# ---- block 1 ----
==> block_1/clk_routes.png <==
Bar = 50 um.
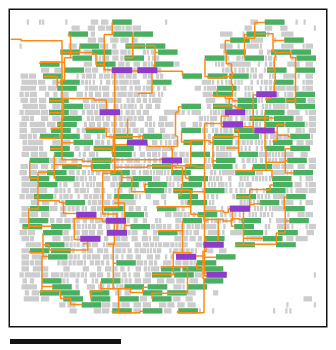
==> block_1/placement_by_type.png <==
Bar = 50 um.
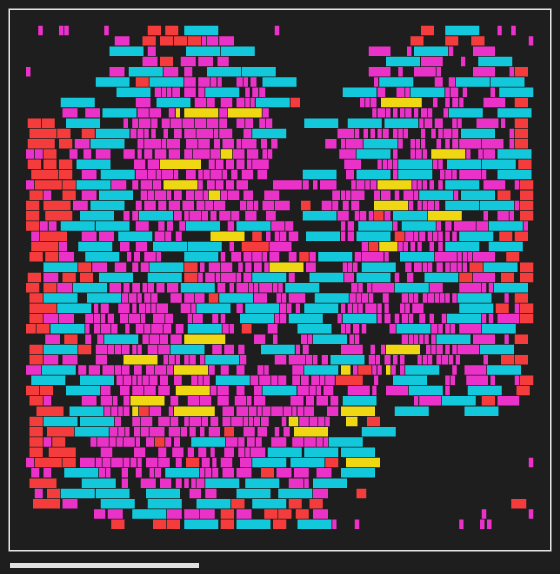
==> block_1/logic_types.png <==
Bar = 50 um.
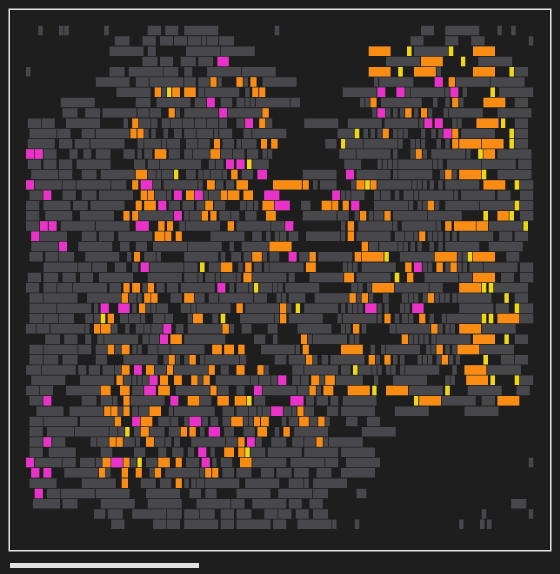
--- config.mk ---
export PLATFORM = sky130hd
export DESIGN_NAME = bundle_sequencer
export DESIGN_NICKNAME = d
export VERILOG_FILES = /design/src/rtl/bundle_sequencer.sv
export SDC_FILE = /design/constraint.sdc
export NUM_CORES = 1
export LEC_CHECK = 0
export CAP_MARGIN = 20
export CORE_MARGIN = 4
export CORE_UTILIZATION = 55
export DETAILED_ROUTE_END_ITERATION = 16
export MAX_ROUTING_LAYER = met4
export PLACE_DENSITY = 0.85
export SLEW_MARGIN = 20
export SYNTH_ARGS = -nofsm -noshare
export SYNTH_HDL_FRONTEND = slang
export SYNTH_SLANG_ARGS = --single-unit
--- constraint.sdc ---
create_clock -name clk -period 3.9 [get_ports clk]
set_input_delay 0.78 -clock clk [delete_from_list [all_inputs] [get_ports clk]]
set_output_delay 0.78 -clock clk [all_outputs]
set_load 0.05 [all_outputs]
--- src/rtl/bundle_sequencer.sv ---
// ---------------------------------------------------------------------------
// bundle_sequencer
//
// Sequences the signed bundling counter over a multi-dimension hypervector
// bundling job. For every output dimension the counter is cleared, item_num
// accumulation rounds are taken from the core array, the counter pipeline is
// drained, and the counter sign bit is sampled. The resulting majority bits
// are packed LSB-first into OUT_W-bit words for a ready/valid consumer.
//
// Ports:
//   clk          clock
//   rst          asynchronous active-low reset
//   start        job start pulse (ignored while busy)
//   item_num     rounds per dimension, sampled at start
//   dim_num      dimensions in the job, sampled at start
//   round_valid  cores present one round of results
//   round_ready  sequencer accepts a round (combinational)
//   core_valid   per-lane result present in this round
//   store        per-lane store strobe to the counter (combinational)
//   store_flag   round strobe to the counter (combinational)
//   counter_clr  synchronous clear to the counter (registered)
//   sign_bit     counter sign bit, 1 = negative sum
//   out_data     packed majority bits, LSB = lowest dimension (registered)
//   out_valid    out_data valid (registered)
//   out_ready    consumer accepts out_data
//   busy         job in progress (registered)
//   done         one-cycle pulse at job end (registered)
// ---------------------------------------------------------------------------
module bundle_sequencer #(
    parameter int                  CORENUM = 32,
    parameter logic [CORENUM-1:0]  MASK    = 32'h0000_3FFF,
    parameter int                  W       = 30,
    parameter int                  DW      = 16,
    parameter int                  OUT_W   = 32,
    parameter int                  LAT     = 3
) (
    input  logic               clk,
    input  logic               rst,
    input  logic               start,
    input  logic [W-1:0]       item_num,
    input  logic [DW-1:0]      dim_num,
    input  logic               round_valid,
    output logic               round_ready,
    input  logic [CORENUM-1:0] core_valid,
    output logic [CORENUM-1:0] store,
    output logic               store_flag,
    output logic               counter_clr,
    input  logic               sign_bit,
    output logic [OUT_W-1:0]   out_data,
    output logic               out_valid,
    input  logic               out_ready,
    output logic               busy,
    output logic               done
);

    // Bit index needs one extra bit so it can reach OUT_W itself.
    localparam int BW  = $clog2(OUT_W);
    localparam int BIW = BW + 1;
    localparam int DCW = (LAT > 1) ? $clog2(LAT) : 1;

    typedef enum logic [2:0] {
        S_IDLE   = 3'd0,
        S_CLEAR  = 3'd1,
        S_ISSUE  = 3'd2,
        S_DRAIN  = 3'd3,
        S_SAMPLE = 3'd4,
        S_EMIT   = 3'd5
    } state_t;

    state_t             state_q,       state_d;
    logic [W-1:0]       item_num_q,    item_num_d;
    logic [DW-1:0]      dim_num_q,     dim_num_d;
    logic [W-1:0]       item_cnt_q,    item_cnt_d;
    logic [DW-1:0]      dim_cnt_q,     dim_cnt_d;
    logic [BW:0]        bit_idx_q,     bit_idx_d;
    logic [DCW-1:0]     drain_cnt_q,   drain_cnt_d;
    logic [OUT_W-1:0]   pack_q,        pack_d;
    logic [OUT_W-1:0]   out_data_q,    out_data_d;
    logic               out_valid_q,   out_valid_d;
    logic               done_q,        done_d;
    logic               busy_q,        busy_d;
    logic               counter_clr_q, counter_clr_d;

    // Round handshake strobes are decoded straight from state so the cores
    // see acceptance in the same cycle they present a round.
    assign round_ready = (state_q == S_ISSUE);
    assign store_flag  = round_ready & round_valid;
    assign store       = store_flag ? (core_valid & MASK) : {CORENUM{1'b0}};

    assign out_data    = out_data_q;
    assign out_valid   = out_valid_q;
    assign done        = done_q;
    assign busy        = busy_q;
    assign counter_clr = counter_clr_q;

    // Next-state and next-output computation for the job sequencer.
    always_comb begin
        state_d       = state_q;
        item_num_d    = item_num_q;
        dim_num_d     = dim_num_q;
        item_cnt_d    = item_cnt_q;
        dim_cnt_d     = dim_cnt_q;
        bit_idx_d     = bit_idx_q;
        drain_cnt_d   = drain_cnt_q;
        pack_d        = pack_q;
        out_data_d    = out_data_q;
        out_valid_d   = out_valid_q;
        done_d        = 1'b0;
        counter_clr_d = 1'b0;

        case (state_q)
            S_IDLE: begin
                // busy_q is still high in the done cycle, which masks a start
                // arriving together with done.
                if (start && !busy_q) begin
                    if (dim_num != {DW{1'b0}}) begin
                        item_num_d    = item_num;
                        dim_num_d     = dim_num;
                        dim_cnt_d     = {DW{1'b0}};
                        bit_idx_d     = {BIW{1'b0}};
                        pack_d        = {OUT_W{1'b0}};
                        counter_clr_d = 1'b1;
                        state_d       = S_CLEAR;
                    end else begin
                        done_d  = 1'b1;
                        state_d = S_IDLE;
                    end
                end else begin
                    state_d = S_IDLE;
                end
            end

            S_CLEAR: begin
                item_cnt_d  = {W{1'b0}};
                drain_cnt_d = {DCW{1'b0}};
                if (item_num_q == {W{1'b0}}) begin
                    state_d = S_DRAIN;
                end else begin
                    state_d = S_ISSUE;
                end
            end

            S_ISSUE: begin
                if (round_valid) begin
                    // item_cnt_q < item_num_q <= 2^W-1, so the increment cannot wrap.
                    item_cnt_d = item_cnt_q + W'(1'b1);
                    if (item_cnt_d == item_num_q) begin
                        state_d = S_DRAIN;
                    end else begin
                        state_d = S_ISSUE;
                    end
                end else begin
                    state_d = S_ISSUE;
                end
            end

            S_DRAIN: begin
                if (drain_cnt_q == DCW'(LAT - 1)) begin
                    state_d = S_SAMPLE;
                end else begin
                    drain_cnt_d = drain_cnt_q + DCW'(1'b1);
                    state_d     = S_DRAIN;
                end
            end

            S_SAMPLE: begin
                // Non-negative sum (including a tie) becomes a 1.
                pack_d[bit_idx_q[BW-1:0]] = ~sign_bit;
                bit_idx_d = bit_idx_q + BIW'(1'b1);
                dim_cnt_d = dim_cnt_q + DW'(1'b1);
                if ((bit_idx_d == BIW'(OUT_W)) || (dim_cnt_d == dim_num_q)) begin
                    out_valid_d = 1'b1;
                    out_data_d  = pack_d;
                    state_d     = S_EMIT;
                end else begin
                    counter_clr_d = 1'b1;
                    state_d       = S_CLEAR;
                end
            end

            S_EMIT: begin
                if (out_ready) begin
                    out_valid_d = 1'b0;
                    out_data_d  = {OUT_W{1'b0}};
                    pack_d      = {OUT_W{1'b0}};
                    bit_idx_d   = {BIW{1'b0}};
                    if (dim_cnt_q == dim_num_q) begin
                        done_d  = 1'b1;
                        state_d = S_IDLE;
                    end else begin
                        counter_clr_d = 1'b1;
                        state_d       = S_CLEAR;
                    end
                end else begin
                    state_d = S_EMIT;
                end
            end

            default: begin
                state_d = S_IDLE;
            end
        endcase

        // busy covers the job-end done cycle but not a zero-dimension done.
        busy_d = (state_d != S_IDLE) || (done_d && (state_q != S_IDLE));
    end

    // State and registered-output flops with asynchronous active-low reset.
    always_ff @(posedge clk or negedge rst) begin
        if (!rst) begin
            state_q       <= S_IDLE;
            item_num_q    <= {W{1'b0}};
            dim_num_q     <= {DW{1'b0}};
            item_cnt_q    <= {W{1'b0}};
            dim_cnt_q     <= {DW{1'b0}};
            bit_idx_q     <= {BIW{1'b0}};
            drain_cnt_q   <= {DCW{1'b0}};
            pack_q        <= {OUT_W{1'b0}};
            out_data_q    <= {OUT_W{1'b0}};
            out_valid_q   <= 1'b0;
            done_q        <= 1'b0;
            busy_q        <= 1'b0;
            counter_clr_q <= 1'b0;
        end else begin
            state_q       <= state_d;
            item_num_q    <= item_num_d;
            dim_num_q     <= dim_num_d;
            item_cnt_q    <= item_cnt_d;
            dim_cnt_q     <= dim_cnt_d;
            bit_idx_q     <= bit_idx_d;
            drain_cnt_q   <= drain_cnt_d;
            pack_q        <= pack_d;
            out_data_q    <= out_data_d;
            out_valid_q   <= out_valid_d;
            done_q        <= done_d;
            busy_q        <= busy_d;
            counter_clr_q <= counter_clr_d;
        end
    end

endmodule

==> CHANGELOG.md <==
### Physical design

- Comb group: 2.13 mW
- Worst path cell trace: clkdlybuf4s50_1 -> nand3_1 -> inv_1 -> and2_1 -> buf_12
- Result of the run: finished, final reports clean
- Number of buffers between clock root and the deepest sink: 2
- Summed standard-cell area reported by yosys: 9990 um2
- FF-to-FF Start: dim_cnt_q[0]
- Count of endpoints failing hold in the final timing report: 0
- Share of flip-flops with an asynchronous set or reset after synthesis: 100%
- Ports: 154
- Tightest Hold Check Type: in2async
- Count of port buffers added during placement: 117
- Part of the total power dissipated in sequential elements: 39.0%
- Worst clock skew on the final layout: 0.00906 ns
- Largest non-sequential cell family by area: simple AND/OR/NAND/NOR gates
- Count of standard-cell rows: 49
- Amount of wire on met2 after detailed routing: 11,600 um
- Leading cell type by number of instances after synthesis: nand2_1
- Final total power: 6.42 mW
- Largest stage delay, worst path: 0.56 ns
- P_sw: 2.27 mW
- Clock slew at reported path FFs: 0.07 ns
- Number of enable-type register cells in the synthesized netlist: 0
- XOR-XNOR Cells, Area Fraction: 6.13%
- Highest metal layer used by the detailed router: met4
- DIE WIDTH: 143 um
Notes on block_1/clk_routes.png above:
clock wires: in orange, length 2,100 um. flip-flops: in green, count 171. clock drivers: in purple, count 17.
There are 18 routed clock nets.

Notes on block_1/placement_by_type.png above:
other buffers and delay cells: in red, cells 133, share of their area 13%. flops: in cyan, cells 171, share of their area 37%. clock drivers and dummy loads: in yellow, cells 30, share of their area 5.2%. combinational and other logic: in magenta, cells 849, share of their area 46%.

Notes on block_1/logic_types.png above:
AND and OR gates: in magenta, cells 66, where widely spread. inverters: in yellow, cells 48. inverting AOI/OAI gates: in orange, cells 216.


# ---- block 2 ----
**config.mk**
```make
export PLATFORM = sky130hd
export DESIGN_NAME = camera_timing_gen
export DESIGN_NICKNAME = d
export VERILOG_FILES = /design/src/rtl/camera_timing_gen.sv
export SDC_FILE = /design/constraint.sdc
export NUM_CORES = 1
export LEC_CHECK = 0
export CORE_MARGIN = 5
export CORE_UTILIZATION = 55
export CTS_CLUSTER_DIAMETER = 80
export DETAILED_ROUTE_END_ITERATION = 8
export PLACE_DENSITY = 0.76
export SYNTH_ARGS = -nofsm -noshare
export SYNTH_HDL_FRONTEND = slang
export SYNTH_SLANG_ARGS = --single-unit
```
**constraint.sdc**
```tcl
create_clock -name inclk_i -period 13.1 [get_ports inclk_i]
set_input_delay 2.62 -clock inclk_i [delete_from_list [all_inputs] [get_ports inclk_i]]
set_output_delay 2.62 -clock inclk_i [all_outputs]
set_load 0.05 [all_outputs]
```
**src/rtl/camera_timing_gen.sv**
```systemverilog
// OV7670-style camera source: pclk divider plus a frame FSM that produces vsync/href
// framing and a per-line byte ramp. This lets the capture path run without a sensor.
module camera_timing_gen #(
  parameter int PCLK_DIV = 16,
  parameter int H_ACTIVE = 640,
  parameter int H_BLANK  = 144,
  parameter int BPP      = 2,
  parameter int V_SYNC   = 1,
  parameter int V_BACK   = 3,
  parameter int V_ACTIVE = 480,
  parameter int V_FRONT  = 10
) (
  input  logic       inclk_i,
  input  logic       rst_i,
  input  logic       enable_i,
  output logic       pclk_o,
  output logic       vsync_o,
  output logic       href_o,
  output logic [7:0] data_o,
  output logic       busy_o,
  output logic       frame_done_o,
  output logic [7:0] frame_cnt_o,
  output logic [2:0] state_o
);

  localparam int TLINE     = (H_ACTIVE + H_BLANK) * BPP;
  localparam int HREF_COLS = H_ACTIVE * BPP;
  localparam int DW        = (PCLK_DIV > 1) ? $clog2(PCLK_DIV) : 1;

  typedef enum logic [2:0] {
    IDLE   = 3'd0,
    VSYNC  = 3'd1,
    VBACK  = 3'd2,
    ACTIVE = 3'd3,
    VFRONT = 3'd4
  } state_t;

  function automatic int phase_lines(input state_t s);
    case (s)
      VSYNC:   return V_SYNC;
      VBACK:   return V_BACK;
      ACTIVE:  return V_ACTIVE;
      VFRONT:  return V_FRONT;
      default: return 0;
    endcase
  endfunction

  // First phase at or after position 'from' that has a nonzero line count;
  // IDLE means the frame is over.
  function automatic state_t first_phase(input int from);
    state_t r;
    r = IDLE;
    for (int i = 4; i >= 1; i--) begin
      if (i >= from && phase_lines(state_t'(3'(i))) > 0) r = state_t'(3'(i));
    end
    return r;
  endfunction

  logic [DW-1:0] div_q;
  logic          pclk_q;
  state_t        state_q, state_d;
  logic [15:0]   col_q, col_d;
  logic [15:0]   line_q, line_d;
  logic          vsync_q, vsync_d;
  logic          href_q, href_d;
  logic [7:0]    data_q, data_d;
  logic          busy_q, busy_d;
  logic          done_q;
  logic [7:0]    cnt_q;
  logic          div_end, tick, frame_end;

  assign div_end = (div_q == DW'(PCLK_DIV - 1));
  // Framing advances on the pclk falling edge so receivers sampling on the rise see
  // half a pclk period of setup time.
  assign tick    = div_end && pclk_q;

  always_comb begin
    state_d   = state_q;
    col_d     = col_q;
    line_d    = line_q;
    frame_end = 1'b0;
    if (tick) begin
      case (state_q)
        IDLE: begin
          if (enable_i) state_d = first_phase(1);
        end
        default: begin
          if (col_q == 16'(TLINE - 1)) begin
            col_d = '0;
            if (line_q == 16'(phase_lines(state_q) - 1)) begin
              line_d  = '0;
              state_d = first_phase(int'(state_q) + 1);
              if (state_d == IDLE) begin
                frame_end = 1'b1;
                if (enable_i) state_d = first_phase(1);
              end
            end else begin
              line_d = line_q + 16'd1;
            end
          end else begin
            col_d = col_q + 16'd1;
          end
        end
      endcase
    end
    vsync_d = (state_d == VSYNC);
    href_d  = (state_d == ACTIVE) && (col_d < 16'(HREF_COLS));
    data_d  = href_d ? col_d[7:0] : 8'h00;
    busy_d  = (state_d != IDLE);
  end

  always_ff @(posedge inclk_i or posedge rst_i) begin
    if (rst_i) begin
      div_q   <= '0;
      pclk_q  <= 1'b0;
      state_q <= IDLE;
      col_q   <= '0;
      line_q  <= '0;
      vsync_q <= 1'b0;
      href_q  <= 1'b0;
      data_q  <= 8'h00;
      busy_q  <= 1'b0;
      done_q  <= 1'b0;
      cnt_q   <= 8'h00;
    end else begin
      if (div_end) begin
        div_q  <= '0;
        pclk_q <= ~pclk_q;
      end else begin
        div_q <= div_q + DW'(1);
      end
      state_q <= state_d;
      col_q   <= col_d;
      line_q  <= line_d;
      vsync_q <= vsync_d;
      href_q  <= href_d;
      data_q  <= data_d;
      busy_q  <= busy_d;
      done_q  <= frame_end;
      cnt_q   <= cnt_q + {7'd0, frame_end};
    end
  end

  assign pclk_o       = pclk_q;
  assign vsync_o      = vsync_q;
  assign href_o       = href_q;
  assign data_o       = data_q;
  assign busy_o       = busy_q;
  assign frame_done_o = done_q;
  assign frame_cnt_o  = cnt_q;
  assign state_o      = state_q;

endmodule

```
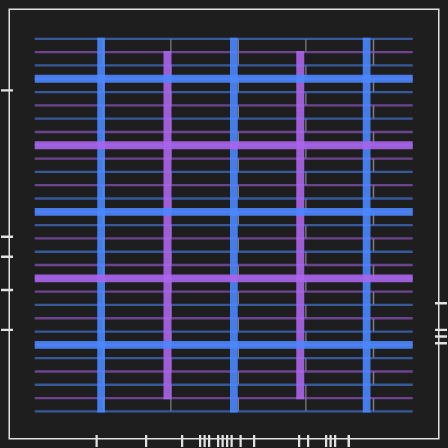
(block_2/power_grid.png)
Pins as bars on the die edge. Tap cells in grey.
VDD: in purple. VSS: in blue.
75 tap cells. 5 straps on met5. 5 straps on met4.

==> CHANGELOG.md <==
### Physical design

- Result of the run: finished, final reports clean
- Layout Nets: 379
- Vias/cell: 5.79
- Number of logged tool warnings: 31
- Critical Path End Type: flop
- Register-to-Register Path Depth: 14
- Placed instance area: 3610 um2
- Critical path launch point type: flop
- Ao+oa area frac: 9.77%
- Total power divided by cell area: 95.2 nW/um2
- Clock slew at reported path FFs: 0.07 ns
- Clk pwr share: 44.5%
- GR peak layer: met2
- Storage element area: 1500 um2
- Most frequent cells in the layout: dfrtp_1 (60), nand2_1 (26), clkdlybuf4s50_1 (26), nor2_1 (25), nand3_1 (22)

# ---- block 3 ----
==> block_3/clocks.png <==
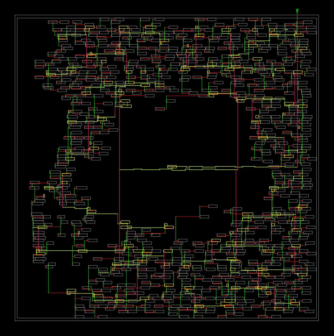
==> block_3/power_grid.png <==
Pins as bars on the die edge. Tap cells in grey.
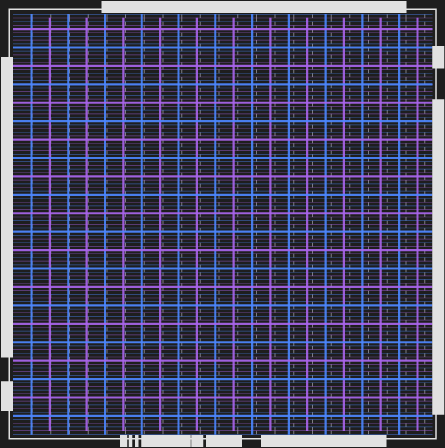
$ cat src/rtl/glove_pkg.sv
// ---------------------------------------------------------------------------
// glove_pkg
// Shared types and constants for the glove sensor front end.
//   fx16_t        : signed Q8.8 sample as delivered to Conv
//   FX_FRAC       : fractional bits of fx16_t
//   N_CH_DEFAULT  : default number of sensor channels per frame
//   N_T_DEFAULT   : default number of time steps held per channel
//   NUM_W         : width of the pre-shifted normalisation numerator
//   state_t       : norm_window sequencing states
// ---------------------------------------------------------------------------
package glove_pkg;

    typedef logic signed [15:0] fx16_t;

    localparam int FX_FRAC      = 8;
    localparam int N_CH_DEFAULT = 4;
    localparam int N_T_DEFAULT  = 10;

    // 17-bit signed difference shifted left by FX_FRAC
    localparam int NUM_W        = 17 + FX_FRAC;

    typedef enum logic [1:0] {
        IDLE,
        DIV,
        STORE
    } state_t;

endpackage

$ cat src/rtl/serial_div.sv
// ---------------------------------------------------------------------------
// serial_div
// Unsigned restoring divider, one quotient bit per cycle, MSB first.
// Fixed latency of DVD_W iterations after the start cycle.
//   clk, rst_n : clock, asynchronous active-low reset
//   start      : load dividend/divisor; iterations begin on the next edge
//   dividend   : DVD_W-bit unsigned dividend
//   divisor    : DVS_W-bit unsigned divisor (0 yields a meaningless result)
//   done       : high during the final iteration cycle; quotient is valid
//                from the cycle after done
//   quotient   : DVD_W-bit unsigned quotient
// ---------------------------------------------------------------------------
module serial_div
    import glove_pkg::*;
#(
    parameter int DVD_W = NUM_W,
    parameter int DVS_W = 16
) (
    input  logic             clk,
    input  logic             rst_n,
    input  logic             start,
    input  logic [DVD_W-1:0] dividend,
    input  logic [DVS_W-1:0] divisor,
    output logic             done,
    output logic [DVD_W-1:0] quotient
);

    localparam int CNT_W = $clog2(DVD_W + 1);

    logic             busy;
    logic [CNT_W-1:0] cnt;
    logic [DVS_W-1:0] rem;
    logic [DVS_W-1:0] dvs;
    logic [DVD_W-1:0] quo;
    logic [DVS_W:0]   trial;
    logic [DVS_W:0]   diff;
    logic             ge;

    // Partial remainder shifted with the next dividend bit; quo doubles as
    // the dividend shift register and the quotient collector.
    always_comb begin
        trial = {rem, quo[DVD_W-1]};
        diff  = trial - {1'b0, dvs};
        ge    = (trial >= {1'b0, dvs});
    end

    always_ff @(posedge clk or negedge rst_n) begin
        if (!rst_n) begin
            busy <= 1'b0;
            cnt  <= '0;
        end else if (start) begin
            busy <= 1'b1;
            cnt  <= CNT_W'(DVD_W);
        end else if (busy) begin
            cnt <= cnt - 1'b1;
            if (cnt == CNT_W'(1)) busy <= 1'b0;
        end
    end

    always_ff @(posedge clk) begin
        if (start) begin
            rem <= '0;
            quo <= dividend;
            dvs <= divisor;
        end else if (busy) begin
            rem <= ge ? diff[DVS_W-1:0] : trial[DVS_W-1:0];
            quo <= {quo[DVD_W-2:0], ge};
        end
    end

    assign done     = busy && (cnt == CNT_W'(1));
    assign quotient = quo;

endmodule

$ cat src/rtl/norm_window.sv
// ---------------------------------------------------------------------------
// norm_window
// Normalises raw signed sensor samples to Q8.8 as (sample - mean) / std and
// keeps a sliding window of N_T frames per channel for Conv. After every
// frame commit that leaves the window full, o_start pulses for one cycle.
// Optional feature macro: NORM_SAT_EN -- clamp out-of-range quotients to
// 0x7FFF / 0x8000 instead of keeping the low 16 bits.
//   i_clk, i_rst_n : clock, asynchronous active-low reset
//   i_valid        : i_sample valid (held by source until accepted)
//   i_sample       : raw signed sample, channels in order 0..N_CH-1
//   i_mean[ch]     : signed per-channel mean, sampled at acceptance
//   i_std[ch]      : unsigned per-channel std, sampled at acceptance
//   o_ready        : block can accept a sample
//   o_data[i]      : Q8.8 window, i = ch*N_T + t, t = N_T-1 newest
//   o_start        : one-cycle pulse, window valid
//   o_ch           : channel index expected for the next sample
// ---------------------------------------------------------------------------
module norm_window
    import glove_pkg::*;
#(
    parameter int N_CH = N_CH_DEFAULT,
    parameter int N_T  = N_T_DEFAULT
) (
    input  logic                      i_clk,
    input  logic                      i_rst_n,
    input  logic                      i_valid,
    input  logic signed [15:0]        i_sample,
    input  logic signed [15:0]        i_mean [0:N_CH-1],
    input  logic        [15:0]        i_std  [0:N_CH-1],
    output logic                      o_ready,
    output fx16_t                     o_data [0:N_CH*N_T-1],
    output logic                      o_start,
    output logic [$clog2(N_CH)-1:0]   o_ch
);

    localparam int CH_W = $clog2(N_CH);
    localparam int FC_W = $clog2(N_T + 1);

    state_t                  state;
    logic                    neg;
    logic                    dzero;
    logic                    nzero;
    fx16_t                   stage [0:N_CH-1];
    logic [FC_W-1:0]         fcnt;
    logic [FC_W-1:0]         fcnt_nxt;
    logic signed [16:0]      diff;
    logic signed [NUM_W-1:0] num;
    logic [NUM_W-1:0]        mag;
    logic                    accept;
    logic                    div_done;
    logic [NUM_W-1:0]        quot;
    fx16_t                   q;
    logic                    last_ch;

    // Apply sign and reduce the 25-bit magnitude quotient to Q8.8.
    // A zero divisor bypasses the quotient entirely.
    function automatic fx16_t reduce_q(input logic [NUM_W-1:0] qt,
                                       input logic ng,
                                       input logic dz,
                                       input logic nz);
        logic [NUM_W-1:0] sv;
        if (dz) begin
            if (!nz) return 16'h0000;
            return ng ? 16'h8000 : 16'h7FFF;
        end
`ifdef NORM_SAT_EN
        if (!ng && (qt > NUM_W'(32'h7FFF))) return 16'h7FFF;
        if ( ng && (qt > NUM_W'(32'h8000))) return 16'h8000;
`endif
        sv = ng ? (~qt + 1'b1) : qt;
        return fx16_t'(sv[15:0]);
    endfunction

    always_comb begin
        diff     = {i_sample[15], i_sample} - {i_mean[o_ch][15], i_mean[o_ch]};
        num      = {diff, {FX_FRAC{1'b0}}};
        mag      = num[NUM_W-1] ? (~num + 1'b1) : num;
        accept   = (state == IDLE) && i_valid;
        q        = reduce_q(quot, neg, dzero, nzero);
        last_ch  = (o_ch == CH_W'(N_CH - 1));
        fcnt_nxt = (fcnt == FC_W'(N_T)) ? fcnt : fcnt + 1'b1;
    end

    serial_div #(
        .DVD_W (NUM_W),
        .DVS_W (16)
    ) u_div (
        .clk      (i_clk),
        .rst_n    (i_rst_n),
        .start    (accept),
        .dividend (mag),
        .divisor  (i_std[o_ch]),
        .done     (div_done),
        .quotient (quot)
    );

    always_ff @(posedge i_clk or negedge i_rst_n) begin
        if (!i_rst_n) begin
            state   <= IDLE;
            o_ready <= 1'b1;
            o_start <= 1'b0;
            o_ch    <= '0;
            fcnt    <= '0;
            neg     <= 1'b0;
            dzero   <= 1'b0;
            nzero   <= 1'b0;
            for (int c = 0; c < N_CH; c++) stage[c] <= '0;
            for (int i = 0; i < N_CH*N_T; i++) o_data[i] <= '0;
        end else begin
            o_start <= 1'b0;
            case (state)
                // accept: capture sign / zero flags; divider loads in parallel
                IDLE: begin
                    if (i_valid) begin
                        neg     <= num[NUM_W-1];
                        nzero   <= (num != '0);
                        dzero   <= (i_std[o_ch] == 16'd0);
                        state   <= DIV;
                        o_ready <= 1'b0;
                    end
                end
                // iterate: divider runs its fixed 25 cycles
                DIV: begin
                    if (div_done) state <= STORE;
                end
                // store: write stage, commit the frame on the last channel
                STORE: begin
                    stage[o_ch] <= q;
                    state       <= IDLE;
                    o_ready     <= 1'b1;
                    if (last_ch) begin
                        o_ch    <= '0;
                        fcnt    <= fcnt_nxt;
                        o_start <= (fcnt_nxt == FC_W'(N_T));
                        for (int c = 0; c < N_CH; c++) begin
                            for (int t = 0; t < N_T - 1; t++)
                                o_data[c*N_T + t] <= o_data[c*N_T + t + 1];
                            // the last channel's stage is being written now
                            o_data[c*N_T + N_T - 1] <= (c == N_CH - 1) ? q : stage[c];
                        end
                    end else begin
                        o_ch <= o_ch + 1'b1;
                    end
                end
                default: state <= IDLE;
            endcase
        end
    end

endmodule
$ cat config.mk
export PLATFORM = sky130hd
export DESIGN_NAME = norm_window
export DESIGN_NICKNAME = d
export VERILOG_FILES = /design/src/rtl/glove_pkg.sv /design/src/rtl/serial_div.sv /design/src/rtl/norm_window.sv
export SDC_FILE = /design/constraint.sdc
export NUM_CORES = 2
export LEC_CHECK = 0
export CAP_MARGIN = 20
export CORE_AREA = 2 2 312 314
export DETAILED_ROUTE_END_ITERATION = 8
export DIE_AREA = 0 0 314 316
export PLACE_DENSITY = 0.67
export SETUP_SLACK_MARGIN = 0.15
export SYNTH_ARGS = -nofsm -noshare
export SYNTH_HDL_FRONTEND = slang
export SYNTH_SLANG_ARGS = --single-unit
$ cat constraint.sdc
create_clock -name i_clk -period 4.75 [get_ports i_clk]
set_input_delay 0.95 -clock i_clk [delete_from_list [all_inputs] [get_ports i_clk]]
set_output_delay 0.95 -clock i_clk [all_outputs]
set_load 0.1 [all_outputs]
==> CHANGELOG.md <==
### Physical design

- Met3 Usage GRT: 3.98%
- Relative contribution of combinational cells to total power: 19.4%
- Number of gates given a new drive strength after cts: 0
- FF-to-FF Start: o_ch[0]
- Leading cell type by number of instances after synthesis: nand2_1
- Worst path cell trace: mux4_2 -> inv_1 -> ha_1 -> nand3_1 -> a21oi_2 -> or4_4 -> a2111oi_4 -> o2111ai_2 -> o41ai_1 -> xor2_1 -> o21ai_1
- Most used logic cell in the final layout: nand2_1
- Area added between synthesis and finish: 39.3%
- First element of the critical path: o_ch[0]
- Arrival @ worst endpoint: 4.52 ns
- Dominant power group: sequential cells
- XOR-XNOR Cells, Area Fraction: 1.43%
- # Cells Yosys: 3,534
- Number of logged tool warnings: 44
- Average detailed-routed wire length per instance: 17.9 um
- Result of the run: finished, final reports clean
- Req. time, crit path: 5.12 ns
- Number of logic stages on the critical path including buffering: 11
- Critical path launch point type: flop
- Crit-path max FO: 12
- Count of port buffers added during placement: 790
- Netlist cell types: 72
- Highest metal layer used by the detailed router: met4
- Total grt overflow: 0
- Clock slew at reported path FFs: 0.06 ns
- Part of the Yosys area used for sequential elements: 60.4%
- Buffer share of cell area: 19.6%
- Largest non-sequential cell family by area: simple AND/OR/NAND/NOR gates
- Count of endpoints failing hold in the final timing report: 0
- Via count of the first global-routing pass: 25.4k
- Flip-flop count of the largest register after layout: 640
- Part of the total power dissipated in sequential elements: 41.7%
- Final-report setup violation count: 0
- M2 GR Usage: 34.2%
- Core ar.: 96,000 um2
- P_sw: 5.08 mW
- Synthesized-area fraction occupied by adder cells: 1.81%
- DRC: 0
- Non-clock inverters: 58
- Switching part of the total power: 29.4%
- Synthesized netlist net count: 3,726
Notes on block_3/clocks.png above:
clock sink count: 764
power attributed to the clock group: 6.71 mW
worst clock skew on the final layout: 0.0309 ns
number of CTS-inserted buffers: 85
number of clock buffers in the layout: 119

Notes on block_3/power_grid.png above:
VSS: in blue. VDD: in purple.
22 straps on met5. The core has 114 rows. 22 straps on met4. 791 signal pins sit on the boundary.


# ---- block 4 ----
==> block_4/clocks.png <==
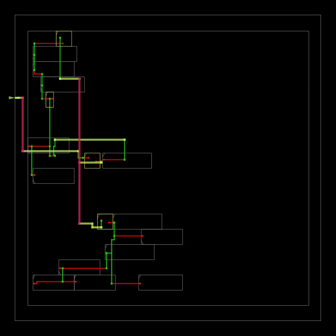
==> block_4/clk_routes.png <==
Bar = 20 um.
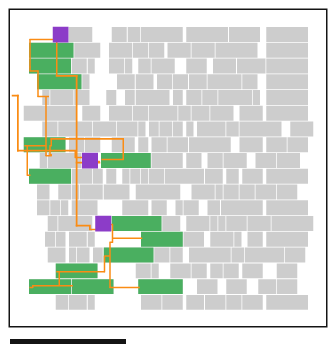
==> src/rtl/mc_control_unit.sv <==
// Multi-cycle RISC-V control FSM with memory-wait timeout and sticky fault.
// Optional: define MC_BRANCH_EN to enable BEQ/BNE resolution in EXEC.
module mc_control_unit #(
  parameter int unsigned TIMEOUT  = 15,
  parameter int unsigned ALU_CC_W = 4
) (
  input  logic                clk,
  input  logic                reset,
  input  logic [6:0]          opcode,
  input  logic [6:0]          funct7,
  input  logic [2:0]          funct3,
  input  logic                zero,
  input  logic                mem_ready,
  output logic                pc_write,
  output logic                ir_write,
  output logic                reg_write,
  output logic                mem2reg,
  output logic                alu_src,
  output logic                mem_read,
  output logic                mem_write,
  output logic                instr_fetch,
  output logic [ALU_CC_W-1:0] alu_cc,
  output logic [2:0]          state,
  output logic                fault
);

  typedef enum logic [2:0] {
    S_FETCH  = 3'd0,
    S_DECODE = 3'd1,
    S_EXEC   = 3'd2,
    S_MEM    = 3'd3,
    S_WB     = 3'd4,
    S_FAULT  = 3'd5
  } state_e;

  typedef enum logic [2:0] {
    C_R, C_I, C_LW, C_SW, C_BR
  } cls_e;

  localparam logic [6:0] OP_R  = 7'b0110011;
  localparam logic [6:0] OP_I  = 7'b0010011;
  localparam logic [6:0] OP_LW = 7'b0000011;
  localparam logic [6:0] OP_SW = 7'b0100011;
`ifdef MC_BRANCH_EN
  localparam logic [6:0] OP_BR = 7'b1100011;
`endif

  state_e     state_q, state_d;
  cls_e       cls_q, cls_d;
  logic [7:0] wait_q, wait_d;
  logic [8:0] wait_inc;
  logic       timeout;
  logic [3:0] cc4;

  assign wait_inc = {1'b0, wait_q} + 9'd1;
  assign timeout  = (wait_inc >= 9'(TIMEOUT));

  // Counter only survives consecutive unacknowledged memory cycles.
  always_comb begin
    state_d = state_q;
    cls_d   = cls_q;
    wait_d  = '0;
    case (state_q)
      S_FETCH: begin
        if (mem_ready) begin
          state_d = S_DECODE;
        end else begin
          wait_d = wait_inc[7:0];
          if (timeout) state_d = S_FAULT;
        end
      end
      S_DECODE: begin
        state_d = S_EXEC;
        unique case (1'b1)
          (opcode == OP_R):  cls_d = C_R;
          (opcode == OP_I):  cls_d = C_I;
          (opcode == OP_LW): cls_d = C_LW;
          (opcode == OP_SW): cls_d = C_SW;
`ifdef MC_BRANCH_EN
          (opcode == OP_BR): begin
            cls_d = C_BR;
            if (funct3[2:1] != 2'b00) state_d = S_FAULT;
          end
`endif
          default: state_d = S_FAULT;
        endcase
      end
      S_EXEC: begin
        case (cls_q)
          C_LW, C_SW: state_d = S_MEM;
          C_BR:       state_d = S_FETCH;
          default:    state_d = S_WB;
        endcase
      end
      S_MEM: begin
        if (mem_ready) begin
          state_d = (cls_q == C_LW) ? S_WB : S_FETCH;
        end else begin
          wait_d = wait_inc[7:0];
          if (timeout) state_d = S_FAULT;
        end
      end
      S_WB:    state_d = S_FETCH;
      default: state_d = S_FAULT;
    endcase
  end

  always_ff @(posedge clk) begin
    if (!reset) begin
      state_q <= S_FETCH;
      cls_q   <= C_R;
      wait_q  <= '0;
    end else begin
      state_q <= state_d;
      cls_q   <= cls_d;
      wait_q  <= wait_d;
    end
  end

  always_comb begin
    cc4 = 4'b0010;
    case (cls_q)
      C_BR: cc4 = 4'b0110;
      C_R, C_I: begin
        case (funct3)
          3'b000: begin
            if (cls_q == C_R && funct7 == 7'b0100000)
              cc4 = 4'b0110;
          end
          3'b100:  cc4 = 4'b1100;
          3'b110:  cc4 = 4'b0001;
          3'b111:  cc4 = 4'b0000;
          3'b010:  cc4 = 4'b0111;
          default: cc4 = 4'b0010;
        endcase
      end
      default: cc4 = 4'b0010;
    endcase
  end

  // Everything is forced low while reset is held.
  always_comb begin
    pc_write    = 1'b0;
    ir_write    = 1'b0;
    reg_write   = 1'b0;
    mem2reg     = 1'b0;
    alu_src     = 1'b0;
    mem_read    = 1'b0;
    mem_write   = 1'b0;
    instr_fetch = 1'b0;
    alu_cc      = '0;
    state       = 3'd0;
    fault       = 1'b0;
    if (reset) begin
      state = state_q;
      case (state_q)
        S_FETCH: begin
          instr_fetch = 1'b1;
          mem_read    = 1'b1;
          ir_write    = mem_ready;
        end
        S_DECODE: ;
        S_EXEC: begin
          alu_src = (cls_q == C_I) || (cls_q == C_LW) ||
                    (cls_q == C_SW);
          alu_cc  = ALU_CC_W'(cc4);
          if (cls_q == C_BR)
            pc_write = funct3[0] ? !zero : zero;
        end
        S_MEM: begin
          alu_cc    = ALU_CC_W'(cc4);
          mem_read  = (cls_q == C_LW);
          mem_write = (cls_q == C_SW);
          pc_write  = (cls_q == C_SW) && mem_ready;
        end
        S_WB: begin
          alu_cc    = ALU_CC_W'(cc4);
          reg_write = 1'b1;
          pc_write  = 1'b1;
          mem2reg   = (cls_q == C_LW);
        end
        default: fault = 1'b1;
      endcase
    end
  end

endmodule
==> config.mk <==
export PLATFORM = sky130hd
export DESIGN_NAME = mc_control_unit
export DESIGN_NICKNAME = d
export VERILOG_FILES = /design/src/rtl/mc_control_unit.sv
export SDC_FILE = /design/constraint.sdc
export NUM_CORES = 1
export LEC_CHECK = 0
export CAP_MARGIN = 20
export CORE_MARGIN = 2
export CORE_UTILIZATION = 35
export DETAILED_ROUTE_END_ITERATION = 6
export PLACE_DENSITY = 0.68
export SLEW_MARGIN = 20
export SYNTH_ARGS = -nofsm -noshare
export SYNTH_HDL_FRONTEND = slang
export SYNTH_SLANG_ARGS = --single-unit
==> constraint.sdc <==
create_clock -name clk -period 1.5 [get_ports clk]
set_clock_uncertainty 0.05 [all_clocks]
set_input_delay 0.15 -clock clk [delete_from_list [all_inputs] [get_ports clk]]
set_output_delay 0.15 -clock clk [all_outputs]
set_load 0.05 [all_outputs]
==> CHANGELOG.md <==
### Physical design

- Gate count after technology mapping: 116
- Non-clock inverters: 6
- DIE WIDTH: 54.6 um
- Most used logic cell in the final layout: buf_4
- Final-report setup violation count: 22
- Gr usage total: 20.6%
- Number of buffers between clock root and the deepest sink: 2
- Clk pwr share: 22.8%
- Biggest area consumer among synthesized cells: dfxtp_1
- Met3 Usage GRT: 3.28%
- Critical register-to-register path endpoint: state_q[2]
- Total half-perimeter wirelength after legalization and detailed placement: 2240 um
- HP Start: cls_q[0]
- Most flop-heavy register: wait_q
- Highest attainable clock frequency: 0.522 GHz
- Storage element area: 275 um2
- Result of the run: finished with violations
- Worst setup margin: -0.416 ns
- Violated checks: setup timing
- Number of logic stages on the critical path including buffering: 6
- Relative contribution of combinational cells to total power: 39.7%
- Switching part of the total power: 31.0%
About block_4/clocks.png:
number of clock buffers in the layout: 4
Seq Cell Count: 13
power attributed to the clock group: 218 uW
Clk Latency, worst-skew pair: 0.28 ns
number of CTS-inserted buffers: 3

About block_4/clk_routes.png:
flip-flops: in green, count 13. clock wires: in orange, length 177 um. clock drivers: in purple, count 3.
There are 4 routed clock nets.


# ---- block 5 ----
==> block_5/clk_routes.png <==
Bar = 20 um.
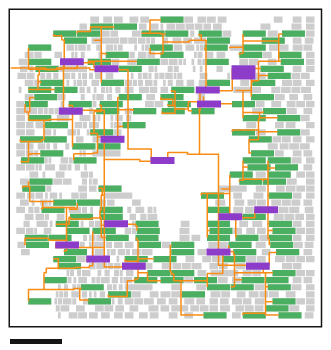
[config.mk]
export PLATFORM = sky130hd
export DESIGN_NAME = hart_run_ctrl_flat
export DESIGN_NICKNAME = d
export VERILOG_FILES = /design/src/rtl/hart_pkg.sv /design/src/rtl/hart_run_ctrl_if.sv /design/src/rtl/hart_wdt.sv /design/src/rtl/hart_run_ctrl.sv /design/src/flat_wrapper.sv
export SDC_FILE = /design/constraint.sdc
export NUM_CORES = 1
export LEC_CHECK = 0
export CORE_AREA = 2 2 118 120
export DETAILED_ROUTE_END_ITERATION = 7
export DIE_AREA = 0 0 120 122
export PLACE_DENSITY = 0.88
export SYNTH_ARGS = -nofsm -noshare
export SYNTH_HDL_FRONTEND = slang
export SYNTH_SLANG_ARGS = --single-unit
[constraint.sdc]
create_clock -name clk_i -period 5.93 [get_ports clk_i]
set_input_delay 1.186 -clock clk_i [delete_from_list [all_inputs] [get_ports clk_i]]
set_output_delay 1.186 -clock clk_i [all_outputs]
set_load 0.03 [all_outputs]
[src/rtl/hart_pkg.sv]
// Shared types for the hart run-state controller: run-state encoding and exception bit positions.
package hart_pkg;

    typedef enum logic [2:0] {
        BOOT  = 3'd0,
        RUN   = 3'd1,
        HALT  = 3'd2,
        STEP  = 3'd3,
        ERROR = 3'd4
    } run_state_e;

    localparam int unsigned EXC_FAULT_MSB = 2;
    localparam int unsigned EXC_ECALL     = 3;
    localparam int unsigned EXC_EBREAK    = 4;
    localparam int unsigned EXC_WDT       = 7;

endpackage

[src/rtl/hart_run_ctrl_if.sv]
// Commit/debug request and run-state status bundle between the core and its run controller.
interface hart_run_ctrl_if #(
    parameter int unsigned DATA_WIDTH = 64,
    parameter int unsigned EXC_WIDTH  = 8
);
    logic [EXC_WIDTH-1:0]  exceptions_i;
    logic                  commit_valid_i;
    logic [DATA_WIDTH-1:0] commit_pc_i;
    logic                  halt_req_i;
    logic                  resume_i;
    logic                  step_i;
    logic                  pc_we_o;
    logic [2:0]            state_o;
    logic [EXC_WIDTH-1:0]  cause_o;
    logic [DATA_WIDTH-1:0] trap_pc_o;
    logic [DATA_WIDTH-1:0] instret_o;

    modport master (
        output exceptions_i, commit_valid_i, commit_pc_i, halt_req_i, resume_i, step_i,
        input  pc_we_o, state_o, cause_o, trap_pc_o, instret_o
    );

    modport slave (
        input  exceptions_i, commit_valid_i, commit_pc_i, halt_req_i, resume_i, step_i,
        output pc_we_o, state_o, cause_o, trap_pc_o, instret_o
    );
endinterface

[src/rtl/hart_wdt.sv]
// Commit watchdog: flags when WDT_CYCLES active cycles pass without a retirement.
// Only compiled when HART_WDT_EN is defined.
`ifdef HART_WDT_EN
module hart_wdt #(
    parameter int unsigned WDT_CYCLES = 1024
) (
    input  logic clk_i,
    input  logic rst_i,
    input  logic active_i,
    input  logic clear_i,
    output logic expire_o
);
    localparam int unsigned CNT_W = $clog2(WDT_CYCLES + 1);

    logic [CNT_W-1:0] cnt_q, cnt_d;

    always_comb begin
        cnt_d = cnt_q;
        if (clear_i) begin
            cnt_d = '0;
        end else if (active_i) begin
            cnt_d = cnt_q + CNT_W'(1);
        end
    end

    // Fires during the last idle active cycle so the FSM enters ERROR on the limit edge.
    assign expire_o = active_i && !clear_i && (cnt_q == CNT_W'(WDT_CYCLES - 1));

    always_ff @(posedge clk_i or posedge rst_i) begin
        if (rst_i) cnt_q <= '0;
        else       cnt_q <= cnt_d;
    end
endmodule
`endif

[src/rtl/hart_run_ctrl.sv]
// Run-state controller: boot sequencing, PC write gating, trap latch, instret and debug halt/step.
// Optional commit watchdog enabled by defining HART_WDT_EN.
module hart_run_ctrl
    import hart_pkg::*;
#(
    parameter int unsigned DATA_WIDTH  = 64,
    parameter int unsigned EXC_WIDTH   = 8,
    parameter int unsigned BOOT_CYCLES = 4,
    parameter int unsigned WDT_CYCLES  = 1024
) (
    input  logic            clk_i,
    input  logic            rst_i,
    hart_run_ctrl_if.slave  bus
);
    localparam int unsigned BOOT_W = $clog2(BOOT_CYCLES + 1);

    run_state_e            state_q, state_d;
    logic [BOOT_W-1:0]     boot_cnt_q, boot_cnt_d;
    logic [EXC_WIDTH-1:0]  cause_q, cause_d;
    logic [DATA_WIDTH-1:0] trap_pc_q, trap_pc_d;
    logic [DATA_WIDTH-1:0] instret_q, instret_d;
    logic [EXC_WIDTH-1:0]  exc;
    logic                  active;
    logic                  fault;
    logic                  halt_trap;
    logic                  wdt_expire;
    logic [DATA_WIDTH-1:0] wdt_pc;
    logic                  pc_we_c;

    // The watchdog cause bit is owned by the internal counter, never by the committing instruction.
    assign exc       = bus.exceptions_i & ~(EXC_WIDTH'(1) << EXC_WDT);
    assign active    = (state_q == RUN) || (state_q == STEP);
    assign fault     = |exc[EXC_FAULT_MSB:0];
    assign halt_trap = exc[EXC_ECALL] | exc[EXC_EBREAK];

`ifdef HART_WDT_EN
    logic [DATA_WIDTH-1:0] last_pc_q;

    always_ff @(posedge clk_i or posedge rst_i) begin
        if (rst_i)                   last_pc_q <= '0;
        else if (bus.commit_valid_i) last_pc_q <= bus.commit_pc_i;
    end

    assign wdt_pc = last_pc_q;

    hart_wdt #(.WDT_CYCLES(WDT_CYCLES)) u_wdt (
        .clk_i    (clk_i),
        .rst_i    (rst_i),
        .active_i (active),
        .clear_i  (bus.commit_valid_i),
        .expire_o (wdt_expire)
    );
`else
    logic unused_wdt;
    assign unused_wdt = ^32'(WDT_CYCLES);
    assign wdt_pc     = trap_pc_q;
    assign wdt_expire = 1'b0;
`endif

    always_comb begin
        state_d    = state_q;
        boot_cnt_d = boot_cnt_q;
        cause_d    = cause_q;
        trap_pc_d  = trap_pc_q;
        instret_d  = instret_q;
        pc_we_c    = 1'b0;

        unique case (state_q)
            BOOT: begin
                if (boot_cnt_q == BOOT_W'(BOOT_CYCLES - 1)) begin
                    state_d    = RUN;
                    boot_cnt_d = '0;
                end else begin
                    boot_cnt_d = boot_cnt_q + BOOT_W'(1);
                end
            end
            RUN, STEP: begin
                pc_we_c = 1'b1;
                if (bus.commit_valid_i) begin
                    instret_d = instret_q + DATA_WIDTH'(1);
                    if (fault || halt_trap) begin
                        state_d   = fault ? ERROR : HALT;
                        cause_d   = exc;
                        trap_pc_d = bus.commit_pc_i;
                    end else if (bus.halt_req_i || (state_q == STEP)) begin
                        state_d = HALT;
                    end
                end else if (wdt_expire) begin
                    state_d   = ERROR;
                    cause_d   = EXC_WIDTH'(1) << EXC_WDT;
                    trap_pc_d = wdt_pc;
                end else if (bus.halt_req_i) begin
                    state_d = HALT;
                end
            end
            HALT: begin
                if (bus.step_i) begin
                    state_d = STEP;
                end else if (bus.resume_i && !bus.halt_req_i) begin
                    state_d = RUN;
                    cause_d = '0;
                end
            end
            ERROR: begin
                state_d = ERROR;
            end
            default: begin
                state_d = BOOT;
            end
        endcase
    end

    always_ff @(posedge clk_i or posedge rst_i) begin
        if (rst_i) begin
            state_q    <= BOOT;
            boot_cnt_q <= '0;
            cause_q    <= '0;
            trap_pc_q  <= '0;
            instret_q  <= '0;
        end else begin
            state_q    <= state_d;
            boot_cnt_q <= boot_cnt_d;
            cause_q    <= cause_d;
            trap_pc_q  <= trap_pc_d;
            instret_q  <= instret_d;
        end
    end

    assign bus.pc_we_o   = pc_we_c;
    assign bus.state_o   = state_q;
    assign bus.cause_o   = cause_q;
    assign bus.trap_pc_o = trap_pc_q;
    assign bus.instret_o = instret_q;
endmodule

[src/flat_wrapper.sv]
// flat-port wrapper written by rule: the top's interface ports become plain ports
module hart_run_ctrl_flat import hart_pkg::*;
#(
    parameter int unsigned DATA_WIDTH  = 64,
    parameter int unsigned EXC_WIDTH   = 8,
    parameter int unsigned BOOT_CYCLES = 4,
    parameter int unsigned WDT_CYCLES  = 1024
)
  (clk_i, rst_i, bus_exceptions_i, bus_commit_valid_i, bus_commit_pc_i, bus_halt_req_i, bus_resume_i, bus_step_i, bus_pc_we_o, bus_state_o, bus_cause_o, bus_trap_pc_o, bus_instret_o);
  hart_run_ctrl_if #(.DATA_WIDTH(DATA_WIDTH), .EXC_WIDTH(EXC_WIDTH)) bus_i ();
  input  logic clk_i;
  input  logic rst_i;
  input wire logic [$bits(bus_i.exceptions_i)-1:0] bus_exceptions_i;
  input wire logic [$bits(bus_i.commit_valid_i)-1:0] bus_commit_valid_i;
  input wire logic [$bits(bus_i.commit_pc_i)-1:0] bus_commit_pc_i;
  input wire logic [$bits(bus_i.halt_req_i)-1:0] bus_halt_req_i;
  input wire logic [$bits(bus_i.resume_i)-1:0] bus_resume_i;
  input wire logic [$bits(bus_i.step_i)-1:0] bus_step_i;
  output wire logic [$bits(bus_i.pc_we_o)-1:0] bus_pc_we_o;
  output wire logic [$bits(bus_i.state_o)-1:0] bus_state_o;
  output wire logic [$bits(bus_i.cause_o)-1:0] bus_cause_o;
  output wire logic [$bits(bus_i.trap_pc_o)-1:0] bus_trap_pc_o;
  output wire logic [$bits(bus_i.instret_o)-1:0] bus_instret_o;
  assign bus_i.exceptions_i = bus_exceptions_i;
  assign bus_i.commit_valid_i = bus_commit_valid_i;
  assign bus_i.commit_pc_i = bus_commit_pc_i;
  assign bus_i.halt_req_i = bus_halt_req_i;
  assign bus_i.resume_i = bus_resume_i;
  assign bus_i.step_i = bus_step_i;
  assign bus_pc_we_o = bus_i.pc_we_o;
  assign bus_state_o = bus_i.state_o;
  assign bus_cause_o = bus_i.cause_o;
  assign bus_trap_pc_o = bus_i.trap_pc_o;
  assign bus_instret_o = bus_i.instret_o;
  hart_run_ctrl #(.DATA_WIDTH(DATA_WIDTH), .EXC_WIDTH(EXC_WIDTH), .BOOT_CYCLES(BOOT_CYCLES), .WDT_CYCLES(WDT_CYCLES)) u_core (.clk_i(clk_i), .rst_i(rst_i), .bus(bus_i));
endmodule
==> CHANGELOG.md <==
### Physical design

- First-pass GRT wire length: 23,300 um
- Portion of netlist area occupied by mux cells: 12.4%
- Top cells by count: dfrtp_1 (141), mux2_2 (65), xnor2_1 (41)
- Vias/cell: 5.09
- Count of port buffers added during placement: 215
- Final sum of negative setup slack: 0 ns
- Post-Route M1 WL: 6010 um
- Violation count after the first detailed-routing iteration: 244
- Top area contributor share: 59.7%
- Dpl ws: 1.76 ns
- Amount of wire on met2 after detailed routing: 7120 um
- Final Util: 66.5%
- Worst clock skew on the final layout: 0.00499 ns
- XOR-XNOR Cells, Area Fraction: 9.34%
- Logic share of the area: 25.4%
- Met3 Usage GRT: 6.27%
- Multi-input gate count: 313
- Dominant power group: combinational cells
- Register-to-Register Path Depth: 6
- Buffer and inverter count on the worst path: 1
- Max Transition Viols Final: 0
- Ao+oa area frac: 1.55%
- Sequential power: 1.41 mW
- Result of the run: finished, final reports clean
- Most frequent cells in the layout: clkdlybuf4s50_1 (215), dfrtp_1 (141), mux2_2 (65), xnor2_1 (41), nand2_1 (37)
- Number of clock buffers in the layout: 21
- Max-slew headroom: 45.6%
- Part of the Yosys area used for sequential elements: 59.7%
- Tightest Hold Check Type: reg2reg
- Crit-path max FO: 7
Notes on block_5/clk_routes.png above:
clock drivers: in purple, count 17. flip-flops: in green, count 141. clock wires: in orange, length 1,540 um.
There are 18 routed clock nets. Position of the flops: widely spread.


# ---- block 6 ----
==> block_6/placement_by_type.png <==
Bar = 100 um.
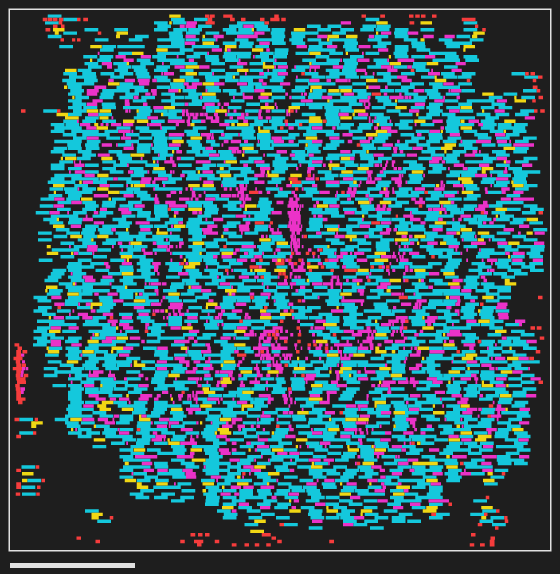
==> block_6/power_grid.png <==
Pins as bars on the die edge. Tap cells in grey.
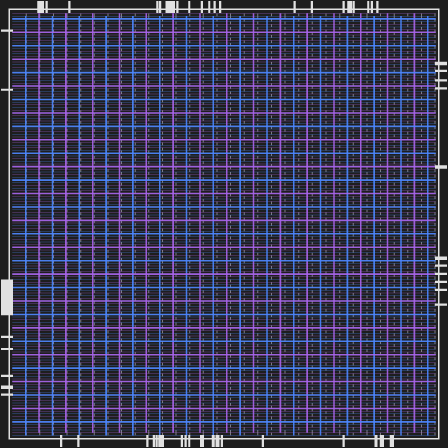
<file path="src/rtl/mips_mem_pkg.sv">
// Shared definitions for the data-memory responder: FSM encoding, lane count
// and the address legality check used at request acceptance.
package mips_mem_pkg;

    typedef enum logic [1:0] {
        IDLE = 2'd0,
        WAIT = 2'd1,
        RESP = 2'd2
    } dmem_state_t;

    localparam int BYTE_LANES = 4;
    localparam int WAIT_CNT_W = 4;

    // Misaligned byte offset, or any address bit above the word-index field.
    function automatic logic addr_err(input logic [31:0] addr, input int unsigned addr_width);
        logic [31:0] w_hi;
        w_hi = addr >> (addr_width + 2);
        return (addr[1:0] != 2'b00) || (w_hi != 32'd0);
    endfunction

endpackage

</file>
<file path="src/rtl/dmem_array.sv">
// Word-organised data storage: synchronous byte-enabled write, combinational
// read from the same index.
module dmem_array
    import mips_mem_pkg::*;
#(
    parameter int ADDR_WIDTH = 6
) (
    input  logic                  CLK,
    input  logic                  i_we,
    input  logic [ADDR_WIDTH-1:0] i_addr,
    input  logic [BYTE_LANES-1:0] i_be,
    input  logic [31:0]           i_wdata,
    output logic [31:0]           o_rdata
);

    localparam int DEPTH = 2 ** ADDR_WIDTH;

    logic [31:0] r_mem [DEPTH];

    always_ff @(posedge CLK) begin
        if (i_we) begin
            for (int i = 0; i < BYTE_LANES; i++) begin
                if (i_be[i]) begin
                    r_mem[i_addr][8*i +: 8] <= i_wdata[8*i +: 8];
                end
            end
        end
    end

    assign o_rdata = r_mem[i_addr];

endmodule

</file>
<file path="src/rtl/dmem_responder.sv">
// Slave end of the core's load/store port: one request at a time, a fixed
// number of wait states, then a held response until the requester takes it.
//
//   state | meaning
//   IDLE  | ReqReady high, waiting for a request
//   WAIT  | request latched, counting down wait states; commit when count is 0
//   RESP  | response held on RespValid/RespRData/RespErr until RespReady
module dmem_responder
    import mips_mem_pkg::*;
#(
    parameter int ADDR_WIDTH  = 6,
    parameter int WAIT_CYCLES = 2
) (
    input  logic        CLK,
    input  logic        Reset,
    input  logic        ReqValid,
    output logic        ReqReady,
    input  logic        ReqWrite,
    input  logic [31:0] ReqAddr,
    input  logic [31:0] ReqWData,
    input  logic [3:0]  ReqByteEn,
    output logic        RespValid,
    input  logic        RespReady,
    output logic [31:0] RespRData,
    output logic        RespErr
);

    localparam logic [WAIT_CNT_W-1:0] LP_WAIT_INIT = WAIT_CNT_W'(WAIT_CYCLES);

    dmem_state_t                 r_state;
    logic [WAIT_CNT_W-1:0]       r_wait_cnt;
    logic                        r_write;
    logic                        r_err;
    logic [ADDR_WIDTH-1:0]       r_index;
    logic [31:0]                 r_wdata;
    logic [BYTE_LANES-1:0]       r_be;
    logic                        r_req_ready;
    logic                        r_resp_valid;
    logic [31:0]                 r_resp_rdata;
    logic                        r_resp_err;

    logic                        w_accept;
    logic                        w_commit;
    logic                        w_mem_we;
    logic [31:0]                 w_mem_rdata;

    assign w_accept = ReqValid && r_req_ready;
    assign w_commit = (r_state == WAIT) && (r_wait_cnt == '0);
    // Reset in the commit cycle must suppress the store.
    assign w_mem_we = w_commit && r_write && !r_err && !Reset;

    dmem_array #(
        .ADDR_WIDTH (ADDR_WIDTH)
    ) u_array (
        .CLK     (CLK),
        .i_we    (w_mem_we),
        .i_addr  (r_index),
        .i_be    (r_be),
        .i_wdata (r_wdata),
        .o_rdata (w_mem_rdata)
    );

    always_ff @(posedge CLK) begin
        if (Reset) begin
            r_state      <= IDLE;
            r_wait_cnt   <= '0;
            r_req_ready  <= 1'b1;
            r_resp_valid <= 1'b0;
            r_resp_rdata <= 32'd0;
            r_resp_err   <= 1'b0;
        end else begin
            case (r_state)
                IDLE: begin
                    if (w_accept) begin
                        r_write     <= ReqWrite;
                        r_err       <= addr_err(ReqAddr, ADDR_WIDTH);
                        r_index     <= ReqAddr[ADDR_WIDTH+1:2];
                        r_wdata     <= ReqWData;
                        r_be        <= ReqByteEn;
                        r_wait_cnt  <= LP_WAIT_INIT;
                        r_req_ready <= 1'b0;
                        r_state     <= WAIT;
                    end
                end
                WAIT: begin
                    if (w_commit) begin
                        r_resp_valid <= 1'b1;
                        r_resp_rdata <= (!r_write && !r_err) ? w_mem_rdata : 32'd0;
                        r_resp_err   <= r_err;
                        r_state      <= RESP;
                    end else begin
                        r_wait_cnt <= r_wait_cnt - 1'b1;
                    end
                end
                RESP: begin
                    if (RespReady) begin
                        r_resp_valid <= 1'b0;
                        r_resp_rdata <= 32'd0;
                        r_resp_err   <= 1'b0;
                        r_req_ready  <= 1'b1;
                        r_state      <= IDLE;
                    end
                end
                default: begin
                    r_state     <= IDLE;
                    r_req_ready <= 1'b1;
                end
            endcase
        end
    end

    assign ReqReady  = r_req_ready;
    assign RespValid = r_resp_valid;
    assign RespRData = r_resp_rdata;
    assign RespErr   = r_resp_err;

endmodule
</file>
<file path="config.mk">
export PLATFORM = sky130hd
export DESIGN_NAME = dmem_responder
export DESIGN_NICKNAME = d
export VERILOG_FILES = /design/src/rtl/mips_mem_pkg.sv /design/src/rtl/dmem_array.sv /design/src/rtl/dmem_responder.sv
export SDC_FILE = /design/constraint.sdc
export NUM_CORES = 2
export LEC_CHECK = 0
export CORE_MARGIN = 2
export CORE_UTILIZATION = 45
export CTS_CLUSTER_DIAMETER = 50
export DETAILED_ROUTE_END_ITERATION = 7
export PLACE_DENSITY = 0.59
export SLEW_MARGIN = 10
export SYNTH_ARGS = -nofsm -noshare
export SYNTH_HDL_FRONTEND = slang
export SYNTH_SLANG_ARGS = --single-unit
</file>
<file path="constraint.sdc">
create_clock -name CLK -period 5.3 [get_ports CLK]
set_input_delay 0.795 -clock CLK [delete_from_list [all_inputs] [get_ports CLK]]
set_output_delay 0.795 -clock CLK [all_outputs]
set_load 0.01 [all_outputs]
</file>
==> CHANGELOG.md <==
### Physical design

- Number of diodes: 12
- Clk Latency, worst-skew pair: 0.88 ns
- Worst setup margin: 1.23 ns
- End point of the critical path: u_array.r_mem[35][16]
- Critical path launch point type: flop
- Max capacitance violation total: 0
- Share of flip-flops with an asynchronous set or reset after synthesis: 0%
- Largest cells by area after synthesis: edfxtp_1 (76%), mux4_2 (12%), mux2i_1 (1.5%), nor2_1 (1.3%), dfxtp_1 (1.1%)
- Logic share of the area: 18.9%
- Max-slew headroom: 23.0%
- Gr usage total: 28.4%
- Seq Cell Count: 2,139
- Top delay family on crit path: simple AND/OR/NAND/NOR gates
- Layout Nets: 4,313
- Result of the run: finished, final reports clean
- Most used logic cell in the final layout: edfxtp_1
- Biggest area consumer among synthesized cells: edfxtp_1
- Switching part of the total power: 24.2%
- Number of buffers between clock root and the deepest sink: 3
- Worst hold slack: 0.486 ns
- Setup fix buffers added after clock tree synthesis: 0
- Type of the setup path with the least slack: reg2reg
- Most frequent cells in the layout: edfxtp_1 (2,092), mux4_2 (452), nor2_1 (289), clkbuf_16 (232), nand2_1 (189)
- Buffer share of cell area: 2.31%
- Clock sink count: 2,139
- Area-dominant cell class after layout: sequential cells
- Total detailed-routing wirelength: 265,000 um
- First element of the critical path: r_wait_cnt[0]
- Synthesized-area fraction occupied by adder cells: 0.0151%
- Final sum of negative setup slack: 0 ns
- FF-to-FF Start: r_wait_cnt[0]
- Non-clock inverters: 7
- Tally of filler cells in the layout: 14.5k
- Pint: 28.9 mW
- Part of the Yosys area used for sequential elements: 76.9%
- Max Transition Viols Final: 0
- Worst Tran Pin Value: 1.15 ns
- Top area contributor share: 75.7%
- Average cell area after synthesis: 20.7 um2
- Sequential power: 18.8 mW
- Summed standard-cell area reported by yosys: 82,900 um2
- Largest stage delay, worst path: 0.62 ns
- Tapcells: 2,464
- DRC: 0
## Picture notes: block_6/placement_by_type.png
combinational and other logic: in magenta, cells 1,636, share of their area 20%. other buffers and delay cells: in red, cells 237, share of their area 2.4%. clock drivers and dummy loads: in yellow, cells 426, share of their area 8.1%. flops: in cyan, cells 2,139, share of their area 70%.

## Picture notes: block_6/power_grid.png
VSS: in blue. VDD: in purple.
31 straps on met4. 31 straps on met5. 108 signal pins sit on the boundary. 158 met1 rails follow the rows.


# ---- block 7 ----
==> block_7/placement_by_type.png <==
Bar = 20 um.
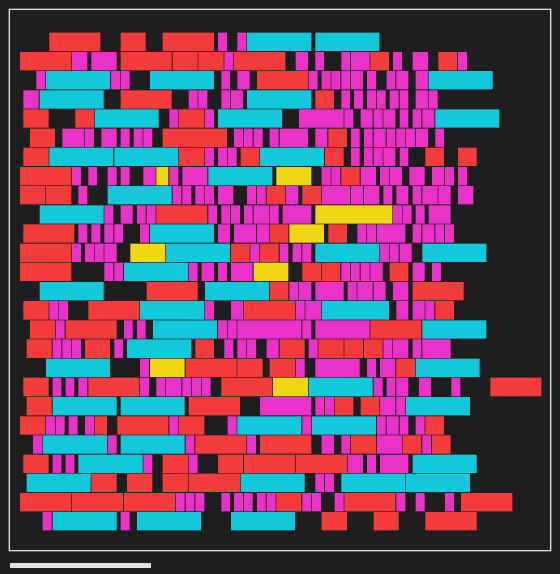
[src/rtl/text_buffer_controller.sv]
// Port-A sequencer for the GPU text buffer: arbitrates CPU accesses against a clear/scroll fill engine.
// Build option: define TEXT_SCROLL_EN to include the hardware scroll-up engine.
module text_buffer_controller #(
  parameter int         COLUMNS    = 80,
  parameter int         ROWS       = 30,
  parameter int         ADDR_WIDTH = $clog2(COLUMNS*ROWS),
  parameter logic [7:0] FILL_CHAR  = 8'h20
) (
  input  logic                  clock,
  input  logic                  reset_n,
  input  logic                  cpu_request,
  input  logic                  cpu_write_enable,
  input  logic [ADDR_WIDTH-1:0] cpu_address,
  input  logic [7:0]            cpu_data_in,
  output logic                  cpu_ack,
  output logic [7:0]            cpu_data_out,
  input  logic                  cmd_clear,
  input  logic                  cmd_scroll,
  output logic                  busy,
  output logic [ADDR_WIDTH-1:0] ram_address,
  output logic [7:0]            ram_data_in,
  output logic                  ram_write_enable,
  input  logic [7:0]            ram_data_out
);

  localparam logic [ADDR_WIDTH-1:0] LAST_CELL = ADDR_WIDTH'(COLUMNS*ROWS-1);
  localparam logic [ADDR_WIDTH-1:0] ADDR_ONE  = ADDR_WIDTH'(1);
`ifdef TEXT_SCROLL_EN
  localparam logic [ADDR_WIDTH-1:0] LAST_MOVE  = ADDR_WIDTH'((ROWS-1)*COLUMNS-1);
  localparam logic [ADDR_WIDTH-1:0] ROW_STRIDE = ADDR_WIDTH'(COLUMNS);
`endif

  typedef enum logic [2:0] {
    IDLE      = 3'd0,
    CPU_ISSUE = 3'd1,
    CPU_WAIT  = 3'd2,
    CPU_ACK   = 3'd3,
    CLR_WRITE = 3'd4
`ifdef TEXT_SCROLL_EN
    ,
    SCR_READ  = 3'd5,
    SCR_WAIT  = 3'd6,
    SCR_WRITE = 3'd7
`endif
  } state_t;

  state_t                  state_r, state_s;
  state_t                  resume_r, resume_s;
  state_t                  eng_s;
  logic [ADDR_WIDTH-1:0]   cell_r, cell_s;
  logic                    busy_r, busy_s;
  logic [ADDR_WIDTH-1:0]   ram_address_r, ram_address_s;
  logic [7:0]              ram_data_in_r, ram_data_in_s;
  logic                    ram_we_r, ram_we_s;
  logic                    cpu_ack_r, cpu_ack_s;
  logic [7:0]              cpu_data_out_r, cpu_data_out_s;
`ifdef TEXT_SCROLL_EN
  logic [ADDR_WIDTH-1:0]   src_r, src_s;
`else
  logic                    unused_scroll_s;
  assign unused_scroll_s = cmd_scroll;
`endif

  // Next-state, counter and registered-output values; outputs are computed for the state being entered.
  always_comb begin
    state_s        = state_r;
    resume_s       = resume_r;
    eng_s          = CLR_WRITE;
    cell_s         = cell_r;
    busy_s         = busy_r;
    ram_address_s  = ram_address_r;
    ram_data_in_s  = ram_data_in_r;
    ram_we_s       = 1'b0;
    cpu_ack_s      = 1'b0;
    cpu_data_out_s = cpu_data_out_r;
`ifdef TEXT_SCROLL_EN
    src_s          = src_r;
`endif

    case (state_r)
      IDLE: begin
        if (cmd_clear) begin
          busy_s  = 1'b1;
          cell_s  = '0;
          state_s = CLR_WRITE;
        end
`ifdef TEXT_SCROLL_EN
        else if (cmd_scroll) begin
          busy_s  = 1'b1;
          cell_s  = '0;
          src_s   = ROW_STRIDE;
          state_s = SCR_READ;
        end
`endif
        else if (cpu_request) begin
          resume_s = IDLE;
          state_s  = CPU_ISSUE;
        end else begin
          state_s = IDLE;
        end
      end
      CPU_ISSUE: state_s = CPU_WAIT;
      CPU_WAIT:  state_s = CPU_ACK;
      CPU_ACK:   state_s = resume_r;
      CLR_WRITE: begin
        if (cell_r == LAST_CELL) begin
          busy_s  = 1'b0;
          state_s = IDLE;
        end else begin
          // A pending CPU request gets one slot between engine cells.
          cell_s   = cell_r + ADDR_ONE;
          eng_s    = CLR_WRITE;
          resume_s = eng_s;
          state_s  = cpu_request ? CPU_ISSUE : eng_s;
        end
      end
`ifdef TEXT_SCROLL_EN
      SCR_READ: state_s = SCR_WAIT;
      SCR_WAIT: state_s = SCR_WRITE;
      SCR_WRITE: begin
        cell_s   = cell_r + ADDR_ONE;
        src_s    = src_r + ADDR_ONE;
        eng_s    = (cell_r == LAST_MOVE) ? CLR_WRITE : SCR_READ;
        resume_s = eng_s;
        state_s  = cpu_request ? CPU_ISSUE : eng_s;
      end
`endif
      default: begin
        busy_s  = 1'b0;
        state_s = IDLE;
      end
    endcase

    case (state_s)
      CPU_ISSUE: begin
        ram_address_s = cpu_address;
        ram_data_in_s = cpu_data_in;
        ram_we_s      = cpu_write_enable;
      end
      CPU_ACK: begin
        cpu_ack_s      = 1'b1;
        cpu_data_out_s = ram_data_out;
      end
      CLR_WRITE: begin
        ram_address_s = cell_s;
        ram_data_in_s = FILL_CHAR;
        ram_we_s      = 1'b1;
      end
`ifdef TEXT_SCROLL_EN
      SCR_READ: begin
        ram_address_s = src_s;
      end
      SCR_WRITE: begin
        // Source byte arrives from the registered RAM read during SCR_WAIT.
        ram_address_s = cell_r;
        ram_data_in_s = ram_data_out;
        ram_we_s      = 1'b1;
      end
`endif
      default: begin
        ram_we_s = 1'b0;
      end
    endcase
  end

  // State, counters and all outputs registered.
  always_ff @(posedge clock or negedge reset_n) begin
    if (!reset_n) begin
      state_r        <= IDLE;
      resume_r       <= IDLE;
      cell_r         <= '0;
      busy_r         <= 1'b0;
      ram_address_r  <= '0;
      ram_data_in_r  <= 8'h00;
      ram_we_r       <= 1'b0;
      cpu_ack_r      <= 1'b0;
      cpu_data_out_r <= 8'h00;
`ifdef TEXT_SCROLL_EN
      src_r          <= '0;
`endif
    end else begin
      state_r        <= state_s;
      resume_r       <= resume_s;
      cell_r         <= cell_s;
      busy_r         <= busy_s;
      ram_address_r  <= ram_address_s;
      ram_data_in_r  <= ram_data_in_s;
      ram_we_r       <= ram_we_s;
      cpu_ack_r      <= cpu_ack_s;
      cpu_data_out_r <= cpu_data_out_s;
`ifdef TEXT_SCROLL_EN
      src_r          <= src_s;
`endif
    end
  end

  assign ram_address      = ram_address_r;
  assign ram_data_in      = ram_data_in_r;
  assign ram_write_enable = ram_we_r;
  assign cpu_ack          = cpu_ack_r;
  assign cpu_data_out     = cpu_data_out_r;
  assign busy             = busy_r;

endmodule

[config.mk]
export PLATFORM = sky130hd
export DESIGN_NAME = text_buffer_controller
export DESIGN_NICKNAME = d
export VERILOG_FILES = /design/src/rtl/text_buffer_controller.sv
export SDC_FILE = /design/constraint.sdc
export NUM_CORES = 1
export LEC_CHECK = 0
export ABC_AREA = 1
export ABC_CLOCK_PERIOD_IN_PS = 1600
export CAP_MARGIN = 40
export CORE_UTILIZATION = 44
export DETAILED_ROUTE_END_ITERATION = 8
export HOLD_SLACK_MARGIN = 0.1
export PLACE_DENSITY = 0.77
export SYNTH_ARGS = -nofsm -noshare
export SYNTH_HDL_FRONTEND = slang
export SYNTH_SLANG_ARGS = --single-unit
export TNS_END_PERCENT = 30
[constraint.sdc]
create_clock -name clock -period 1.6 [get_ports clock]
set_input_delay 0.4 -clock clock [delete_from_list [all_inputs] [get_ports clock]]
set_output_delay 0.4 -clock clock [all_outputs]
set_load 0.1 [all_outputs]
==> CHANGELOG.md <==
### Physical design

- Result of the run: finished with violations
- Violated checks: setup timing
- Synth Register Bits: 47
- Max Transition Viols Final: 0
- Layout Nets: 457
- Placed cell count: 476
- Final Util: 75.3%
- Count of standard-cell rows: 26
- DIE WIDTH: 76.6 um
- Clock root buffer: clkbuf_8
- Fraction of area in registers: 29.9%
- Tightest Hold Check Type: reg2reg
- Area-dominant cell class after layout: buffers
- Worst reg2reg setup slack: -0.07 ns
- Core ar.: 5240 um2
- DRC: 0
- Vert. Die Dim: 76.6 um
- First-pass GRT wire length: 10,700 um
- Final-report setup violation count: 14
- Cell depth of the worst hold path: 2
- Most frequent cells in the layout: nand2_1 (140), dfrtp_1 (46), buf_12 (35), nand3_1 (33), inv_1 (32)
- Clock slew at reported path FFs: 0.09 ns
- Arrival @ worst endpoint: 1.85 ns
- Netlist Area Pre-Place: 2450 um2
- HP Start: resume_r[2]
- Share of synthesized cell area in and, or, nand and nor gates: 39.6%
- Netlist cell types: 26
- Critical path launch point type: flop
- TritonCTS clock tree: yes
- Amount of wire on met2 after detailed routing: 3620 um
- Worst setup margin: -0.0699 ns
- Violation count after the first detailed-routing iteration: 202
- Area of the multi-input gates: 1120 um2
- Largest net degree at the start of global routing: 23
- Final sum of negative setup slack: -0.508 ns
- Buffer and inverter count on the worst path: 2
- Worst-path cell with the longest stage delay: dfrtp_1
- RD Place Congestion: 0.870
- Antenna violations before repair: 0
- Hold worst-path end: resume_r[2]
Notes on block_7/placement_by_type.png above:
clock drivers and dummy loads: in yellow, cells 8, share of their area 3.0%. other buffers and delay cells: in red, cells 99, share of their area 33%. combinational and other logic: in magenta, cells 269, share of their area 33%. flops: in cyan, cells 47, share of their area 31%.


# ---- block 8 ----
**src/rtl/alu_serie_pkg.sv**
```systemverilog
// Shared definitions for the bit-serial ALU: logic select codes and FSM states.
package alu_serie_pkg;

    localparam logic [1:0] S_AND  = 2'b00;
    localparam logic [1:0] S_OR   = 2'b01;
    localparam logic [1:0] S_XOR  = 2'b10;
    localparam logic [1:0] S_NOTA = 2'b11;

    typedef enum logic [1:0] {
        IDLE = 2'b00,
        RUN  = 2'b01,
        FIN  = 2'b10
    } state_t;

endpackage

```
**src/rtl/alu_serie_cal.sv**
```systemverilog
// One-bit arithmetic/logic cell: full adder when l=0, bitwise op selected by s when l=1.
module cal
    import alu_serie_pkg::*;
(
    output logic       out,
    output logic       c_out,
    input  logic       a,
    input  logic       b,
    input  logic       l,
    input  logic       c_in,
    input  logic [1:0] s
);

    always_comb begin
        out   = a ^ b ^ c_in;
        c_out = (a & b) | (c_in & (a ^ b));
        if (l) begin
            c_out = 1'b0;
            unique case (s)
                S_AND:   out = a & b;
                S_OR:    out = a | b;
                S_XOR:   out = a ^ b;
                default: out = ~a;
            endcase
        end
    end

endmodule

```
**src/rtl/alu_serie.sv**
```systemverilog
// Bit-serial N-bit ALU: drives one cal cell LSB first over N cycles with a start/done handshake.
module alu_serie
    import alu_serie_pkg::*;
#(
    parameter int unsigned N = 4
) (
    input  logic         clk,
    input  logic         reset,
    input  logic         start,
    input  logic [N-1:0] a,
    input  logic [N-1:0] b,
    input  logic         l,
    input  logic [1:0]   s,
    input  logic         cin,
    output logic         busy,
    output logic         done,
    output logic [N-1:0] result,
    output logic         c_out,
    output logic         zero
);

    localparam int unsigned CNT_W = $clog2(N);

    state_t           r_state;
    state_t           w_next;
    logic [N-1:0]     r_a;
    logic [N-1:0]     r_b;
    logic [N-1:0]     r_res;
    logic             r_l;
    logic [1:0]       r_s;
    logic             r_carry;
    logic [CNT_W-1:0] r_cnt;
    logic             r_valid;
    logic             w_out;
    logic             w_cout;

    cal u_cal (
        .out   (w_out),
        .c_out (w_cout),
        .a     (r_a[0]),
        .b     (r_b[0]),
        .l     (r_l),
        .c_in  (r_carry),
        .s     (r_s)
    );

    always_ff @(posedge clk) begin
        if (reset) begin
            r_state <= IDLE;
        end else begin
            r_state <= w_next;
        end
    end

    always_comb begin
        w_next = r_state;
        case (r_state)
            IDLE:    if (start) w_next = RUN;
            RUN:     if (r_cnt == CNT_W'(N - 1)) w_next = FIN;
            FIN:     w_next = IDLE;
            default: w_next = IDLE;
        endcase
    end

    // Operand capture, serial shift and carry feedback.
    always_ff @(posedge clk) begin
        if (reset) begin
            r_a     <= '0;
            r_b     <= '0;
            r_res   <= '0;
            r_l     <= 1'b0;
            r_s     <= 2'b00;
            r_carry <= 1'b0;
            r_cnt   <= '0;
            r_valid <= 1'b0;
        end else begin
            case (r_state)
                IDLE: begin
                    if (start) begin
                        r_a     <= a;
                        r_b     <= b;
                        r_l     <= l;
                        r_s     <= s;
                        r_carry <= l ? 1'b0 : cin;
                        r_cnt   <= '0;
                    end
                end
                RUN: begin
                    r_res   <= {w_out, r_res[N-1:1]};
                    r_a     <= {1'b0, r_a[N-1:1]};
                    r_b     <= {1'b0, r_b[N-1:1]};
                    r_carry <= r_l ? 1'b0 : w_cout;
                    r_cnt   <= r_cnt + CNT_W'(1);
                end
                FIN: begin
                    r_valid <= 1'b1;
                end
                default: ;
            endcase
        end
    end

    // zero reports only on a completed result, so it reads 0 straight out of reset.
    assign busy   = (r_state == RUN);
    assign done   = (r_state == FIN);
    assign result = r_res;
    assign c_out  = r_carry;
    assign zero   = (r_valid | done) & ~(|r_res);

endmodule

```
**config.mk**
```make
export PLATFORM = sky130hd
export DESIGN_NAME = alu_serie
export DESIGN_NICKNAME = d
export VERILOG_FILES = /design/src/rtl/alu_serie_pkg.sv /design/src/rtl/alu_serie_cal.sv /design/src/rtl/alu_serie.sv
export SDC_FILE = /design/constraint.sdc
export NUM_CORES = 1
export LEC_CHECK = 0
export CORE_MARGIN = 4
export CORE_UTILIZATION = 50
export CTS_CLUSTER_DIAMETER = 100
export DETAILED_ROUTE_END_ITERATION = 10
export PLACE_DENSITY = 0.92
export SLEW_MARGIN = 20
export SYNTH_ARGS = -nofsm -noshare
export SYNTH_HDL_FRONTEND = slang
export SYNTH_SLANG_ARGS = --single-unit
```
**constraint.sdc**
```tcl
create_clock -name clk -period 4.1 [get_ports clk]
set_input_delay 0.82 -clock clk [delete_from_list [all_inputs] [get_ports clk]]
set_output_delay 0.82 -clock clk [all_outputs]
set_load 0.02 [all_outputs]
```
==> CHANGELOG.md <==
### Physical design

- M2 GR Usage: 31.2%
- Highest attainable clock frequency: 0.362 GHz
- Top area contributor share: 42.5%
- Tightest Hold Check Type: reg2reg
- Comb group: 74.5 uW
- Met3 Usage GRT: 3.70%
- Gate count after technology mapping: 110
- DRC: 0
- Largest stage delay, worst path: 0.65 ns
- Final Util: 68.3%
- Clock-cell share of area: 2.24%
- Sequential power: 227 uW
- Number of logged tool warnings: 27
- Clk pwr share: 24.5%
- Switching part of the total power: 27.3%
- Result of the run: finished, final reports clean
- Number of logic stages on the critical path including buffering: 3
- Multi-input gate count: 79
- Number of diodes: 0
- Via count of the first global-routing pass: 832
- Tally of filler cells in the layout: 152
- Count of standard-cell rows: 15
- Count of endpoints failing hold in the final timing report: 0
- Buffer share of cell area: 17.9%
- Amount of wire on met2 after detailed routing: 1040 um
- Type of the setup path with the least slack: reg2out
- Worst clock skew on the final layout: 0.00445 ns
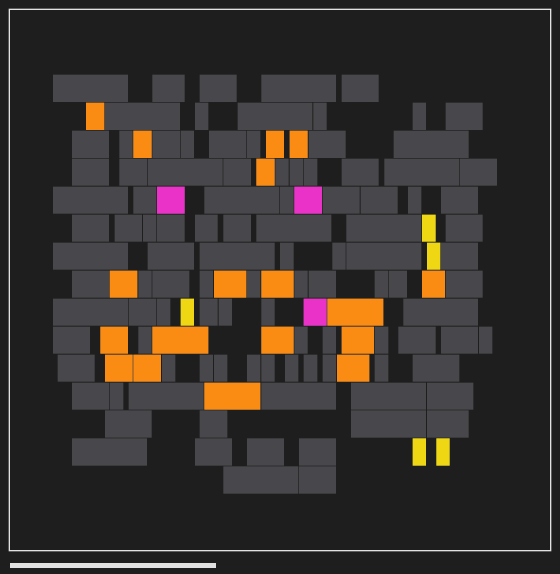
(block_8/logic_types.png)
Bar = 20 um.
inverters: in yellow, cells 5. AND and OR gates: in magenta, cells 3. inverting AOI/OAI gates: in orange, cells 18.

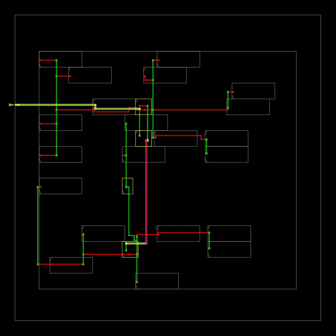
(block_8/clocks.png)
clock sink count: 21
number of CTS-inserted buffers: 3
number of clock buffers in the layout: 3
Clk Latency, worst-skew pair: 0.30 ns


# ---- block 9 ----
==> block_9/clocks.png <==
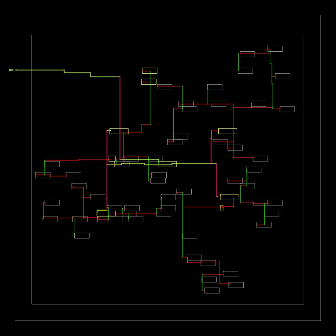
==> block_9/clk_routes.png <==
Bar = 50 um.
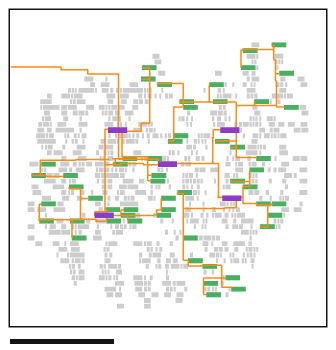
**config.mk**
```make
export PLATFORM = sky130hd
export DESIGN_NAME = skew_gen
export DESIGN_NICKNAME = d
export VERILOG_FILES = /design/src/rtl/skew_gen.sv
export SDC_FILE = /design/constraint.sdc
export NUM_CORES = 1
export LEC_CHECK = 0
export ABC_AREA = 1
export CORE_MARGIN = 8
export CORE_UTILIZATION = 24
export DETAILED_ROUTE_END_ITERATION = 8
export GPL_TIMING_DRIVEN = 0
export PLACE_DENSITY = 0.39
export SYNTH_ARGS = -nofsm -noshare
export SYNTH_HDL_FRONTEND = slang
export SYNTH_SLANG_ARGS = --single-unit
```
**constraint.sdc**
```tcl
create_clock -name clk -period 4.5 [get_ports clk]
set_input_delay 0.9 -clock clk [delete_from_list [all_inputs] [get_ports clk]]
set_output_delay 0.9 -clock clk [all_outputs]
set_load 0.01 [all_outputs]
```
**src/rtl/skew_gen.sv**
```systemverilog
// skew_gen: programmable pair of skewed pulse trains.
//
// On start (in idle) the block latches skew, pulse width, period, pulse count and lead
// select, then emits n_pulses pulse pairs. The lead output is high for the first W cycles
// of each period; the lag output is the same pulse delayed by skew cycles. The effective
// period is stretched when needed so that consecutive pulse pairs never overlap.
//
// Ports:
//   clk        sole clock, rising edge
//   rst        synchronous active-high reset
//   start      launch request, honoured only in idle
//   abort      stop a running train immediately, without done
//   skew       lag delay in cycles (0 = coincident edges)
//   high_len   pulse width in cycles (0 treated as 1)
//   period     lead-rise to lead-rise spacing in cycles
//   n_pulses   pulse pairs per train
//   swap       0: clk1_o leads, 1: clk2_o leads
//   clk1_o     registered pulse output 1
//   clk2_o     registered pulse output 2
//   busy       high while a train is running
//   done       one-cycle completion pulse
//   pulse_idx  index of the current pulse pair
module skew_gen #(
    parameter int unsigned CNT_W = 8
) (
    input  logic             clk,
    input  logic             rst,
    input  logic             start,
    input  logic             abort,
    input  logic [CNT_W-1:0] skew,
    input  logic [CNT_W-1:0] high_len,
    input  logic [CNT_W-1:0] period,
    input  logic [CNT_W-1:0] n_pulses,
    input  logic             swap,
    output logic             clk1_o,
    output logic             clk2_o,
    output logic             busy,
    output logic             done,
    output logic [CNT_W-1:0] pulse_idx
);

    // One extra bit so skew + W + 1 cannot overflow.
    localparam int unsigned PW = CNT_W + 1;

    typedef enum logic {IDLE, RUN} state_t;

    state_t           state_q, state_d;
    logic [PW-1:0]    ph_q, ph_d;
    logic [CNT_W-1:0] idx_q, idx_d;
    logic [CNT_W-1:0] skew_q, skew_d;
    logic [CNT_W-1:0] w_q, w_d;
    logic [PW-1:0]    peff_q, peff_d;
    logic [CNT_W-1:0] n_q, n_d;
    logic             swap_q, swap_d;
    logic             clk1_q, clk1_d;
    logic             clk2_q, clk2_d;
    logic             done_q, done_d;

    logic [CNT_W-1:0] w_in;
    logic [PW-1:0]    min_p;
    logic [PW-1:0]    peff_in;
    logic [PW-1:0]    lag_end;
    logic             lead_d;
    logic             lag_d;

    always_comb begin
        w_in    = (high_len == '0) ? CNT_W'(1) : high_len;
        min_p   = {1'b0, skew} + {1'b0, w_in} + PW'(1);
        peff_in = ({1'b0, period} > min_p) ? {1'b0, period} : min_p;

        state_d = state_q;
        ph_d    = ph_q;
        idx_d   = idx_q;
        skew_d  = skew_q;
        w_d     = w_q;
        peff_d  = peff_q;
        n_d     = n_q;
        swap_d  = swap_q;
        done_d  = 1'b0;

        unique case (state_q)
            IDLE: begin
                // A start coinciding with the done pulse is dropped.
                if (start && !done_q) begin
                    if (n_pulses == '0) begin
                        done_d = 1'b1;
                    end else begin
                        state_d = RUN;
                        ph_d    = '0;
                        idx_d   = '0;
                        skew_d  = skew;
                        w_d     = w_in;
                        peff_d  = peff_in;
                        n_d     = n_pulses;
                        swap_d  = swap;
                    end
                end
            end
            RUN: begin
                if (abort) begin
                    state_d = IDLE;
                    ph_d    = '0;
                    idx_d   = '0;
                end else if (ph_q == peff_q - PW'(1)) begin
                    ph_d = '0;
                    if (idx_q == n_q - CNT_W'(1)) begin
                        state_d = IDLE;
                        idx_d   = '0;
                        done_d  = 1'b1;
                    end else begin
                        idx_d = idx_q + CNT_W'(1);
                    end
                end else begin
                    ph_d = ph_q + PW'(1);
                end
            end
            default: state_d = IDLE;
        endcase

        // Outputs are decoded from next-state values so the registers line up with ph.
        lag_end = {1'b0, skew_d} + {1'b0, w_d};
        lead_d  = (state_d == RUN) && (ph_d < {1'b0, w_d});
        lag_d   = (state_d == RUN) && (ph_d >= {1'b0, skew_d}) && (ph_d < lag_end);
        clk1_d  = swap_d ? lag_d : lead_d;
        clk2_d  = swap_d ? lead_d : lag_d;
    end

    always_ff @(posedge clk) begin
        if (rst) begin
            state_q <= IDLE;
            ph_q    <= '0;
            idx_q   <= '0;
            skew_q  <= '0;
            w_q     <= '0;
            peff_q  <= '0;
            n_q     <= '0;
            swap_q  <= 1'b0;
            clk1_q  <= 1'b0;
            clk2_q  <= 1'b0;
            done_q  <= 1'b0;
        end else begin
            state_q <= state_d;
            ph_q    <= ph_d;
            idx_q   <= idx_d;
            skew_q  <= skew_d;
            w_q     <= w_d;
            peff_q  <= peff_d;
            n_q     <= n_d;
            swap_q  <= swap_d;
            clk1_q  <= clk1_d;
            clk2_q  <= clk2_d;
            done_q  <= done_d;
        end
    end

    assign clk1_o    = clk1_q;
    assign clk2_o    = clk2_q;
    assign busy      = (state_q == RUN);
    assign done      = done_q;
    assign pulse_idx = idx_q;

endmodule

```
==> CHANGELOG.md <==
### Physical design

- Result of the run: finished, final reports clean
- Critical path launch point type: primary input
- Highest attainable clock frequency: 0.233 GHz
- Synth Register Bits: 55
- Layout Nets: 809
- Type of the setup path with the least slack: in2reg
- Non-clock inverters: 80
- Worst Tran Pin Value: 0.646 ns
- GR peak layer: met2
- Largest cells by area after synthesis: dfxtp_1 (25%), ha_1 (15%), nand2_1 (8.9%), inv_1 (6.5%), a21oi_1 (6.3%)
- Leading cell type by number of instances after synthesis: nand2_1
- Placed instance area: 5160 um2
- Violation count after the first detailed-routing iteration: 172
- Number of gates given a new drive strength after cts: 45
- CTS HTree Levels: 2
- Total power divided by cell area: 284 nW/um2
- Count of port buffers added during placement: 48
- Largest stage delay, worst path: 0.50 ns
- Initial core utilization: 24.5%
- Final design instance area without fill: 5950 um2
- Most used logic cell in the final layout: nand2_1
- Area of the multi-input gates: 3200 um2
- Worst path cell trace: clkdlybuf4s50_1 -> nor4_2 -> a21oi_2 -> nand2_1 -> o21a_1 -> ha_4 -> inv_1 -> fa_2 -> o21ai_4 -> a21oi_1 -> o21ai_1 -> a21o_1 -> a21oi_2 -> ha_1 -> nand2_1 -> inv_1 -> nand3_2 -> a31oi_4 -> a2111oi_4 -> nand2_1 -> inv_2 -> nand4_1 -> nand2_1
- Standby leakage power: 2.73 nW
## Picture notes: block_9/clocks.png
number of CTS-inserted buffers: 5
clock sink count: 55
worst clock skew on the final layout: 0.00935 ns
Clk Latency, worst-skew pair: 0.30 ns

## Picture notes: block_9/clk_routes.png
flip-flops: in green, count 55. clock drivers: in purple, count 5. clock wires: in orange, length 933 um.
There are 6 routed clock nets.


# ---- block 10 ----
[src/rtl/cipher_pkg.sv]
// Shared constants for the Vernam cipher datapath: PicoBlaze port map,
// status byte layout and the serialiser state encoding.
package cipher_pkg;

   localparam logic [7:0] DATA_ADDR   = 8'h04;
   localparam logic [7:0] STATUS_ADDR = 8'h08;

   localparam int unsigned ST_FULL    = 7;
   localparam int unsigned ST_EMPTY   = 6;
   localparam int unsigned ST_OVF     = 5;
   localparam int unsigned ST_CNT_MSB = 4;

   typedef enum logic [1:0] {IDLE, START, DATA, STOP} tx_state_t;

endpackage

[src/rtl/sync_fifo.sv]
// DEPTH x 8 synchronous FIFO; a push while full is accepted when a pop
// happens in the same cycle.
module sync_fifo #(
   parameter int unsigned DEPTH = 16,
   localparam int unsigned AW = $clog2(DEPTH)
) (
   input  logic          i_clk,
   input  logic          i_reset,
   input  logic          i_push,
   input  logic [7:0]    i_data,
   input  logic          i_pop,
   output logic [7:0]    o_data,
   output logic          o_full,
   output logic          o_empty,
   output logic [AW:0]   o_count
);

   logic [7:0]    r_mem [DEPTH];
   logic [AW-1:0] r_wr_ptr;
   logic [AW-1:0] r_rd_ptr;
   logic [AW:0]   r_count;
   logic          w_do_push;
   logic          w_do_pop;

   assign o_full    = (r_count == (AW+1)'(DEPTH));
   assign o_empty   = (r_count == '0);
   assign o_count   = r_count;
   assign o_data    = r_mem[r_rd_ptr];
   assign w_do_pop  = i_pop && !o_empty;
   assign w_do_push = i_push && (!o_full || w_do_pop);

   always_ff @(posedge i_clk) begin
      if (i_reset) begin
         r_wr_ptr <= '0;
         r_rd_ptr <= '0;
         r_count  <= '0;
      end else begin
         if (w_do_push) r_wr_ptr <= r_wr_ptr + AW'(1);
         if (w_do_pop)  r_rd_ptr <= r_rd_ptr + AW'(1);
         case ({w_do_push, w_do_pop})
            2'b10:   r_count <= r_count + (AW+1)'(1);
            2'b01:   r_count <= r_count - (AW+1)'(1);
            default: r_count <= r_count;
         endcase
      end
   end

   always_ff @(posedge i_clk) begin
      if (w_do_push) r_mem[r_wr_ptr] <= i_data;
   end

endmodule

[src/rtl/cipher_tx.sv]
// Ciphertext output stage: PicoBlaze port decode, FIFO, status register and
// 8N1 serialiser. All outputs are registered.
module cipher_tx
   import cipher_pkg::*;
#(
   parameter int unsigned DEPTH        = 16,
   parameter int unsigned CLKS_PER_BIT = 16
) (
   input  logic       clk,
   input  logic       reset,
   input  logic [7:0] port_id,
   input  logic [7:0] out_port,
   input  logic       write_strobe,
   input  logic       read_strobe,
   output logic [7:0] status,
   output logic       tx,
   output logic       busy
);

   localparam int unsigned AW = $clog2(DEPTH);
   localparam int unsigned BW = $clog2(CLKS_PER_BIT);

   tx_state_t    r_state, w_state_nxt;
   logic [BW-1:0] r_baud, w_baud_nxt;
   logic [2:0]   r_bit, w_bit_nxt;
   logic [7:0]   r_shift, w_shift_nxt;
   logic         r_tx, w_tx_nxt;
   logic         r_busy;
   logic         r_overflow;
   logic [7:0]   r_status, w_status_d;

   logic         w_push_req, w_clr_req, w_ovf_set, w_pop, w_baud_last;
   logic         w_full, w_empty;
   logic [7:0]   w_rd_data;
   logic [AW:0]  w_count;

   assign w_push_req  = write_strobe && (port_id == DATA_ADDR);
   assign w_clr_req   = read_strobe && (port_id == STATUS_ADDR);
   assign w_ovf_set   = w_push_req && w_full && !w_pop;
   assign w_baud_last = (r_baud == BW'(CLKS_PER_BIT - 1));

   sync_fifo #(.DEPTH(DEPTH)) u_fifo (
      .i_clk   (clk),
      .i_reset (reset),
      .i_push  (w_push_req),
      .i_data  (out_port),
      .i_pop   (w_pop),
      .o_data  (w_rd_data),
      .o_full  (w_full),
      .o_empty (w_empty),
      .o_count (w_count)
   );

   // tx is registered from the current state, so the line lags the FSM by one cycle
   always_comb begin
      w_state_nxt = r_state;
      w_baud_nxt  = w_baud_last ? '0 : r_baud + BW'(1);
      w_bit_nxt   = r_bit;
      w_shift_nxt = r_shift;
      w_pop       = 1'b0;
      w_tx_nxt    = 1'b1;
      unique case (r_state)
         IDLE: begin
            w_baud_nxt = '0;
            if (!w_empty) begin
               w_pop       = 1'b1;
               w_shift_nxt = w_rd_data;
               w_state_nxt = START;
            end
         end
         START: begin
            w_tx_nxt = 1'b0;
            if (w_baud_last) begin
               w_bit_nxt   = '0;
               w_state_nxt = DATA;
            end
         end
         DATA: begin
            w_tx_nxt = r_shift[0];
            if (w_baud_last) begin
               w_shift_nxt = {1'b0, r_shift[7:1]};
               w_bit_nxt   = r_bit + 3'd1;
               if (r_bit == 3'd7) w_state_nxt = STOP;
            end
         end
         STOP: begin
            if (w_baud_last) begin
               if (!w_empty) begin
                  w_pop       = 1'b1;
                  w_shift_nxt = w_rd_data;
                  w_state_nxt = START;
               end else begin
                  w_state_nxt = IDLE;
               end
            end
         end
         default: w_state_nxt = IDLE;
      endcase
   end

   always_comb begin
      w_status_d                 = '0;
      w_status_d[ST_FULL]        = w_full;
      w_status_d[ST_EMPTY]       = w_empty;
      w_status_d[ST_OVF]         = r_overflow;
      w_status_d[ST_CNT_MSB:0]   = 5'(w_count);
   end

   always_ff @(posedge clk) begin
      if (reset) begin
         r_state    <= IDLE;
         r_baud     <= '0;
         r_bit      <= '0;
         r_shift    <= '0;
         r_tx       <= 1'b1;
         r_busy     <= 1'b0;
         r_overflow <= 1'b0;
         r_status   <= 8'h40;
      end else begin
         r_state  <= w_state_nxt;
         r_baud   <= w_baud_nxt;
         r_bit    <= w_bit_nxt;
         r_shift  <= w_shift_nxt;
         r_tx     <= w_tx_nxt;
         r_busy   <= !((r_state == IDLE) && w_empty);
         r_status <= w_status_d;
         if (w_ovf_set)      r_overflow <= 1'b1;
         else if (w_clr_req) r_overflow <= 1'b0;
      end
   end

   assign tx     = r_tx;
   assign busy   = r_busy;
   assign status = r_status;

endmodule

[config.mk]
export PLATFORM = sky130hd
export DESIGN_NAME = cipher_tx
export DESIGN_NICKNAME = d
export VERILOG_FILES = /design/src/rtl/cipher_pkg.sv /design/src/rtl/sync_fifo.sv /design/src/rtl/cipher_tx.sv
export SDC_FILE = /design/constraint.sdc
export NUM_CORES = 1
export LEC_CHECK = 0
export CAP_MARGIN = 10
export CORE_UTILIZATION = 65
export DETAILED_ROUTE_END_ITERATION = 12
export HOLD_SLACK_MARGIN = 0.02
export PLACE_DENSITY = 0.85
export SLEW_MARGIN = 20
export SYNTH_ARGS = -nofsm -noshare
export SYNTH_HDL_FRONTEND = slang
export SYNTH_SLANG_ARGS = --single-unit
[constraint.sdc]
create_clock -name clk -period 5.1 [get_ports clk]
set_input_delay 0.51 -clock clk [delete_from_list [all_inputs] [get_ports clk]]
set_output_delay 0.51 -clock clk [all_outputs]
set_load 0.03 [all_outputs]
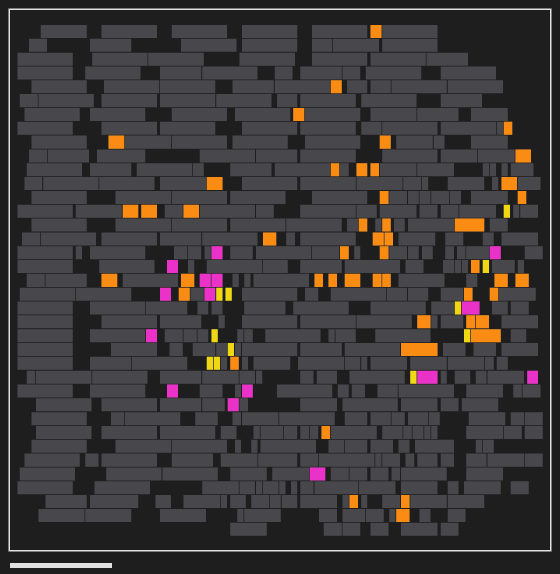
(block_10/logic_types.png)
Bar = 20 um.
inverting AOI/OAI gates: in orange, cells 48. AND and OR gates: in magenta, cells 15. inverters: in yellow, cells 11.

==> CHANGELOG.md <==
### Physical design

- Number of CTS-inserted buffers: 17
- Ao+oa area frac: 6.34%
- Power attributed to the clock group: 1.34 mW
- Number of enable-type register cells in the synthesized netlist: 128
- Share of synthesized cell area in and, or, nand and nor gates: 8.24%
- Result of the run: finished, final reports clean
- Dominant power group: sequential cells
- DIE WIDTH: 106 um
- Max capacitance violation total: 0
- Total detailed-routing wirelength: 14,400 um
- Standby leakage power: 2.69 nW
- Largest stage delay, worst path: 0.45 ns
- Average cell area after synthesis: 16.0 um2
- Largest cells by area after synthesis: edfxtp_1 (54%), dfxtp_1 (13%), mux4_2 (7.3%), ha_1 (3.0%), mux2_2 (2.6%)
- Multi-input gate count: 237
- FF-to-FF Start: r_state[0]
- Buffer share of cell area: 4.24%
- M2 GR Usage: 47.0%
- Part of the Yosys area used for sequential elements: 67.2%
- Arrival @ worst endpoint: 3.64 ns
- Buffer and inverter count on the worst path: 1
- M1 GR Usage: 34.0%
- Number of buffers between clock root and the deepest sink: 2
- Part of the total power dissipated in sequential elements: 44.9%
- End point of the critical path: u_fifo.o_count[3]
- Count of endpoints failing hold in the final timing report: 0
- Core ar.: 10,400 um2
- Top area contributor share: 54.4%
- Clk pwr share: 36.3%
- Total number of yosys warnings: 0
- Critical register-to-register path endpoint: u_fifo.o_count[3]
- Most frequent cells in the layout: edfxtp_1 (128), dfxtp_1 (44), clkdlybuf4s50_1 (29), nor2_1 (28), mux4_2 (23)
- First element of the critical path: r_state[0]
- Via count of the first global-routing pass: 4,104
- Final Util: 77.7%
- Post-route insts no fill: 624
- TritonCTS clock tree: yes
- Number of vias after detailed routing: 3,973
- HP Start: r_overflow

# ---- block 11 ----
==> block_11/clocks.png <==
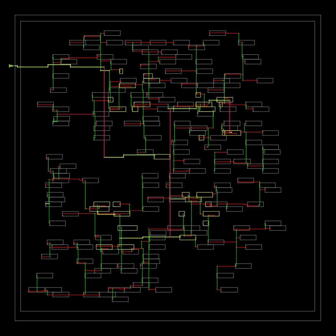
==> block_11/clk_routes.png <==
Bar = 50 um.
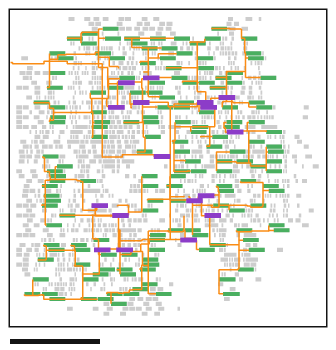
File: config.mk
export PLATFORM = sky130hd
export DESIGN_NAME = sap_bus_datapath
export DESIGN_NICKNAME = d
export VERILOG_FILES = /design/src/rtl/sap_pkg.sv /design/src/rtl/sap_out_fifo.sv /design/src/rtl/sap_bus_datapath.sv
export SDC_FILE = /design/constraint.sdc
export NUM_CORES = 1
export LEC_CHECK = 0
export ABC_AREA = 1
export CAP_MARGIN = 20
export CORE_MARGIN = 3
export CORE_UTILIZATION = 30
export CTS_BUF_LIST = sky130_fd_sc_hd__clkbuf_8 sky130_fd_sc_hd__clkbuf_16
export DETAILED_ROUTE_END_ITERATION = 10
export PLACE_DENSITY = 0.59
export SYNTH_ARGS = -nofsm -noshare
export SYNTH_HDL_FRONTEND = slang
export SYNTH_HIERARCHICAL = 1
export SYNTH_SLANG_ARGS = --single-unit
File: constraint.sdc
create_clock -name CLK -period 2.55 [get_ports CLK]
set_input_delay 0.51 -clock CLK [delete_from_list [all_inputs] [get_ports CLK]]
set_output_delay 0.51 -clock CLK [all_outputs]
set_load 0.01 [all_outputs]
File: src/rtl/sap_pkg.sv
// Shared definitions for the SAP bus-centred datapath.
package sap_pkg;

    // Bus-source codes above the general registers, relative to NUM_REGS.
    localparam int SRC_OFS_IR  = 0;
    localparam int SRC_OFS_ALU = 1;
    localparam int SRC_OFS_RAM = 2;
    localparam int SRC_OFS_PC  = 3;

    // Select width needed to address all registers plus the four extra sources.
    function automatic int sel_width(input int num_regs);
        return $clog2(num_regs + 4);
    endfunction

endpackage

File: src/rtl/sap_out_fifo.sv
// Output-port FIFO: first-word fall-through, valid/ready drain, sticky overflow.
// A push into a full FIFO is still accepted when a pop frees a slot on the same edge.
module sap_out_fifo #(
    parameter int DATA_W = 16,
    parameter int DEPTH  = 4
) (
    input  logic                       clk,
    input  logic                       arst_l,
    input  logic                       push,
    input  logic [DATA_W-1:0]          push_data,
    input  logic                       pop_ready,
    output logic [DATA_W-1:0]          head,
    output logic                       valid,
    output logic [$clog2(DEPTH+1)-1:0] level,
    output logic                       overflow
);

    localparam int PTR_W = $clog2(DEPTH);
    localparam int LVL_W = $clog2(DEPTH + 1);

    logic [DATA_W-1:0] mem [DEPTH];
    logic [PTR_W-1:0]  wr_ptr;
    logic [PTR_W-1:0]  rd_ptr;
    logic              full;
    logic              pop;
    logic              push_ok;

    assign valid   = (level != '0);
    assign full    = (level == LVL_W'(DEPTH));
    assign pop     = valid & pop_ready;
    assign push_ok = push & (~full | pop);
    assign head    = valid ? mem[rd_ptr] : '0;

    // Storage write for accepted pushes.
    always_ff @(posedge clk or negedge arst_l) begin
        if (!arst_l) begin
            for (int i = 0; i < DEPTH; i++) begin
                mem[i] <= '0;
            end
        end else if (push_ok) begin
            mem[wr_ptr] <= push_data;
        end
    end

    // Pointer, occupancy and overflow bookkeeping.
    always_ff @(posedge clk or negedge arst_l) begin
        if (!arst_l) begin
            wr_ptr   <= '0;
            rd_ptr   <= '0;
            level    <= '0;
            overflow <= 1'b0;
        end else begin
            if (push_ok) begin
                wr_ptr <= wr_ptr + PTR_W'(1);
            end
            if (pop) begin
                rd_ptr <= rd_ptr + PTR_W'(1);
            end
            if (push_ok && !pop) begin
                level <= level + LVL_W'(1);
            end else if (pop && !push_ok) begin
                level <= level - LVL_W'(1);
            end
            if (push && !push_ok) begin
                overflow <= 1'b1;
            end
        end
    end

endmodule

File: src/rtl/sap_bus_datapath.sv
// SAP datapath core: general registers, IR, PC, shared encoded-select bus and
// a buffered output port. Architectural state moves only on strobe-qualified
// edges; the output port drains at full clock rate.
module sap_bus_datapath
    import sap_pkg::*;
#(
    parameter int DATA_W    = 16,
    parameter int NUM_REGS  = 4,
    parameter int PC_W      = 8,
    parameter int IMM_W     = 8,
    parameter int OUT_DEPTH = 4
) (
    input  logic                               CLK,
    input  logic                               ARST_L,
    input  logic                               SLOW_CLOCK_STRB,
    input  logic                               HALT,
    input  logic                               SRC_EN,
    input  logic [sel_width(NUM_REGS)-1:0]     SRC_SEL,
    input  logic [NUM_REGS-1:0]                REG_WR,
    input  logic [NUM_REGS-1:0]                REG_MOV,
    input  logic                               IR_WR,
    input  logic                               PC_COUNT,
    input  logic                               BRANCH,
    input  logic                               OUT_WR,
    input  logic [DATA_W-1:0]                  ALU_DATA,
    input  logic [DATA_W-1:0]                  RAM_DATA,
    output logic [DATA_W-1:0]                  BUS,
    output logic [NUM_REGS*DATA_W-1:0]         REG_FLAT,
    output logic [DATA_W-1:0]                  IR,
    output logic [PC_W-1:0]                    PC,
    output logic [DATA_W-1:0]                  OUT_DATA,
    output logic                               OUT_VALID,
    input  logic                               OUT_READY,
    output logic [$clog2(OUT_DEPTH+1)-1:0]     OUT_LEVEL,
    output logic                               OUT_OVERFLOW
);

    localparam int SEL_W = sel_width(NUM_REGS);

    logic [DATA_W-1:0] regs [NUM_REGS];
    logic [DATA_W-1:0] ir_q;
    logic [PC_W-1:0]   pc_q;
    logic [DATA_W-1:0] bus_mux;
    logic [DATA_W-1:0] imm_ext;
    logic              upd;

    assign upd     = SLOW_CLOCK_STRB & ~HALT;
    assign imm_ext = DATA_W'(bus_mux[IMM_W-1:0]);

    // Bus source mux; unused select codes and a disabled driver give zero.
    always_comb begin
        bus_mux = '0;
        if (SRC_EN) begin
            for (int i = 0; i < NUM_REGS; i++) begin
                if (SRC_SEL == SEL_W'(i)) begin
                    bus_mux = regs[i];
                end
            end
            if (SRC_SEL == SEL_W'(NUM_REGS + SRC_OFS_IR)) begin
                bus_mux = ir_q;
            end
            if (SRC_SEL == SEL_W'(NUM_REGS + SRC_OFS_ALU)) begin
                bus_mux = ALU_DATA;
            end
            if (SRC_SEL == SEL_W'(NUM_REGS + SRC_OFS_RAM)) begin
                bus_mux = RAM_DATA;
            end
            if (SRC_SEL == SEL_W'(NUM_REGS + SRC_OFS_PC)) begin
                bus_mux = DATA_W'(pc_q);
            end
        end
    end

    assign BUS = bus_mux;

    // General registers: full-word load wins over immediate load.
    always_ff @(posedge CLK or negedge ARST_L) begin
        if (!ARST_L) begin
            for (int i = 0; i < NUM_REGS; i++) begin
                regs[i] <= '0;
            end
        end else if (upd) begin
            for (int i = 0; i < NUM_REGS; i++) begin
                if (REG_WR[i]) begin
                    regs[i] <= bus_mux;
                end else if (REG_MOV[i]) begin
                    regs[i] <= imm_ext;
                end
            end
        end
    end

    // Instruction register.
    always_ff @(posedge CLK or negedge ARST_L) begin
        if (!ARST_L) begin
            ir_q <= '0;
        end else if (upd && IR_WR) begin
            ir_q <= bus_mux;
        end
    end

    // Program counter: branch beats increment; increment wraps naturally.
    always_ff @(posedge CLK or negedge ARST_L) begin
        if (!ARST_L) begin
            pc_q <= '0;
        end else if (upd) begin
            if (BRANCH) begin
                pc_q <= bus_mux[PC_W-1:0];
            end else if (PC_COUNT) begin
                pc_q <= pc_q + PC_W'(1);
            end
        end
    end

    for (genvar g = 0; g < NUM_REGS; g++) begin : g_flat
        assign REG_FLAT[g*DATA_W +: DATA_W] = regs[g];
    end

    assign IR = ir_q;
    assign PC = pc_q;

    sap_out_fifo #(
        .DATA_W (DATA_W),
        .DEPTH  (OUT_DEPTH)
    ) u_out_fifo (
        .clk       (CLK),
        .arst_l    (ARST_L),
        .push      (upd & OUT_WR),
        .push_data (bus_mux),
        .pop_ready (OUT_READY),
        .head      (OUT_DATA),
        .valid     (OUT_VALID),
        .level     (OUT_LEVEL),
        .overflow  (OUT_OVERFLOW)
    );

endmodule

==> CHANGELOG.md <==
### Physical design

- FF-to-FF Start: REG_FLAT[9]
- Result of the run: finished, final reports clean
- Met3 Usage GRT: 4.32%
- Storage element area: 4010 um2
- Largest stage delay, worst path: 0.24 ns
- Post-route insts no fill: 1,801
- Final sum of negative setup slack: 0 ns
- Final total power: 9.56 mW
- Final-report setup violation count: 0
- Total number of yosys warnings: 6
- Clk pwr share: 27.3%
- Logic share of the area: 31.6%
- M2 GR Usage: 32.3%
- Fraction of area in registers: 32.8%
- Placed instance area: 11,300 um2
- TritonCTS clock tree: yes
- Ao+oa area frac: 6.27%
- Most frequent cells in the layout: nand2_1 (468), dfrtp_1 (157), clkdlybuf4s50_1 (141), buf_4 (115), nand4_1 (100)
- XOR-XNOR Cells, Area Fraction: 0.921%
- Tally of filler cells in the layout: 2,871
- Register-to-Register Path Depth: 15
- Leading cell type by number of instances after synthesis: nand2_1
- Number of CTS-inserted buffers: 17
- Number of vias after detailed routing: 8,704
- Critical Path End Type: output port
- Comb group: 3.48 mW
- P_sw: 3.52 mW
- Clock slew at reported path FFs: 0.07 ns
- First-pass GRT wire length: 49,300 um
- Placed cell count: 1,739
- Count of endpoints failing hold in the final timing report: 0
- Area-dominant cell class after layout: sequential cells
- DRC: 0
- Clock root buffer: clkbuf_16
- Switching part of the total power: 36.8%
- Top delay family on crit path: buffers and inverters
- Buffer and inverter count on the worst path: 6
- Worst setup margin: 0.0823 ns
- Total detailed-routing wirelength: 31,500 um
- Final worst path period share: 96.8%
- Number of gates given a new drive strength after cts: 140
- Tightest Hold Check Type: in2async
- Largest net degree at the start of global routing: 70
About block_11/clocks.png:
clock sink count: 160
Seq Cell Count: 160
Clk Latency, worst-skew pair: 0.43 ns
worst clock skew on the final layout: 0.0100 ns

About block_11/clk_routes.png:
clock wires: in orange, length 2,180 um. flip-flops: in green, count 160. clock drivers: in purple, count 17.
Position of the flops: widely spread. There are 18 routed clock nets.


# ---- block 12 ----
==> block_12/power_grid.png <==
Pins as bars on the die edge. Tap cells in grey.
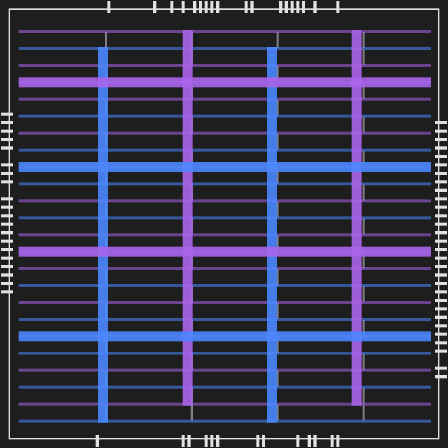
==> block_12/clocks.png <==
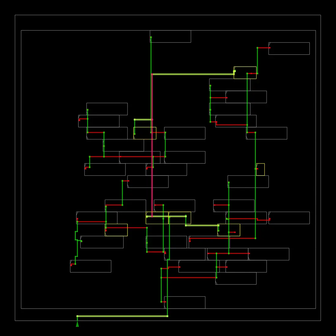
===== src/rtl/ram_port_arbiter_pkg.sv =====
//------------------------------------------------------------------------------
// Module   : ram_port_arbiter_pkg
// Brief    : Shared constants and types for the RAM port arbiter slice.
//            Optional build macro: RAM_PORT_ARBITER_FIXED_PRIO_EN
// Revision : 1.0 - initial release
//------------------------------------------------------------------------------
`default_nettype none

package ram_port_arbiter_pkg;

  // Default geometry of the shared RAM and requester count
  localparam int c_ADDR_W    = 10;
  localparam int c_DATA_W    = 8;
  localparam int c_N_REQ     = 2;

  // The index type is sized for the largest supported requester count so one
  // type serves every legal N_REQ
  localparam int c_N_REQ_MAX = 8;
  localparam int REQ_ID_W    = $clog2(c_N_REQ_MAX);

  typedef logic [REQ_ID_W-1:0] req_idx_t;

endpackage

`default_nettype wire


===== src/rtl/ram_port_arbiter_if.sv =====
//------------------------------------------------------------------------------
// Module   : ram_port_arbiter_if
// Brief    : Requester-side request/response bundle of the RAM port arbiter.
//            Optional build macro: RAM_PORT_ARBITER_FIXED_PRIO_EN (no effect here)
// Revision : 1.0 - initial release
//------------------------------------------------------------------------------
`default_nettype none

interface ram_port_arbiter_if
  import ram_port_arbiter_pkg::*;
#(
  parameter int N_REQ  = c_N_REQ,
  parameter int ADDR_W = c_ADDR_W,
  parameter int DATA_W = c_DATA_W
);

  logic [N_REQ-1:0]        req_valid;
  logic [N_REQ-1:0]        req_ready;
  logic [N_REQ-1:0]        req_we;
  logic [N_REQ*ADDR_W-1:0] req_addr;
  logic [N_REQ*DATA_W-1:0] req_wdata;
  logic [N_REQ-1:0]        rsp_valid;
  logic [DATA_W-1:0]       rsp_rdata;

  // Client side: issues requests, consumes grants and responses
  modport master (
    output req_valid, req_we, req_addr, req_wdata,
    input  req_ready, rsp_valid, rsp_rdata
  );

  // Arbiter side
  modport slave (
    input  req_valid, req_we, req_addr, req_wdata,
    output req_ready, rsp_valid, rsp_rdata
  );

endinterface

`default_nettype wire


===== src/rtl/ram_port_arbiter_rr_arbiter.sv =====
//------------------------------------------------------------------------------
// Module   : rr_arbiter
// Brief    : Combinational grant selection. Round-robin search starting just
//            after i_ptr by default; lowest-index-wins fixed priority when
//            RAM_PORT_ARBITER_FIXED_PRIO_EN is defined.
// Revision : 1.0 - initial release
//------------------------------------------------------------------------------
`default_nettype none

module rr_arbiter
  import ram_port_arbiter_pkg::*;
#(
  parameter int N_REQ = c_N_REQ
) (
  input  wire logic [N_REQ-1:0] i_req,
  input  wire req_idx_t         i_ptr,
  output logic [N_REQ-1:0]      o_grant,
  output req_idx_t              o_winner,
  output logic                  o_any
);

`ifdef RAM_PORT_ARBITER_FIXED_PRIO_EN
  // Pointer has no meaning under fixed priority
  logic w_unused_ptr;
  assign w_unused_ptr = ^i_ptr;

  // Scan from the top down so the lowest requesting index is left standing
  always_comb begin
    o_grant  = '0;
    o_winner = '0;
    o_any    = 1'b0;
    for (int i = N_REQ - 1; i >= 0; i--) begin
      if (i_req[i]) begin
        o_grant    = '0;
        o_grant[i] = 1'b1;
        o_winner   = req_idx_t'(i);
        o_any      = 1'b1;
      end
    end
  end
`else
  // Two ascending passes: first the indices above the pointer, then the
  // wrapped-around ones up to and including the pointer itself
  always_comb begin
    o_grant  = '0;
    o_winner = '0;
    o_any    = 1'b0;
    for (int i = 0; i < N_REQ; i++) begin
      if (!o_any && (i > int'(i_ptr)) && i_req[i]) begin
        o_grant[i] = 1'b1;
        o_winner   = req_idx_t'(i);
        o_any      = 1'b1;
      end
    end
    for (int i = 0; i < N_REQ; i++) begin
      if (!o_any && (i <= int'(i_ptr)) && i_req[i]) begin
        o_grant[i] = 1'b1;
        o_winner   = req_idx_t'(i);
        o_any      = 1'b1;
      end
    end
  end
`endif

endmodule

`default_nettype wire


===== src/rtl/ram_port_arbiter.sv =====
//------------------------------------------------------------------------------
// Module   : ram_port_arbiter
// Brief    : Shares one single-port synchronous RAM (1-cycle read latency)
//            between N_REQ requesters, one access per cycle, read data routed
//            back to the issuer. Build macro RAM_PORT_ARBITER_FIXED_PRIO_EN
//            selects fixed priority instead of round-robin.
// Revision : 1.0 - initial release
//------------------------------------------------------------------------------
`default_nettype none

module ram_port_arbiter
  import ram_port_arbiter_pkg::*;
#(
  parameter int ADDR_W = c_ADDR_W,
  parameter int DATA_W = c_DATA_W,
  parameter int N_REQ  = c_N_REQ
) (
  input  wire logic              clk,
  input  wire logic              rst,
  ram_port_arbiter_if.slave      bus,
  output logic                   ram_we,
  output logic [ADDR_W-1:0]      ram_addr,
  output logic [DATA_W-1:0]      ram_din,
  input  wire logic [DATA_W-1:0] ram_dout
);

  localparam req_idx_t c_PTR_RST = req_idx_t'(N_REQ - 1);

  req_idx_t          w_ptr;
  logic [N_REQ-1:0]  w_grant;
  req_idx_t          w_winner;
  logic              w_any;
  logic              w_issue;
  logic              w_win_we;
  logic [ADDR_W-1:0] w_win_addr;
  logic [DATA_W-1:0] w_win_wdata;
  logic [ADDR_W-1:0] r_hold_addr;
  logic [DATA_W-1:0] r_hold_din;
  logic              r_rd_pending;
  req_idx_t          r_rd_id;
  logic [N_REQ-1:0]  w_rd_onehot;
  logic [N_REQ-1:0]  r_rsp_valid;
  logic [DATA_W-1:0] r_rsp_rdata;

  rr_arbiter #(
    .N_REQ    (N_REQ)
  ) u_arb (
    .i_req    (bus.req_valid),
    .i_ptr    (w_ptr),
    .o_grant  (w_grant),
    .o_winner (w_winner),
    .o_any    (w_any)
  );

`ifdef RAM_PORT_ARBITER_FIXED_PRIO_EN
  assign w_ptr = c_PTR_RST;
`else
  req_idx_t r_last_grant;

  // Remember the most recent winner so the next search starts after it
  always_ff @(posedge clk or posedge rst) begin
    if (rst) begin
      r_last_grant <= c_PTR_RST;
    end else if (w_any) begin
      r_last_grant <= w_winner;
    end
  end

  assign w_ptr = r_last_grant;
`endif

  // Select the winning requester's payload (grant is one-hot)
  always_comb begin
    w_win_we    = 1'b0;
    w_win_addr  = '0;
    w_win_wdata = '0;
    for (int i = 0; i < N_REQ; i++) begin
      if (w_grant[i]) begin
        w_win_we    = bus.req_we[i];
        w_win_addr  = bus.req_addr[i*ADDR_W +: ADDR_W];
        w_win_wdata = bus.req_wdata[i*DATA_W +: DATA_W];
      end
    end
  end

  // No access is issued while reset is held, even if requests are present
  assign w_issue       = w_any & ~rst;
  assign bus.req_ready = rst ? '0 : w_grant;
  assign ram_we        = w_issue & w_win_we;
  assign ram_addr      = w_issue ? w_win_addr  : r_hold_addr;
  assign ram_din       = w_issue ? w_win_wdata : r_hold_din;

  // Keep the last issued address/data so the RAM pins stay quiet when idle
  always_ff @(posedge clk or posedge rst) begin
    if (rst) begin
      r_hold_addr <= '0;
      r_hold_din  <= '0;
    end else if (w_any) begin
      r_hold_addr <= w_win_addr;
      r_hold_din  <= w_win_wdata;
    end
  end

  // Track an accepted read and who issued it while the RAM fetches the word
  always_ff @(posedge clk or posedge rst) begin
    if (rst) begin
      r_rd_pending <= 1'b0;
      r_rd_id      <= '0;
    end else begin
      r_rd_pending <= w_any & ~w_win_we;
      r_rd_id      <= w_winner;
    end
  end

  // Decode the pending read's owner into the response strobe
  always_comb begin
    w_rd_onehot = '0;
    for (int i = 0; i < N_REQ; i++) begin
      w_rd_onehot[i] = r_rd_pending && (r_rd_id == req_idx_t'(i));
    end
  end

  // Register the response pulse together with the RAM output word
  always_ff @(posedge clk or posedge rst) begin
    if (rst) begin
      r_rsp_valid <= '0;
      r_rsp_rdata <= '0;
    end else begin
      r_rsp_valid <= w_rd_onehot;
      if (r_rd_pending) begin
        r_rsp_rdata <= ram_dout;
      end
    end
  end

  assign bus.rsp_valid = r_rsp_valid;
  assign bus.rsp_rdata = r_rsp_rdata;

endmodule

`default_nettype wire


===== src/flat_wrapper.sv =====
// flat-port wrapper written by rule: the top's interface ports become plain ports
module ram_port_arbiter_flat import ram_port_arbiter_pkg::*;
#(
  parameter int ADDR_W = c_ADDR_W,
  parameter int DATA_W = c_DATA_W,
  parameter int N_REQ  = c_N_REQ
)
  (clk, rst, ram_we, ram_addr, ram_din, ram_dout, bus_req_valid, bus_req_we, bus_req_addr, bus_req_wdata, bus_req_ready, bus_rsp_valid, bus_rsp_rdata);
  ram_port_arbiter_if #(.N_REQ(N_REQ), .ADDR_W(ADDR_W), .DATA_W(DATA_W)) bus_i ();
  input  wire logic clk;
  input  wire logic rst;
  output logic ram_we;
  output logic [ADDR_W-1:0] ram_addr;
  output logic [DATA_W-1:0] ram_din;
  input  wire logic [DATA_W-1:0] ram_dout;
  input wire logic [$bits(bus_i.req_valid)-1:0] bus_req_valid;
  input wire logic [$bits(bus_i.req_we)-1:0] bus_req_we;
  input wire logic [$bits(bus_i.req_addr)-1:0] bus_req_addr;
  input wire logic [$bits(bus_i.req_wdata)-1:0] bus_req_wdata;
  output wire logic [$bits(bus_i.req_ready)-1:0] bus_req_ready;
  output wire logic [$bits(bus_i.rsp_valid)-1:0] bus_rsp_valid;
  output wire logic [$bits(bus_i.rsp_rdata)-1:0] bus_rsp_rdata;
  assign bus_i.req_valid = bus_req_valid;
  assign bus_i.req_we = bus_req_we;
  assign bus_i.req_addr = bus_req_addr;
  assign bus_i.req_wdata = bus_req_wdata;
  assign bus_req_ready = bus_i.req_ready;
  assign bus_rsp_valid = bus_i.rsp_valid;
  assign bus_rsp_rdata = bus_i.rsp_rdata;
  ram_port_arbiter #(.ADDR_W(ADDR_W), .DATA_W(DATA_W), .N_REQ(N_REQ)) u_core (.clk(clk), .rst(rst), .bus(bus_i), .ram_we(ram_we), .ram_addr(ram_addr), .ram_din(ram_din), .ram_dout(ram_dout));
endmodule

===== config.mk =====
export PLATFORM = sky130hd
export DESIGN_NAME = ram_port_arbiter_flat
export DESIGN_NICKNAME = d
export VERILOG_FILES = /design/src/rtl/ram_port_arbiter_pkg.sv /design/src/rtl/ram_port_arbiter_if.sv /design/src/rtl/ram_port_arbiter_rr_arbiter.sv /design/src/rtl/ram_port_arbiter.sv /design/src/flat_wrapper.sv
export SDC_FILE = /design/constraint.sdc
export NUM_CORES = 1
export LEC_CHECK = 0
export CORE_UTILIZATION = 43
export CTS_CLUSTER_DIAMETER = 200
export DETAILED_ROUTE_END_ITERATION = 8
export PLACE_DENSITY = 0.81
export SYNTH_ARGS = -nofsm -noshare
export SYNTH_HDL_FRONTEND = slang
export SYNTH_HIERARCHICAL = 1
export SYNTH_SLANG_ARGS = --single-unit

===== constraint.sdc =====
create_clock -name clk -period 2.68 [get_ports clk]
set_clock_uncertainty 0.05 [all_clocks]
set_input_delay 0.67 -clock clk [delete_from_list [all_inputs] [get_ports clk]]
set_output_delay 0.67 -clock clk [all_outputs]
set_load 0.02 [all_outputs]

==> CHANGELOG.md <==
### Physical design

- Summed standard-cell area reported by yosys: 1920 um2
- Buffer share of cell area: 36.5%
- Req. time, crit path: 1.96 ns
- Fraction of area in registers: 27.4%
- Initial core utilization: 46.2%
- Vias/cell: 5.12
- Type of the setup path with the least slack: in2out
- Register-to-Register Path Depth: 8
- Count of endpoints failing hold in the final timing report: 0
- Portion of netlist area occupied by mux cells: 6.47%
- Area-dominant cell class after layout: buffers
- Die footprint: 4730 um2
- Top delay family on crit path: buffers and inverters
- Result of the run: finished, final reports clean
- Worst setup margin: 0.0146 ns
- Count of standard-cell rows: 23
- Relative contribution of combinational cells to total power: 37.6%
- Clock-cell share of area: 2.73%
- Max Transition Viols Final: 0
- Multi-input gate count: 118
- Ys flop type: dfrtp_1
- Post-route insts no fill: 327
- Area of the multi-input gates: 1000 um2
- Highest metal layer used by the detailed router: met4
- Clk pwr share: 23.7%
## Picture notes: block_12/power_grid.png
VDD: in purple. VSS: in blue.
24 met1 rails follow the rows. 4 straps on met4. The core has 23 rows. 4 straps on met5.

## Picture notes: block_12/clocks.png
number of CTS-inserted buffers: 5
clock sink count: 35
Seq Cell Count: 35
Clk Latency, worst-skew pair: 0.29 ns
power attributed to the clock group: 384 uW


# ---- block 13 ----
==> block_13/clk_routes.png <==
Bar = 50 um.
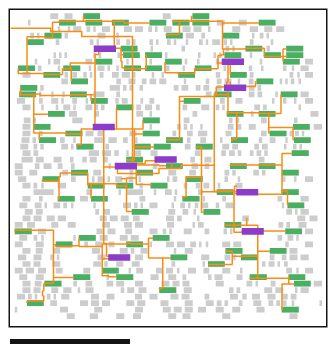
==> block_13/clocks.png <==
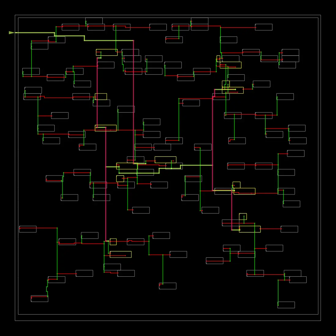
==> block_13/placement_by_type.png <==
Bar = 50 um.
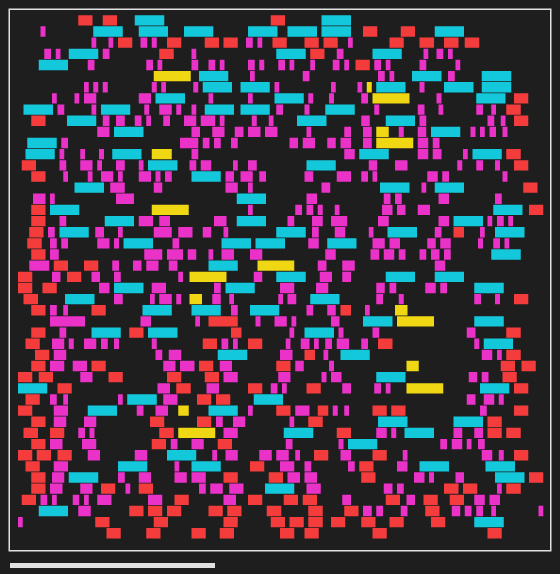
File: src/rtl/instr_encoder.sv
// -----------------------------------------------------------------------------
// instr_encoder
//
// Program-loader front end. It takes field-level instruction descriptions over
// a valid/ready handshake, encodes each one into a 32-bit MIPS word, and writes
// the word to the instruction memory at consecutive word addresses, starting at
// BASE_ADDR. Each accepted description costs two cycles: the accept edge, then
// one WRITE cycle with the memory strobe high.
//
// Parameters
//   BASE_ADDR  byte address of the first written word (word aligned)
//   DEPTH      capacity in words (1..255, since count_o is 8 bits)
//
// Ports
//   clk_i       clock, rising edge
//   rst_i       synchronous active-low reset
//   clear_i     synchronous restart (address, count, flags, pending write)
//   in_valid_i  description present
//   in_ready_o  block can accept this cycle
//   kind_i      class: 0 RTYPE 1 ADDI 2 BEQ 3 ORI 4 LW 5 SW 6 J 7 illegal
//   rs_i, rt_i, rd_i, shamt_i, funct_i, imm_i, target_i  instruction fields
//   im_we_o     instruction memory write strobe
//   im_addr_o   byte address of the write (registered, holds when idle)
//   im_data_o   encoded word (registered, holds when idle)
//   count_o     words written since reset/clear
//   full_o      count_o == DEPTH
//   err_o       sticky: an illegal class was received
// -----------------------------------------------------------------------------
module instr_encoder #(
  parameter logic [31:0] BASE_ADDR = 32'h0000_0000,
  parameter int          DEPTH     = 128
) (
  input  logic        clk_i,
  input  logic        rst_i,
  input  logic        clear_i,
  input  logic        in_valid_i,
  output logic        in_ready_o,
  input  logic [2:0]  kind_i,
  input  logic [4:0]  rs_i,
  input  logic [4:0]  rt_i,
  input  logic [4:0]  rd_i,
  input  logic [4:0]  shamt_i,
  input  logic [5:0]  funct_i,
  input  logic [15:0] imm_i,
  input  logic [25:0] target_i,
  output logic        im_we_o,
  output logic [31:0] im_addr_o,
  output logic [31:0] im_data_o,
  output logic [7:0]  count_o,
  output logic        full_o,
  output logic        err_o
);

  // class codes
  localparam logic [2:0] K_RTYPE = 3'd0;
  localparam logic [2:0] K_ADDI  = 3'd1;
  localparam logic [2:0] K_BEQ   = 3'd2;
  localparam logic [2:0] K_ORI   = 3'd3;
  localparam logic [2:0] K_LW    = 3'd4;
  localparam logic [2:0] K_SW    = 3'd5;
  localparam logic [2:0] K_J     = 3'd6;
  localparam logic [2:0] K_ILL   = 3'd7;

  // opcodes
  localparam logic [5:0] OP_RTYPE = 6'b000000;
  localparam logic [5:0] OP_ADDI  = 6'b001000;
  localparam logic [5:0] OP_BEQ   = 6'b000100;
  localparam logic [5:0] OP_ORI   = 6'b001101;
  localparam logic [5:0] OP_LW    = 6'b100011;
  localparam logic [5:0] OP_SW    = 6'b101011;
  localparam logic [5:0] OP_J     = 6'b000010;

  localparam logic [7:0] DEPTH_W = 8'(DEPTH);

  typedef enum logic {IDLE = 1'b0, WRITE = 1'b1} state_t;

  state_t      state, state_n;
  logic [31:0] addr_q;        // address the next accepted word will use
  logic [31:0] wr_addr_q;
  logic [31:0] wr_data_q;
  logic [7:0]  count_q;
  logic        full_q;
  logic        err_q;

  logic        restart;
  logic        xfer;
  logic        legal;
  logic [31:0] enc_word;

  // Reset and clear share one restart path; clear wins over any transfer.
  assign restart = !rst_i || clear_i;
  assign xfer    = in_valid_i && in_ready_o;
  assign legal   = (kind_i != K_ILL);

  // ---------------------------------------------------------------------------
  // Encoder. Fields not used by a class are simply not selected.
  // ---------------------------------------------------------------------------
  function automatic logic [31:0] encode(
    input logic [2:0]  kind,
    input logic [4:0]  rs,
    input logic [4:0]  rt,
    input logic [4:0]  rd,
    input logic [4:0]  shamt,
    input logic [5:0]  funct,
    input logic [15:0] imm,
    input logic [25:0] target
  );
    logic [31:0] w;
    w = 32'h0;
    case (kind)
      K_RTYPE: w = {OP_RTYPE, rs, rt, rd, shamt, funct};
      K_ADDI:  w = {OP_ADDI, rs, rt, imm};
      K_BEQ:   w = {OP_BEQ,  rs, rt, imm};
      K_ORI:   w = {OP_ORI,  rs, rt, imm};
      K_LW:    w = {OP_LW,   rs, rt, imm};
      K_SW:    w = {OP_SW,   rs, rt, imm};
      K_J:     w = {OP_J, target};
      default: w = 32'h0;
    endcase
    return w;
  endfunction

  assign enc_word = encode(kind_i, rs_i, rt_i, rd_i, shamt_i, funct_i, imm_i, target_i);

  // ---------------------------------------------------------------------------
  // FSM: state register
  // ---------------------------------------------------------------------------
  always_ff @(posedge clk_i) begin
    if (restart) state <= IDLE;
    else         state <= state_n;
  end

  // FSM: next state
  always_comb begin
    state_n = state;
    case (state)
      IDLE:    if (xfer && legal) state_n = WRITE;
      WRITE:   state_n = IDLE;
      default: state_n = IDLE;
    endcase
  end

  // FSM: outputs
  // The strobe is masked by a same-cycle clear/reset so a cancelled write is
  // never captured by the memory at the restart edge.
  always_comb begin
    in_ready_o = (state == IDLE) && !full_q && !clear_i;
    im_we_o    = (state == WRITE) && !restart;
  end

  // ---------------------------------------------------------------------------
  // Datapath
  // ---------------------------------------------------------------------------
  always_ff @(posedge clk_i) begin
    if (restart) begin
      addr_q    <= BASE_ADDR;
      wr_addr_q <= BASE_ADDR;
      wr_data_q <= 32'h0;
      count_q   <= 8'd0;
      full_q    <= 1'b0;
      err_q     <= 1'b0;
    end else if (state == WRITE) begin
      // write completes at this edge
      addr_q  <= addr_q + 32'd4;
      count_q <= count_q + 8'd1;
      full_q  <= ((count_q + 8'd1) == DEPTH_W);
    end else if (xfer) begin
      if (legal) begin
        wr_addr_q <= addr_q;
        wr_data_q <= enc_word;
      end else begin
        err_q <= 1'b1;
      end
    end
  end

  assign im_addr_o = wr_addr_q;
  assign im_data_o = wr_data_q;
  assign count_o   = count_q;
  assign full_o    = full_q;
  assign err_o     = err_q;

endmodule

File: config.mk
export PLATFORM = sky130hd
export DESIGN_NAME = instr_encoder
export DESIGN_NICKNAME = d
export VERILOG_FILES = /design/src/rtl/instr_encoder.sv
export SDC_FILE = /design/constraint.sdc
export NUM_CORES = 1
export LEC_CHECK = 0
export CELL_PAD_IN_SITES_DETAIL_PLACEMENT = 1
export CELL_PAD_IN_SITES_GLOBAL_PLACEMENT = 2
export CORE_UTILIZATION = 28
export DETAILED_ROUTE_END_ITERATION = 16
export PLACE_DENSITY_LB_ADDON = 0.1
export SYNTH_ARGS = -nofsm -noshare
export SYNTH_HDL_FRONTEND = slang
export SYNTH_SLANG_ARGS = --single-unit
File: constraint.sdc
create_clock -name clk_i -period 3.99 [get_ports clk_i]
set_input_delay 0.5985 -clock clk_i [delete_from_list [all_inputs] [get_ports clk_i]]
set_output_delay 0.5985 -clock clk_i [all_outputs]
set_load 0.03 [all_outputs]
==> CHANGELOG.md <==
### Physical design

- Tally of filler cells in the layout: 1,933
- Area-dominant cell class after layout: logic gates
- Via count of the first global-routing pass: 4,762
- Core ar.: 16,500 um2
- GR peak layer: met2
- Top area contributor share: 43.3%
- Result of the run: finished, final reports clean
- Fraction of area in registers: 30.9%
- Largest stage delay, worst path: 0.69 ns
- Setup fix buffers added after clock tree synthesis: 0
- Hold worst-path end: im_addr_o[22]
- Synthesized-area fraction occupied by adder cells: 0.797%
- Clock-cell share of area: 4.32%
- Count of port buffers added during placement: 147
- Post-Route M1 WL: 6790 um
- Pre-antenna DRT Iters: 6
- Residual antenna-violating net count after detailed routing: 0
- Worst hold slack: 0.454 ns
- DRC: 0
- Final-report setup violation count: 0
- Fraction of layout cells with a size suffix above 1: 4.80%
- CTS HTree Levels: 3
- Part of the total power dissipated in sequential elements: 48.2%
- Average detailed-routed wire length per instance: 16.5 um
About block_13/clk_routes.png:
clock drivers: in purple, count 9. clock wires: in orange, length 1,530 um. flip-flops: in green, count 102.
There are 10 routed clock nets.

About block_13/clocks.png:
Clk Latency, worst-skew pair: 0.36 ns
number of CTS-inserted buffers: 9
worst clock skew on the final layout: 0.00801 ns
number of clock buffers in the layout: 11

About block_13/placement_by_type.png:
flops: in cyan, cells 102, share of their area 32%. other buffers and delay cells: in red, cells 153, share of their area 24%. clock drivers and dummy loads: in yellow, cells 16, share of their area 4.5%. combinational and other logic: in magenta, cells 416, share of their area 39%.


# ---- block 14 ----
==> block_14/power_grid.png <==
Pins as bars on the die edge. Tap cells in grey.
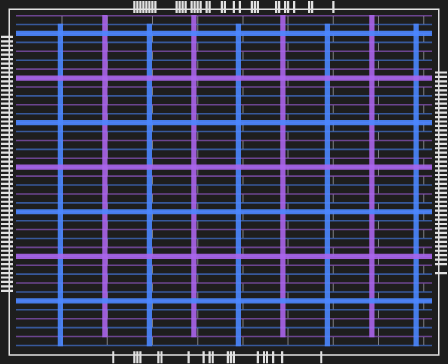
==> block_14/clk_routes.png <==
Bar = 50 um.
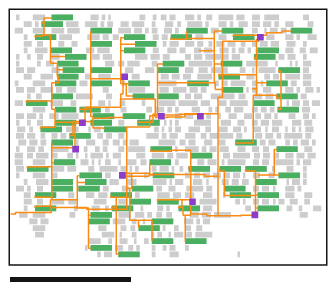
<file path="src/rtl/load_writeback_unit.sv">
// Multi-cycle load engine: issues a word-aligned memory read, extracts and extends
// the addressed byte/half/word, then writes it to the register file for one cycle.
module load_writeback_unit #(
  parameter int unsigned ADDR_WIDTH     = 32,
  parameter int unsigned REG_ADDR_WIDTH = 5,
  parameter int unsigned DATA_WIDTH     = 32
) (
  input  logic                      clk,
  input  logic                      reset,
  input  logic                      req_valid,
  output logic                      req_ready,
  input  logic [ADDR_WIDTH-1:0]     req_addr,
  input  logic [2:0]                req_funct3,
  input  logic [REG_ADDR_WIDTH-1:0] req_rd,
  output logic                      mem_req_valid,
  input  logic                      mem_req_ready,
  output logic [ADDR_WIDTH-1:0]     mem_req_addr,
  input  logic                      mem_rsp_valid,
  input  logic [DATA_WIDTH-1:0]     mem_rsp_data,
  output logic                      rf_write_enable,
  output logic [3:0]                rf_write_width,
  output logic [REG_ADDR_WIDTH-1:0] rf_write_reg_addr,
  output logic [DATA_WIDTH-1:0]     rf_write_data,
  output logic                      busy,
  output logic                      load_error
);

  localparam logic [2:0] F3_LB  = 3'b000;
  localparam logic [2:0] F3_LH  = 3'b001;
  localparam logic [2:0] F3_LW  = 3'b010;
  localparam logic [2:0] F3_LBU = 3'b100;
  localparam logic [2:0] F3_LHU = 3'b101;

  localparam logic [3:0] W_BYTE = 4'd1;
  localparam logic [3:0] W_HALF = 4'd2;
  localparam logic [3:0] W_WORD = 4'd4;

  typedef enum logic [2:0] {ST_IDLE, ST_REQ, ST_WAIT, ST_WB, ST_ERR} state_t;

  state_t                      state_q, state_d;
  logic [1:0]                  off_q, off_d;
  logic [2:0]                  f3_q, f3_d;
  logic [REG_ADDR_WIDTH-1:0]   rd_q, rd_d;

  logic                        req_ready_d, mem_req_valid_d, busy_d, load_error_d;
  logic                        rf_write_enable_d;
  logic [ADDR_WIDTH-1:0]       mem_req_addr_d;
  logic [3:0]                  rf_write_width_d;
  logic [REG_ADDR_WIDTH-1:0]   rf_write_reg_addr_d;
  logic [DATA_WIDTH-1:0]       rf_write_data_d;

  logic                        legal_c;
  logic [7:0]                  byte_c;
  logic [15:0]                 half_c;
  logic [DATA_WIDTH-1:0]       ext_c;
  logic [3:0]                  width_c;

  // Request legality: known funct3 and natural alignment
  always_comb begin
    legal_c = 1'b0;
    case (req_funct3)
      F3_LB, F3_LBU: legal_c = 1'b1;
      F3_LH, F3_LHU: legal_c = ~req_addr[0];
      F3_LW:         legal_c = (req_addr[1:0] == 2'b00);
      default:       legal_c = 1'b0;
    endcase
  end

  // Little-endian lane select and extension of the response word
  always_comb begin
    byte_c  = mem_rsp_data[{off_q, 3'b000} +: 8];
    half_c  = mem_rsp_data[{off_q[1], 4'b0000} +: 16];
    ext_c   = mem_rsp_data;
    width_c = W_WORD;
    case (f3_q)
      F3_LB:  ext_c = {{(DATA_WIDTH-8){byte_c[7]}}, byte_c};
      F3_LH:  ext_c = {{(DATA_WIDTH-16){half_c[15]}}, half_c};
      F3_LBU: begin
        ext_c   = {{(DATA_WIDTH-8){1'b0}}, byte_c};
        width_c = W_BYTE;
      end
      F3_LHU: begin
        ext_c   = {{(DATA_WIDTH-16){1'b0}}, half_c};
        width_c = W_HALF;
      end
      default: begin
        ext_c   = mem_rsp_data;
        width_c = W_WORD;
      end
    endcase
  end

  // Next state; registered outputs follow the state being entered
  always_comb begin
    state_d             = state_q;
    off_d               = off_q;
    f3_d                = f3_q;
    rd_d                = rd_q;
    mem_req_addr_d      = mem_req_addr;
    rf_write_width_d    = rf_write_width;
    rf_write_reg_addr_d = rf_write_reg_addr;
    rf_write_data_d     = rf_write_data;

    case (state_q)
      ST_IDLE: begin
        if (req_valid && req_ready) begin
          off_d = req_addr[1:0];
          f3_d  = req_funct3;
          rd_d  = req_rd;
          if (legal_c) begin
            state_d        = ST_REQ;
            mem_req_addr_d = {req_addr[ADDR_WIDTH-1:2], 2'b00};
          end else begin
            state_d = ST_ERR;
          end
        end
      end
      ST_REQ: begin
        if (mem_req_valid && mem_req_ready) state_d = ST_WAIT;
      end
      ST_WAIT: begin
        if (mem_rsp_valid) begin
          state_d             = ST_WB;
          rf_write_width_d    = width_c;
          rf_write_reg_addr_d = rd_q;
          rf_write_data_d     = ext_c;
        end
      end
      ST_WB:   state_d = ST_IDLE;
      ST_ERR:  state_d = ST_IDLE;
      default: state_d = ST_IDLE;
    endcase

    req_ready_d       = (state_d == ST_IDLE);
    busy_d            = (state_d != ST_IDLE);
    mem_req_valid_d   = (state_d == ST_REQ);
    load_error_d      = (state_d == ST_ERR);
    rf_write_enable_d = (state_d == ST_WB) && (rd_d != '0);
  end

  always_ff @(posedge clk or negedge reset) begin
    if (!reset) begin
      state_q           <= ST_IDLE;
      off_q             <= '0;
      f3_q              <= '0;
      rd_q              <= '0;
      req_ready         <= 1'b1;
      busy              <= 1'b0;
      mem_req_valid     <= 1'b0;
      mem_req_addr      <= '0;
      load_error        <= 1'b0;
      rf_write_enable   <= 1'b0;
      rf_write_width    <= '0;
      rf_write_reg_addr <= '0;
      rf_write_data     <= '0;
    end else begin
      state_q           <= state_d;
      off_q             <= off_d;
      f3_q              <= f3_d;
      rd_q              <= rd_d;
      req_ready         <= req_ready_d;
      busy              <= busy_d;
      mem_req_valid     <= mem_req_valid_d;
      mem_req_addr      <= mem_req_addr_d;
      load_error        <= load_error_d;
      rf_write_enable   <= rf_write_enable_d;
      rf_write_width    <= rf_write_width_d;
      rf_write_reg_addr <= rf_write_reg_addr_d;
      rf_write_data     <= rf_write_data_d;
    end
  end

endmodule

</file>
<file path="config.mk">
export PLATFORM = sky130hd
export DESIGN_NAME = load_writeback_unit
export DESIGN_NICKNAME = d
export VERILOG_FILES = /design/src/rtl/load_writeback_unit.sv
export SDC_FILE = /design/constraint.sdc
export NUM_CORES = 1
export LEC_CHECK = 0
export ABC_AREA = 0
export CELL_PAD_IN_SITES_DETAIL_PLACEMENT = 1
export CELL_PAD_IN_SITES_GLOBAL_PLACEMENT = 1
export CORE_ASPECT_RATIO = 0.8
export CORE_MARGIN = 1.5
export CORE_UTILIZATION = 31
export CTS_BUF_LIST = sky130_fd_sc_hd__clkbuf_4
export DETAILED_ROUTE_END_ITERATION = 10
export PLACE_DENSITY = 0.83
export SETUP_SLACK_MARGIN = 0.5
export SYNTH_ARGS = -nofsm -noshare
export SYNTH_HDL_FRONTEND = slang
export SYNTH_SLANG_ARGS = --single-unit
</file>
<file path="constraint.sdc">
create_clock -name clk -period 1.6 [get_ports clk]
set_input_delay 0.32 -clock clk [delete_from_list [all_inputs] [get_ports clk]]
set_output_delay 0.32 -clock clk [all_outputs]
set_load 0.01 [all_outputs]
</file>
==> CHANGELOG.md <==
### Physical design

- Result of the run: finished with violations
- Violated checks: setup timing
- Ports: 155
- Critical path launch point type: flop
- Area-dominant cell class after layout: buffers
- Met3 Usage GRT: 6.86%
- Total grt overflow: 0
- Comb group: 8.11 mW
- Multi-input gate count: 243
- Total half-perimeter wirelength after legalization and detailed placement: 10,100 um
- Final total power: 13.4 mW
- Area added between synthesis and finish: 82.9%
- Netlist Area Pre-Place: 4040 um2
- Total number of yosys warnings: 0
- Die footprint: 13,700 um2
- # Cells Yosys: 360
- Clk pwr share: 9.0%
- Number of logic stages on the critical path including buffering: 5
- Number of buffers between clock root and the deepest sink: 2
- Pint: 8.13 mW
- XOR-XNOR Cells, Area Fraction: 0%
- Post-cts hold-fix buffer tally: 1
- Leading cell type by number of instances after synthesis: dfrtp_1
- Biggest area consumer among synthesized cells: dfrtp_1
- Sequential power: 4.10 mW
- Worst setup margin: -0.0261 ns
- Fraction of area in registers: 29.9%
- Core ar.: 12,800 um2
- P_sw: 5.28 mW
- Minimum clock period after layout: 1.63 ns
- Residual antenna-violating net count after detailed routing: 0
- Final-report setup violation count: 30
- Seq Cell Count: 88
- Share of flip-flops with an asynchronous set or reset after synthesis: 100%
## Picture notes: block_14/power_grid.png
VSS: in blue. VDD: in purple.
175 tap cells. 9 straps on met4. 7 straps on met5.

## Picture notes: block_14/clk_routes.png
flip-flops: in green, count 88. clock wires: in orange, length 1,230 um. clock drivers: in purple, count 9.
Position of the flops: widely spread.


# ---- block 15 ----
==> block_15/placement_by_type.png <==
Bar = 20 um.
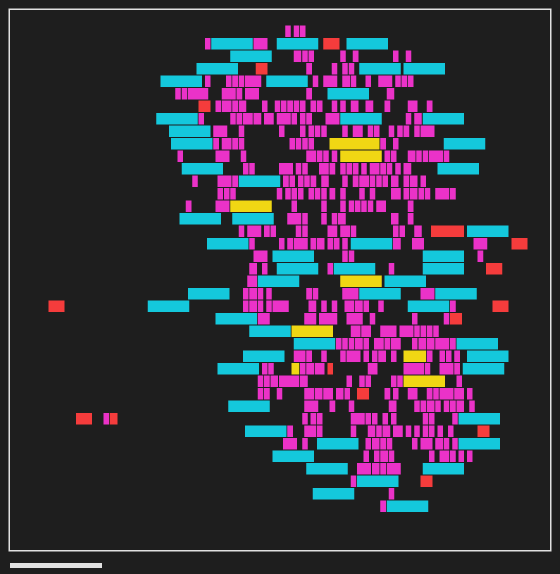
===== src/rtl/sel_debounce_toggle_if.sv =====
// Button / auto-scan control and select outputs of the mux select generator.
interface sel_debounce_toggle_if;
  logic btn_in;
  logic auto_en;
  logic btn_level;
  logic btn_pulse;
  logic sel_out;

  // Driver side: supplies the raw button and auto-scan enable
  modport master (
    output btn_in,
    output auto_en,
    input  btn_level,
    input  btn_pulse,
    input  sel_out
  );

  // Select generator side
  modport slave (
    input  btn_in,
    input  auto_en,
    output btn_level,
    output btn_pulse,
    output sel_out
  );
endinterface


===== src/rtl/sel_debounce_toggle.sv =====
// Select generator for the 2:1 mux stage: synchronises and debounces a raw
// push-button, toggles a select register on each press, and optionally
// toggles it periodically in auto-scan mode.
module sel_debounce_toggle #(
  parameter int unsigned SYNC_STAGES     = 2,
  parameter int unsigned DEBOUNCE_CYCLES = 1000000,
  parameter int unsigned AUTO_PERIOD     = 100000000
) (
  input  logic                  clk,
  input  logic                  rst,
  sel_debounce_toggle_if.slave  bus
);

  localparam int unsigned DB_W = $clog2(DEBOUNCE_CYCLES);
  localparam int unsigned AP_W = $clog2(AUTO_PERIOD);

  localparam logic [DB_W-1:0] DB_LAST = DB_W'(DEBOUNCE_CYCLES - 1);
  localparam logic [DB_W-1:0] DB_ONE  = DB_W'(1);
  localparam logic [AP_W-1:0] AP_LAST = AP_W'(AUTO_PERIOD - 1);
  localparam logic [AP_W-1:0] AP_ONE  = AP_W'(1);

  typedef enum logic [1:0] {
    IDLE_LOW,
    WAIT_HIGH,
    IDLE_HIGH,
    WAIT_LOW
  } db_state_e;

  logic [SYNC_STAGES-1:0] sync_r;
  logic                   sync_q;

  db_state_e              state_q, state_d;
  logic [DB_W-1:0]        db_cnt_q, db_cnt_d;
  logic                   level_q, level_d;
  logic                   pulse_q, pulse_d;

  logic [AP_W-1:0]        auto_cnt_q, auto_cnt_d;
  logic                   auto_req_q, auto_req_d;

  logic                   sel_q;

  // Input synchroniser for the asynchronous button
  always_ff @(posedge clk or posedge rst) begin
    if (rst) begin
      sync_r <= '0;
    end else begin
      sync_r <= {sync_r[SYNC_STAGES-2:0], bus.btn_in};
    end
  end

  assign sync_q = sync_r[SYNC_STAGES-1];

  // Debounce FSM state, counter and registered outputs
  always_ff @(posedge clk or posedge rst) begin
    if (rst) begin
      state_q  <= IDLE_LOW;
      db_cnt_q <= '0;
      level_q  <= 1'b0;
      pulse_q  <= 1'b0;
    end else begin
      state_q  <= state_d;
      db_cnt_q <= db_cnt_d;
      level_q  <= level_d;
      pulse_q  <= pulse_d;
    end
  end

  // Debounce next-state: a new level is accepted only after DEBOUNCE_CYCLES
  // consecutive agreeing samples; only the press (rising) edge pulses
  always_comb begin
    state_d  = state_q;
    db_cnt_d = db_cnt_q;
    level_d  = level_q;
    pulse_d  = 1'b0;
    case (state_q)
      IDLE_LOW: begin
        db_cnt_d = '0;
        if (sync_q) begin
          state_d  = WAIT_HIGH;
          db_cnt_d = DB_ONE;
        end
      end
      WAIT_HIGH: begin
        if (!sync_q) begin
          state_d  = IDLE_LOW;
          db_cnt_d = '0;
        end else if (db_cnt_q == DB_LAST) begin
          state_d  = IDLE_HIGH;
          db_cnt_d = '0;
          level_d  = 1'b1;
          pulse_d  = 1'b1;
        end else begin
          db_cnt_d = db_cnt_q + DB_ONE;
        end
      end
      IDLE_HIGH: begin
        db_cnt_d = '0;
        if (!sync_q) begin
          state_d  = WAIT_LOW;
          db_cnt_d = DB_ONE;
        end
      end
      WAIT_LOW: begin
        if (sync_q) begin
          state_d  = IDLE_HIGH;
          db_cnt_d = '0;
        end else if (db_cnt_q == DB_LAST) begin
          state_d  = IDLE_LOW;
          db_cnt_d = '0;
          level_d  = 1'b0;
        end else begin
          db_cnt_d = db_cnt_q + DB_ONE;
        end
      end
      default: begin
        state_d  = IDLE_LOW;
        db_cnt_d = '0;
      end
    endcase
  end

  // Auto-scan next-state; a press restarts the period on the same edge the
  // pulse is raised so the next auto toggle lands a full period after the
  // button-driven flip
  always_comb begin
    auto_cnt_d = auto_cnt_q;
    auto_req_d = 1'b0;
    if (!bus.auto_en) begin
      auto_cnt_d = '0;
    end else if (auto_cnt_q == AP_LAST) begin
      auto_cnt_d = '0;
      auto_req_d = 1'b1;
    end else begin
      auto_cnt_d = auto_cnt_q + AP_ONE;
    end
    if (pulse_d) begin
      auto_cnt_d = '0;
    end
  end

  // Auto-scan counter and pending toggle request
  always_ff @(posedge clk or posedge rst) begin
    if (rst) begin
      auto_cnt_q <= '0;
      auto_req_q <= 1'b0;
    end else begin
      auto_cnt_q <= auto_cnt_d;
      auto_req_q <= auto_req_d;
    end
  end

  // Select register: coincident button and auto requests flip it only once
  always_ff @(posedge clk or posedge rst) begin
    if (rst) begin
      sel_q <= 1'b0;
    end else if (pulse_q || auto_req_q) begin
      sel_q <= ~sel_q;
    end
  end

  assign bus.btn_level = level_q;
  assign bus.btn_pulse = pulse_q;
  assign bus.sel_out   = sel_q;

endmodule


===== src/flat_wrapper.sv =====
// flat-port wrapper written by rule: the top's interface ports become plain ports
module sel_debounce_toggle_flat 
#(
  parameter int unsigned SYNC_STAGES     = 2,
  parameter int unsigned DEBOUNCE_CYCLES = 1000000,
  parameter int unsigned AUTO_PERIOD     = 100000000
)
  (clk, rst, bus_btn_in, bus_auto_en, bus_btn_level, bus_btn_pulse, bus_sel_out);
  sel_debounce_toggle_if bus_i ();
  input  logic clk;
  input  logic rst;
  input wire logic [$bits(bus_i.btn_in)-1:0] bus_btn_in;
  input wire logic [$bits(bus_i.auto_en)-1:0] bus_auto_en;
  output wire logic [$bits(bus_i.btn_level)-1:0] bus_btn_level;
  output wire logic [$bits(bus_i.btn_pulse)-1:0] bus_btn_pulse;
  output wire logic [$bits(bus_i.sel_out)-1:0] bus_sel_out;
  assign bus_i.btn_in = bus_btn_in;
  assign bus_i.auto_en = bus_auto_en;
  assign bus_btn_level = bus_i.btn_level;
  assign bus_btn_pulse = bus_i.btn_pulse;
  assign bus_sel_out = bus_i.sel_out;
  sel_debounce_toggle #(.SYNC_STAGES(SYNC_STAGES), .DEBOUNCE_CYCLES(DEBOUNCE_CYCLES), .AUTO_PERIOD(AUTO_PERIOD)) u_core (.clk(clk), .rst(rst), .bus(bus_i));
endmodule

===== config.mk =====
export PLATFORM = sky130hd
export DESIGN_NAME = sel_debounce_toggle_flat
export DESIGN_NICKNAME = d
export VERILOG_FILES = /design/src/rtl/sel_debounce_toggle_if.sv /design/src/rtl/sel_debounce_toggle.sv /design/src/flat_wrapper.sv
export SDC_FILE = /design/constraint.sdc
export NUM_CORES = 1
export LEC_CHECK = 0
export ABC_AREA = 1
export CAP_MARGIN = 10
export CORE_MARGIN = 2
export CORE_UTILIZATION = 25
export DETAILED_ROUTE_END_ITERATION = 7
export HOLD_SLACK_MARGIN = 0.02
export RECOVER_POWER = 100
export SLEW_MARGIN = 20
export SYNTH_ARGS = -nofsm -noshare
export SYNTH_HDL_FRONTEND = slang
export SYNTH_SLANG_ARGS = --single-unit
export TNS_END_PERCENT = 20

===== constraint.sdc =====
create_clock -name clk -period 1.8 [get_ports clk]
set_input_delay 0.18 -clock clk [delete_from_list [all_inputs] [get_ports clk]]
set_output_delay 0.18 -clock clk [all_outputs]
set_load 0.03 [all_outputs]

==> CHANGELOG.md <==
### Physical design

- Top flop regs: u_core.auto_cnt_q: 27 flops, u_core.db_cnt_q: 20 flops, u_core.sync_r: 2 flops
- M2 GR Usage: 16.7%
- Netlist Area Pre-Place: 3220 um2
- Leading cell type by number of instances after synthesis: nor2_1
- Critical Path End Type: flop
- Violation count after the first detailed-routing iteration: 187
- Switching part of the total power: 25.9%
- Total number of yosys warnings: 0
- Number of vias after detailed routing: 2,714
- Top area contributor share: 42.7%
- GR peak layer: met2
- Critical path launch point type: flop
- Share of synthesized cell area in and, or, nand and nor gates: 39.5%
- Multi-input gate count: 330
- Met3 Usage GRT: 2.62%
- # Cells Yosys: 442
- Setup fix buffers added after clock tree synthesis: 0
- Top delay family on crit path: simple AND/OR/NAND/NOR gates
- Summed standard-cell area reported by yosys: 3220 um2
- Max-slew headroom: 17.9%
- Count of endpoints failing hold in the final timing report: 0
- VDD IR-drop max: 0.000468 V
- Result of the run: finished, final reports clean
- Total grt overflow: 0
- Comb group: 329 uW
About block_15/placement_by_type.png:
other buffers and delay cells: in red, cells 15, share of their area 3.8%. flops: in cyan, cells 55, share of their area 40%. clock drivers and dummy loads: in yellow, cells 8, share of their area 5.0%. combinational and other logic: in magenta, cells 381, share of their area 52%.


# ---- block 16 ----
File: src/rtl/tawas_pkg.sv
// Shared definitions for the Tawas AU issue scheduler: widths, AU opcode
// field positions and the issue-state encoding.
package tawas_pkg;

    localparam int OP_W    = 15;
    localparam int IMM_W   = 28;

    localparam int IMM_SEL = 14;
    localparam int RA_HI   = 8;
    localparam int RA_LO   = 6;
    localparam int RB_HI   = 5;
    localparam int RB_LO   = 3;
    localparam int RC_HI   = 2;
    localparam int RC_LO   = 0;

    typedef enum logic {
        ARB = 1'b0,
        OPH = 1'b1
    } state_e;

    // RA is always a source; RB is a source only for register-register ops.
    function automatic logic raw_hit(
        input logic [OP_W-1:0] op,
        input logic [2:0]      rc
    );
        return (op[RA_HI:RA_LO] == rc) ||
               (!op[IMM_SEL] && (op[RB_HI:RB_LO] == rc));
    endfunction

endpackage

File: src/rtl/tawas_rr_arb2.sv
// Two-input round-robin arbiter with a candidate mask and a lock that
// forces the grant while an immediate/op pair is in progress.
module tawas_rr_arb2 (
    input  logic       clk_i,
    input  logic       rst_ni,
    input  logic [1:0] req_i,
    input  logic [1:0] mask_i,
    input  logic       lock_i,
    input  logic       lock_idx_i,
    input  logic       upd_i,
    output logic       gnt_vld_o,
    output logic       gnt_idx_o
);

    logic       ptr_q;
    logic       ptr_d;
    logic [1:0] cand;

    assign cand = req_i & ~mask_i;

    // ptr_q holds the last granted requester; the other one wins a tie.
    always_comb begin
        gnt_vld_o = 1'b0;
        gnt_idx_o = 1'b0;
        priority case (1'b1)
            lock_i: begin
                gnt_vld_o = 1'b1;
                gnt_idx_o = lock_idx_i;
            end
            &cand: begin
                gnt_vld_o = 1'b1;
                gnt_idx_o = ~ptr_q;
            end
            cand[0]: begin
                gnt_vld_o = 1'b1;
                gnt_idx_o = 1'b0;
            end
            cand[1]: begin
                gnt_vld_o = 1'b1;
                gnt_idx_o = 1'b1;
            end
            default: ;
        endcase
    end

    assign ptr_d = upd_i ? gnt_idx_o : ptr_q;

    always_ff @(posedge clk_i or negedge rst_ni) begin
        if (!rst_ni) begin
            ptr_q <= 1'b1;
        end else begin
            ptr_q <= ptr_d;
        end
    end

endmodule

File: src/rtl/tawas_au_sched.sv
// Shares the Tawas AU between two thread requesters (slice 0 / slice 1).
// Optional RAW interlock: define TAWAS_AU_SCHED_HAZARD_EN.
module tawas_au_sched
    import tawas_pkg::*;
(
    input  logic             CLK,
    input  logic             RST,
    input  logic [1:0]       REQ_VLD,
    output logic [1:0]       REQ_RDY,
    input  logic [OP_W-1:0]  REQ_OP0,
    input  logic [OP_W-1:0]  REQ_OP1,
    input  logic [1:0]       REQ_IMM_VLD,
    input  logic [IMM_W-1:0] REQ_IMM0,
    input  logic [IMM_W-1:0] REQ_IMM1,
    output logic             SLICE,
    output logic             AU_OP_VLD,
    output logic [OP_W-1:0]  AU_OP,
    output logic             AU_OP_IMM_VLD,
    output logic [IMM_W-1:0] AU_OP_IMM,
    input  logic             AU_RC_VLD,
    input  logic [2:0]       AU_RC_SEL,
    output logic [1:0]       RSP_VLD,
    output logic             BUSY
);

    state_e           state_q;
    state_e           state_d;
    logic             lock_q;
    logic             lock_d;
    logic             slice_q;
    logic             slice_d;
    logic             op_vld_q;
    logic             op_vld_d;
    logic [OP_W-1:0]  op_q;
    logic [OP_W-1:0]  op_d;
    logic             imm_vld_q;
    logic             imm_vld_d;
    logic [IMM_W-1:0] imm_q;
    logic [IMM_W-1:0] imm_d;

    logic             tag_q;
    logic             infl_q;
    logic [2:0]       rc_q;

    logic [1:0]       rdy;
    logic [1:0]       blk;
    logic             gnt_vld;
    logic             gnt_idx;
    logic             upd;

    logic [OP_W-1:0]  sel_op;
    logic [IMM_W-1:0] sel_imm;
    logic             sel_immv;

    assign sel_op   = gnt_idx ? REQ_OP1  : REQ_OP0;
    assign sel_imm  = gnt_idx ? REQ_IMM1 : REQ_IMM0;
    assign sel_immv = REQ_IMM_VLD[gnt_idx];

`ifdef TAWAS_AU_SCHED_HAZARD_EN
    // The op on the AU this cycle writes back next cycle; block readers.
    always_comb begin
        blk    = 2'b00;
        blk[0] = op_vld_q && !slice_q &&
                 raw_hit(REQ_OP0, op_q[RC_HI:RC_LO]);
        blk[1] = op_vld_q && slice_q &&
                 raw_hit(REQ_OP1, op_q[RC_HI:RC_LO]);
    end
`else
    assign blk = 2'b00;
`endif

    tawas_rr_arb2 u_arb (
        .clk_i      (CLK),
        .rst_ni     (RST),
        .req_i      (REQ_VLD),
        .mask_i     (blk),
        .lock_i     (state_q == OPH),
        .lock_idx_i (lock_q),
        .upd_i      (upd),
        .gnt_vld_o  (gnt_vld),
        .gnt_idx_o  (gnt_idx)
    );

    always_comb begin
        state_d   = state_q;
        lock_d    = lock_q;
        slice_d   = slice_q;
        op_vld_d  = 1'b0;
        op_d      = op_q;
        imm_vld_d = 1'b0;
        imm_d     = imm_q;
        rdy       = 2'b00;
        upd       = 1'b0;
        unique case (state_q)
            ARB: begin
                if (gnt_vld) begin
                    slice_d = gnt_idx;
                    if (sel_immv) begin
                        imm_vld_d = 1'b1;
                        imm_d     = sel_imm;
                        lock_d    = gnt_idx;
                        state_d   = OPH;
                    end else begin
                        rdy[gnt_idx] = 1'b1;
                        op_vld_d     = 1'b1;
                        op_d         = sel_op;
                        upd          = 1'b1;
                    end
                end
            end
            OPH: begin
                rdy[gnt_idx] = 1'b1;
                op_vld_d     = 1'b1;
                op_d         = sel_op;
                slice_d      = gnt_idx;
                upd          = 1'b1;
                state_d      = ARB;
            end
            default: state_d = ARB;
        endcase
    end

    always_ff @(posedge CLK or negedge RST) begin
        if (!RST) begin
            state_q   <= ARB;
            lock_q    <= 1'b0;
            slice_q   <= 1'b0;
            op_vld_q  <= 1'b0;
            op_q      <= '0;
            imm_vld_q <= 1'b0;
            imm_q     <= '0;
            tag_q     <= 1'b0;
            infl_q    <= 1'b0;
            rc_q      <= 3'd0;
        end else begin
            state_q   <= state_d;
            lock_q    <= lock_d;
            slice_q   <= slice_d;
            op_vld_q  <= op_vld_d;
            op_q      <= op_d;
            imm_vld_q <= imm_vld_d;
            imm_q     <= imm_d;
            infl_q    <= op_vld_q;
            if (op_vld_q) begin
                tag_q <= slice_q;
                rc_q  <= op_q[RC_HI:RC_LO];
            end
        end
    end

    assign REQ_RDY       = rdy & {2{RST}};
    assign SLICE         = slice_q;
    assign AU_OP_VLD     = op_vld_q;
    assign AU_OP         = op_q;
    assign AU_OP_IMM_VLD = imm_vld_q;
    assign AU_OP_IMM     = imm_q;
    assign RSP_VLD       = {AU_RC_VLD & infl_q & tag_q,
                            AU_RC_VLD & infl_q & ~tag_q};
    assign BUSY          = (state_q != ARB) | op_vld_q | imm_vld_q;

`ifndef SYNTHESIS
    // A result must follow an AU op by exactly one cycle.
    ap_rc_orphan: assert property (
        @(posedge CLK) disable iff (!RST) AU_RC_VLD |-> infl_q);
    ap_rc_sel: assert property (
        @(posedge CLK) disable iff (!RST)
        (AU_RC_VLD && infl_q) |-> (AU_RC_SEL == rc_q));
`endif

endmodule

File: config.mk
export PLATFORM = sky130hd
export DESIGN_NAME = tawas_au_sched
export DESIGN_NICKNAME = d
export VERILOG_FILES = /design/src/rtl/tawas_pkg.sv /design/src/rtl/tawas_rr_arb2.sv /design/src/rtl/tawas_au_sched.sv
export SDC_FILE = /design/constraint.sdc
export NUM_CORES = 1
export LEC_CHECK = 0
export ABC_CLOCK_PERIOD_IN_PS = 4600
export CAP_MARGIN = 20
export CORE_ASPECT_RATIO = 1.1
export CORE_MARGIN = 4
export CORE_UTILIZATION = 40
export DETAILED_ROUTE_END_ITERATION = 12
export PLACE_DENSITY = 0.86
export SLEW_MARGIN = 0
export SYNTH_ARGS = -nofsm -noshare
export SYNTH_HDL_FRONTEND = slang
export SYNTH_SLANG_ARGS = --single-unit
File: constraint.sdc
create_clock -name CLK -period 4.6 [get_ports CLK]
set_clock_uncertainty 0.1 [all_clocks]
set_input_delay 0.92 -clock CLK [delete_from_list [all_inputs] [get_ports CLK]]
set_output_delay 0.92 -clock CLK [all_outputs]
set_load 0.05 [all_outputs]
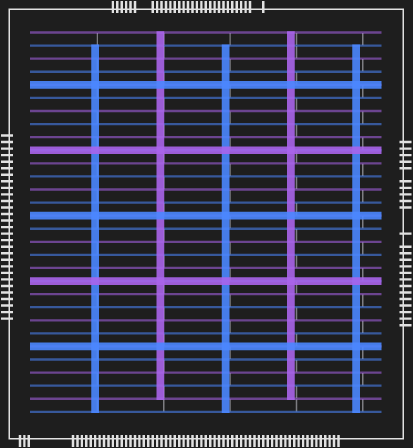
(block_16/power_grid.png)
Pins as bars on the die edge. Tap cells in grey.
VSS: in blue. VDD: in purple.
30 met1 rails follow the rows. The core has 29 rows. 77 tap cells. 147 signal pins sit on the boundary. 5 straps on met4.

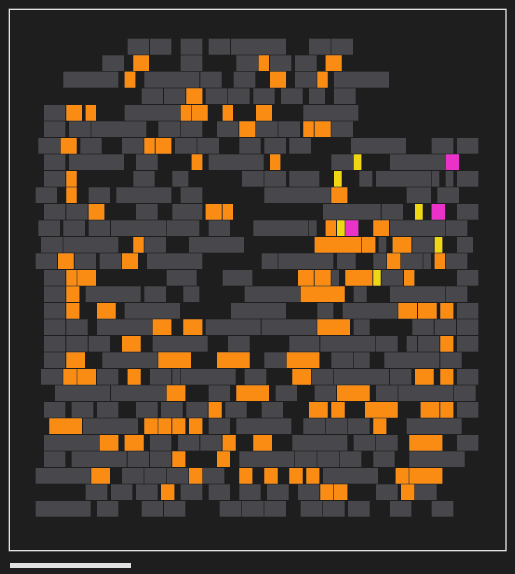
(block_16/logic_types.png)
Bar = 20 um.
AND and OR gates: in magenta, cells 3. inverting AOI/OAI gates: in orange, cells 99, where widely spread. inverters: in yellow, cells 6, where right middle.

==> CHANGELOG.md <==
### Physical design

- Buffer share of cell area: 36.9%
- Cell depth of the worst hold path: 0
- Number of logged tool warnings: 29
- Total met3 wirelength after detailed routing: 393 um
- Met3 Usage GRT: 4.13%
- Number of CTS-inserted buffers: 5
- RD Place Congestion: 0.820
- Fraction of area in registers: 31.3%
- Most used logic cell in the final layout: clkdlybuf4s50_1
- Final-report setup violation count: 0
- Tapcells: 77
- Gr usage total: 21.2%
- Core ar.: 5770 um2
- Antenna violations before repair: 0
- Post-cts hold-fix buffer tally: 0
- HP Start: AU_OP_VLD
- Fraction of layout cells with a size suffix above 1: 10.2%
- Result of the run: finished, final reports clean
- Sequential power: 788 uW
- # Cells Yosys: 204
- Req. time, crit path: 3.58 ns
- Residual antenna-violating net count after detailed routing: 0
- Total power divided by cell area: 735 nW/um2
- Highest metal layer used by the detailed router: met4
- M1 GR Usage: 25.0%
- Average detailed-routed wire length per instance: 18.0 um
- Layout Nets: 438
- Synthesized netlist net count: 300
- Area added between synthesis and finish: 67.5%
- Final worst path period share: 80.3%
- Dpl ws: 0.922 ns
- Netlist cell types: 31
- Die footprint: 7270 um2
- TritonCTS clock tree: yes
- Largest net degree at the start of global routing: 31
- Setup repair after global routing missed its margin: false
- DIE WIDTH: 81.6 um
- Synth Register Bits: 50
- Max Transition Viols Final: 0
- Top area contributor share: 51.4%
- First element of the critical path: REQ_VLD[1]

# ---- block 17 ----
--- src/rtl/garage_door_scheduler.sv ---
// garage_door_scheduler
//   Shares one motor supply between N_DOORS garage doors. Button presses are latched per door,
//   doors are served round-robin one at a time, and the travel direction is picked from the
//   limit switches. A closing door that breaks the beam is reversed. Each travel leg is guarded
//   by a watchdog, and doors that time out or report both limits get a sticky fault flag.
//
// Ports
//   clk        rising-edge clock
//   reset_n    asynchronous active-low reset
//   req        per-door button pulse
//   up_max     per-door fully-open limit switch
//   dn_max     per-door fully-closed limit switch
//   obstruct   per-door beam-break (acted on only while closing)
//   fault_clr  pulse, clears every fault bit
//   up_m       per-door raise motor enable
//   dn_m       per-door lower motor enable
//   grant      one-hot door currently owned, zero when idle
//   busy       scheduler is not idle
//   fault      sticky per-door fault flags
module garage_door_scheduler #(
  parameter int unsigned N_DOORS = 4,
  parameter int unsigned TIMEOUT = 1024,
  parameter int unsigned CNT_W   = 11
) (
  input  logic               clk,
  input  logic               reset_n,
  input  logic [N_DOORS-1:0] req,
  input  logic [N_DOORS-1:0] up_max,
  input  logic [N_DOORS-1:0] dn_max,
  input  logic [N_DOORS-1:0] obstruct,
  input  logic               fault_clr,
  output logic [N_DOORS-1:0] up_m,
  output logic [N_DOORS-1:0] dn_m,
  output logic [N_DOORS-1:0] grant,
  output logic               busy,
  output logic [N_DOORS-1:0] fault
);

  localparam int unsigned IdxW = (N_DOORS > 1) ? $clog2(N_DOORS) : 1;

  typedef enum logic [2:0] {
    StIdle,
    StMoveUp,
    StMoveDn,
    StSettle,
    StSettleRev
  } state_e;

  state_e               state_q, state_d;
  logic [IdxW-1:0]      cur_q, cur_d;
  logic [IdxW-1:0]      rr_ptr_q, rr_ptr_d;
  logic [CNT_W-1:0]     wd_q, wd_d;
  logic [N_DOORS-1:0]   pending_q, pending_d;
  logic [N_DOORS-1:0]   fault_q, fault_d;

  logic [N_DOORS-1:0]   fault_set;
  logic [N_DOORS-1:0]   pend_clr;
  logic                 sel_found;
  logic [IdxW-1:0]      sel_idx;
  logic [IdxW-1:0]      cand;
  logic                 wd_expired;

  assign wd_expired = (wd_q == CNT_W'(TIMEOUT - 1));

  // Round-robin pick: first pending door strictly after rr_ptr, wrapping around.
  always_comb begin
    sel_found = 1'b0;
    sel_idx   = '0;
    cand      = '0;
    for (int unsigned k = 1; k <= N_DOORS; k++) begin
      cand = IdxW'((32'(rr_ptr_q) + k) % N_DOORS);
      if (!sel_found && pending_q[cand]) begin
        sel_found = 1'b1;
        sel_idx   = cand;
      end
    end
  end

  // Next-state logic
  always_comb begin
    state_d   = state_q;
    cur_d     = cur_q;
    rr_ptr_d  = rr_ptr_q;
    wd_d      = wd_q;
    fault_set = '0;
    pend_clr  = '0;

    unique case (state_q)
      StIdle: begin
        if (sel_found) begin
          cur_d             = sel_idx;
          rr_ptr_d          = sel_idx;
          wd_d              = '0;
          pend_clr[sel_idx] = 1'b1;
          if (up_max[sel_idx] && dn_max[sel_idx]) begin
            // Both limits at once means a broken switch: refuse to move.
            fault_set[sel_idx] = 1'b1;
          end else if (dn_max[sel_idx]) begin
            state_d = StMoveUp;
          end else begin
            // Fully open or somewhere in between: close it.
            state_d = StMoveDn;
          end
        end
      end

      StMoveUp: begin
        wd_d = wd_q + CNT_W'(1);
        if (up_max[cur_q]) begin
          state_d = StSettle;
        end else if (wd_expired) begin
          fault_set[cur_q] = 1'b1;
          state_d          = StSettle;
        end
      end

      StMoveDn: begin
        wd_d = wd_q + CNT_W'(1);
        if (dn_max[cur_q]) begin
          state_d = StSettle;
        end else if (obstruct[cur_q]) begin
          state_d = StSettleRev;
        end else if (wd_expired) begin
          fault_set[cur_q] = 1'b1;
          state_d          = StSettle;
        end
      end

      StSettle: begin
        state_d = StIdle;
      end

      StSettleRev: begin
        // Fresh watchdog budget for the reopening leg.
        wd_d    = '0;
        state_d = StMoveUp;
      end

      default: begin
        state_d = StIdle;
      end
    endcase

    // A newly set fault beats a simultaneous clear.
    fault_d   = (fault_q & ~{N_DOORS{fault_clr}}) | fault_set;
    pending_d = (pending_q | (req & ~fault_q & ~grant)) & ~pend_clr & ~fault_d;
  end

  always_ff @(posedge clk or negedge reset_n) begin
    if (!reset_n) begin
      state_q   <= StIdle;
      cur_q     <= '0;
      rr_ptr_q  <= IdxW'(N_DOORS - 1);
      wd_q      <= '0;
      pending_q <= '0;
      fault_q   <= '0;
    end else begin
      state_q   <= state_d;
      cur_q     <= cur_d;
      rr_ptr_q  <= rr_ptr_d;
      wd_q      <= wd_d;
      pending_q <= pending_d;
      fault_q   <= fault_d;
    end
  end

  // Moore outputs, decoded from registered state so the async reset drops motors at once.
  always_comb begin
    up_m  = '0;
    dn_m  = '0;
    grant = '0;
    busy  = (state_q != StIdle);
    fault = fault_q;
    unique case (state_q)
      StMoveUp: begin
        up_m[cur_q]  = 1'b1;
        grant[cur_q] = 1'b1;
      end
      StMoveDn: begin
        dn_m[cur_q]  = 1'b1;
        grant[cur_q] = 1'b1;
      end
      StSettle, StSettleRev: begin
        grant[cur_q] = 1'b1;
      end
      default: begin
      end
    endcase
  end

endmodule

--- config.mk ---
export PLATFORM = sky130hd
export DESIGN_NAME = garage_door_scheduler
export DESIGN_NICKNAME = d
export VERILOG_FILES = /design/src/rtl/garage_door_scheduler.sv
export SDC_FILE = /design/constraint.sdc
export NUM_CORES = 1
export LEC_CHECK = 0
export CAP_MARGIN = 10
export CELL_PAD_IN_SITES_DETAIL_PLACEMENT = 0
export CELL_PAD_IN_SITES_GLOBAL_PLACEMENT = 2
export CORE_ASPECT_RATIO = 0.8
export CORE_MARGIN = 5
export CORE_UTILIZATION = 32
export CTS_CLUSTER_SIZE = 16
export DETAILED_ROUTE_END_ITERATION = 8
export PLACE_DENSITY = 0.84
export SKIP_LAST_GASP = 1
export SYNTH_ARGS = -nofsm -noshare
export SYNTH_HDL_FRONTEND = slang
export SYNTH_SLANG_ARGS = --single-unit
export TNS_END_PERCENT = 30
--- constraint.sdc ---
create_clock -name clk -period 3.4 [get_ports clk]
set_clock_uncertainty 0.15 [all_clocks]
set_input_delay 0.85 -clock clk [delete_from_list [all_inputs] [get_ports clk]]
set_output_delay 0.85 -clock clk [all_outputs]
set_load 0.01 [all_outputs]
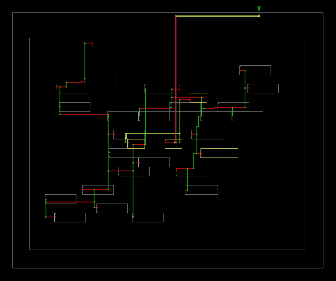
(block_17/clocks.png)
Clk Latency, worst-skew pair: 0.28 ns
Seq Cell Count: 26
clock sink count: 26

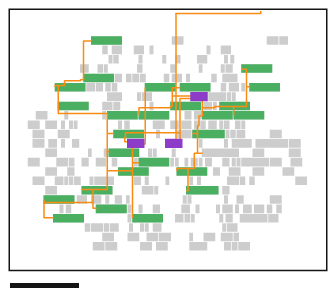
(block_17/clk_routes.png)
Bar = 20 um.
clock wires: in orange, length 355 um. clock drivers: in purple, count 3. flip-flops: in green, count 26.
There are 4 routed clock nets.

==> CHANGELOG.md <==
### Physical design

- Number of gates given a new drive strength after cts: 0
- DIE WIDTH: 91.9 um
- Dpl ws: 0.546 ns
- Logic share of the area: 45.2%
- Vert. Die Dim: 75.5 um
- Setup repair after global routing missed its margin: false
- Violation count after the first detailed-routing iteration: 112
- Final design instance area without fill: 2170 um2
- Post-Route M1 WL: 2630 um
- Critical Path End Type: output port
- Vias/cell: 5.29
- Gr usage total: 14.6%
- Clock slew at reported path FFs: 0.09 ns
- Most frequent cells in the layout: nor2_1 (38), clkdlybuf4s50_1 (35), nand2_1 (24), dfrtp_1 (24), nor3_1 (10)
- Total detailed-routing wirelength: 4810 um
- Type of the setup path with the least slack: reg2out
- Sequential power: 600 uW
- Synth Register Bits: 26
- M1 GR Usage: 21.9%
- Minimum clock period after layout: 3.08 ns
- End point of the critical path: grant[0]
- Clock-cell share of area: 3.29%
- Result of the run: finished, final reports clean
- Setup fix buffers added after clock tree synthesis: 0
- Die footprint: 6940 um2
- Final-report setup violation count: 0
- Number of ordinary and repair buffers in the finished layout: 36
- Portion of netlist area occupied by mux cells: 4.74%
- Final worst path period share: 90.5%
- P_sw: 936 uW
- Gate count after technology mapping: 200
- Standby leakage power: 0.876 nW
- Flip-flop count of the largest register after layout: 11
- Average detailed-routed wire length per instance: 16.3 um
- Highest attainable clock frequency: 0.325 GHz
- Relative contribution of combinational cells to total power: 57.4%
- Non-clock inverters: 8
- Amount of wire on met2 after detailed routing: 1950 um
- Total met3 wirelength after detailed routing: 193 um
- Antenna violations before repair: 0

# ---- block 18 ----
[config.mk]
export PLATFORM = sky130hd
export DESIGN_NAME = multi_channel_dds
export DESIGN_NICKNAME = d
export VERILOG_FILES = /design/src/rtl/dds_pkg.sv /design/src/rtl/quarter_sine_rom.sv /design/src/rtl/multi_channel_dds.sv
export SDC_FILE = /design/constraint.sdc
export NUM_CORES = 1
export LEC_CHECK = 0
export CAP_MARGIN = 20
export CORE_MARGIN = 1.5
export CORE_UTILIZATION = 35
export DETAILED_ROUTE_END_ITERATION = 16
export SYNTH_ARGS = -nofsm -noshare
export SYNTH_HDL_FRONTEND = slang
export SYNTH_SLANG_ARGS = --single-unit
[constraint.sdc]
create_clock -name clock -period 12.24 [get_ports clock]
set_input_delay 1.836 -clock clock [delete_from_list [all_inputs] [get_ports clock]]
set_output_delay 1.836 -clock clock [all_outputs]
set_load 0.02 [all_outputs]
[src/rtl/dds_pkg.sv]
// Shared types and elaboration-time helpers for the multi-channel DDS.
package dds_pkg;

  // Scan controller states.
  typedef enum logic [1:0] {
    ST_IDLE  = 2'd0,
    ST_SCAN  = 2'd1,
    ST_DRAIN = 2'd2
  } dds_state_e;

  // Quadrant of the full phase circle, taken from the top two phase bits.
  typedef enum logic [1:0] {
    QUAD_0 = 2'd0,
    QUAD_1 = 2'd1,
    QUAD_2 = 2'd2,
    QUAD_3 = 2'd3
  } quadrant_e;

  // Quarter-wave table entry idx: round(A * sin(pi/2 * (idx + 0.5) / 2^lut_addr)),
  // A = 2^(out_width-1) - 1. The half-step offset keeps the table symmetric and
  // avoids a zero entry. Evaluated only at elaboration; sine via Taylor series.
  function automatic int quarter_sine_entry(input int idx, input int lut_addr,
                                            input int out_width);
    real x;
    real term;
    real sum;
    real amp;
    x = 1.5707963267948966 * (real'(idx) + 0.5) / real'(32'sd1 <<< lut_addr);
    term = x;
    sum  = x;
    for (int k = 1; k <= 9; k++) begin
      term = -term * x * x / real'((32'sd2 * k) * (32'sd2 * k + 32'sd1));
      sum  = sum + term;
    end
    amp = real'((32'sd1 <<< (out_width - 1)) - 32'sd1);
    return $rtoi(amp * sum + 0.5);
  endfunction

endpackage

[src/rtl/quarter_sine_rom.sv]
// Quarter-wave sine magnitude table with a registered, enabled read port.
module quarter_sine_rom
  import dds_pkg::*;
#(
  parameter int LUT_ADDR  = 6,
  parameter int OUT_WIDTH = 8
) (
  input  logic                 clock,
  input  logic                 reset_n,
  input  logic                 en,
  input  logic [LUT_ADDR-1:0]  addr,
  output logic [OUT_WIDTH-2:0] data
);

  localparam int DEPTH = 32'sd1 <<< LUT_ADDR;

  logic [OUT_WIDTH-2:0] table_s [DEPTH];

  for (genvar i = 0; i < DEPTH; i++) begin : g_entry
    localparam int ENTRY = quarter_sine_entry(i, LUT_ADDR, OUT_WIDTH);
    assign table_s[i] = (OUT_WIDTH-1)'(ENTRY);
  end

  // Registered table read; holds its value while the pipeline is stalled.
  always_ff @(posedge clock or negedge reset_n) begin
    if (!reset_n) begin
      data <= '0;
    end else if (en) begin
      data <= table_s[addr];
    end
  end

endmodule

[src/rtl/multi_channel_dds.sv]
// Multi-channel DDS: per-channel phase accumulators sharing one quarter-wave
// ROM, emitting a serial signed sample stream under valid/ready.
module multi_channel_dds
  import dds_pkg::*;
#(
  parameter int CHANNELS  = 4,
  parameter int ACC_WIDTH = 16,
  parameter int LUT_ADDR  = 6,
  parameter int OUT_WIDTH = 8,
  localparam int CH_W     = (CHANNELS > 1) ? $clog2(CHANNELS) : 1
) (
  input  logic                            clock,
  input  logic                            reset_n,
  input  logic                            tick,
  input  logic                            sync_clear,
  input  logic [CHANNELS*ACC_WIDTH-1:0]   freq_step,
  input  logic [CHANNELS*ACC_WIDTH-1:0]   phase_offset,
  output logic signed [OUT_WIDTH-1:0]     out_sample,
  output logic [CH_W-1:0]                 out_channel,
  output logic                            out_valid,
  output logic                            out_last,
  input  logic                            out_ready,
  output logic                            busy,
  output logic                            overrun
);

  localparam int AW = ACC_WIDTH;
  localparam logic [CH_W-1:0] LAST_CH = CH_W'(CHANNELS - 1);

  logic [AW-1:0] acc_r  [CHANNELS];
  logic [AW-1:0] step_s [CHANNELS];
  logic [AW-1:0] off_s  [CHANNELS];

  dds_state_e          state_r;
  logic [CH_W-1:0]     issue_ch_r;

  logic                s1_valid_r;
  logic [LUT_ADDR-1:0] s1_index_r;
  logic                s1_neg_r;
  logic [CH_W-1:0]     s1_ch_r;
  logic                s1_last_r;
  logic                s2_neg_r;

  logic                advance_s;
  logic                accept_s;
  logic                issue_s;
  logic [AW-1:0]       issue_acc_s;
  logic [AW-1:0]       phase_s;
  quadrant_e           quad_s;
  logic [LUT_ADDR-1:0] addr_raw_s;
  logic [LUT_ADDR-1:0] index_s;
  logic                neg_s;
  logic [AW-LUT_ADDR-3:0] phase_unused_s;
  logic [OUT_WIDTH-2:0] rom_mag_s;
  logic [OUT_WIDTH-1:0] mag_ext_s;

  for (genvar c = 0; c < CHANNELS; c++) begin : g_unpack
    assign step_s[c] = freq_step[c*AW +: AW];
    assign off_s[c]  = phase_offset[c*AW +: AW];
  end

  assign advance_s = !out_valid || out_ready;
  assign accept_s  = out_valid && out_ready;
  assign issue_s   = (state_r == ST_SCAN) && advance_s;

  // Issue-side phase and quadrant mapping; a same-cycle clear is seen by the issue.
  always_comb begin
    issue_acc_s    = sync_clear ? '0 : acc_r[issue_ch_r];
    phase_s        = issue_acc_s + off_s[issue_ch_r];
    quad_s         = quadrant_e'(phase_s[AW-1 -: 2]);
    addr_raw_s     = phase_s[AW-3 -: LUT_ADDR];
    phase_unused_s = phase_s[AW-LUT_ADDR-3:0];
    case (quad_s)
      QUAD_0: begin index_s = addr_raw_s;  neg_s = 1'b0; end
      QUAD_1: begin index_s = ~addr_raw_s; neg_s = 1'b0; end
      QUAD_2: begin index_s = addr_raw_s;  neg_s = 1'b1; end
      QUAD_3: begin index_s = ~addr_raw_s; neg_s = 1'b1; end
      default: begin index_s = addr_raw_s; neg_s = 1'b0; end
    endcase
  end

  // Scan controller: walks the channels once per tick, flags dropped ticks.
  always_ff @(posedge clock or negedge reset_n) begin
    if (!reset_n) begin
      state_r    <= ST_IDLE;
      issue_ch_r <= '0;
      busy       <= 1'b0;
      overrun    <= 1'b0;
    end else begin
      overrun <= tick && (state_r != ST_IDLE);
      case (state_r)
        ST_IDLE: begin
          if (tick) begin
            state_r    <= ST_SCAN;
            issue_ch_r <= '0;
            busy       <= 1'b1;
          end
        end
        ST_SCAN: begin
          if (advance_s) begin
            if (issue_ch_r == LAST_CH) begin
              state_r <= ST_DRAIN;
            end else begin
              issue_ch_r <= issue_ch_r + CH_W'(32'd1);
            end
          end
        end
        ST_DRAIN: begin
          if (accept_s && out_last) begin
            state_r <= ST_IDLE;
            busy    <= 1'b0;
          end
        end
        default: begin
          state_r <= ST_IDLE;
          busy    <= 1'b0;
        end
      endcase
    end
  end

  // Two-stage pipeline (issue -> ROM/output); everything holds while stalled.
  always_ff @(posedge clock or negedge reset_n) begin
    if (!reset_n) begin
      s1_valid_r  <= 1'b0;
      s1_index_r  <= '0;
      s1_neg_r    <= 1'b0;
      s1_ch_r     <= '0;
      s1_last_r   <= 1'b0;
      out_valid   <= 1'b0;
      out_channel <= '0;
      out_last    <= 1'b0;
      s2_neg_r    <= 1'b0;
    end else if (advance_s) begin
      s1_valid_r  <= issue_s;
      s1_index_r  <= index_s;
      s1_neg_r    <= neg_s;
      s1_ch_r     <= issue_ch_r;
      s1_last_r   <= issue_s && (issue_ch_r == LAST_CH);
      out_valid   <= s1_valid_r;
      out_channel <= s1_ch_r;
      out_last    <= s1_valid_r && s1_last_r;
      s2_neg_r    <= s1_neg_r;
    end
  end

  // Phase accumulators: clear wins over the acceptance increment.
  always_ff @(posedge clock or negedge reset_n) begin
    if (!reset_n) begin
      for (int c = 0; c < CHANNELS; c++) acc_r[c] <= '0;
    end else if (sync_clear) begin
      for (int c = 0; c < CHANNELS; c++) acc_r[c] <= '0;
    end else if (accept_s) begin
      acc_r[out_channel] <= acc_r[out_channel] + step_s[out_channel];
    end
  end

  quarter_sine_rom #(
    .LUT_ADDR  (LUT_ADDR),
    .OUT_WIDTH (OUT_WIDTH)
  ) u_rom (
    .clock   (clock),
    .reset_n (reset_n),
    .en      (advance_s),
    .addr    (s1_index_r),
    .data    (rom_mag_s)
  );

  // Apply the quadrant sign to the registered ROM magnitude.
  always_comb begin
    mag_ext_s = {1'b0, rom_mag_s};
    if (s2_neg_r) begin
      out_sample = -mag_ext_s;
    end else begin
      out_sample = mag_ext_s;
    end
  end

endmodule
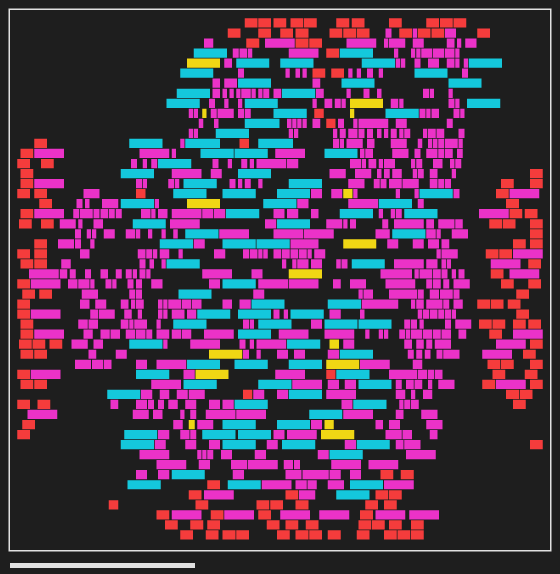
(block_18/placement_by_type.png)
Bar = 50 um.
clock drivers and dummy loads: in yellow, cells 15, share of their area 3.0%. combinational and other logic: in magenta, cells 554, share of their area 54%. flops: in cyan, cells 93, share of their area 26%. other buffers and delay cells: in red, cells 152, share of their area 17%.

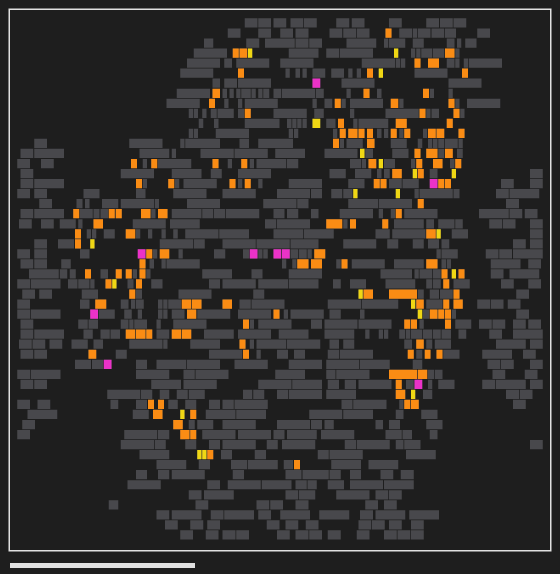
(block_18/logic_types.png)
Bar = 50 um.
inverting AOI/OAI gates: in orange, cells 133. AND and OR gates: in magenta, cells 9. inverters: in yellow, cells 21.

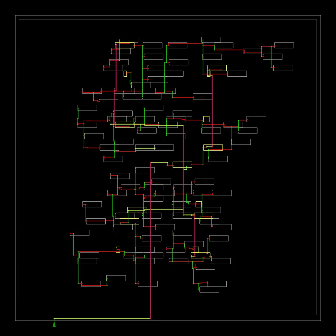
(block_18/clocks.png)
Seq Cell Count: 93
power attributed to the clock group: 258 uW

==> CHANGELOG.md <==
### Physical design

- Buffer and inverter count on the worst path: 1
- XOR-XNOR Cells, Area Fraction: 4.33%
- Synthesized netlist net count: 861
- Dominant power group: combinational cells
- DIE WIDTH: 146 um
- Critical Path End Type: flop
- Highest attainable clock frequency: 0.194 GHz
- Type of the setup path with the least slack: in2reg
- Largest cells by area after synthesis: dfrtp_1 (32%), mux4_2 (20%), ha_1 (6.6%), a22o_1 (5.5%), nand2_1 (4.2%)
- Largest non-sequential cell family by area: multiplexers
- Initial core utilization: 35.6%
- Minimum clock period after layout: 5.14 ns
- Clock slew at reported path FFs: 0.07 ns
- Number of ordinary and repair buffers in the finished layout: 152
- Storage element area: 2330 um2
- Area of the multi-input gates: 4640 um2
- Buffer share of cell area: 16.4%
- Leading cell type by number of instances after synthesis: dfrtp_1
- # Cells Yosys: 689
- Share of synthesized cell area in and, or, nand and nor gates: 12.3%
- Total power divided by cell area: 225 nW/um2
- Register-to-Register Path Depth: 11
- Total half-perimeter wirelength after legalization and detailed placement: 14,500 um
- RD Place Congestion: 0.919
- Top delay family on crit path: buffers and inverters
- Final worst path period share: 42.0%
- VDD IR-drop max: 0.0000814 V
- Netlist cell types: 56
- Worst hold slack: 0.470 ns
- Average detailed-routed wire length per instance: 18.5 um
- Number of logic stages on the critical path including buffering: 9
- Biggest area consumer among synthesized cells: dfrtp_1
- Largest stage delay, worst path: 1.12 ns
- Total number of yosys warnings: 0
- Share of flip-flops with an asynchronous set or reset after synthesis: 100%
- Number of diodes: 0
- Violation count after the first detailed-routing iteration: 418
- Result of the run: finished, final reports clean
- Max capacitance violation total: 0
- Post-cts hold-fix buffer tally: 0

# ---- block 19 ----
[config.mk]
export PLATFORM = sky130hd
export DESIGN_NAME = td4_ctrl
export DESIGN_NICKNAME = d
export VERILOG_FILES = /design/src/rtl/td4_ctrl.sv
export SDC_FILE = /design/constraint.sdc
export NUM_CORES = 1
export LEC_CHECK = 0
export CELL_PAD_IN_SITES_DETAIL_PLACEMENT = 0
export CELL_PAD_IN_SITES_GLOBAL_PLACEMENT = 2
export CORE_ASPECT_RATIO = 1.75
export CORE_MARGIN = 3
export CORE_UTILIZATION = 23
export CTS_BUF_LIST = sky130_fd_sc_hd__clkbuf_4 sky130_fd_sc_hd__clkbuf_8
export DETAILED_ROUTE_END_ITERATION = 10
export GPL_TIMING_DRIVEN = 0
export PLACE_DENSITY = 0.79
export SLEW_MARGIN = 25
export SYNTH_ARGS = -nofsm -noshare
export SYNTH_HDL_FRONTEND = slang
export SYNTH_SLANG_ARGS = --single-unit
[constraint.sdc]
create_clock -name clk -period 1.55 [get_ports clk]
set_input_delay 0.31 -clock clk [delete_from_list [all_inputs] [get_ports clk]]
set_output_delay 0.31 -clock clk [all_outputs]
set_load 0.02 [all_outputs]
[src/rtl/td4_ctrl.sv]
// Instruction sequencer for the td4 4-bit CPU: fetches the ROM byte into the IR, decodes it into
// datapath load/select strobes, owns the carry flag and sequences run / single-step / halt.
//
// state | meaning
// IDLE  | waiting for run or a step request
// FETCH | ir <= instr, no enables
// EXEC  | one-cycle strobes from ir, carry updated at the end of the cycle
// HALT  | self-jump seen, frozen until reset

module td4_ctrl #(
    parameter bit HALT_ON_SELF_JMP = 1'b1,
    parameter bit STEP_EDGE        = 1'b1
) (
    input  logic       clk,
    input  logic       reset,
    input  logic       run,
    input  logic       step,
    input  logic [7:0] instr,
    input  logic [3:0] pc,
    input  logic       alu_co,
    output logic [1:0] sel,
    output logic [3:0] im,
    output logic       ld_a,
    output logic       ld_b,
    output logic       ld_out,
    output logic       ld_pc,
    output logic       inc_pc,
    output logic       carry,
    output logic       halted,
    output logic [1:0] state
);

    typedef enum logic [1:0] {
        ST_IDLE  = 2'b00,
        ST_FETCH = 2'b01,
        ST_EXEC  = 2'b10,
        ST_HALT  = 2'b11
    } state_t;

    localparam logic [3:0] OP_ADD_A  = 4'b0000;
    localparam logic [3:0] OP_MOV_AB = 4'b0001;
    localparam logic [3:0] OP_IN_A   = 4'b0010;
    localparam logic [3:0] OP_MOV_AI = 4'b0011;
    localparam logic [3:0] OP_MOV_BA = 4'b0100;
    localparam logic [3:0] OP_ADD_B  = 4'b0101;
    localparam logic [3:0] OP_IN_B   = 4'b0110;
    localparam logic [3:0] OP_MOV_BI = 4'b0111;
    localparam logic [3:0] OP_OUT_B  = 4'b1001;
    localparam logic [3:0] OP_OUT_I  = 4'b1011;
    localparam logic [3:0] OP_JNC    = 4'b1110;
    localparam logic [3:0] OP_JMP    = 4'b1111;

    localparam logic [1:0] SRC_A    = 2'b00;
    localparam logic [1:0] SRC_B    = 2'b01;
    localparam logic [1:0] SRC_IN   = 2'b10;
    localparam logic [1:0] SRC_ZERO = 2'b11;

    state_t     state_q;
    state_t     state_d;
    logic [7:0] ir;
    logic       carry_q;
    logic       carry_d;
    logic       step_q;

    logic [3:0] op;
    logic       go;
    logic [1:0] dec_sel;
    logic       dec_ld_a;
    logic       dec_ld_b;
    logic       dec_ld_out;
    logic       dec_take;
    logic       dec_carry;
    logic       self_jmp;

    assign op = ir[7:4];
    assign im = ir[3:0];

    always_comb begin
        if (STEP_EDGE) begin
            go = run | (step & ~step_q);
        end else begin
            go = run | step;
        end
    end

    always_comb begin
        dec_sel    = SRC_A;
        dec_ld_a   = 1'b0;
        dec_ld_b   = 1'b0;
        dec_ld_out = 1'b0;
        dec_take   = 1'b0;
        dec_carry  = 1'b0;
        case (op)
            OP_ADD_A: begin
                dec_sel   = SRC_A;
                dec_ld_a  = 1'b1;
                dec_carry = alu_co;
            end
            OP_MOV_AB: begin
                dec_sel  = SRC_B;
                dec_ld_a = 1'b1;
            end
            OP_IN_A: begin
                dec_sel  = SRC_IN;
                dec_ld_a = 1'b1;
            end
            OP_MOV_AI: begin
                dec_sel  = SRC_ZERO;
                dec_ld_a = 1'b1;
            end
            OP_MOV_BA: begin
                dec_sel  = SRC_A;
                dec_ld_b = 1'b1;
            end
            OP_ADD_B: begin
                dec_sel   = SRC_B;
                dec_ld_b  = 1'b1;
                dec_carry = alu_co;
            end
            OP_IN_B: begin
                dec_sel  = SRC_IN;
                dec_ld_b = 1'b1;
            end
            OP_MOV_BI: begin
                dec_sel  = SRC_ZERO;
                dec_ld_b = 1'b1;
            end
            OP_OUT_B: begin
                dec_sel    = SRC_B;
                dec_ld_out = 1'b1;
            end
            OP_OUT_I: begin
                dec_sel    = SRC_ZERO;
                dec_ld_out = 1'b1;
            end
            OP_JMP: dec_take = 1'b1;
            // JNC looks at the carry left behind by the previous instruction
            OP_JNC: dec_take = ~carry_q;
            default: ;
        endcase
    end

    assign self_jmp = HALT_ON_SELF_JMP && dec_take && (im == pc);

    always_comb begin
        state_d = state_q;
        carry_d = carry_q;
        sel     = SRC_A;
        ld_a    = 1'b0;
        ld_b    = 1'b0;
        ld_out  = 1'b0;
        ld_pc   = 1'b0;
        inc_pc  = 1'b0;
        halted  = 1'b0;
        case (state_q)
            ST_IDLE: begin
                if (go) begin
                    state_d = ST_FETCH;
                end
            end
            ST_FETCH: state_d = ST_EXEC;
            ST_EXEC: begin
                sel     = dec_sel;
                ld_a    = dec_ld_a;
                ld_b    = dec_ld_b;
                ld_out  = dec_ld_out;
                ld_pc   = dec_take;
                inc_pc  = ~dec_take;
                carry_d = dec_carry;
                if (self_jmp) begin
                    state_d = ST_HALT;
                end else if (run) begin
                    state_d = ST_FETCH;
                end else begin
                    state_d = ST_IDLE;
                end
            end
            ST_HALT: halted = 1'b1;
            default: state_d = ST_IDLE;
        endcase
        // A reset cycle must not let a half-executed instruction touch the datapath
        if (reset) begin
            sel    = SRC_A;
            ld_a   = 1'b0;
            ld_b   = 1'b0;
            ld_out = 1'b0;
            ld_pc  = 1'b0;
            inc_pc = 1'b0;
            halted = 1'b0;
        end
    end

    always_ff @(posedge clk) begin
        if (reset) begin
            state_q <= ST_IDLE;
            ir      <= 8'h00;
            carry_q <= 1'b0;
            step_q  <= 1'b0;
        end else begin
            state_q <= state_d;
            carry_q <= carry_d;
            step_q  <= step;
            if (state_q == ST_FETCH) begin
                ir <= instr;
            end
        end
    end

    assign carry = carry_q;
    assign state = state_q;

endmodule

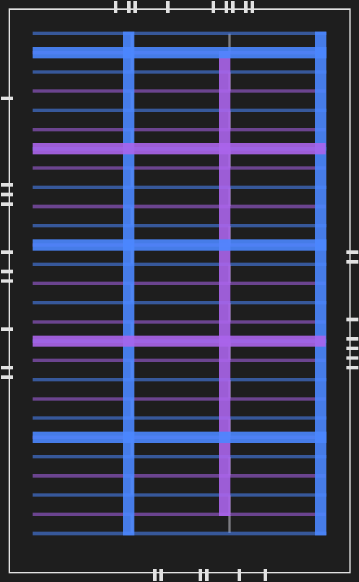
(block_19/power_grid.png)
Pins as bars on the die edge. Tap cells in grey.
VSS: in blue. VDD: in purple.
3 straps on met4. 27 met1 rails follow the rows. 5 straps on met5. 28 tap cells. The core has 26 rows.

==> CHANGELOG.md <==
### Physical design

- Result of the run: finished with violations
- Violated checks: setup timing
- XOR-XNOR Cells, Area Fraction: 4.94%
- Final Util: 41.3%
- Layout Nets: 143
- Final-report setup violation count: 4
- Dominant power group: combinational cells
- Count of port buffers added during placement: 31
- Post-cts hold-fix buffer tally: 0
- Largest net degree at the start of global routing: 11
- Initial core utilization: 24.2%
- P_sw: 355 uW
- Total power divided by cell area: 928 nW/um2
- Worst setup margin: -0.133 ns
- Total half-perimeter wirelength after legalization and detailed placement: 1330 um
- Placed cell count: 138
- Clock-cell share of area: 3.42%
- Vert. Die Dim: 79.5 um
- TritonCTS clock tree: yes
- Most flop-heavy register: ir
- Vias/cell: 4.46
- Fraction of layout cells with a size suffix above 1: 36.7%
- Setup repair after global routing missed its margin: true
- Number of ordinary and repair buffers in the finished layout: 45
- Crit-path max FO: 3
- Register-to-Register Path Depth: 6
- M2 GR Usage: 17.1%
- Gr usage total: 10.3%
- Number of vias after detailed routing: 660
- Number of diodes: 0
- Critical register-to-register path endpoint: state[1]
- Area added between synthesis and finish: 70.4%
- Synth Register Bits: 12
- Tapcells: 28
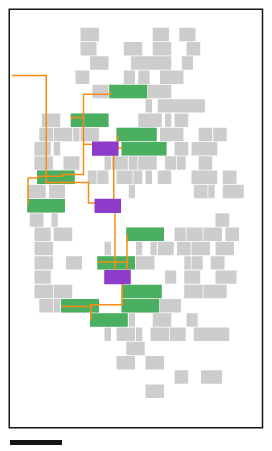
(block_19/clk_routes.png)
Bar = 10 um.
clock wires: in orange, length 155 um. clock drivers: in purple, count 3. flip-flops: in green, count 12.
Position of the flops: middle.


# ---- block 20 ----
### src/rtl/pool_pkg.sv
// Shared defaults and types for the 2x2 pooling window generator.
// Optional frame-alignment input is enabled with the macro POOL_WIN_SOF_EN.
package pool_pkg;

    localparam int DATA_W = 8;
    localparam int IMG_W  = 28;
    localparam int IMG_H  = 28;

    // Counter width for a range of v values; never narrower than one bit.
    function automatic int clog2_min1(input int v);
        return (v < 2) ? 1 : $clog2(v);
    endfunction

    localparam int COL_W = clog2_min1(IMG_W);
    localparam int ROW_W = clog2_min1(IMG_H);

    typedef logic [DATA_W-1:0] pix_t;

endpackage

### src/rtl/pool_line_buf.sv
// One-line pixel store: a register array with a synchronous write port and
// two combinational read ports (left and right pixel of a window column pair).
module pool_line_buf
#(
    parameter int DATA_W = 8,
    parameter int IMG_W  = 28,
    parameter int AW     = 5
)
(
    input  logic              clk,
    input  logic              we,
    input  logic [AW-1:0]     waddr,
    input  logic [DATA_W-1:0] wdata,
    input  logic [AW-1:0]     raddr0,
    input  logic [AW-1:0]     raddr1,
    output logic [DATA_W-1:0] rdata0,
    output logic [DATA_W-1:0] rdata1
);
    import pool_pkg::*;

    // Contents are never cleared: every entry is rewritten on the even row
    // before any odd row reads it.
    logic [DATA_W-1:0] mem [IMG_W];

    // Store the incoming even-row pixel at its column.
    always_ff @(posedge clk) begin
        if (we) begin
            mem[waddr] <= wdata;
        end
    end

    assign rdata0 = mem[raddr0];
    assign rdata1 = mem[raddr1];

endmodule

### src/rtl/pool_window_gen.sv
// Producer side of the 2x2 max-pool interface. Buffers the even row of each
// row pair and emits one non-overlapping 2x2 window per pixel pair on the odd
// row, one cycle after the bottom-right pixel is accepted. No backpressure.
// Macro POOL_WIN_SOF_EN adds in_sof: an accepted beat with in_sof=1 is pixel
// (0,0) and any partial window or frame in progress is dropped.
module pool_window_gen
#(
    parameter int DATA_W = pool_pkg::DATA_W,
    parameter int IMG_W  = pool_pkg::IMG_W,
    parameter int IMG_H  = pool_pkg::IMG_H
)
(
    input  logic              clk,
    input  logic              rst,
`ifdef POOL_WIN_SOF_EN
    input  logic              in_sof,
`endif
    input  logic              in_valid,
    input  logic [DATA_W-1:0] in_data,
    output logic              out_valid,
    output logic [DATA_W-1:0] out_d1,
    output logic [DATA_W-1:0] out_d2,
    output logic [DATA_W-1:0] out_d3,
    output logic [DATA_W-1:0] out_d4,
    output logic              frame_done
);
    import pool_pkg::*;

    localparam int CW = clog2_min1(IMG_W);
    localparam int RW = clog2_min1(IMG_H);
    localparam logic [CW-1:0] COL_LAST = CW'(IMG_W - 1);
    localparam logic [RW-1:0] ROW_LAST = RW'(IMG_H - 1);

    logic [CW-1:0]     col, cur_col, raddr0;
    logic [RW-1:0]     row, cur_row;
    logic [DATA_W-1:0] hold, rd0, rd1;
    logic              col_last, row_last, row_odd, col_odd, lb_we;

    // Position of the pixel on in_data; a start-of-frame beat is (0,0).
    always_comb begin
        cur_col = col;
        cur_row = row;
`ifdef POOL_WIN_SOF_EN
        if (in_sof) begin
            cur_col = '0;
            cur_row = '0;
        end
`endif
    end

    assign col_last = (cur_col == COL_LAST);
    assign row_last = (cur_row == ROW_LAST);
    assign row_odd  = cur_row[0];
    assign col_odd  = cur_col[0];
    assign lb_we    = in_valid && !row_odd;
    // Left window column. Equals col-1 whenever a window completes (odd col)
    // and stays inside the array on every other column too.
    assign raddr0   = cur_col & ~CW'(1);

    pool_line_buf #(
        .DATA_W (DATA_W),
        .IMG_W  (IMG_W),
        .AW     (CW)
    ) u_line_buf (
        .clk    (clk),
        .we     (lb_we),
        .waddr  (cur_col),
        .wdata  (in_data),
        .raddr0 (raddr0),
        .raddr1 (cur_col),
        .rdata0 (rd0),
        .rdata1 (rd1)
    );

    // Raster counters, bottom-left hold register and registered window outputs.
    always_ff @(posedge clk) begin
        if (rst) begin
            col        <= '0;
            row        <= '0;
            hold       <= '0;
            out_valid  <= 1'b0;
            out_d1     <= '0;
            out_d2     <= '0;
            out_d3     <= '0;
            out_d4     <= '0;
            frame_done <= 1'b0;
        end else begin
            out_valid  <= 1'b0;
            frame_done <= 1'b0;
            if (in_valid) begin
                // An unpaired last column on odd-width images never feeds hold.
                if (row_odd && !col_odd && !col_last) begin
                    hold <= in_data;
                end
                if (row_odd && col_odd) begin
                    out_valid <= 1'b1;
                    out_d1    <= rd0;
                    out_d2    <= rd1;
                    out_d3    <= hold;
                    out_d4    <= in_data;
                end
                frame_done <= col_last && row_last;
                if (col_last) begin
                    col <= '0;
                    row <= row_last ? '0 : cur_row + 1'b1;
                end else begin
                    col <= cur_col + 1'b1;
                    row <= cur_row;
                end
            end
        end
    end

endmodule

### config.mk
export PLATFORM = sky130hd
export DESIGN_NAME = pool_window_gen
export DESIGN_NICKNAME = d
export VERILOG_FILES = /design/src/rtl/pool_pkg.sv /design/src/rtl/pool_line_buf.sv /design/src/rtl/pool_window_gen.sv
export SDC_FILE = /design/constraint.sdc
export NUM_CORES = 1
export LEC_CHECK = 0
export ABC_CLOCK_PERIOD_IN_PS = 2400
export CORE_MARGIN = 10
export CORE_UTILIZATION = 54
export CTS_CLUSTER_DIAMETER = 60
export DETAILED_ROUTE_END_ITERATION = 6
export GPL_TIMING_DRIVEN = 0
export PLACE_DENSITY = 0.87
export SYNTH_ARGS = -nofsm -noshare
export SYNTH_HDL_FRONTEND = slang
export SYNTH_SLANG_ARGS = --single-unit
### constraint.sdc
create_clock -name clk -period 2.4 [get_ports clk]
set_input_delay 0.48 -clock clk [delete_from_list [all_inputs] [get_ports clk]]
set_output_delay 0.48 -clock clk [all_outputs]
set_load 0.01 [all_outputs]
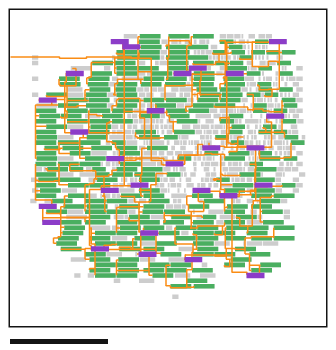
(block_20/clk_routes.png)
Bar = 50 um.
flip-flops: in green, count 276. clock wires: in orange, length 2,780 um. clock drivers: in purple, count 27.
There are 28 routed clock nets.

==> CHANGELOG.md <==
### Physical design

- Top area contributor share: 62.0%
- Highest metal layer used by the detailed router: met4
- Register-to-Register Path Depth: 5
- Switching part of the total power: 20.0%
- Result of the run: finished with violations
- Clock sink count: 276
- Netlist Area Pre-Place: 10,800 um2
- Critical Path End Type: flop
- Number of vias after detailed routing: 6,584
- Count of port buffers added during placement: 43
- Final design instance area without fill: 13,000 um2
- Flip-flop count of the largest register after layout: 224
- Worst setup margin: -0.0298 ns
- Total half-perimeter wirelength after legalization and detailed placement: 17,200 um
- Number of logged tool warnings: 31
- Worst reg2reg setup slack: -0.03 ns
- DRC: 1
- Violated checks: DRC, setup timing
- Netlist cell types: 53
- Largest net degree at the start of global routing: 31
- Violation count after the first detailed-routing iteration: 831
- Highest attainable clock frequency: 0.412 GHz
- Multi-input gate count: 354
- Minimum clock period after layout: 2.43 ns
- Final-report setup violation count: 15
- Critical register-to-register path endpoint: u_line_buf.mem[26][6]
- Placed cell count: 987
- HP Start: in_valid
- Number of gates given a new drive strength after cts: 44
- Number of logic stages on the critical path including buffering: 5
- M2 GR Usage: 33.1%
- Max Transition Viols Final: 0
- Critical path launch point type: flop
- Top delay family on crit path: simple AND/OR/NAND/NOR gates
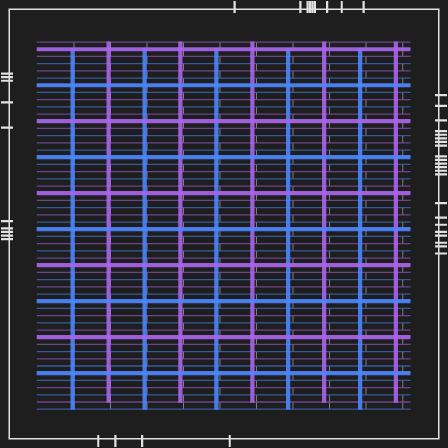
(block_20/power_grid.png)
Pins as bars on the die edge. Tap cells in grey.
VDD: in purple. VSS: in blue.
10 straps on met4. 10 straps on met5. The core has 51 rows. 45 signal pins sit on the boundary. 265 tap cells.


# ---- block 21 ----
==> block_21/clocks.png <==
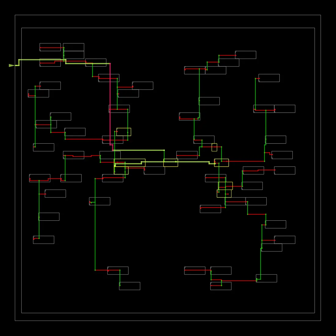
==> block_21/power_grid.png <==
Pins as bars on the die edge. Tap cells in grey.
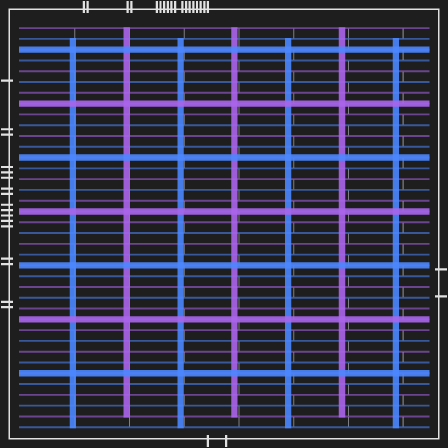
==> block_21/logic_types.png <==
Bar = 20 um.
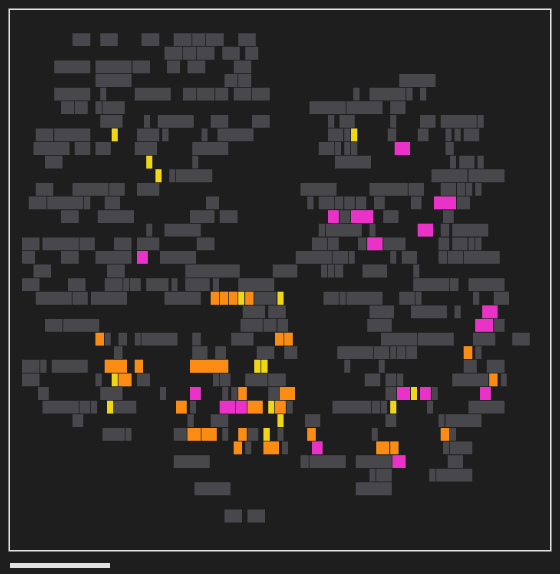
File: src/rtl/led_pattern_seq_if.sv
// Pattern sequencer bus: control levels toward the sequencer and the
// per-lane enable/phase/mode/step results toward the breathing stage.
//   next_i  : mode-advance request (level, debounced, synchronous)
//   pause_i : freezes pattern timing while high
//   en_o    : per-lane enable, bit i = lane i
//   phase_o : per-lane phase, bits [3i+2:3i] = lane i
//   mode_o  : 0 OFF, 1 BREATH, 2 CHASE, 3 WAVE
//   step_o  : one-cycle pulse on each pattern step
interface led_pattern_seq_if;
    localparam int unsigned LANES   = 8;
    localparam int unsigned PHASE_W = 3;
    localparam int unsigned MODE_W  = 2;

    logic                         next_i;
    logic                         pause_i;
    logic [LANES-1:0]             en_o;
    logic [LANES*PHASE_W-1:0]     phase_o;
    logic [MODE_W-1:0]            mode_o;
    logic                         step_o;

    modport master (
        output next_i,
        output pause_i,
        input  en_o,
        input  phase_o,
        input  mode_o,
        input  step_o
    );

    modport slave (
        input  next_i,
        input  pause_i,
        output en_o,
        output phase_o,
        output mode_o,
        output step_o
    );
endinterface

File: src/rtl/led_pattern_seq.sv
// LED pattern sequencer: cycles OFF/BREATH/CHASE/WAVE on rising edges of
// next, time-steps chase/wave from a prescaled tick, and drives registered
// per-lane enables and 3-bit phases to the breathing stage.
//   clk, rst : clock and synchronous active-high reset
//   bus      : led_pattern_seq_if slave (next_i, pause_i in; en_o, phase_o,
//              mode_o, step_o out, all outputs registered)
module led_pattern_seq #(
    parameter int unsigned DIV        = 500000,
    parameter int unsigned STEP_TICKS = 64
) (
    input  logic               clk,
    input  logic               rst,
    led_pattern_seq_if.slave   bus
);
    localparam int unsigned LANES   = 8;
    localparam int unsigned POS_W   = 3;
    localparam int unsigned DIV_W   = (DIV > 1) ? $clog2(DIV) : 1;
    localparam int unsigned STEP_W  = (STEP_TICKS > 1) ? $clog2(STEP_TICKS) : 1;
    localparam logic [DIV_W-1:0]  DIV_MAX  = DIV_W'(DIV - 1);
    localparam logic [STEP_W-1:0] STEP_MAX = STEP_W'(STEP_TICKS - 1);

    typedef enum logic [1:0] {
        MODE_OFF    = 2'd0,
        MODE_BREATH = 2'd1,
        MODE_CHASE  = 2'd2,
        MODE_WAVE   = 2'd3
    } mode_e;

    typedef enum logic {
        DIR_UP   = 1'b0,
        DIR_DOWN = 1'b1
    } dir_e;

    mode_e                    mode_q, mode_d;
    dir_e                     dir_q, dir_d;
    logic                     next_q;
    logic [DIV_W-1:0]         div_q, div_d;
    logic [STEP_W-1:0]        step_cnt_q, step_cnt_d;
    logic [POS_W-1:0]         pos_q, pos_d;
    logic [LANES-1:0]         en_q, en_d;
    logic [LANES*POS_W-1:0]   phase_q, phase_d;
    logic                     step_q, step_d;

    logic                     adv;
    logic                     tick;
    logic                     step_fire;

    // State register
    always_ff @(posedge clk) begin
        if (rst) begin
            mode_q     <= MODE_OFF;
            dir_q      <= DIR_UP;
            next_q     <= 1'b0;
            div_q      <= '0;
            step_cnt_q <= '0;
            pos_q      <= '0;
            en_q       <= '0;
            phase_q    <= '0;
            step_q     <= 1'b0;
        end else begin
            mode_q     <= mode_d;
            dir_q      <= dir_d;
            next_q     <= bus.next_i;
            div_q      <= div_d;
            step_cnt_q <= step_cnt_d;
            pos_q      <= pos_d;
            en_q       <= en_d;
            phase_q    <= phase_d;
            step_q     <= step_d;
        end
    end

    // Next-state: prescaler, step counter, position walk, mode FSM, outputs
    always_comb begin
        mode_d     = mode_q;
        dir_d      = dir_q;
        div_d      = div_q;
        step_cnt_d = step_cnt_q;
        pos_d      = pos_q;
        en_d       = '0;
        phase_d    = '0;

        adv       = bus.next_i & ~next_q;
        tick      = ~bus.pause_i & (div_q == DIV_MAX);
        step_fire = tick & (step_cnt_q == STEP_MAX);

        if (!bus.pause_i) begin
            div_d = tick ? '0 : div_q + DIV_W'(1);
        end

        if (tick) begin
            step_cnt_d = step_fire ? '0 : step_cnt_q + STEP_W'(1);
        end

        if (step_fire) begin
            case (mode_q)
                MODE_CHASE: begin
                    // Ping-pong bounces off the end lanes without dwelling
                    if (dir_q == DIR_UP) begin
                        if (pos_q == POS_W'(LANES - 1)) begin
                            pos_d = POS_W'(LANES - 2);
                            dir_d = DIR_DOWN;
                        end else begin
                            pos_d = pos_q + POS_W'(1);
                        end
                    end else begin
                        if (pos_q == '0) begin
                            pos_d = POS_W'(1);
                            dir_d = DIR_UP;
                        end else begin
                            pos_d = pos_q - POS_W'(1);
                        end
                    end
                end
                MODE_WAVE: pos_d = pos_q + POS_W'(1);
                default:   pos_d = pos_q;
            endcase
        end

        // A mode change restarts all pattern timing and overrides any step
        if (adv) begin
            case (mode_q)
                MODE_OFF:    mode_d = MODE_BREATH;
                MODE_BREATH: mode_d = MODE_CHASE;
                MODE_CHASE:  mode_d = MODE_WAVE;
                default:     mode_d = MODE_OFF;
            endcase
            div_d      = '0;
            step_cnt_d = '0;
            pos_d      = '0;
            dir_d      = DIR_UP;
        end

        step_d = step_fire & ~adv;

        // Outputs track the post-edge state
        case (mode_d)
            MODE_BREATH: en_d = '1;
            MODE_CHASE:  en_d = LANES'(1) << pos_d;
            MODE_WAVE: begin
                en_d = '1;
                for (int i = 0; i < LANES; i++) begin
                    phase_d[POS_W*i +: POS_W] = POS_W'(i) + pos_d;
                end
            end
            default:     en_d = '0;
        endcase
    end

    assign bus.mode_o  = mode_q;
    assign bus.en_o    = en_q;
    assign bus.phase_o = phase_q;
    assign bus.step_o  = step_q;

endmodule

File: src/flat_wrapper.sv
// flat-port wrapper written by rule: the top's interface ports become plain ports
module led_pattern_seq_flat 
#(
    parameter int unsigned DIV        = 500000,
    parameter int unsigned STEP_TICKS = 64
)
  (clk, rst, bus_next_i, bus_pause_i, bus_en_o, bus_phase_o, bus_mode_o, bus_step_o);
  led_pattern_seq_if bus_i ();
  input  logic clk;
  input  logic rst;
  input wire logic [$bits(bus_i.next_i)-1:0] bus_next_i;
  input wire logic [$bits(bus_i.pause_i)-1:0] bus_pause_i;
  output wire logic [$bits(bus_i.en_o)-1:0] bus_en_o;
  output wire logic [$bits(bus_i.phase_o)-1:0] bus_phase_o;
  output wire logic [$bits(bus_i.mode_o)-1:0] bus_mode_o;
  output wire logic [$bits(bus_i.step_o)-1:0] bus_step_o;
  assign bus_i.next_i = bus_next_i;
  assign bus_i.pause_i = bus_pause_i;
  assign bus_en_o = bus_i.en_o;
  assign bus_phase_o = bus_i.phase_o;
  assign bus_mode_o = bus_i.mode_o;
  assign bus_step_o = bus_i.step_o;
  led_pattern_seq #(.DIV(DIV), .STEP_TICKS(STEP_TICKS)) u_core (.clk(clk), .rst(rst), .bus(bus_i));
endmodule
File: config.mk
export PLATFORM = sky130hd
export DESIGN_NAME = led_pattern_seq_flat
export DESIGN_NICKNAME = d
export VERILOG_FILES = /design/src/rtl/led_pattern_seq_if.sv /design/src/rtl/led_pattern_seq.sv /design/src/flat_wrapper.sv
export SDC_FILE = /design/constraint.sdc
export NUM_CORES = 1
export LEC_CHECK = 0
export ABC_AREA = 0
export CORE_MARGIN = 2
export CORE_UTILIZATION = 25
export CTS_BUF_LIST = sky130_fd_sc_hd__clkbuf_4 sky130_fd_sc_hd__clkbuf_8 sky130_fd_sc_hd__clkbuf_16
export DETAILED_ROUTE_END_ITERATION = 10
export GPL_TIMING_DRIVEN = 0
export PLACE_DENSITY_LB_ADDON = 0.1
export SLEW_MARGIN = 20
export SYNTH_ARGS = -nofsm -noshare
export SYNTH_HDL_FRONTEND = slang
export SYNTH_SLANG_ARGS = --single-unit
File: constraint.sdc
create_clock -name clk -period 4.8 [get_ports clk]
set_input_delay 1.44 -clock clk [delete_from_list [all_inputs] [get_ports clk]]
set_output_delay 1.44 -clock clk [all_outputs]
set_load 0.02 [all_outputs]
==> CHANGELOG.md <==
### Physical design

- TritonCTS clock tree: yes
- Number of ordinary and repair buffers in the finished layout: 59
- Placed cell count: 473
- Standby leakage power: 1.28 nW
- Most frequent CP cell: ha_1
- Hold worst-path end: u_core.step_cnt_q[1]
- Worst Tran Pin Value: 0.677 ns
- Vert. Die Dim: 108 um
- Portion of netlist area occupied by mux cells: 1.11%
- Residual antenna-violating net count after detailed routing: 0
- Area added between synthesis and finish: 24.6%
- Via count of the first global-routing pass: 2,128
- Gr usage total: 10.9%
- Pre-antenna DRT Iters: 4
- Area of the multi-input gates: 1420 um2
- Number of diodes: 0
- Count of endpoints failing hold in the final timing report: 0
- Top cells by count: dfxtp_1 (55), nor2_1 (42), nand2_1 (24)
- Worst reg2reg setup slack: 1.74 ns
- Buffer and inverter count on the worst path: 4
- Netlist cell types: 51
- Worst setup margin: 0.854 ns
- Worst-path cell with the longest stage delay: clkdlybuf4s50_1
- Ao+oa area frac: 11.1%
- First-pass GRT wire length: 10,300 um
- Number of buffers between clock root and the deepest sink: 2
- Dominant power group: sequential cells
- Summed standard-cell area reported by yosys: 2700 um2
- Final Util: 32.3%
- Result of the run: finished, final reports clean
- Met3 Usage GRT: 2.97%
- Seq Cell Count: 55
- Most used logic cell in the final layout: dfxtp_1
- Initial core utilization: 25.9%
- Clock sink count: 55
- Req. time, crit path: 5.04 ns
- Cell depth of the worst hold path: 2
- Clock root buffer: clkbuf_8
- Multi-input gate count: 208
- Setup fix buffers added after clock tree synthesis: 0
- Critical register-to-register path endpoint: u_core.bus.phase_o[17]
- Final sum of negative setup slack: 0 ns
- Tapcells: 136
## Picture notes: block_21/clocks.png
Clk Latency, worst-skew pair: 0.30 ns
number of CTS-inserted buffers: 5
worst clock skew on the final layout: 0.00525 ns

## Picture notes: block_21/power_grid.png
VDD: in purple. VSS: in blue.
The core has 37 rows. 7 straps on met5. 136 tap cells.

## Picture notes: block_21/logic_types.png
inverting AOI/OAI gates: in orange, cells 27. AND and OR gates: in magenta, cells 17. inverters: in yellow, cells 15.


# ---- block 22 ----
==> block_22/logic_types.png <==
Bar = 50 um.
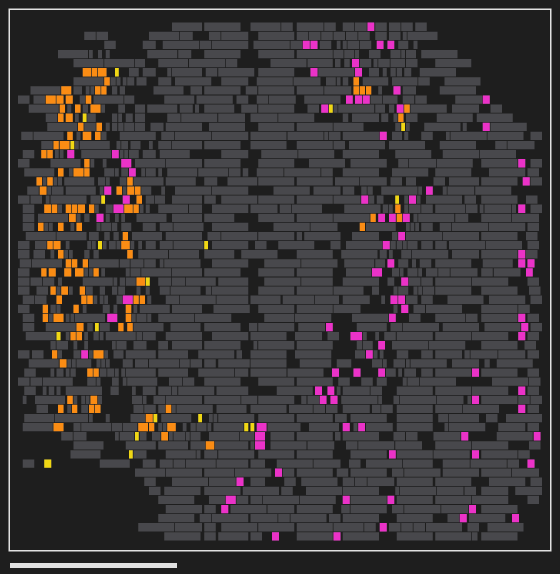
==> block_22/clk_routes.png <==
Bar = 50 um.
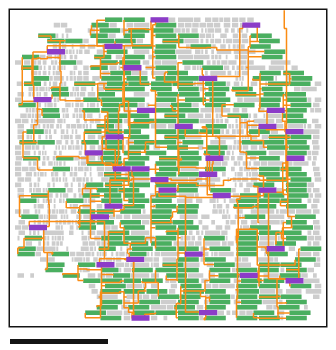
### src/rtl/inst_prefetch_unit_pkg.sv
// Shared definitions for the instruction prefetch unit: FSM encoding, queue entry
// layout and PC arithmetic helper.
package inst_prefetch_unit_pkg;

  typedef enum logic [1:0] {
    ST_IDLE = 2'd0,
    ST_WAIT = 2'd1,
    ST_DROP = 2'd2
  } fetch_state_e;

  localparam logic [31:0] DEFAULT_RESET_PC = 32'h0000_0000;
  localparam int          ENTRY_W          = 64;

  typedef struct packed {
    logic [31:0] pc;
    logic [31:0] inst;
  } fetch_entry_t;

  function automatic logic [31:0] pc_plus4(input logic [31:0] pc);
    return pc + 32'd4;
  endfunction

endpackage

### src/rtl/inst_prefetch_unit_fifo.sv
// DEPTH x W synchronous FIFO with push, pop, flush, occupancy count and head output.
// Flush has priority over push and pop.
module inst_prefetch_unit_fifo #(
  parameter int DEPTH = 4,
  parameter int W     = 64
) (
  input  logic                     i_clk,
  input  logic                     i_rst,
  input  logic                     i_push,
  input  logic                     i_pop,
  input  logic                     i_flush,
  input  logic [W-1:0]             i_data,
  output logic [W-1:0]             o_head,
  output logic [$clog2(DEPTH):0]   o_count
);
  localparam int AW = $clog2(DEPTH);
  localparam logic [AW:0]   FULL_C = (AW+1)'(DEPTH);
  localparam logic [AW-1:0] STEP_C = AW'(1);

  logic [W-1:0]  r_mem [DEPTH];
  logic [AW-1:0] r_rd_ptr;
  logic [AW-1:0] r_wr_ptr;
  logic [AW:0]   r_count;
  logic          w_do_pop;
  logic          w_do_push;

  assign w_do_pop  = i_pop & (r_count != '0);
  assign w_do_push = i_push & ((r_count != FULL_C) | w_do_pop);

  // Pointer and occupancy bookkeeping; pointers wrap naturally at DEPTH.
  always_ff @(posedge i_clk or posedge i_rst) begin
    if (i_rst) begin
      r_rd_ptr <= '0;
      r_wr_ptr <= '0;
      r_count  <= '0;
    end else if (i_flush) begin
      r_rd_ptr <= '0;
      r_wr_ptr <= '0;
      r_count  <= '0;
    end else begin
      if (w_do_pop)  r_rd_ptr <= r_rd_ptr + STEP_C;
      if (w_do_push) r_wr_ptr <= r_wr_ptr + STEP_C;
      case ({w_do_push, w_do_pop})
        2'b10:   r_count <= r_count + (AW+1)'(1);
        2'b01:   r_count <= r_count - (AW+1)'(1);
        default: r_count <= r_count;
      endcase
    end
  end

  // Entry storage; contents are only observed while count is non-zero.
  always_ff @(posedge i_clk) begin
    if (w_do_push && !i_flush) r_mem[r_wr_ptr] <= i_data;
  end

  assign o_head  = r_mem[r_rd_ptr];
  assign o_count = r_count;

endmodule

### src/rtl/inst_prefetch_unit.sv
// Instruction prefetch front end: fetches sequential words from a req/ack memory into a
// small {PC, Inst} queue feeding IF/ID, with branch redirect and wrong-path flush.
module inst_prefetch_unit
  import inst_prefetch_unit_pkg::*;
#(
  parameter int          DEPTH    = 4,
  parameter logic [31:0] RESET_PC = DEFAULT_RESET_PC
) (
  input  logic        i_clk,
  input  logic        i_rst,
  input  logic        i_redirect,
  input  logic [31:0] i_redirect_pc,
  output logic        o_mem_req,
  output logic [31:0] o_mem_addr,
  input  logic        i_mem_ack,
  input  logic [31:0] i_mem_data,
  input  logic        i_id_ready,
  output logic        o_i_valid,
  output logic [31:0] o_i_pc,
  output logic [31:0] o_i_pc4,
  output logic [31:0] o_i_inst
);
  localparam int            CW      = $clog2(DEPTH) + 1;
  localparam logic [CW-1:0] DEPTH_C = CW'(DEPTH);
  localparam logic [CW-1:0] ONE_C   = CW'(1);

  fetch_state_e       r_state;
  logic [31:0]        r_fpc;
  logic [31:0]        r_mem_addr;
  logic               r_mem_req;
  logic [CW-1:0]      w_count;
  logic [CW-1:0]      w_count_after;
  logic [ENTRY_W-1:0] w_head_raw;
  fetch_entry_t       w_head;
  fetch_entry_t       w_push_entry;
  logic               w_valid;
  logic               w_push;
  logic               w_pop;
  logic [31:0]        w_fpc_inc;

  assign w_valid       = (w_count != '0);
  assign w_pop         = w_valid & i_id_ready;
  assign w_push        = (r_state == ST_WAIT) & i_mem_ack & ~i_redirect;
  // Occupancy once this cycle's ack is pushed (and any pop retired).
  assign w_count_after = w_count + ONE_C - (w_pop ? ONE_C : '0);
  assign w_fpc_inc     = pc_plus4(r_fpc);
  assign w_push_entry  = '{pc: r_mem_addr, inst: i_mem_data};
  assign w_head        = w_head_raw;

  inst_prefetch_unit_fifo #(
    .DEPTH (DEPTH),
    .W     (ENTRY_W)
  ) u_fifo (
    .i_clk   (i_clk),
    .i_rst   (i_rst),
    .i_push  (w_push),
    .i_pop   (w_pop),
    .i_flush (i_redirect),
    .i_data  (w_push_entry),
    .o_head  (w_head_raw),
    .o_count (w_count)
  );

  // Fetch FSM; FPC always holds the address of the next word not yet pushed.
  always_ff @(posedge i_clk or posedge i_rst) begin
    if (i_rst) begin
      r_state    <= ST_IDLE;
      r_fpc      <= RESET_PC;
      r_mem_req  <= 1'b0;
      r_mem_addr <= RESET_PC;
    end else begin
      case (r_state)
        ST_IDLE: begin
          if (i_redirect) begin
            r_fpc <= i_redirect_pc;
          end else if (w_count < DEPTH_C) begin
            r_state    <= ST_WAIT;
            r_mem_req  <= 1'b1;
            r_mem_addr <= r_fpc;
          end
        end
        ST_WAIT: begin
          if (i_redirect) begin
            r_fpc <= i_redirect_pc;
            if (i_mem_ack) begin
              r_state   <= ST_IDLE;
              r_mem_req <= 1'b0;
            end else begin
              r_state <= ST_DROP;
            end
          end else if (i_mem_ack) begin
            r_fpc <= w_fpc_inc;
            if (w_count_after < DEPTH_C) begin
              r_mem_addr <= w_fpc_inc;
            end else begin
              r_state   <= ST_IDLE;
              r_mem_req <= 1'b0;
            end
          end
        end
        ST_DROP: begin
          if (i_redirect) r_fpc <= i_redirect_pc;
          if (i_mem_ack) begin
            r_state   <= ST_IDLE;
            r_mem_req <= 1'b0;
          end
        end
        default: begin
          r_state   <= ST_IDLE;
          r_mem_req <= 1'b0;
        end
      endcase
    end
  end

  assign o_mem_req  = r_mem_req;
  assign o_mem_addr = r_mem_addr;
  assign o_i_valid  = w_valid;
  assign o_i_pc     = w_valid ? w_head.pc : 32'h0;
  assign o_i_pc4    = w_valid ? pc_plus4(w_head.pc) : 32'h0;
  assign o_i_inst   = w_valid ? w_head.inst : 32'h0;

endmodule
### config.mk
export PLATFORM = sky130hd
export DESIGN_NAME = inst_prefetch_unit
export DESIGN_NICKNAME = d
export VERILOG_FILES = /design/src/rtl/inst_prefetch_unit_pkg.sv /design/src/rtl/inst_prefetch_unit_fifo.sv /design/src/rtl/inst_prefetch_unit.sv
export SDC_FILE = /design/constraint.sdc
export NUM_CORES = 1
export LEC_CHECK = 0
export CAP_MARGIN = 30
export CORE_MARGIN = 2
export CORE_UTILIZATION = 59
export DETAILED_ROUTE_END_ITERATION = 7
export GPL_TIMING_DRIVEN = 0
export PLACE_DENSITY = 0.86
export SKIP_LAST_GASP = 1
export SYNTH_ARGS = -nofsm -noshare
export SYNTH_HDL_FRONTEND = slang
export SYNTH_SLANG_ARGS = --single-unit
### constraint.sdc
create_clock -name i_clk -period 7.55 [get_ports i_clk]
set_input_delay 1.51 -clock i_clk [delete_from_list [all_inputs] [get_ports i_clk]]
set_output_delay 1.51 -clock i_clk [all_outputs]
set_load 0.05 [all_outputs]
==> CHANGELOG.md <==
### Physical design

- Result of the run: finished, final reports clean
- Largest non-sequential cell family by area: multiplexers
- Largest cells by area after synthesis: edfxtp_1 (53%), dfrtp_1 (13%), mux4_2 (8.8%), and2_1 (3.0%), mux2_2 (2.5%)
- Area of the multi-input gates: 4730 um2
- Top delay family on crit path: buffers and inverters
- Fraction of layout cells with a size suffix above 1: 14.3%
- Highest metal layer used by the detailed router: met4
- Total grt overflow: 0
- Ao+oa area frac: 4.54%
- Number of buffers between clock root and the deepest sink: 3
- Tightest Hold Check Type: reg2reg
- Placed cell count: 1,512
- Worst hold slack: 0.503 ns
- Area added between synthesis and finish: 25.3%
- Register-to-Register Path Depth: 7
- Total half-perimeter wirelength after legalization and detailed placement: 23,900 um
- Seq Cell Count: 330
- Area-dominant cell class after layout: sequential cells
- Critical Path End Type: output port
- Most used logic cell in the final layout: edfxtp_1
- Pre-antenna DRT Iters: 5
- Dominant power group: combinational cells
- Worst-path cell with the longest stage delay: clkdlybuf4s50_1
- Synthesized-area fraction occupied by adder cells: 0.770%
- Comb group: 3.58 mW
- Number of logic stages on the critical path including buffering: 8
- Multi-input gate count: 578
- Clock sink count: 330
- Switching part of the total power: 41.7%
## Picture notes: block_22/logic_types.png
inverting AOI/OAI gates: in orange, cells 112. AND and OR gates: in magenta, cells 90, where widely spread. inverters: in yellow, cells 19.

## Picture notes: block_22/clk_routes.png
clock drivers: in purple, count 34. clock wires: in orange, length 3,690 um. flip-flops: in green, count 330.
Position of the flops: widely spread.


# ---- block 23 ----
$ cat config.mk
export PLATFORM = sky130hd
export DESIGN_NAME = writeback_arbiter_flat
export DESIGN_NICKNAME = d
export VERILOG_FILES = /design/src/rtl/writeback_arbiter_if.sv /design/src/rtl/writeback_arbiter.sv /design/src/flat_wrapper.sv
export SDC_FILE = /design/constraint.sdc
export NUM_CORES = 1
export LEC_CHECK = 0
export ABC_AREA = 1
export CAP_MARGIN = 5
export CORE_MARGIN = 2
export CORE_UTILIZATION = 45
export DETAILED_ROUTE_END_ITERATION = 10
export PLACE_DENSITY = 0.7
export SYNTH_ARGS = -nofsm -noshare
export SYNTH_HDL_FRONTEND = slang
export SYNTH_SLANG_ARGS = --single-unit
$ cat constraint.sdc
create_clock -name clk -period 16.2 [get_ports clk]
set_input_delay 3.24 -clock clk [delete_from_list [all_inputs] [get_ports clk]]
set_output_delay 3.24 -clock clk [all_outputs]
set_load 0.01 [all_outputs]
$ cat src/rtl/writeback_arbiter_if.sv
// ---------------------------------------------------------------------------
// writeback_arbiter_if
//
// Bundles the execute-stage result channels (ALU, load/store, branch), the
// pipeline flush, and the serialized writeback bus into one interface.
//
//   master modport : execute stage / environment side. Drives flush and the
//                    three result channels, observes the writeback bus,
//                    the per-channel full flags and overflow_err.
//   slave modport  : writeback_arbiter side. The mirror image.
//
// Channel signals:
//   alu_valid/alu_rob_id/alu_rd_phy/alu_data        ALU result
//   ls_valid/ls_rob_id/ls_rd_phy/ls_data/ls_is_store load/store completion
//   br_valid/br_rob_id/br_rd_phy/br_next_pc/
//   br_jump_pc/br_is_jump                           branch completion
// Writeback bus:
//   wb_valid, wb_rob_id, wb_rd_phy, wb_data, wb_reg_we,
//   wb_is_branch, wb_jump_pc, wb_is_jump
// Status:
//   alu_full, ls_full, br_full, overflow_err
// ---------------------------------------------------------------------------
interface writeback_arbiter_if #(
  parameter int ROB_WIDTH  = 5,
  parameter int PHY_WIDTH  = 6,
  parameter int DATA_WIDTH = 32,
  parameter int ADDR_WIDTH = 32
);
  logic                  flush;

  logic                  alu_valid;
  logic [ROB_WIDTH-1:0]  alu_rob_id;
  logic [PHY_WIDTH-1:0]  alu_rd_phy;
  logic [DATA_WIDTH-1:0] alu_data;

  logic                  ls_valid;
  logic [ROB_WIDTH-1:0]  ls_rob_id;
  logic [PHY_WIDTH-1:0]  ls_rd_phy;
  logic [DATA_WIDTH-1:0] ls_data;
  logic                  ls_is_store;

  logic                  br_valid;
  logic [ROB_WIDTH-1:0]  br_rob_id;
  logic [PHY_WIDTH-1:0]  br_rd_phy;
  logic [ADDR_WIDTH-1:0] br_next_pc;
  logic [ADDR_WIDTH-1:0] br_jump_pc;
  logic                  br_is_jump;

  logic                  wb_valid;
  logic [ROB_WIDTH-1:0]  wb_rob_id;
  logic [PHY_WIDTH-1:0]  wb_rd_phy;
  logic [DATA_WIDTH-1:0] wb_data;
  logic                  wb_reg_we;
  logic                  wb_is_branch;
  logic [ADDR_WIDTH-1:0] wb_jump_pc;
  logic                  wb_is_jump;

  logic                  alu_full;
  logic                  ls_full;
  logic                  br_full;
  logic                  overflow_err;

  modport master (
    output flush,
    output alu_valid, alu_rob_id, alu_rd_phy, alu_data,
    output ls_valid, ls_rob_id, ls_rd_phy, ls_data, ls_is_store,
    output br_valid, br_rob_id, br_rd_phy, br_next_pc, br_jump_pc, br_is_jump,
    input  wb_valid, wb_rob_id, wb_rd_phy, wb_data, wb_reg_we,
    input  wb_is_branch, wb_jump_pc, wb_is_jump,
    input  alu_full, ls_full, br_full, overflow_err
  );

  modport slave (
    input  flush,
    input  alu_valid, alu_rob_id, alu_rd_phy, alu_data,
    input  ls_valid, ls_rob_id, ls_rd_phy, ls_data, ls_is_store,
    input  br_valid, br_rob_id, br_rd_phy, br_next_pc, br_jump_pc, br_is_jump,
    output wb_valid, wb_rob_id, wb_rd_phy, wb_data, wb_reg_we,
    output wb_is_branch, wb_jump_pc, wb_is_jump,
    output alu_full, ls_full, br_full, overflow_err
  );
endinterface

$ cat src/rtl/writeback_arbiter.sv
// ---------------------------------------------------------------------------
// writeback_arbiter
//
// Collects execute-stage results from three channels (0 = ALU, 1 = LS,
// 2 = BR), buffers each in its own small circular FIFO, and serializes them
// onto one registered writeback bus with a round-robin arbiter (one entry
// per cycle).
//
// Ports:
//   clk    : clock
//   rst    : asynchronous active-high reset
//   wb_bus : writeback_arbiter_if.slave -- flush, three result channels,
//            writeback bus, per-channel full flags, sticky overflow_err
//
// Optional feature (macro WB_BYPASS_EN):
//   When defined, a channel whose FIFO is empty may present its incoming
//   result directly to the arbiter; if granted it goes straight into the
//   output register (one edge of latency) and is not pushed.
// ---------------------------------------------------------------------------
module writeback_arbiter #(
  parameter int ROB_WIDTH  = 5,
  parameter int PHY_WIDTH  = 6,
  parameter int DATA_WIDTH = 32,
  parameter int ADDR_WIDTH = 32,
  parameter int FIFO_DEPTH = 4
) (
  input logic                clk,
  input logic                rst,
  writeback_arbiter_if.slave wb_bus
);

  localparam int PTR_W = $clog2(FIFO_DEPTH);
  localparam int CNT_W = PTR_W + 1;

  // Normalised writeback entry. reg_we is resolved at capture time so the
  // FIFOs and output register never need to know the source channel.
  typedef struct packed {
    logic [ROB_WIDTH-1:0]  rob_id;
    logic [PHY_WIDTH-1:0]  rd_phy;
    logic [DATA_WIDTH-1:0] data;
    logic                  reg_we;
    logic                  is_branch;
    logic [ADDR_WIDTH-1:0] jump_pc;
    logic                  is_jump;
  } wb_entry_t;

  typedef enum logic [1:0] {
    RR_ALU = 2'd0,
    RR_LS  = 2'd1,
    RR_BR  = 2'd2
  } rr_state_t;

  rr_state_t rr_ptr_reg, rr_ptr_next;

  logic [2:0] in_valid;      // channel valids, masked by flush
  wb_entry_t  in_entry [3];
  wb_entry_t  head     [3];
  logic [2:0] fifo_full, fifo_empty;
  logic [2:0] cand, push, pop, drop, bypass_take;
  logic       grant_any;
  logic [1:0] grant_idx;
  logic [2:0] slot;
  wb_entry_t  sel_entry;

  logic       wb_valid_reg;
  wb_entry_t  wb_entry_reg;
  logic       overflow_reg;

  // Inputs seen during a flush are discarded outright.
  assign in_valid = {wb_bus.br_valid, wb_bus.ls_valid, wb_bus.alu_valid}
                    & {3{~wb_bus.flush}};

  always_comb begin
    in_entry[0] = '0;
    in_entry[1] = '0;
    in_entry[2] = '0;

    in_entry[0].rob_id = wb_bus.alu_rob_id;
    in_entry[0].rd_phy = wb_bus.alu_rd_phy;
    in_entry[0].data   = wb_bus.alu_data;
    in_entry[0].reg_we = (wb_bus.alu_rd_phy != '0);

    in_entry[1].rob_id = wb_bus.ls_rob_id;
    in_entry[1].rd_phy = wb_bus.ls_rd_phy;
    in_entry[1].data   = wb_bus.ls_data;
    in_entry[1].reg_we = !wb_bus.ls_is_store && (wb_bus.ls_rd_phy != '0);

    // Branches write the link value (next_pc) to the destination register.
    in_entry[2].rob_id    = wb_bus.br_rob_id;
    in_entry[2].rd_phy    = wb_bus.br_rd_phy;
    in_entry[2].data      = DATA_WIDTH'(wb_bus.br_next_pc);
    in_entry[2].reg_we    = (wb_bus.br_rd_phy != '0);
    in_entry[2].is_branch = 1'b1;
    in_entry[2].jump_pc   = wb_bus.br_jump_pc;
    in_entry[2].is_jump   = wb_bus.br_is_jump;
  end

  // ---------------------------------------------------------------------
  // Per-channel circular FIFOs. Storage is not reset; only pointers and
  // counts are. Pointers wrap naturally since the depth is a power of two.
  // ---------------------------------------------------------------------
  for (genvar gi = 0; gi < 3; gi++) begin : g_fifo
    logic [PTR_W-1:0] rd_ptr_reg, wr_ptr_reg;
    logic [CNT_W-1:0] count_reg;
    wb_entry_t        mem [FIFO_DEPTH];

    always_ff @(posedge clk or posedge rst) begin
      if (rst) begin
        rd_ptr_reg <= '0;
        wr_ptr_reg <= '0;
        count_reg  <= '0;
      end else if (wb_bus.flush) begin
        rd_ptr_reg <= '0;
        wr_ptr_reg <= '0;
        count_reg  <= '0;
      end else begin
        if (push[gi]) wr_ptr_reg <= wr_ptr_reg + 1'b1;
        if (pop[gi])  rd_ptr_reg <= rd_ptr_reg + 1'b1;
        case ({push[gi], pop[gi]})
          2'b10:   count_reg <= count_reg + 1'b1;
          2'b01:   count_reg <= count_reg - 1'b1;
          default: count_reg <= count_reg;
        endcase
      end
    end

    always_ff @(posedge clk) begin
      if (push[gi]) mem[wr_ptr_reg] <= in_entry[gi];
    end

    assign head[gi]       = mem[rd_ptr_reg];
    assign fifo_full[gi]  = (count_reg == CNT_W'(FIFO_DEPTH));
    assign fifo_empty[gi] = (count_reg == '0);
  end

  // ---------------------------------------------------------------------
  // Round-robin grant, pop/push/drop decisions and output-entry select.
  // ---------------------------------------------------------------------
  always_comb begin
    cand = ~fifo_empty;
`ifdef WB_BYPASS_EN
    // An empty FIFO with a live input can compete directly.
    cand = ~fifo_empty | in_valid;
`endif

    grant_any = 1'b0;
    grant_idx = 2'd0;
    slot      = 3'd0;
    for (int i = 0; i < 3; i++) begin
      slot = {1'b0, rr_ptr_reg} + 3'(i);
      if (slot >= 3'd3) slot = slot - 3'd3;
      if (!grant_any && cand[slot[1:0]]) begin
        grant_any = 1'b1;
        grant_idx = slot[1:0];
      end
    end
    if (wb_bus.flush) grant_any = 1'b0;

    pop         = '0;
    push        = '0;
    drop        = '0;
    bypass_take = '0;
    for (int k = 0; k < 3; k++) begin
      pop[k] = grant_any && (grant_idx == 2'(k)) && !fifo_empty[k];
`ifdef WB_BYPASS_EN
      bypass_take[k] = grant_any && (grant_idx == 2'(k)) && fifo_empty[k];
`endif
      // A full FIFO still accepts a push when its head leaves this cycle.
      push[k] = in_valid[k] && !bypass_take[k] && (!fifo_full[k] || pop[k]);
      drop[k] = in_valid[k] && fifo_full[k] && !pop[k];
    end

    case (grant_idx)
      2'd1:    sel_entry = bypass_take[1] ? in_entry[1] : head[1];
      2'd2:    sel_entry = bypass_take[2] ? in_entry[2] : head[2];
      default: sel_entry = bypass_take[0] ? in_entry[0] : head[0];
    endcase
  end

  // Round-robin pointer: move just past the granted channel, else hold.
  always_comb begin
    rr_ptr_next = rr_ptr_reg;
    if (grant_any) begin
      case (grant_idx)
        2'd0:    rr_ptr_next = RR_LS;
        2'd1:    rr_ptr_next = RR_BR;
        default: rr_ptr_next = RR_ALU;
      endcase
    end
  end

  always_ff @(posedge clk or posedge rst) begin
    if (rst) begin
      rr_ptr_reg <= RR_ALU;
    end else begin
      rr_ptr_reg <= rr_ptr_next;
    end
  end

  // ---------------------------------------------------------------------
  // Output register and sticky overflow flag. Payload is zeroed whenever
  // no entry is being written back.
  // ---------------------------------------------------------------------
  always_ff @(posedge clk or posedge rst) begin
    if (rst) begin
      wb_valid_reg <= 1'b0;
      wb_entry_reg <= '0;
      overflow_reg <= 1'b0;
    end else begin
      wb_valid_reg <= grant_any;
      wb_entry_reg <= grant_any ? sel_entry : '0;
      overflow_reg <= overflow_reg | (|drop);
    end
  end

  assign wb_bus.wb_valid     = wb_valid_reg;
  assign wb_bus.wb_rob_id    = wb_entry_reg.rob_id;
  assign wb_bus.wb_rd_phy    = wb_entry_reg.rd_phy;
  assign wb_bus.wb_data      = wb_entry_reg.data;
  assign wb_bus.wb_reg_we    = wb_entry_reg.reg_we;
  assign wb_bus.wb_is_branch = wb_entry_reg.is_branch;
  assign wb_bus.wb_jump_pc   = wb_entry_reg.jump_pc;
  assign wb_bus.wb_is_jump   = wb_entry_reg.is_jump;

  assign wb_bus.alu_full     = fifo_full[0];
  assign wb_bus.ls_full      = fifo_full[1];
  assign wb_bus.br_full      = fifo_full[2];
  assign wb_bus.overflow_err = overflow_reg;

endmodule

$ cat src/flat_wrapper.sv
// flat-port wrapper written by rule: the top's interface ports become plain ports
module writeback_arbiter_flat 
#(
  parameter int ROB_WIDTH  = 5,
  parameter int PHY_WIDTH  = 6,
  parameter int DATA_WIDTH = 32,
  parameter int ADDR_WIDTH = 32,
  parameter int FIFO_DEPTH = 4
)
  (clk, rst, wb_bus_flush, wb_bus_alu_valid, wb_bus_alu_rob_id, wb_bus_alu_rd_phy, wb_bus_alu_data, wb_bus_ls_valid, wb_bus_ls_rob_id, wb_bus_ls_rd_phy, wb_bus_ls_data, wb_bus_ls_is_store, wb_bus_br_valid, wb_bus_br_rob_id, wb_bus_br_rd_phy, wb_bus_br_next_pc, wb_bus_br_jump_pc, wb_bus_br_is_jump, wb_bus_wb_valid, wb_bus_wb_rob_id, wb_bus_wb_rd_phy, wb_bus_wb_data, wb_bus_wb_reg_we, wb_bus_wb_is_branch, wb_bus_wb_jump_pc, wb_bus_wb_is_jump, wb_bus_alu_full, wb_bus_ls_full, wb_bus_br_full, wb_bus_overflow_err);
  writeback_arbiter_if #(.ROB_WIDTH(ROB_WIDTH), .PHY_WIDTH(PHY_WIDTH), .DATA_WIDTH(DATA_WIDTH), .ADDR_WIDTH(ADDR_WIDTH)) wb_bus_i ();
  input logic clk;
  input logic rst;
  input wire logic [$bits(wb_bus_i.flush)-1:0] wb_bus_flush;
  input wire logic [$bits(wb_bus_i.alu_valid)-1:0] wb_bus_alu_valid;
  input wire logic [$bits(wb_bus_i.alu_rob_id)-1:0] wb_bus_alu_rob_id;
  input wire logic [$bits(wb_bus_i.alu_rd_phy)-1:0] wb_bus_alu_rd_phy;
  input wire logic [$bits(wb_bus_i.alu_data)-1:0] wb_bus_alu_data;
  input wire logic [$bits(wb_bus_i.ls_valid)-1:0] wb_bus_ls_valid;
  input wire logic [$bits(wb_bus_i.ls_rob_id)-1:0] wb_bus_ls_rob_id;
  input wire logic [$bits(wb_bus_i.ls_rd_phy)-1:0] wb_bus_ls_rd_phy;
  input wire logic [$bits(wb_bus_i.ls_data)-1:0] wb_bus_ls_data;
  input wire logic [$bits(wb_bus_i.ls_is_store)-1:0] wb_bus_ls_is_store;
  input wire logic [$bits(wb_bus_i.br_valid)-1:0] wb_bus_br_valid;
  input wire logic [$bits(wb_bus_i.br_rob_id)-1:0] wb_bus_br_rob_id;
  input wire logic [$bits(wb_bus_i.br_rd_phy)-1:0] wb_bus_br_rd_phy;
  input wire logic [$bits(wb_bus_i.br_next_pc)-1:0] wb_bus_br_next_pc;
  input wire logic [$bits(wb_bus_i.br_jump_pc)-1:0] wb_bus_br_jump_pc;
  input wire logic [$bits(wb_bus_i.br_is_jump)-1:0] wb_bus_br_is_jump;
  output wire logic [$bits(wb_bus_i.wb_valid)-1:0] wb_bus_wb_valid;
  output wire logic [$bits(wb_bus_i.wb_rob_id)-1:0] wb_bus_wb_rob_id;
  output wire logic [$bits(wb_bus_i.wb_rd_phy)-1:0] wb_bus_wb_rd_phy;
  output wire logic [$bits(wb_bus_i.wb_data)-1:0] wb_bus_wb_data;
  output wire logic [$bits(wb_bus_i.wb_reg_we)-1:0] wb_bus_wb_reg_we;
  output wire logic [$bits(wb_bus_i.wb_is_branch)-1:0] wb_bus_wb_is_branch;
  output wire logic [$bits(wb_bus_i.wb_jump_pc)-1:0] wb_bus_wb_jump_pc;
  output wire logic [$bits(wb_bus_i.wb_is_jump)-1:0] wb_bus_wb_is_jump;
  output wire logic [$bits(wb_bus_i.alu_full)-1:0] wb_bus_alu_full;
  output wire logic [$bits(wb_bus_i.ls_full)-1:0] wb_bus_ls_full;
  output wire logic [$bits(wb_bus_i.br_full)-1:0] wb_bus_br_full;
  output wire logic [$bits(wb_bus_i.overflow_err)-1:0] wb_bus_overflow_err;
  assign wb_bus_i.flush = wb_bus_flush;
  assign wb_bus_i.alu_valid = wb_bus_alu_valid;
  assign wb_bus_i.alu_rob_id = wb_bus_alu_rob_id;
  assign wb_bus_i.alu_rd_phy = wb_bus_alu_rd_phy;
  assign wb_bus_i.alu_data = wb_bus_alu_data;
  assign wb_bus_i.ls_valid = wb_bus_ls_valid;
  assign wb_bus_i.ls_rob_id = wb_bus_ls_rob_id;
  assign wb_bus_i.ls_rd_phy = wb_bus_ls_rd_phy;
  assign wb_bus_i.ls_data = wb_bus_ls_data;
  assign wb_bus_i.ls_is_store = wb_bus_ls_is_store;
  assign wb_bus_i.br_valid = wb_bus_br_valid;
  assign wb_bus_i.br_rob_id = wb_bus_br_rob_id;
  assign wb_bus_i.br_rd_phy = wb_bus_br_rd_phy;
  assign wb_bus_i.br_next_pc = wb_bus_br_next_pc;
  assign wb_bus_i.br_jump_pc = wb_bus_br_jump_pc;
  assign wb_bus_i.br_is_jump = wb_bus_br_is_jump;
  assign wb_bus_wb_valid = wb_bus_i.wb_valid;
  assign wb_bus_wb_rob_id = wb_bus_i.wb_rob_id;
  assign wb_bus_wb_rd_phy = wb_bus_i.wb_rd_phy;
  assign wb_bus_wb_data = wb_bus_i.wb_data;
  assign wb_bus_wb_reg_we = wb_bus_i.wb_reg_we;
  assign wb_bus_wb_is_branch = wb_bus_i.wb_is_branch;
  assign wb_bus_wb_jump_pc = wb_bus_i.wb_jump_pc;
  assign wb_bus_wb_is_jump = wb_bus_i.wb_is_jump;
  assign wb_bus_alu_full = wb_bus_i.alu_full;
  assign wb_bus_ls_full = wb_bus_i.ls_full;
  assign wb_bus_br_full = wb_bus_i.br_full;
  assign wb_bus_overflow_err = wb_bus_i.overflow_err;
  writeback_arbiter #(.ROB_WIDTH(ROB_WIDTH), .PHY_WIDTH(PHY_WIDTH), .DATA_WIDTH(DATA_WIDTH), .ADDR_WIDTH(ADDR_WIDTH), .FIFO_DEPTH(FIFO_DEPTH)) u_core (.clk(clk), .rst(rst), .wb_bus(wb_bus_i));
endmodule
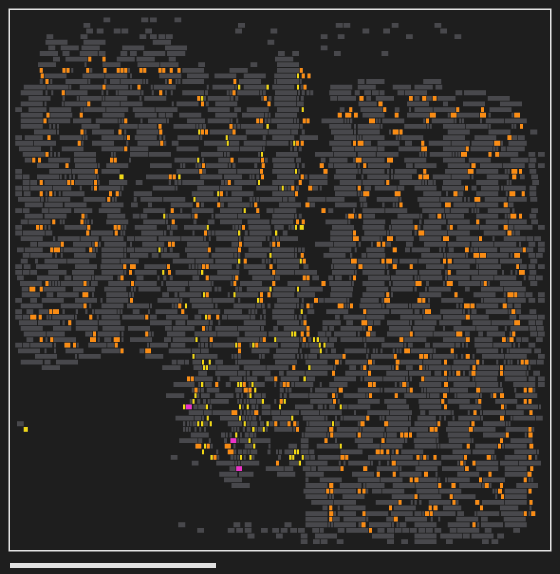
(block_23/logic_types.png)
Bar = 100 um.
inverters: in yellow, cells 102. XOR/XNOR gates: in magenta, cells 3. inverting AOI/OAI gates: in orange, cells 475, where widely spread.

==> CHANGELOG.md <==
### Physical design

- Clock-cell share of area: 7.20%
- Number of vias after detailed routing: 18.7k
- Worst Tran Pin Value: 1.17 ns
- Vert. Die Dim: 262 um
- Synthesized netlist net count: 2,445
- Share of flip-flops with an asynchronous set or reset after synthesis: 13.5%
- Result of the run: finished, final reports clean
- Crit-path max FO: 64
- Seq Cell Count: 763
- Ports: 252
- Power attributed to the clock group: 1.78 mW
- GR peak layer: met2
- Setup fix buffers added after clock tree synthesis: 0
- XOR-XNOR Cells, Area Fraction: 0.0879%
- Average cell area after synthesis: 13.3 um2
- Top delay family on crit path: buffers and inverters
- Netlist Area Pre-Place: 29,900 um2
- Summed standard-cell area reported by yosys: 29,900 um2
- Flip-flop count of the largest register after layout: 660
- Area of the multi-input gates: 6440 um2
- Total detailed-routing wirelength: 74,700 um
- Number of CTS-inserted buffers: 78
- Largest cells by area after synthesis: edfxtp_1 (66%), dfrtp_1 (8.6%), nand2_1 (4.1%), o21ai_0 (3.5%), nor2_1 (3.0%)
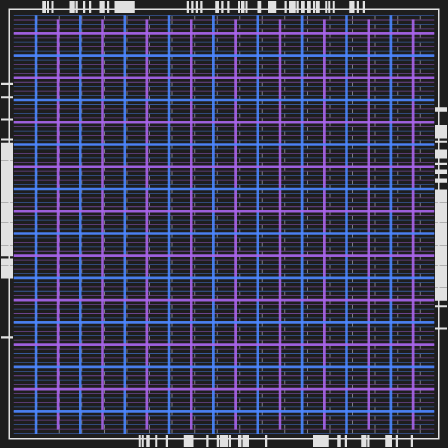
(block_23/power_grid.png)
Pins as bars on the die edge. Tap cells in grey.
VSS: in blue. VDD: in purple.
252 signal pins sit on the boundary. The core has 94 rows. 18 straps on met5.


# ---- block 24 ----
==> block_24/placement_by_type.png <==
Bar = 50 um.
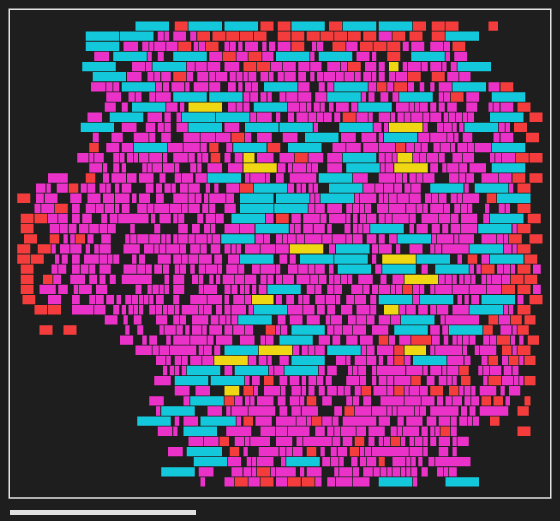
==> block_24/logic_types.png <==
Bar = 50 um.
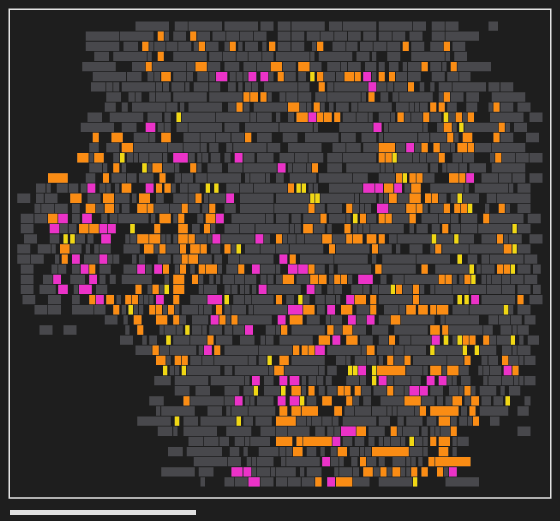
==> block_24/clocks.png <==
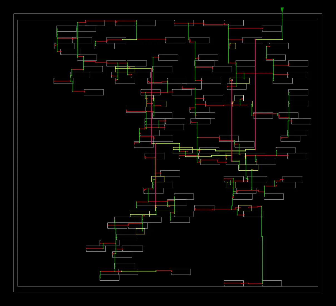
### config.mk
export PLATFORM = sky130hd
export DESIGN_NAME = dwc_downconv_wr_cmd_sequencer
export DESIGN_NICKNAME = d
export VERILOG_FILES = /design/src/rtl/dwc_downconv_wr_cmd_sequencer_pkg.sv /design/src/rtl/dwc_downconv_wr_cmd_sequencer_split_calc.sv /design/src/rtl/dwc_downconv_wr_cmd_sequencer.sv
export SDC_FILE = /design/constraint.sdc
export NUM_CORES = 1
export LEC_CHECK = 0
export ABC_AREA = 0
export CORE_ASPECT_RATIO = 0.9
export CORE_MARGIN = 1.5
export CORE_UTILIZATION = 59
export DETAILED_ROUTE_END_ITERATION = 8
export GPL_ROUTABILITY_DRIVEN = 0
export PLACE_DENSITY = 0.91
export SYNTH_ARGS = -nofsm -noshare
export SYNTH_HDL_FRONTEND = slang
export SYNTH_HIERARCHICAL = 1
export SYNTH_SLANG_ARGS = --single-unit
### constraint.sdc
create_clock -name ACLK -period 6.65 [get_ports ACLK]
set_clock_uncertainty 0.15 [all_clocks]
set_input_delay 1.33 -clock ACLK [delete_from_list [all_inputs] [get_ports ACLK]]
set_output_delay 1.33 -clock ACLK [all_outputs]
set_load 0.02 [all_outputs]
### src/rtl/dwc_downconv_wr_cmd_sequencer_pkg.sv
// dwc_downconv_wr_cmd_sequencer_pkg: shared burst encodings, FSM states and sizing helpers.
package dwc_downconv_wr_cmd_sequencer_pkg;
  typedef enum logic [1:0] {BURST_FIXED = 2'd0, BURST_INCR = 2'd1, BURST_WRAP = 2'd2} burst_e;
  typedef enum logic [1:0] {S_IDLE, S_LOAD, S_ISSUE, S_NEXT} state_e;
  localparam int MAX_BEATS = 256;
  function automatic logic [2:0] ssize(input int data_width);
    return 3'($clog2(data_width / 8));
  endfunction
endpackage

### src/rtl/dwc_downconv_wr_cmd_sequencer_split_calc.sv
// dwc_wr_split_calc: per-command split parameters (ratio, offset, total beats, wrap mask) and next sub-burst address.
module dwc_wr_split_calc
  import dwc_downconv_wr_cmd_sequencer_pkg::*;
#(
  parameter int ADDR_WIDTH = 32,
  parameter int SLAVE_DATA_WIDTH = 32
) (
  input  logic [ADDR_WIDTH-1:0] addr,
  input  logic [7:0]            len,
  input  logic [2:0]            size,
  input  logic [1:0]            burst,
  input  logic [ADDR_WIDTH-1:0] cur_addr,
  input  logic [ADDR_WIDTH-1:0] cur_mask,
  input  logic [2:0]            cur_size,
  input  logic [1:0]            cur_burst,
  input  logic [8:0]            beats,
  output logic [2:0]            r,
  output logic [7:0]            off,
  output logic [15:0]           total,
  output logic [ADDR_WIDTH-1:0] start_addr,
  output logic [ADDR_WIDTH-1:0] wrap_mask,
  output logic [ADDR_WIDTH-1:0] next_addr
);
  localparam logic [2:0] SS = ssize(SLAVE_DATA_WIDTH);
  localparam logic [ADDR_WIDTH-1:0] ONE = ADDR_WIDTH'(1);
  localparam logic [ADDR_WIDTH-1:0] SMASK = (ONE << SS) - ONE;
  logic [ADDR_WIDTH-1:0] lo;
  always_comb begin
    r = (size > SS) ? size - SS : 3'd0;
    lo = addr & ((ONE << size) - ONE);
    // WRAP bursts are size-aligned, so only INCR/FIXED carry a leading partial beat
    off = (r != 3'd0 && burst != BURST_WRAP) ? 8'(lo >> SS) : 8'd0;
    total = ((16'(len) + 16'd1) << r) - 16'(off);
    start_addr = (r == 3'd0) ? addr : addr & ~SMASK;
    wrap_mask = ((ADDR_WIDTH'(len) + ONE) << size) - ONE;
    next_addr = (cur_burst == BURST_WRAP) ? (cur_addr & ~cur_mask) | ((cur_addr + (ONE << cur_size)) & cur_mask) :
                (cur_burst == BURST_FIXED) ? cur_addr : cur_addr + (ADDR_WIDTH'(beats) << SS);
  end
endmodule

### src/rtl/dwc_downconv_wr_cmd_sequencer.sv
// dwc_downconv_wr_cmd_sequencer: splits held master write commands into slave-width AW bursts plus W beat counts.
module dwc_downconv_wr_cmd_sequencer
  import dwc_downconv_wr_cmd_sequencer_pkg::*;
#(
  parameter int ID_WIDTH = 1,
  parameter int ADDR_WIDTH = 32,
  parameter int SLAVE_DATA_WIDTH = 32
) (
  input  logic                  ACLK,
  input  logic                  sysReset,
  input  logic                  hold_reg_empty,
  output logic                  hold_get_next_data,
  input  logic [ADDR_WIDTH-1:0] cmd_addr,
  input  logic [7:0]            cmd_len,
  input  logic [2:0]            cmd_size,
  input  logic [1:0]            cmd_burst,
  input  logic [ID_WIDTH-1:0]   cmd_id,
  output logic                  SLAVE_AWVALID,
  input  logic                  SLAVE_AWREADY,
  output logic [ADDR_WIDTH-1:0] SLAVE_AWADDR,
  output logic [7:0]            SLAVE_AWLEN,
  output logic [2:0]            SLAVE_AWSIZE,
  output logic [1:0]            SLAVE_AWBURST,
  output logic [ID_WIDTH-1:0]   SLAVE_AWID,
  output logic                  wr_beats_valid,
  input  logic                  wr_beats_ready,
  output logic [8:0]            wr_beats_cnt,
  output logic                  wr_beats_last,
  output logic                  busy
);
  localparam logic [2:0] SS = ssize(SLAVE_DATA_WIDTH);
  state_e state, state_nxt;
  logic [ADDR_WIDTH-1:0] q_addr, q_mask, start_addr, wrap_mask, next_addr;
  logic [2:0] q_size, q_r, r;
  logic [1:0] q_burst;
  logic [ID_WIDTH-1:0] q_id;
  logic [7:0] q_off, off;
  logic [15:0] rem, total;
  logic [8:0] step_beats, cap, beats;
  logic first, aw_done, wb_done, aw_fin, wb_fin;

  dwc_wr_split_calc #(.ADDR_WIDTH(ADDR_WIDTH), .SLAVE_DATA_WIDTH(SLAVE_DATA_WIDTH)) u_calc (
    .addr(cmd_addr), .len(cmd_len), .size(cmd_size), .burst(cmd_burst),
    .cur_addr(q_addr), .cur_mask(q_mask), .cur_size(q_size), .cur_burst(q_burst), .beats(step_beats),
    .r(r), .off(off), .total(total), .start_addr(start_addr), .wrap_mask(wrap_mask), .next_addr(next_addr)
  );

  // INCR splits at the 256-beat limit; FIXED/WRAP split per master beat
  assign cap = (q_r == 3'd0 || q_burst == BURST_INCR) ? 9'(MAX_BEATS) : (9'd1 << q_r) - {1'b0, first ? q_off : 8'd0};
  assign beats = (rem < {7'd0, cap}) ? rem[8:0] : cap;
  assign SLAVE_AWVALID = (state == S_ISSUE) && !aw_done;
  assign wr_beats_valid = (state == S_ISSUE) && !wb_done;
  assign aw_fin = aw_done || (SLAVE_AWVALID && SLAVE_AWREADY);
  assign wb_fin = wb_done || (wr_beats_valid && wr_beats_ready);
  assign SLAVE_AWADDR = q_addr;
  assign SLAVE_AWLEN = (beats == 9'd0) ? 8'd0 : 8'(beats - 9'd1);
  assign SLAVE_AWSIZE = (q_r == 3'd0) ? q_size : SS;
  assign SLAVE_AWBURST = (q_r == 3'd0) ? q_burst : BURST_INCR;
  assign SLAVE_AWID = q_id;
  assign wr_beats_cnt = beats;
  assign wr_beats_last = (beats != 9'd0) && (rem == {7'd0, beats});
  assign busy = state != S_IDLE;
  assign hold_get_next_data = (state == S_NEXT) && (rem == 16'd0);

  always_ff @(posedge ACLK or negedge sysReset)
    if (!sysReset) state <= S_IDLE;
    else state <= state_nxt;

  always_comb begin
    state_nxt = state;
    case (state)
      S_IDLE:  state_nxt = hold_reg_empty ? S_IDLE : S_LOAD;
      S_LOAD:  state_nxt = S_ISSUE;
      S_ISSUE: state_nxt = (aw_fin && wb_fin) ? S_NEXT : S_ISSUE;
      default: state_nxt = (rem == 16'd0) ? S_IDLE : S_ISSUE;
    endcase
  end

  always_ff @(posedge ACLK or negedge sysReset)
    if (!sysReset) begin
      q_addr <= '0;
      q_mask <= '0;
      q_size <= '0;
      q_burst <= '0;
      q_id <= '0;
      q_r <= '0;
      q_off <= '0;
      rem <= '0;
      step_beats <= '0;
      first <= 1'b0;
      aw_done <= 1'b0;
      wb_done <= 1'b0;
    end else if (state == S_LOAD) begin
      q_addr <= start_addr;
      q_mask <= wrap_mask;
      q_size <= cmd_size;
      q_burst <= cmd_burst;
      q_id <= cmd_id;
      q_r <= r;
      q_off <= off;
      rem <= total;
      first <= 1'b1;
      aw_done <= 1'b0;
      wb_done <= 1'b0;
    end else if (state == S_ISSUE) begin
      if (aw_fin && wb_fin) begin
        aw_done <= 1'b0;
        wb_done <= 1'b0;
        rem <= rem - {7'd0, beats};
        step_beats <= beats;
        first <= 1'b0;
      end else begin
        aw_done <= aw_fin;
        wb_done <= wb_fin;
      end
    end else if (state == S_NEXT && rem != 16'd0) begin
      q_addr <= next_addr;
    end
endmodule
==> CHANGELOG.md <==
### Physical design

- Clk Latency, worst-skew pair: 0.36 ns
- Type of the setup path with the least slack: reg2out
- Critical path launch point type: flop
- Total half-perimeter wirelength after legalization and detailed placement: 22,700 um
- Fraction of area in registers: 22.6%
- Post-route insts no fill: 1,627
- Tally of filler cells in the layout: 1,286
- Final design instance area without fill: 12,300 um2
- Top area contributor share: 25.9%
- Residual antenna-violating net count after detailed routing: 0
- Arrival @ worst endpoint: 5.06 ns
- Via count of the first global-routing pass: 9,731
- Result of the run: finished, final reports clean
- TritonCTS clock tree: yes
- Standby leakage power: 5.10 nW
- Req. time, crit path: 5.17 ns
- Pint: 3.31 mW
- Buffer and inverter count on the worst path: 4
- Count of endpoints failing hold in the final timing report: 0
- Worst-path cell with the longest stage delay: a2111o_1
- Portion of netlist area occupied by mux cells: 10.3%
- Count of port buffers added during placement: 110
- Storage element area: 2780 um2
- DIE WIDTH: 145 um
- Final-report setup violation count: 0
- Register-to-Register Path Depth: 23
- Met3 Usage GRT: 6.22%
- Total met3 wirelength after detailed routing: 3740 um
- Worst reg2reg setup slack: 0.50 ns
- Total detailed-routing wirelength: 32,300 um
- Worst Tran Pin Value: 1.10 ns
- Number of ordinary and repair buffers in the finished layout: 156
- First-pass GRT wire length: 50,600 um
- Clock root buffer: clkbuf_16
- Largest cells by area after synthesis: dfrtp_1 (26%), ha_1 (6.4%), mux2_2 (5.9%), a21oi_1 (5.0%), mux2i_1 (4.0%)
- Largest non-sequential cell family by area: simple AND/OR/NAND/NOR gates
- Worst setup margin: 0.112 ns
- Seq Cell Count: 111
- Non-clock inverters: 60
- Worst hold slack: 0.359 ns
- Count of standard-cell rows: 46
- CTS HTree Levels: 3
- HP Start: q_off[0]
About block_24/placement_by_type.png:
combinational and other logic: in magenta, cells 1,104, share of their area 62%. other buffers and delay cells: in red, cells 156, share of their area 12%. flops: in cyan, cells 111, share of their area 23%. clock drivers and dummy loads: in yellow, cells 16, share of their area 2.6%.

About block_24/logic_types.png:
inverters: in yellow, cells 60. inverting AOI/OAI gates: in orange, cells 282. AND and OR gates: in magenta, cells 82.

About block_24/clocks.png:
number of clock buffers in the layout: 9
power attributed to the clock group: 565 uW
number of CTS-inserted buffers: 9



==> notes/layouts.md <==
Pictures saved along the way, in no particular order.

Clock routing.
image #1
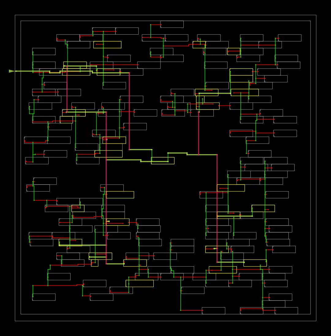
image #2
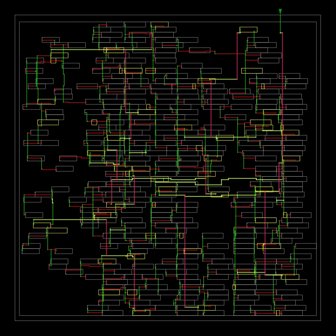
image #3
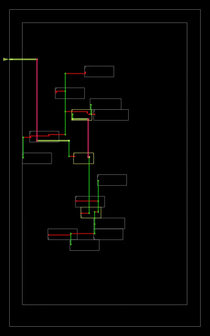
image #4
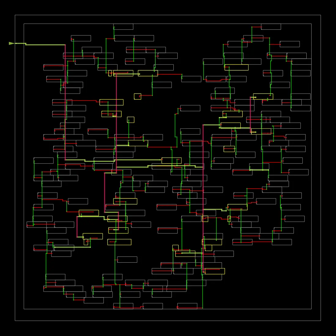
image #5
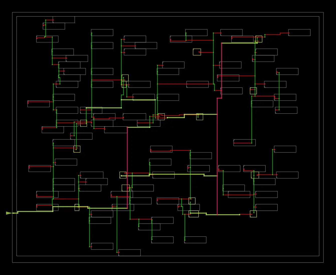
image #6
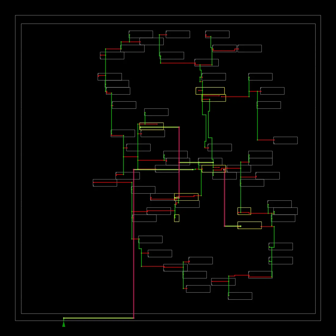
| from | picture |
|---|---|
| block 14 | image #5 |
| block 1 | image #4 |
| block 15 | image #6 |
| block 5 | image #1 |
| block 19 | image #3 |
| block 22 | image #2 |
Of these, most sequential cells: image #2
Of these, fewest sequential cells: image #3


==> gallery <==
Clock routing.
Plate I
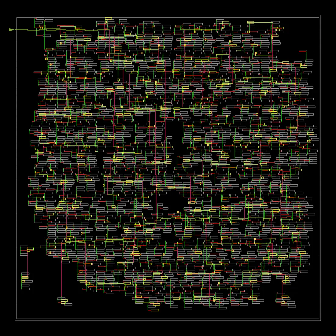
Plate II
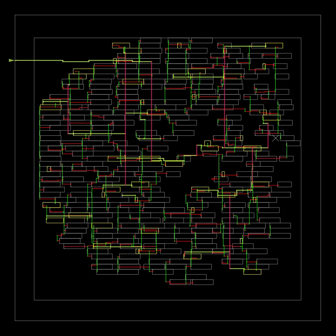
Plate III
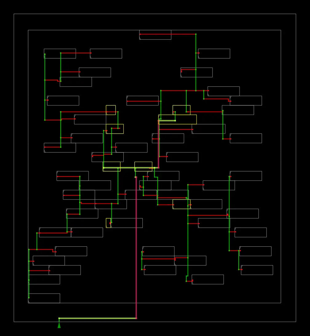
Plate IV
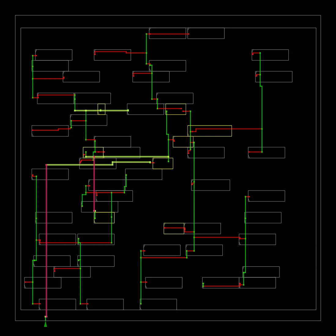
Plate V
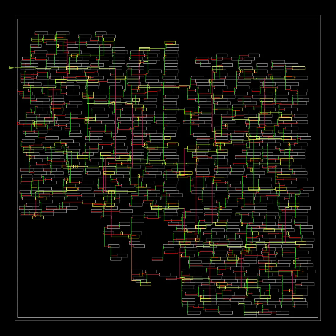
Plate VI
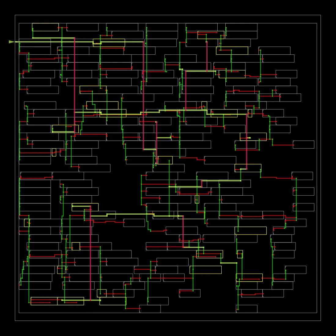
Of these, most sequential cells: Plate I
Of these, most clock buffers: Plate I
- block 16 = Plate III
- block 6 = Plate I
- block 7 = Plate IV
- block 20 = Plate II
- block 10 = Plate VI
- block 23 = Plate V

Power and IR drop assume default switching activity.
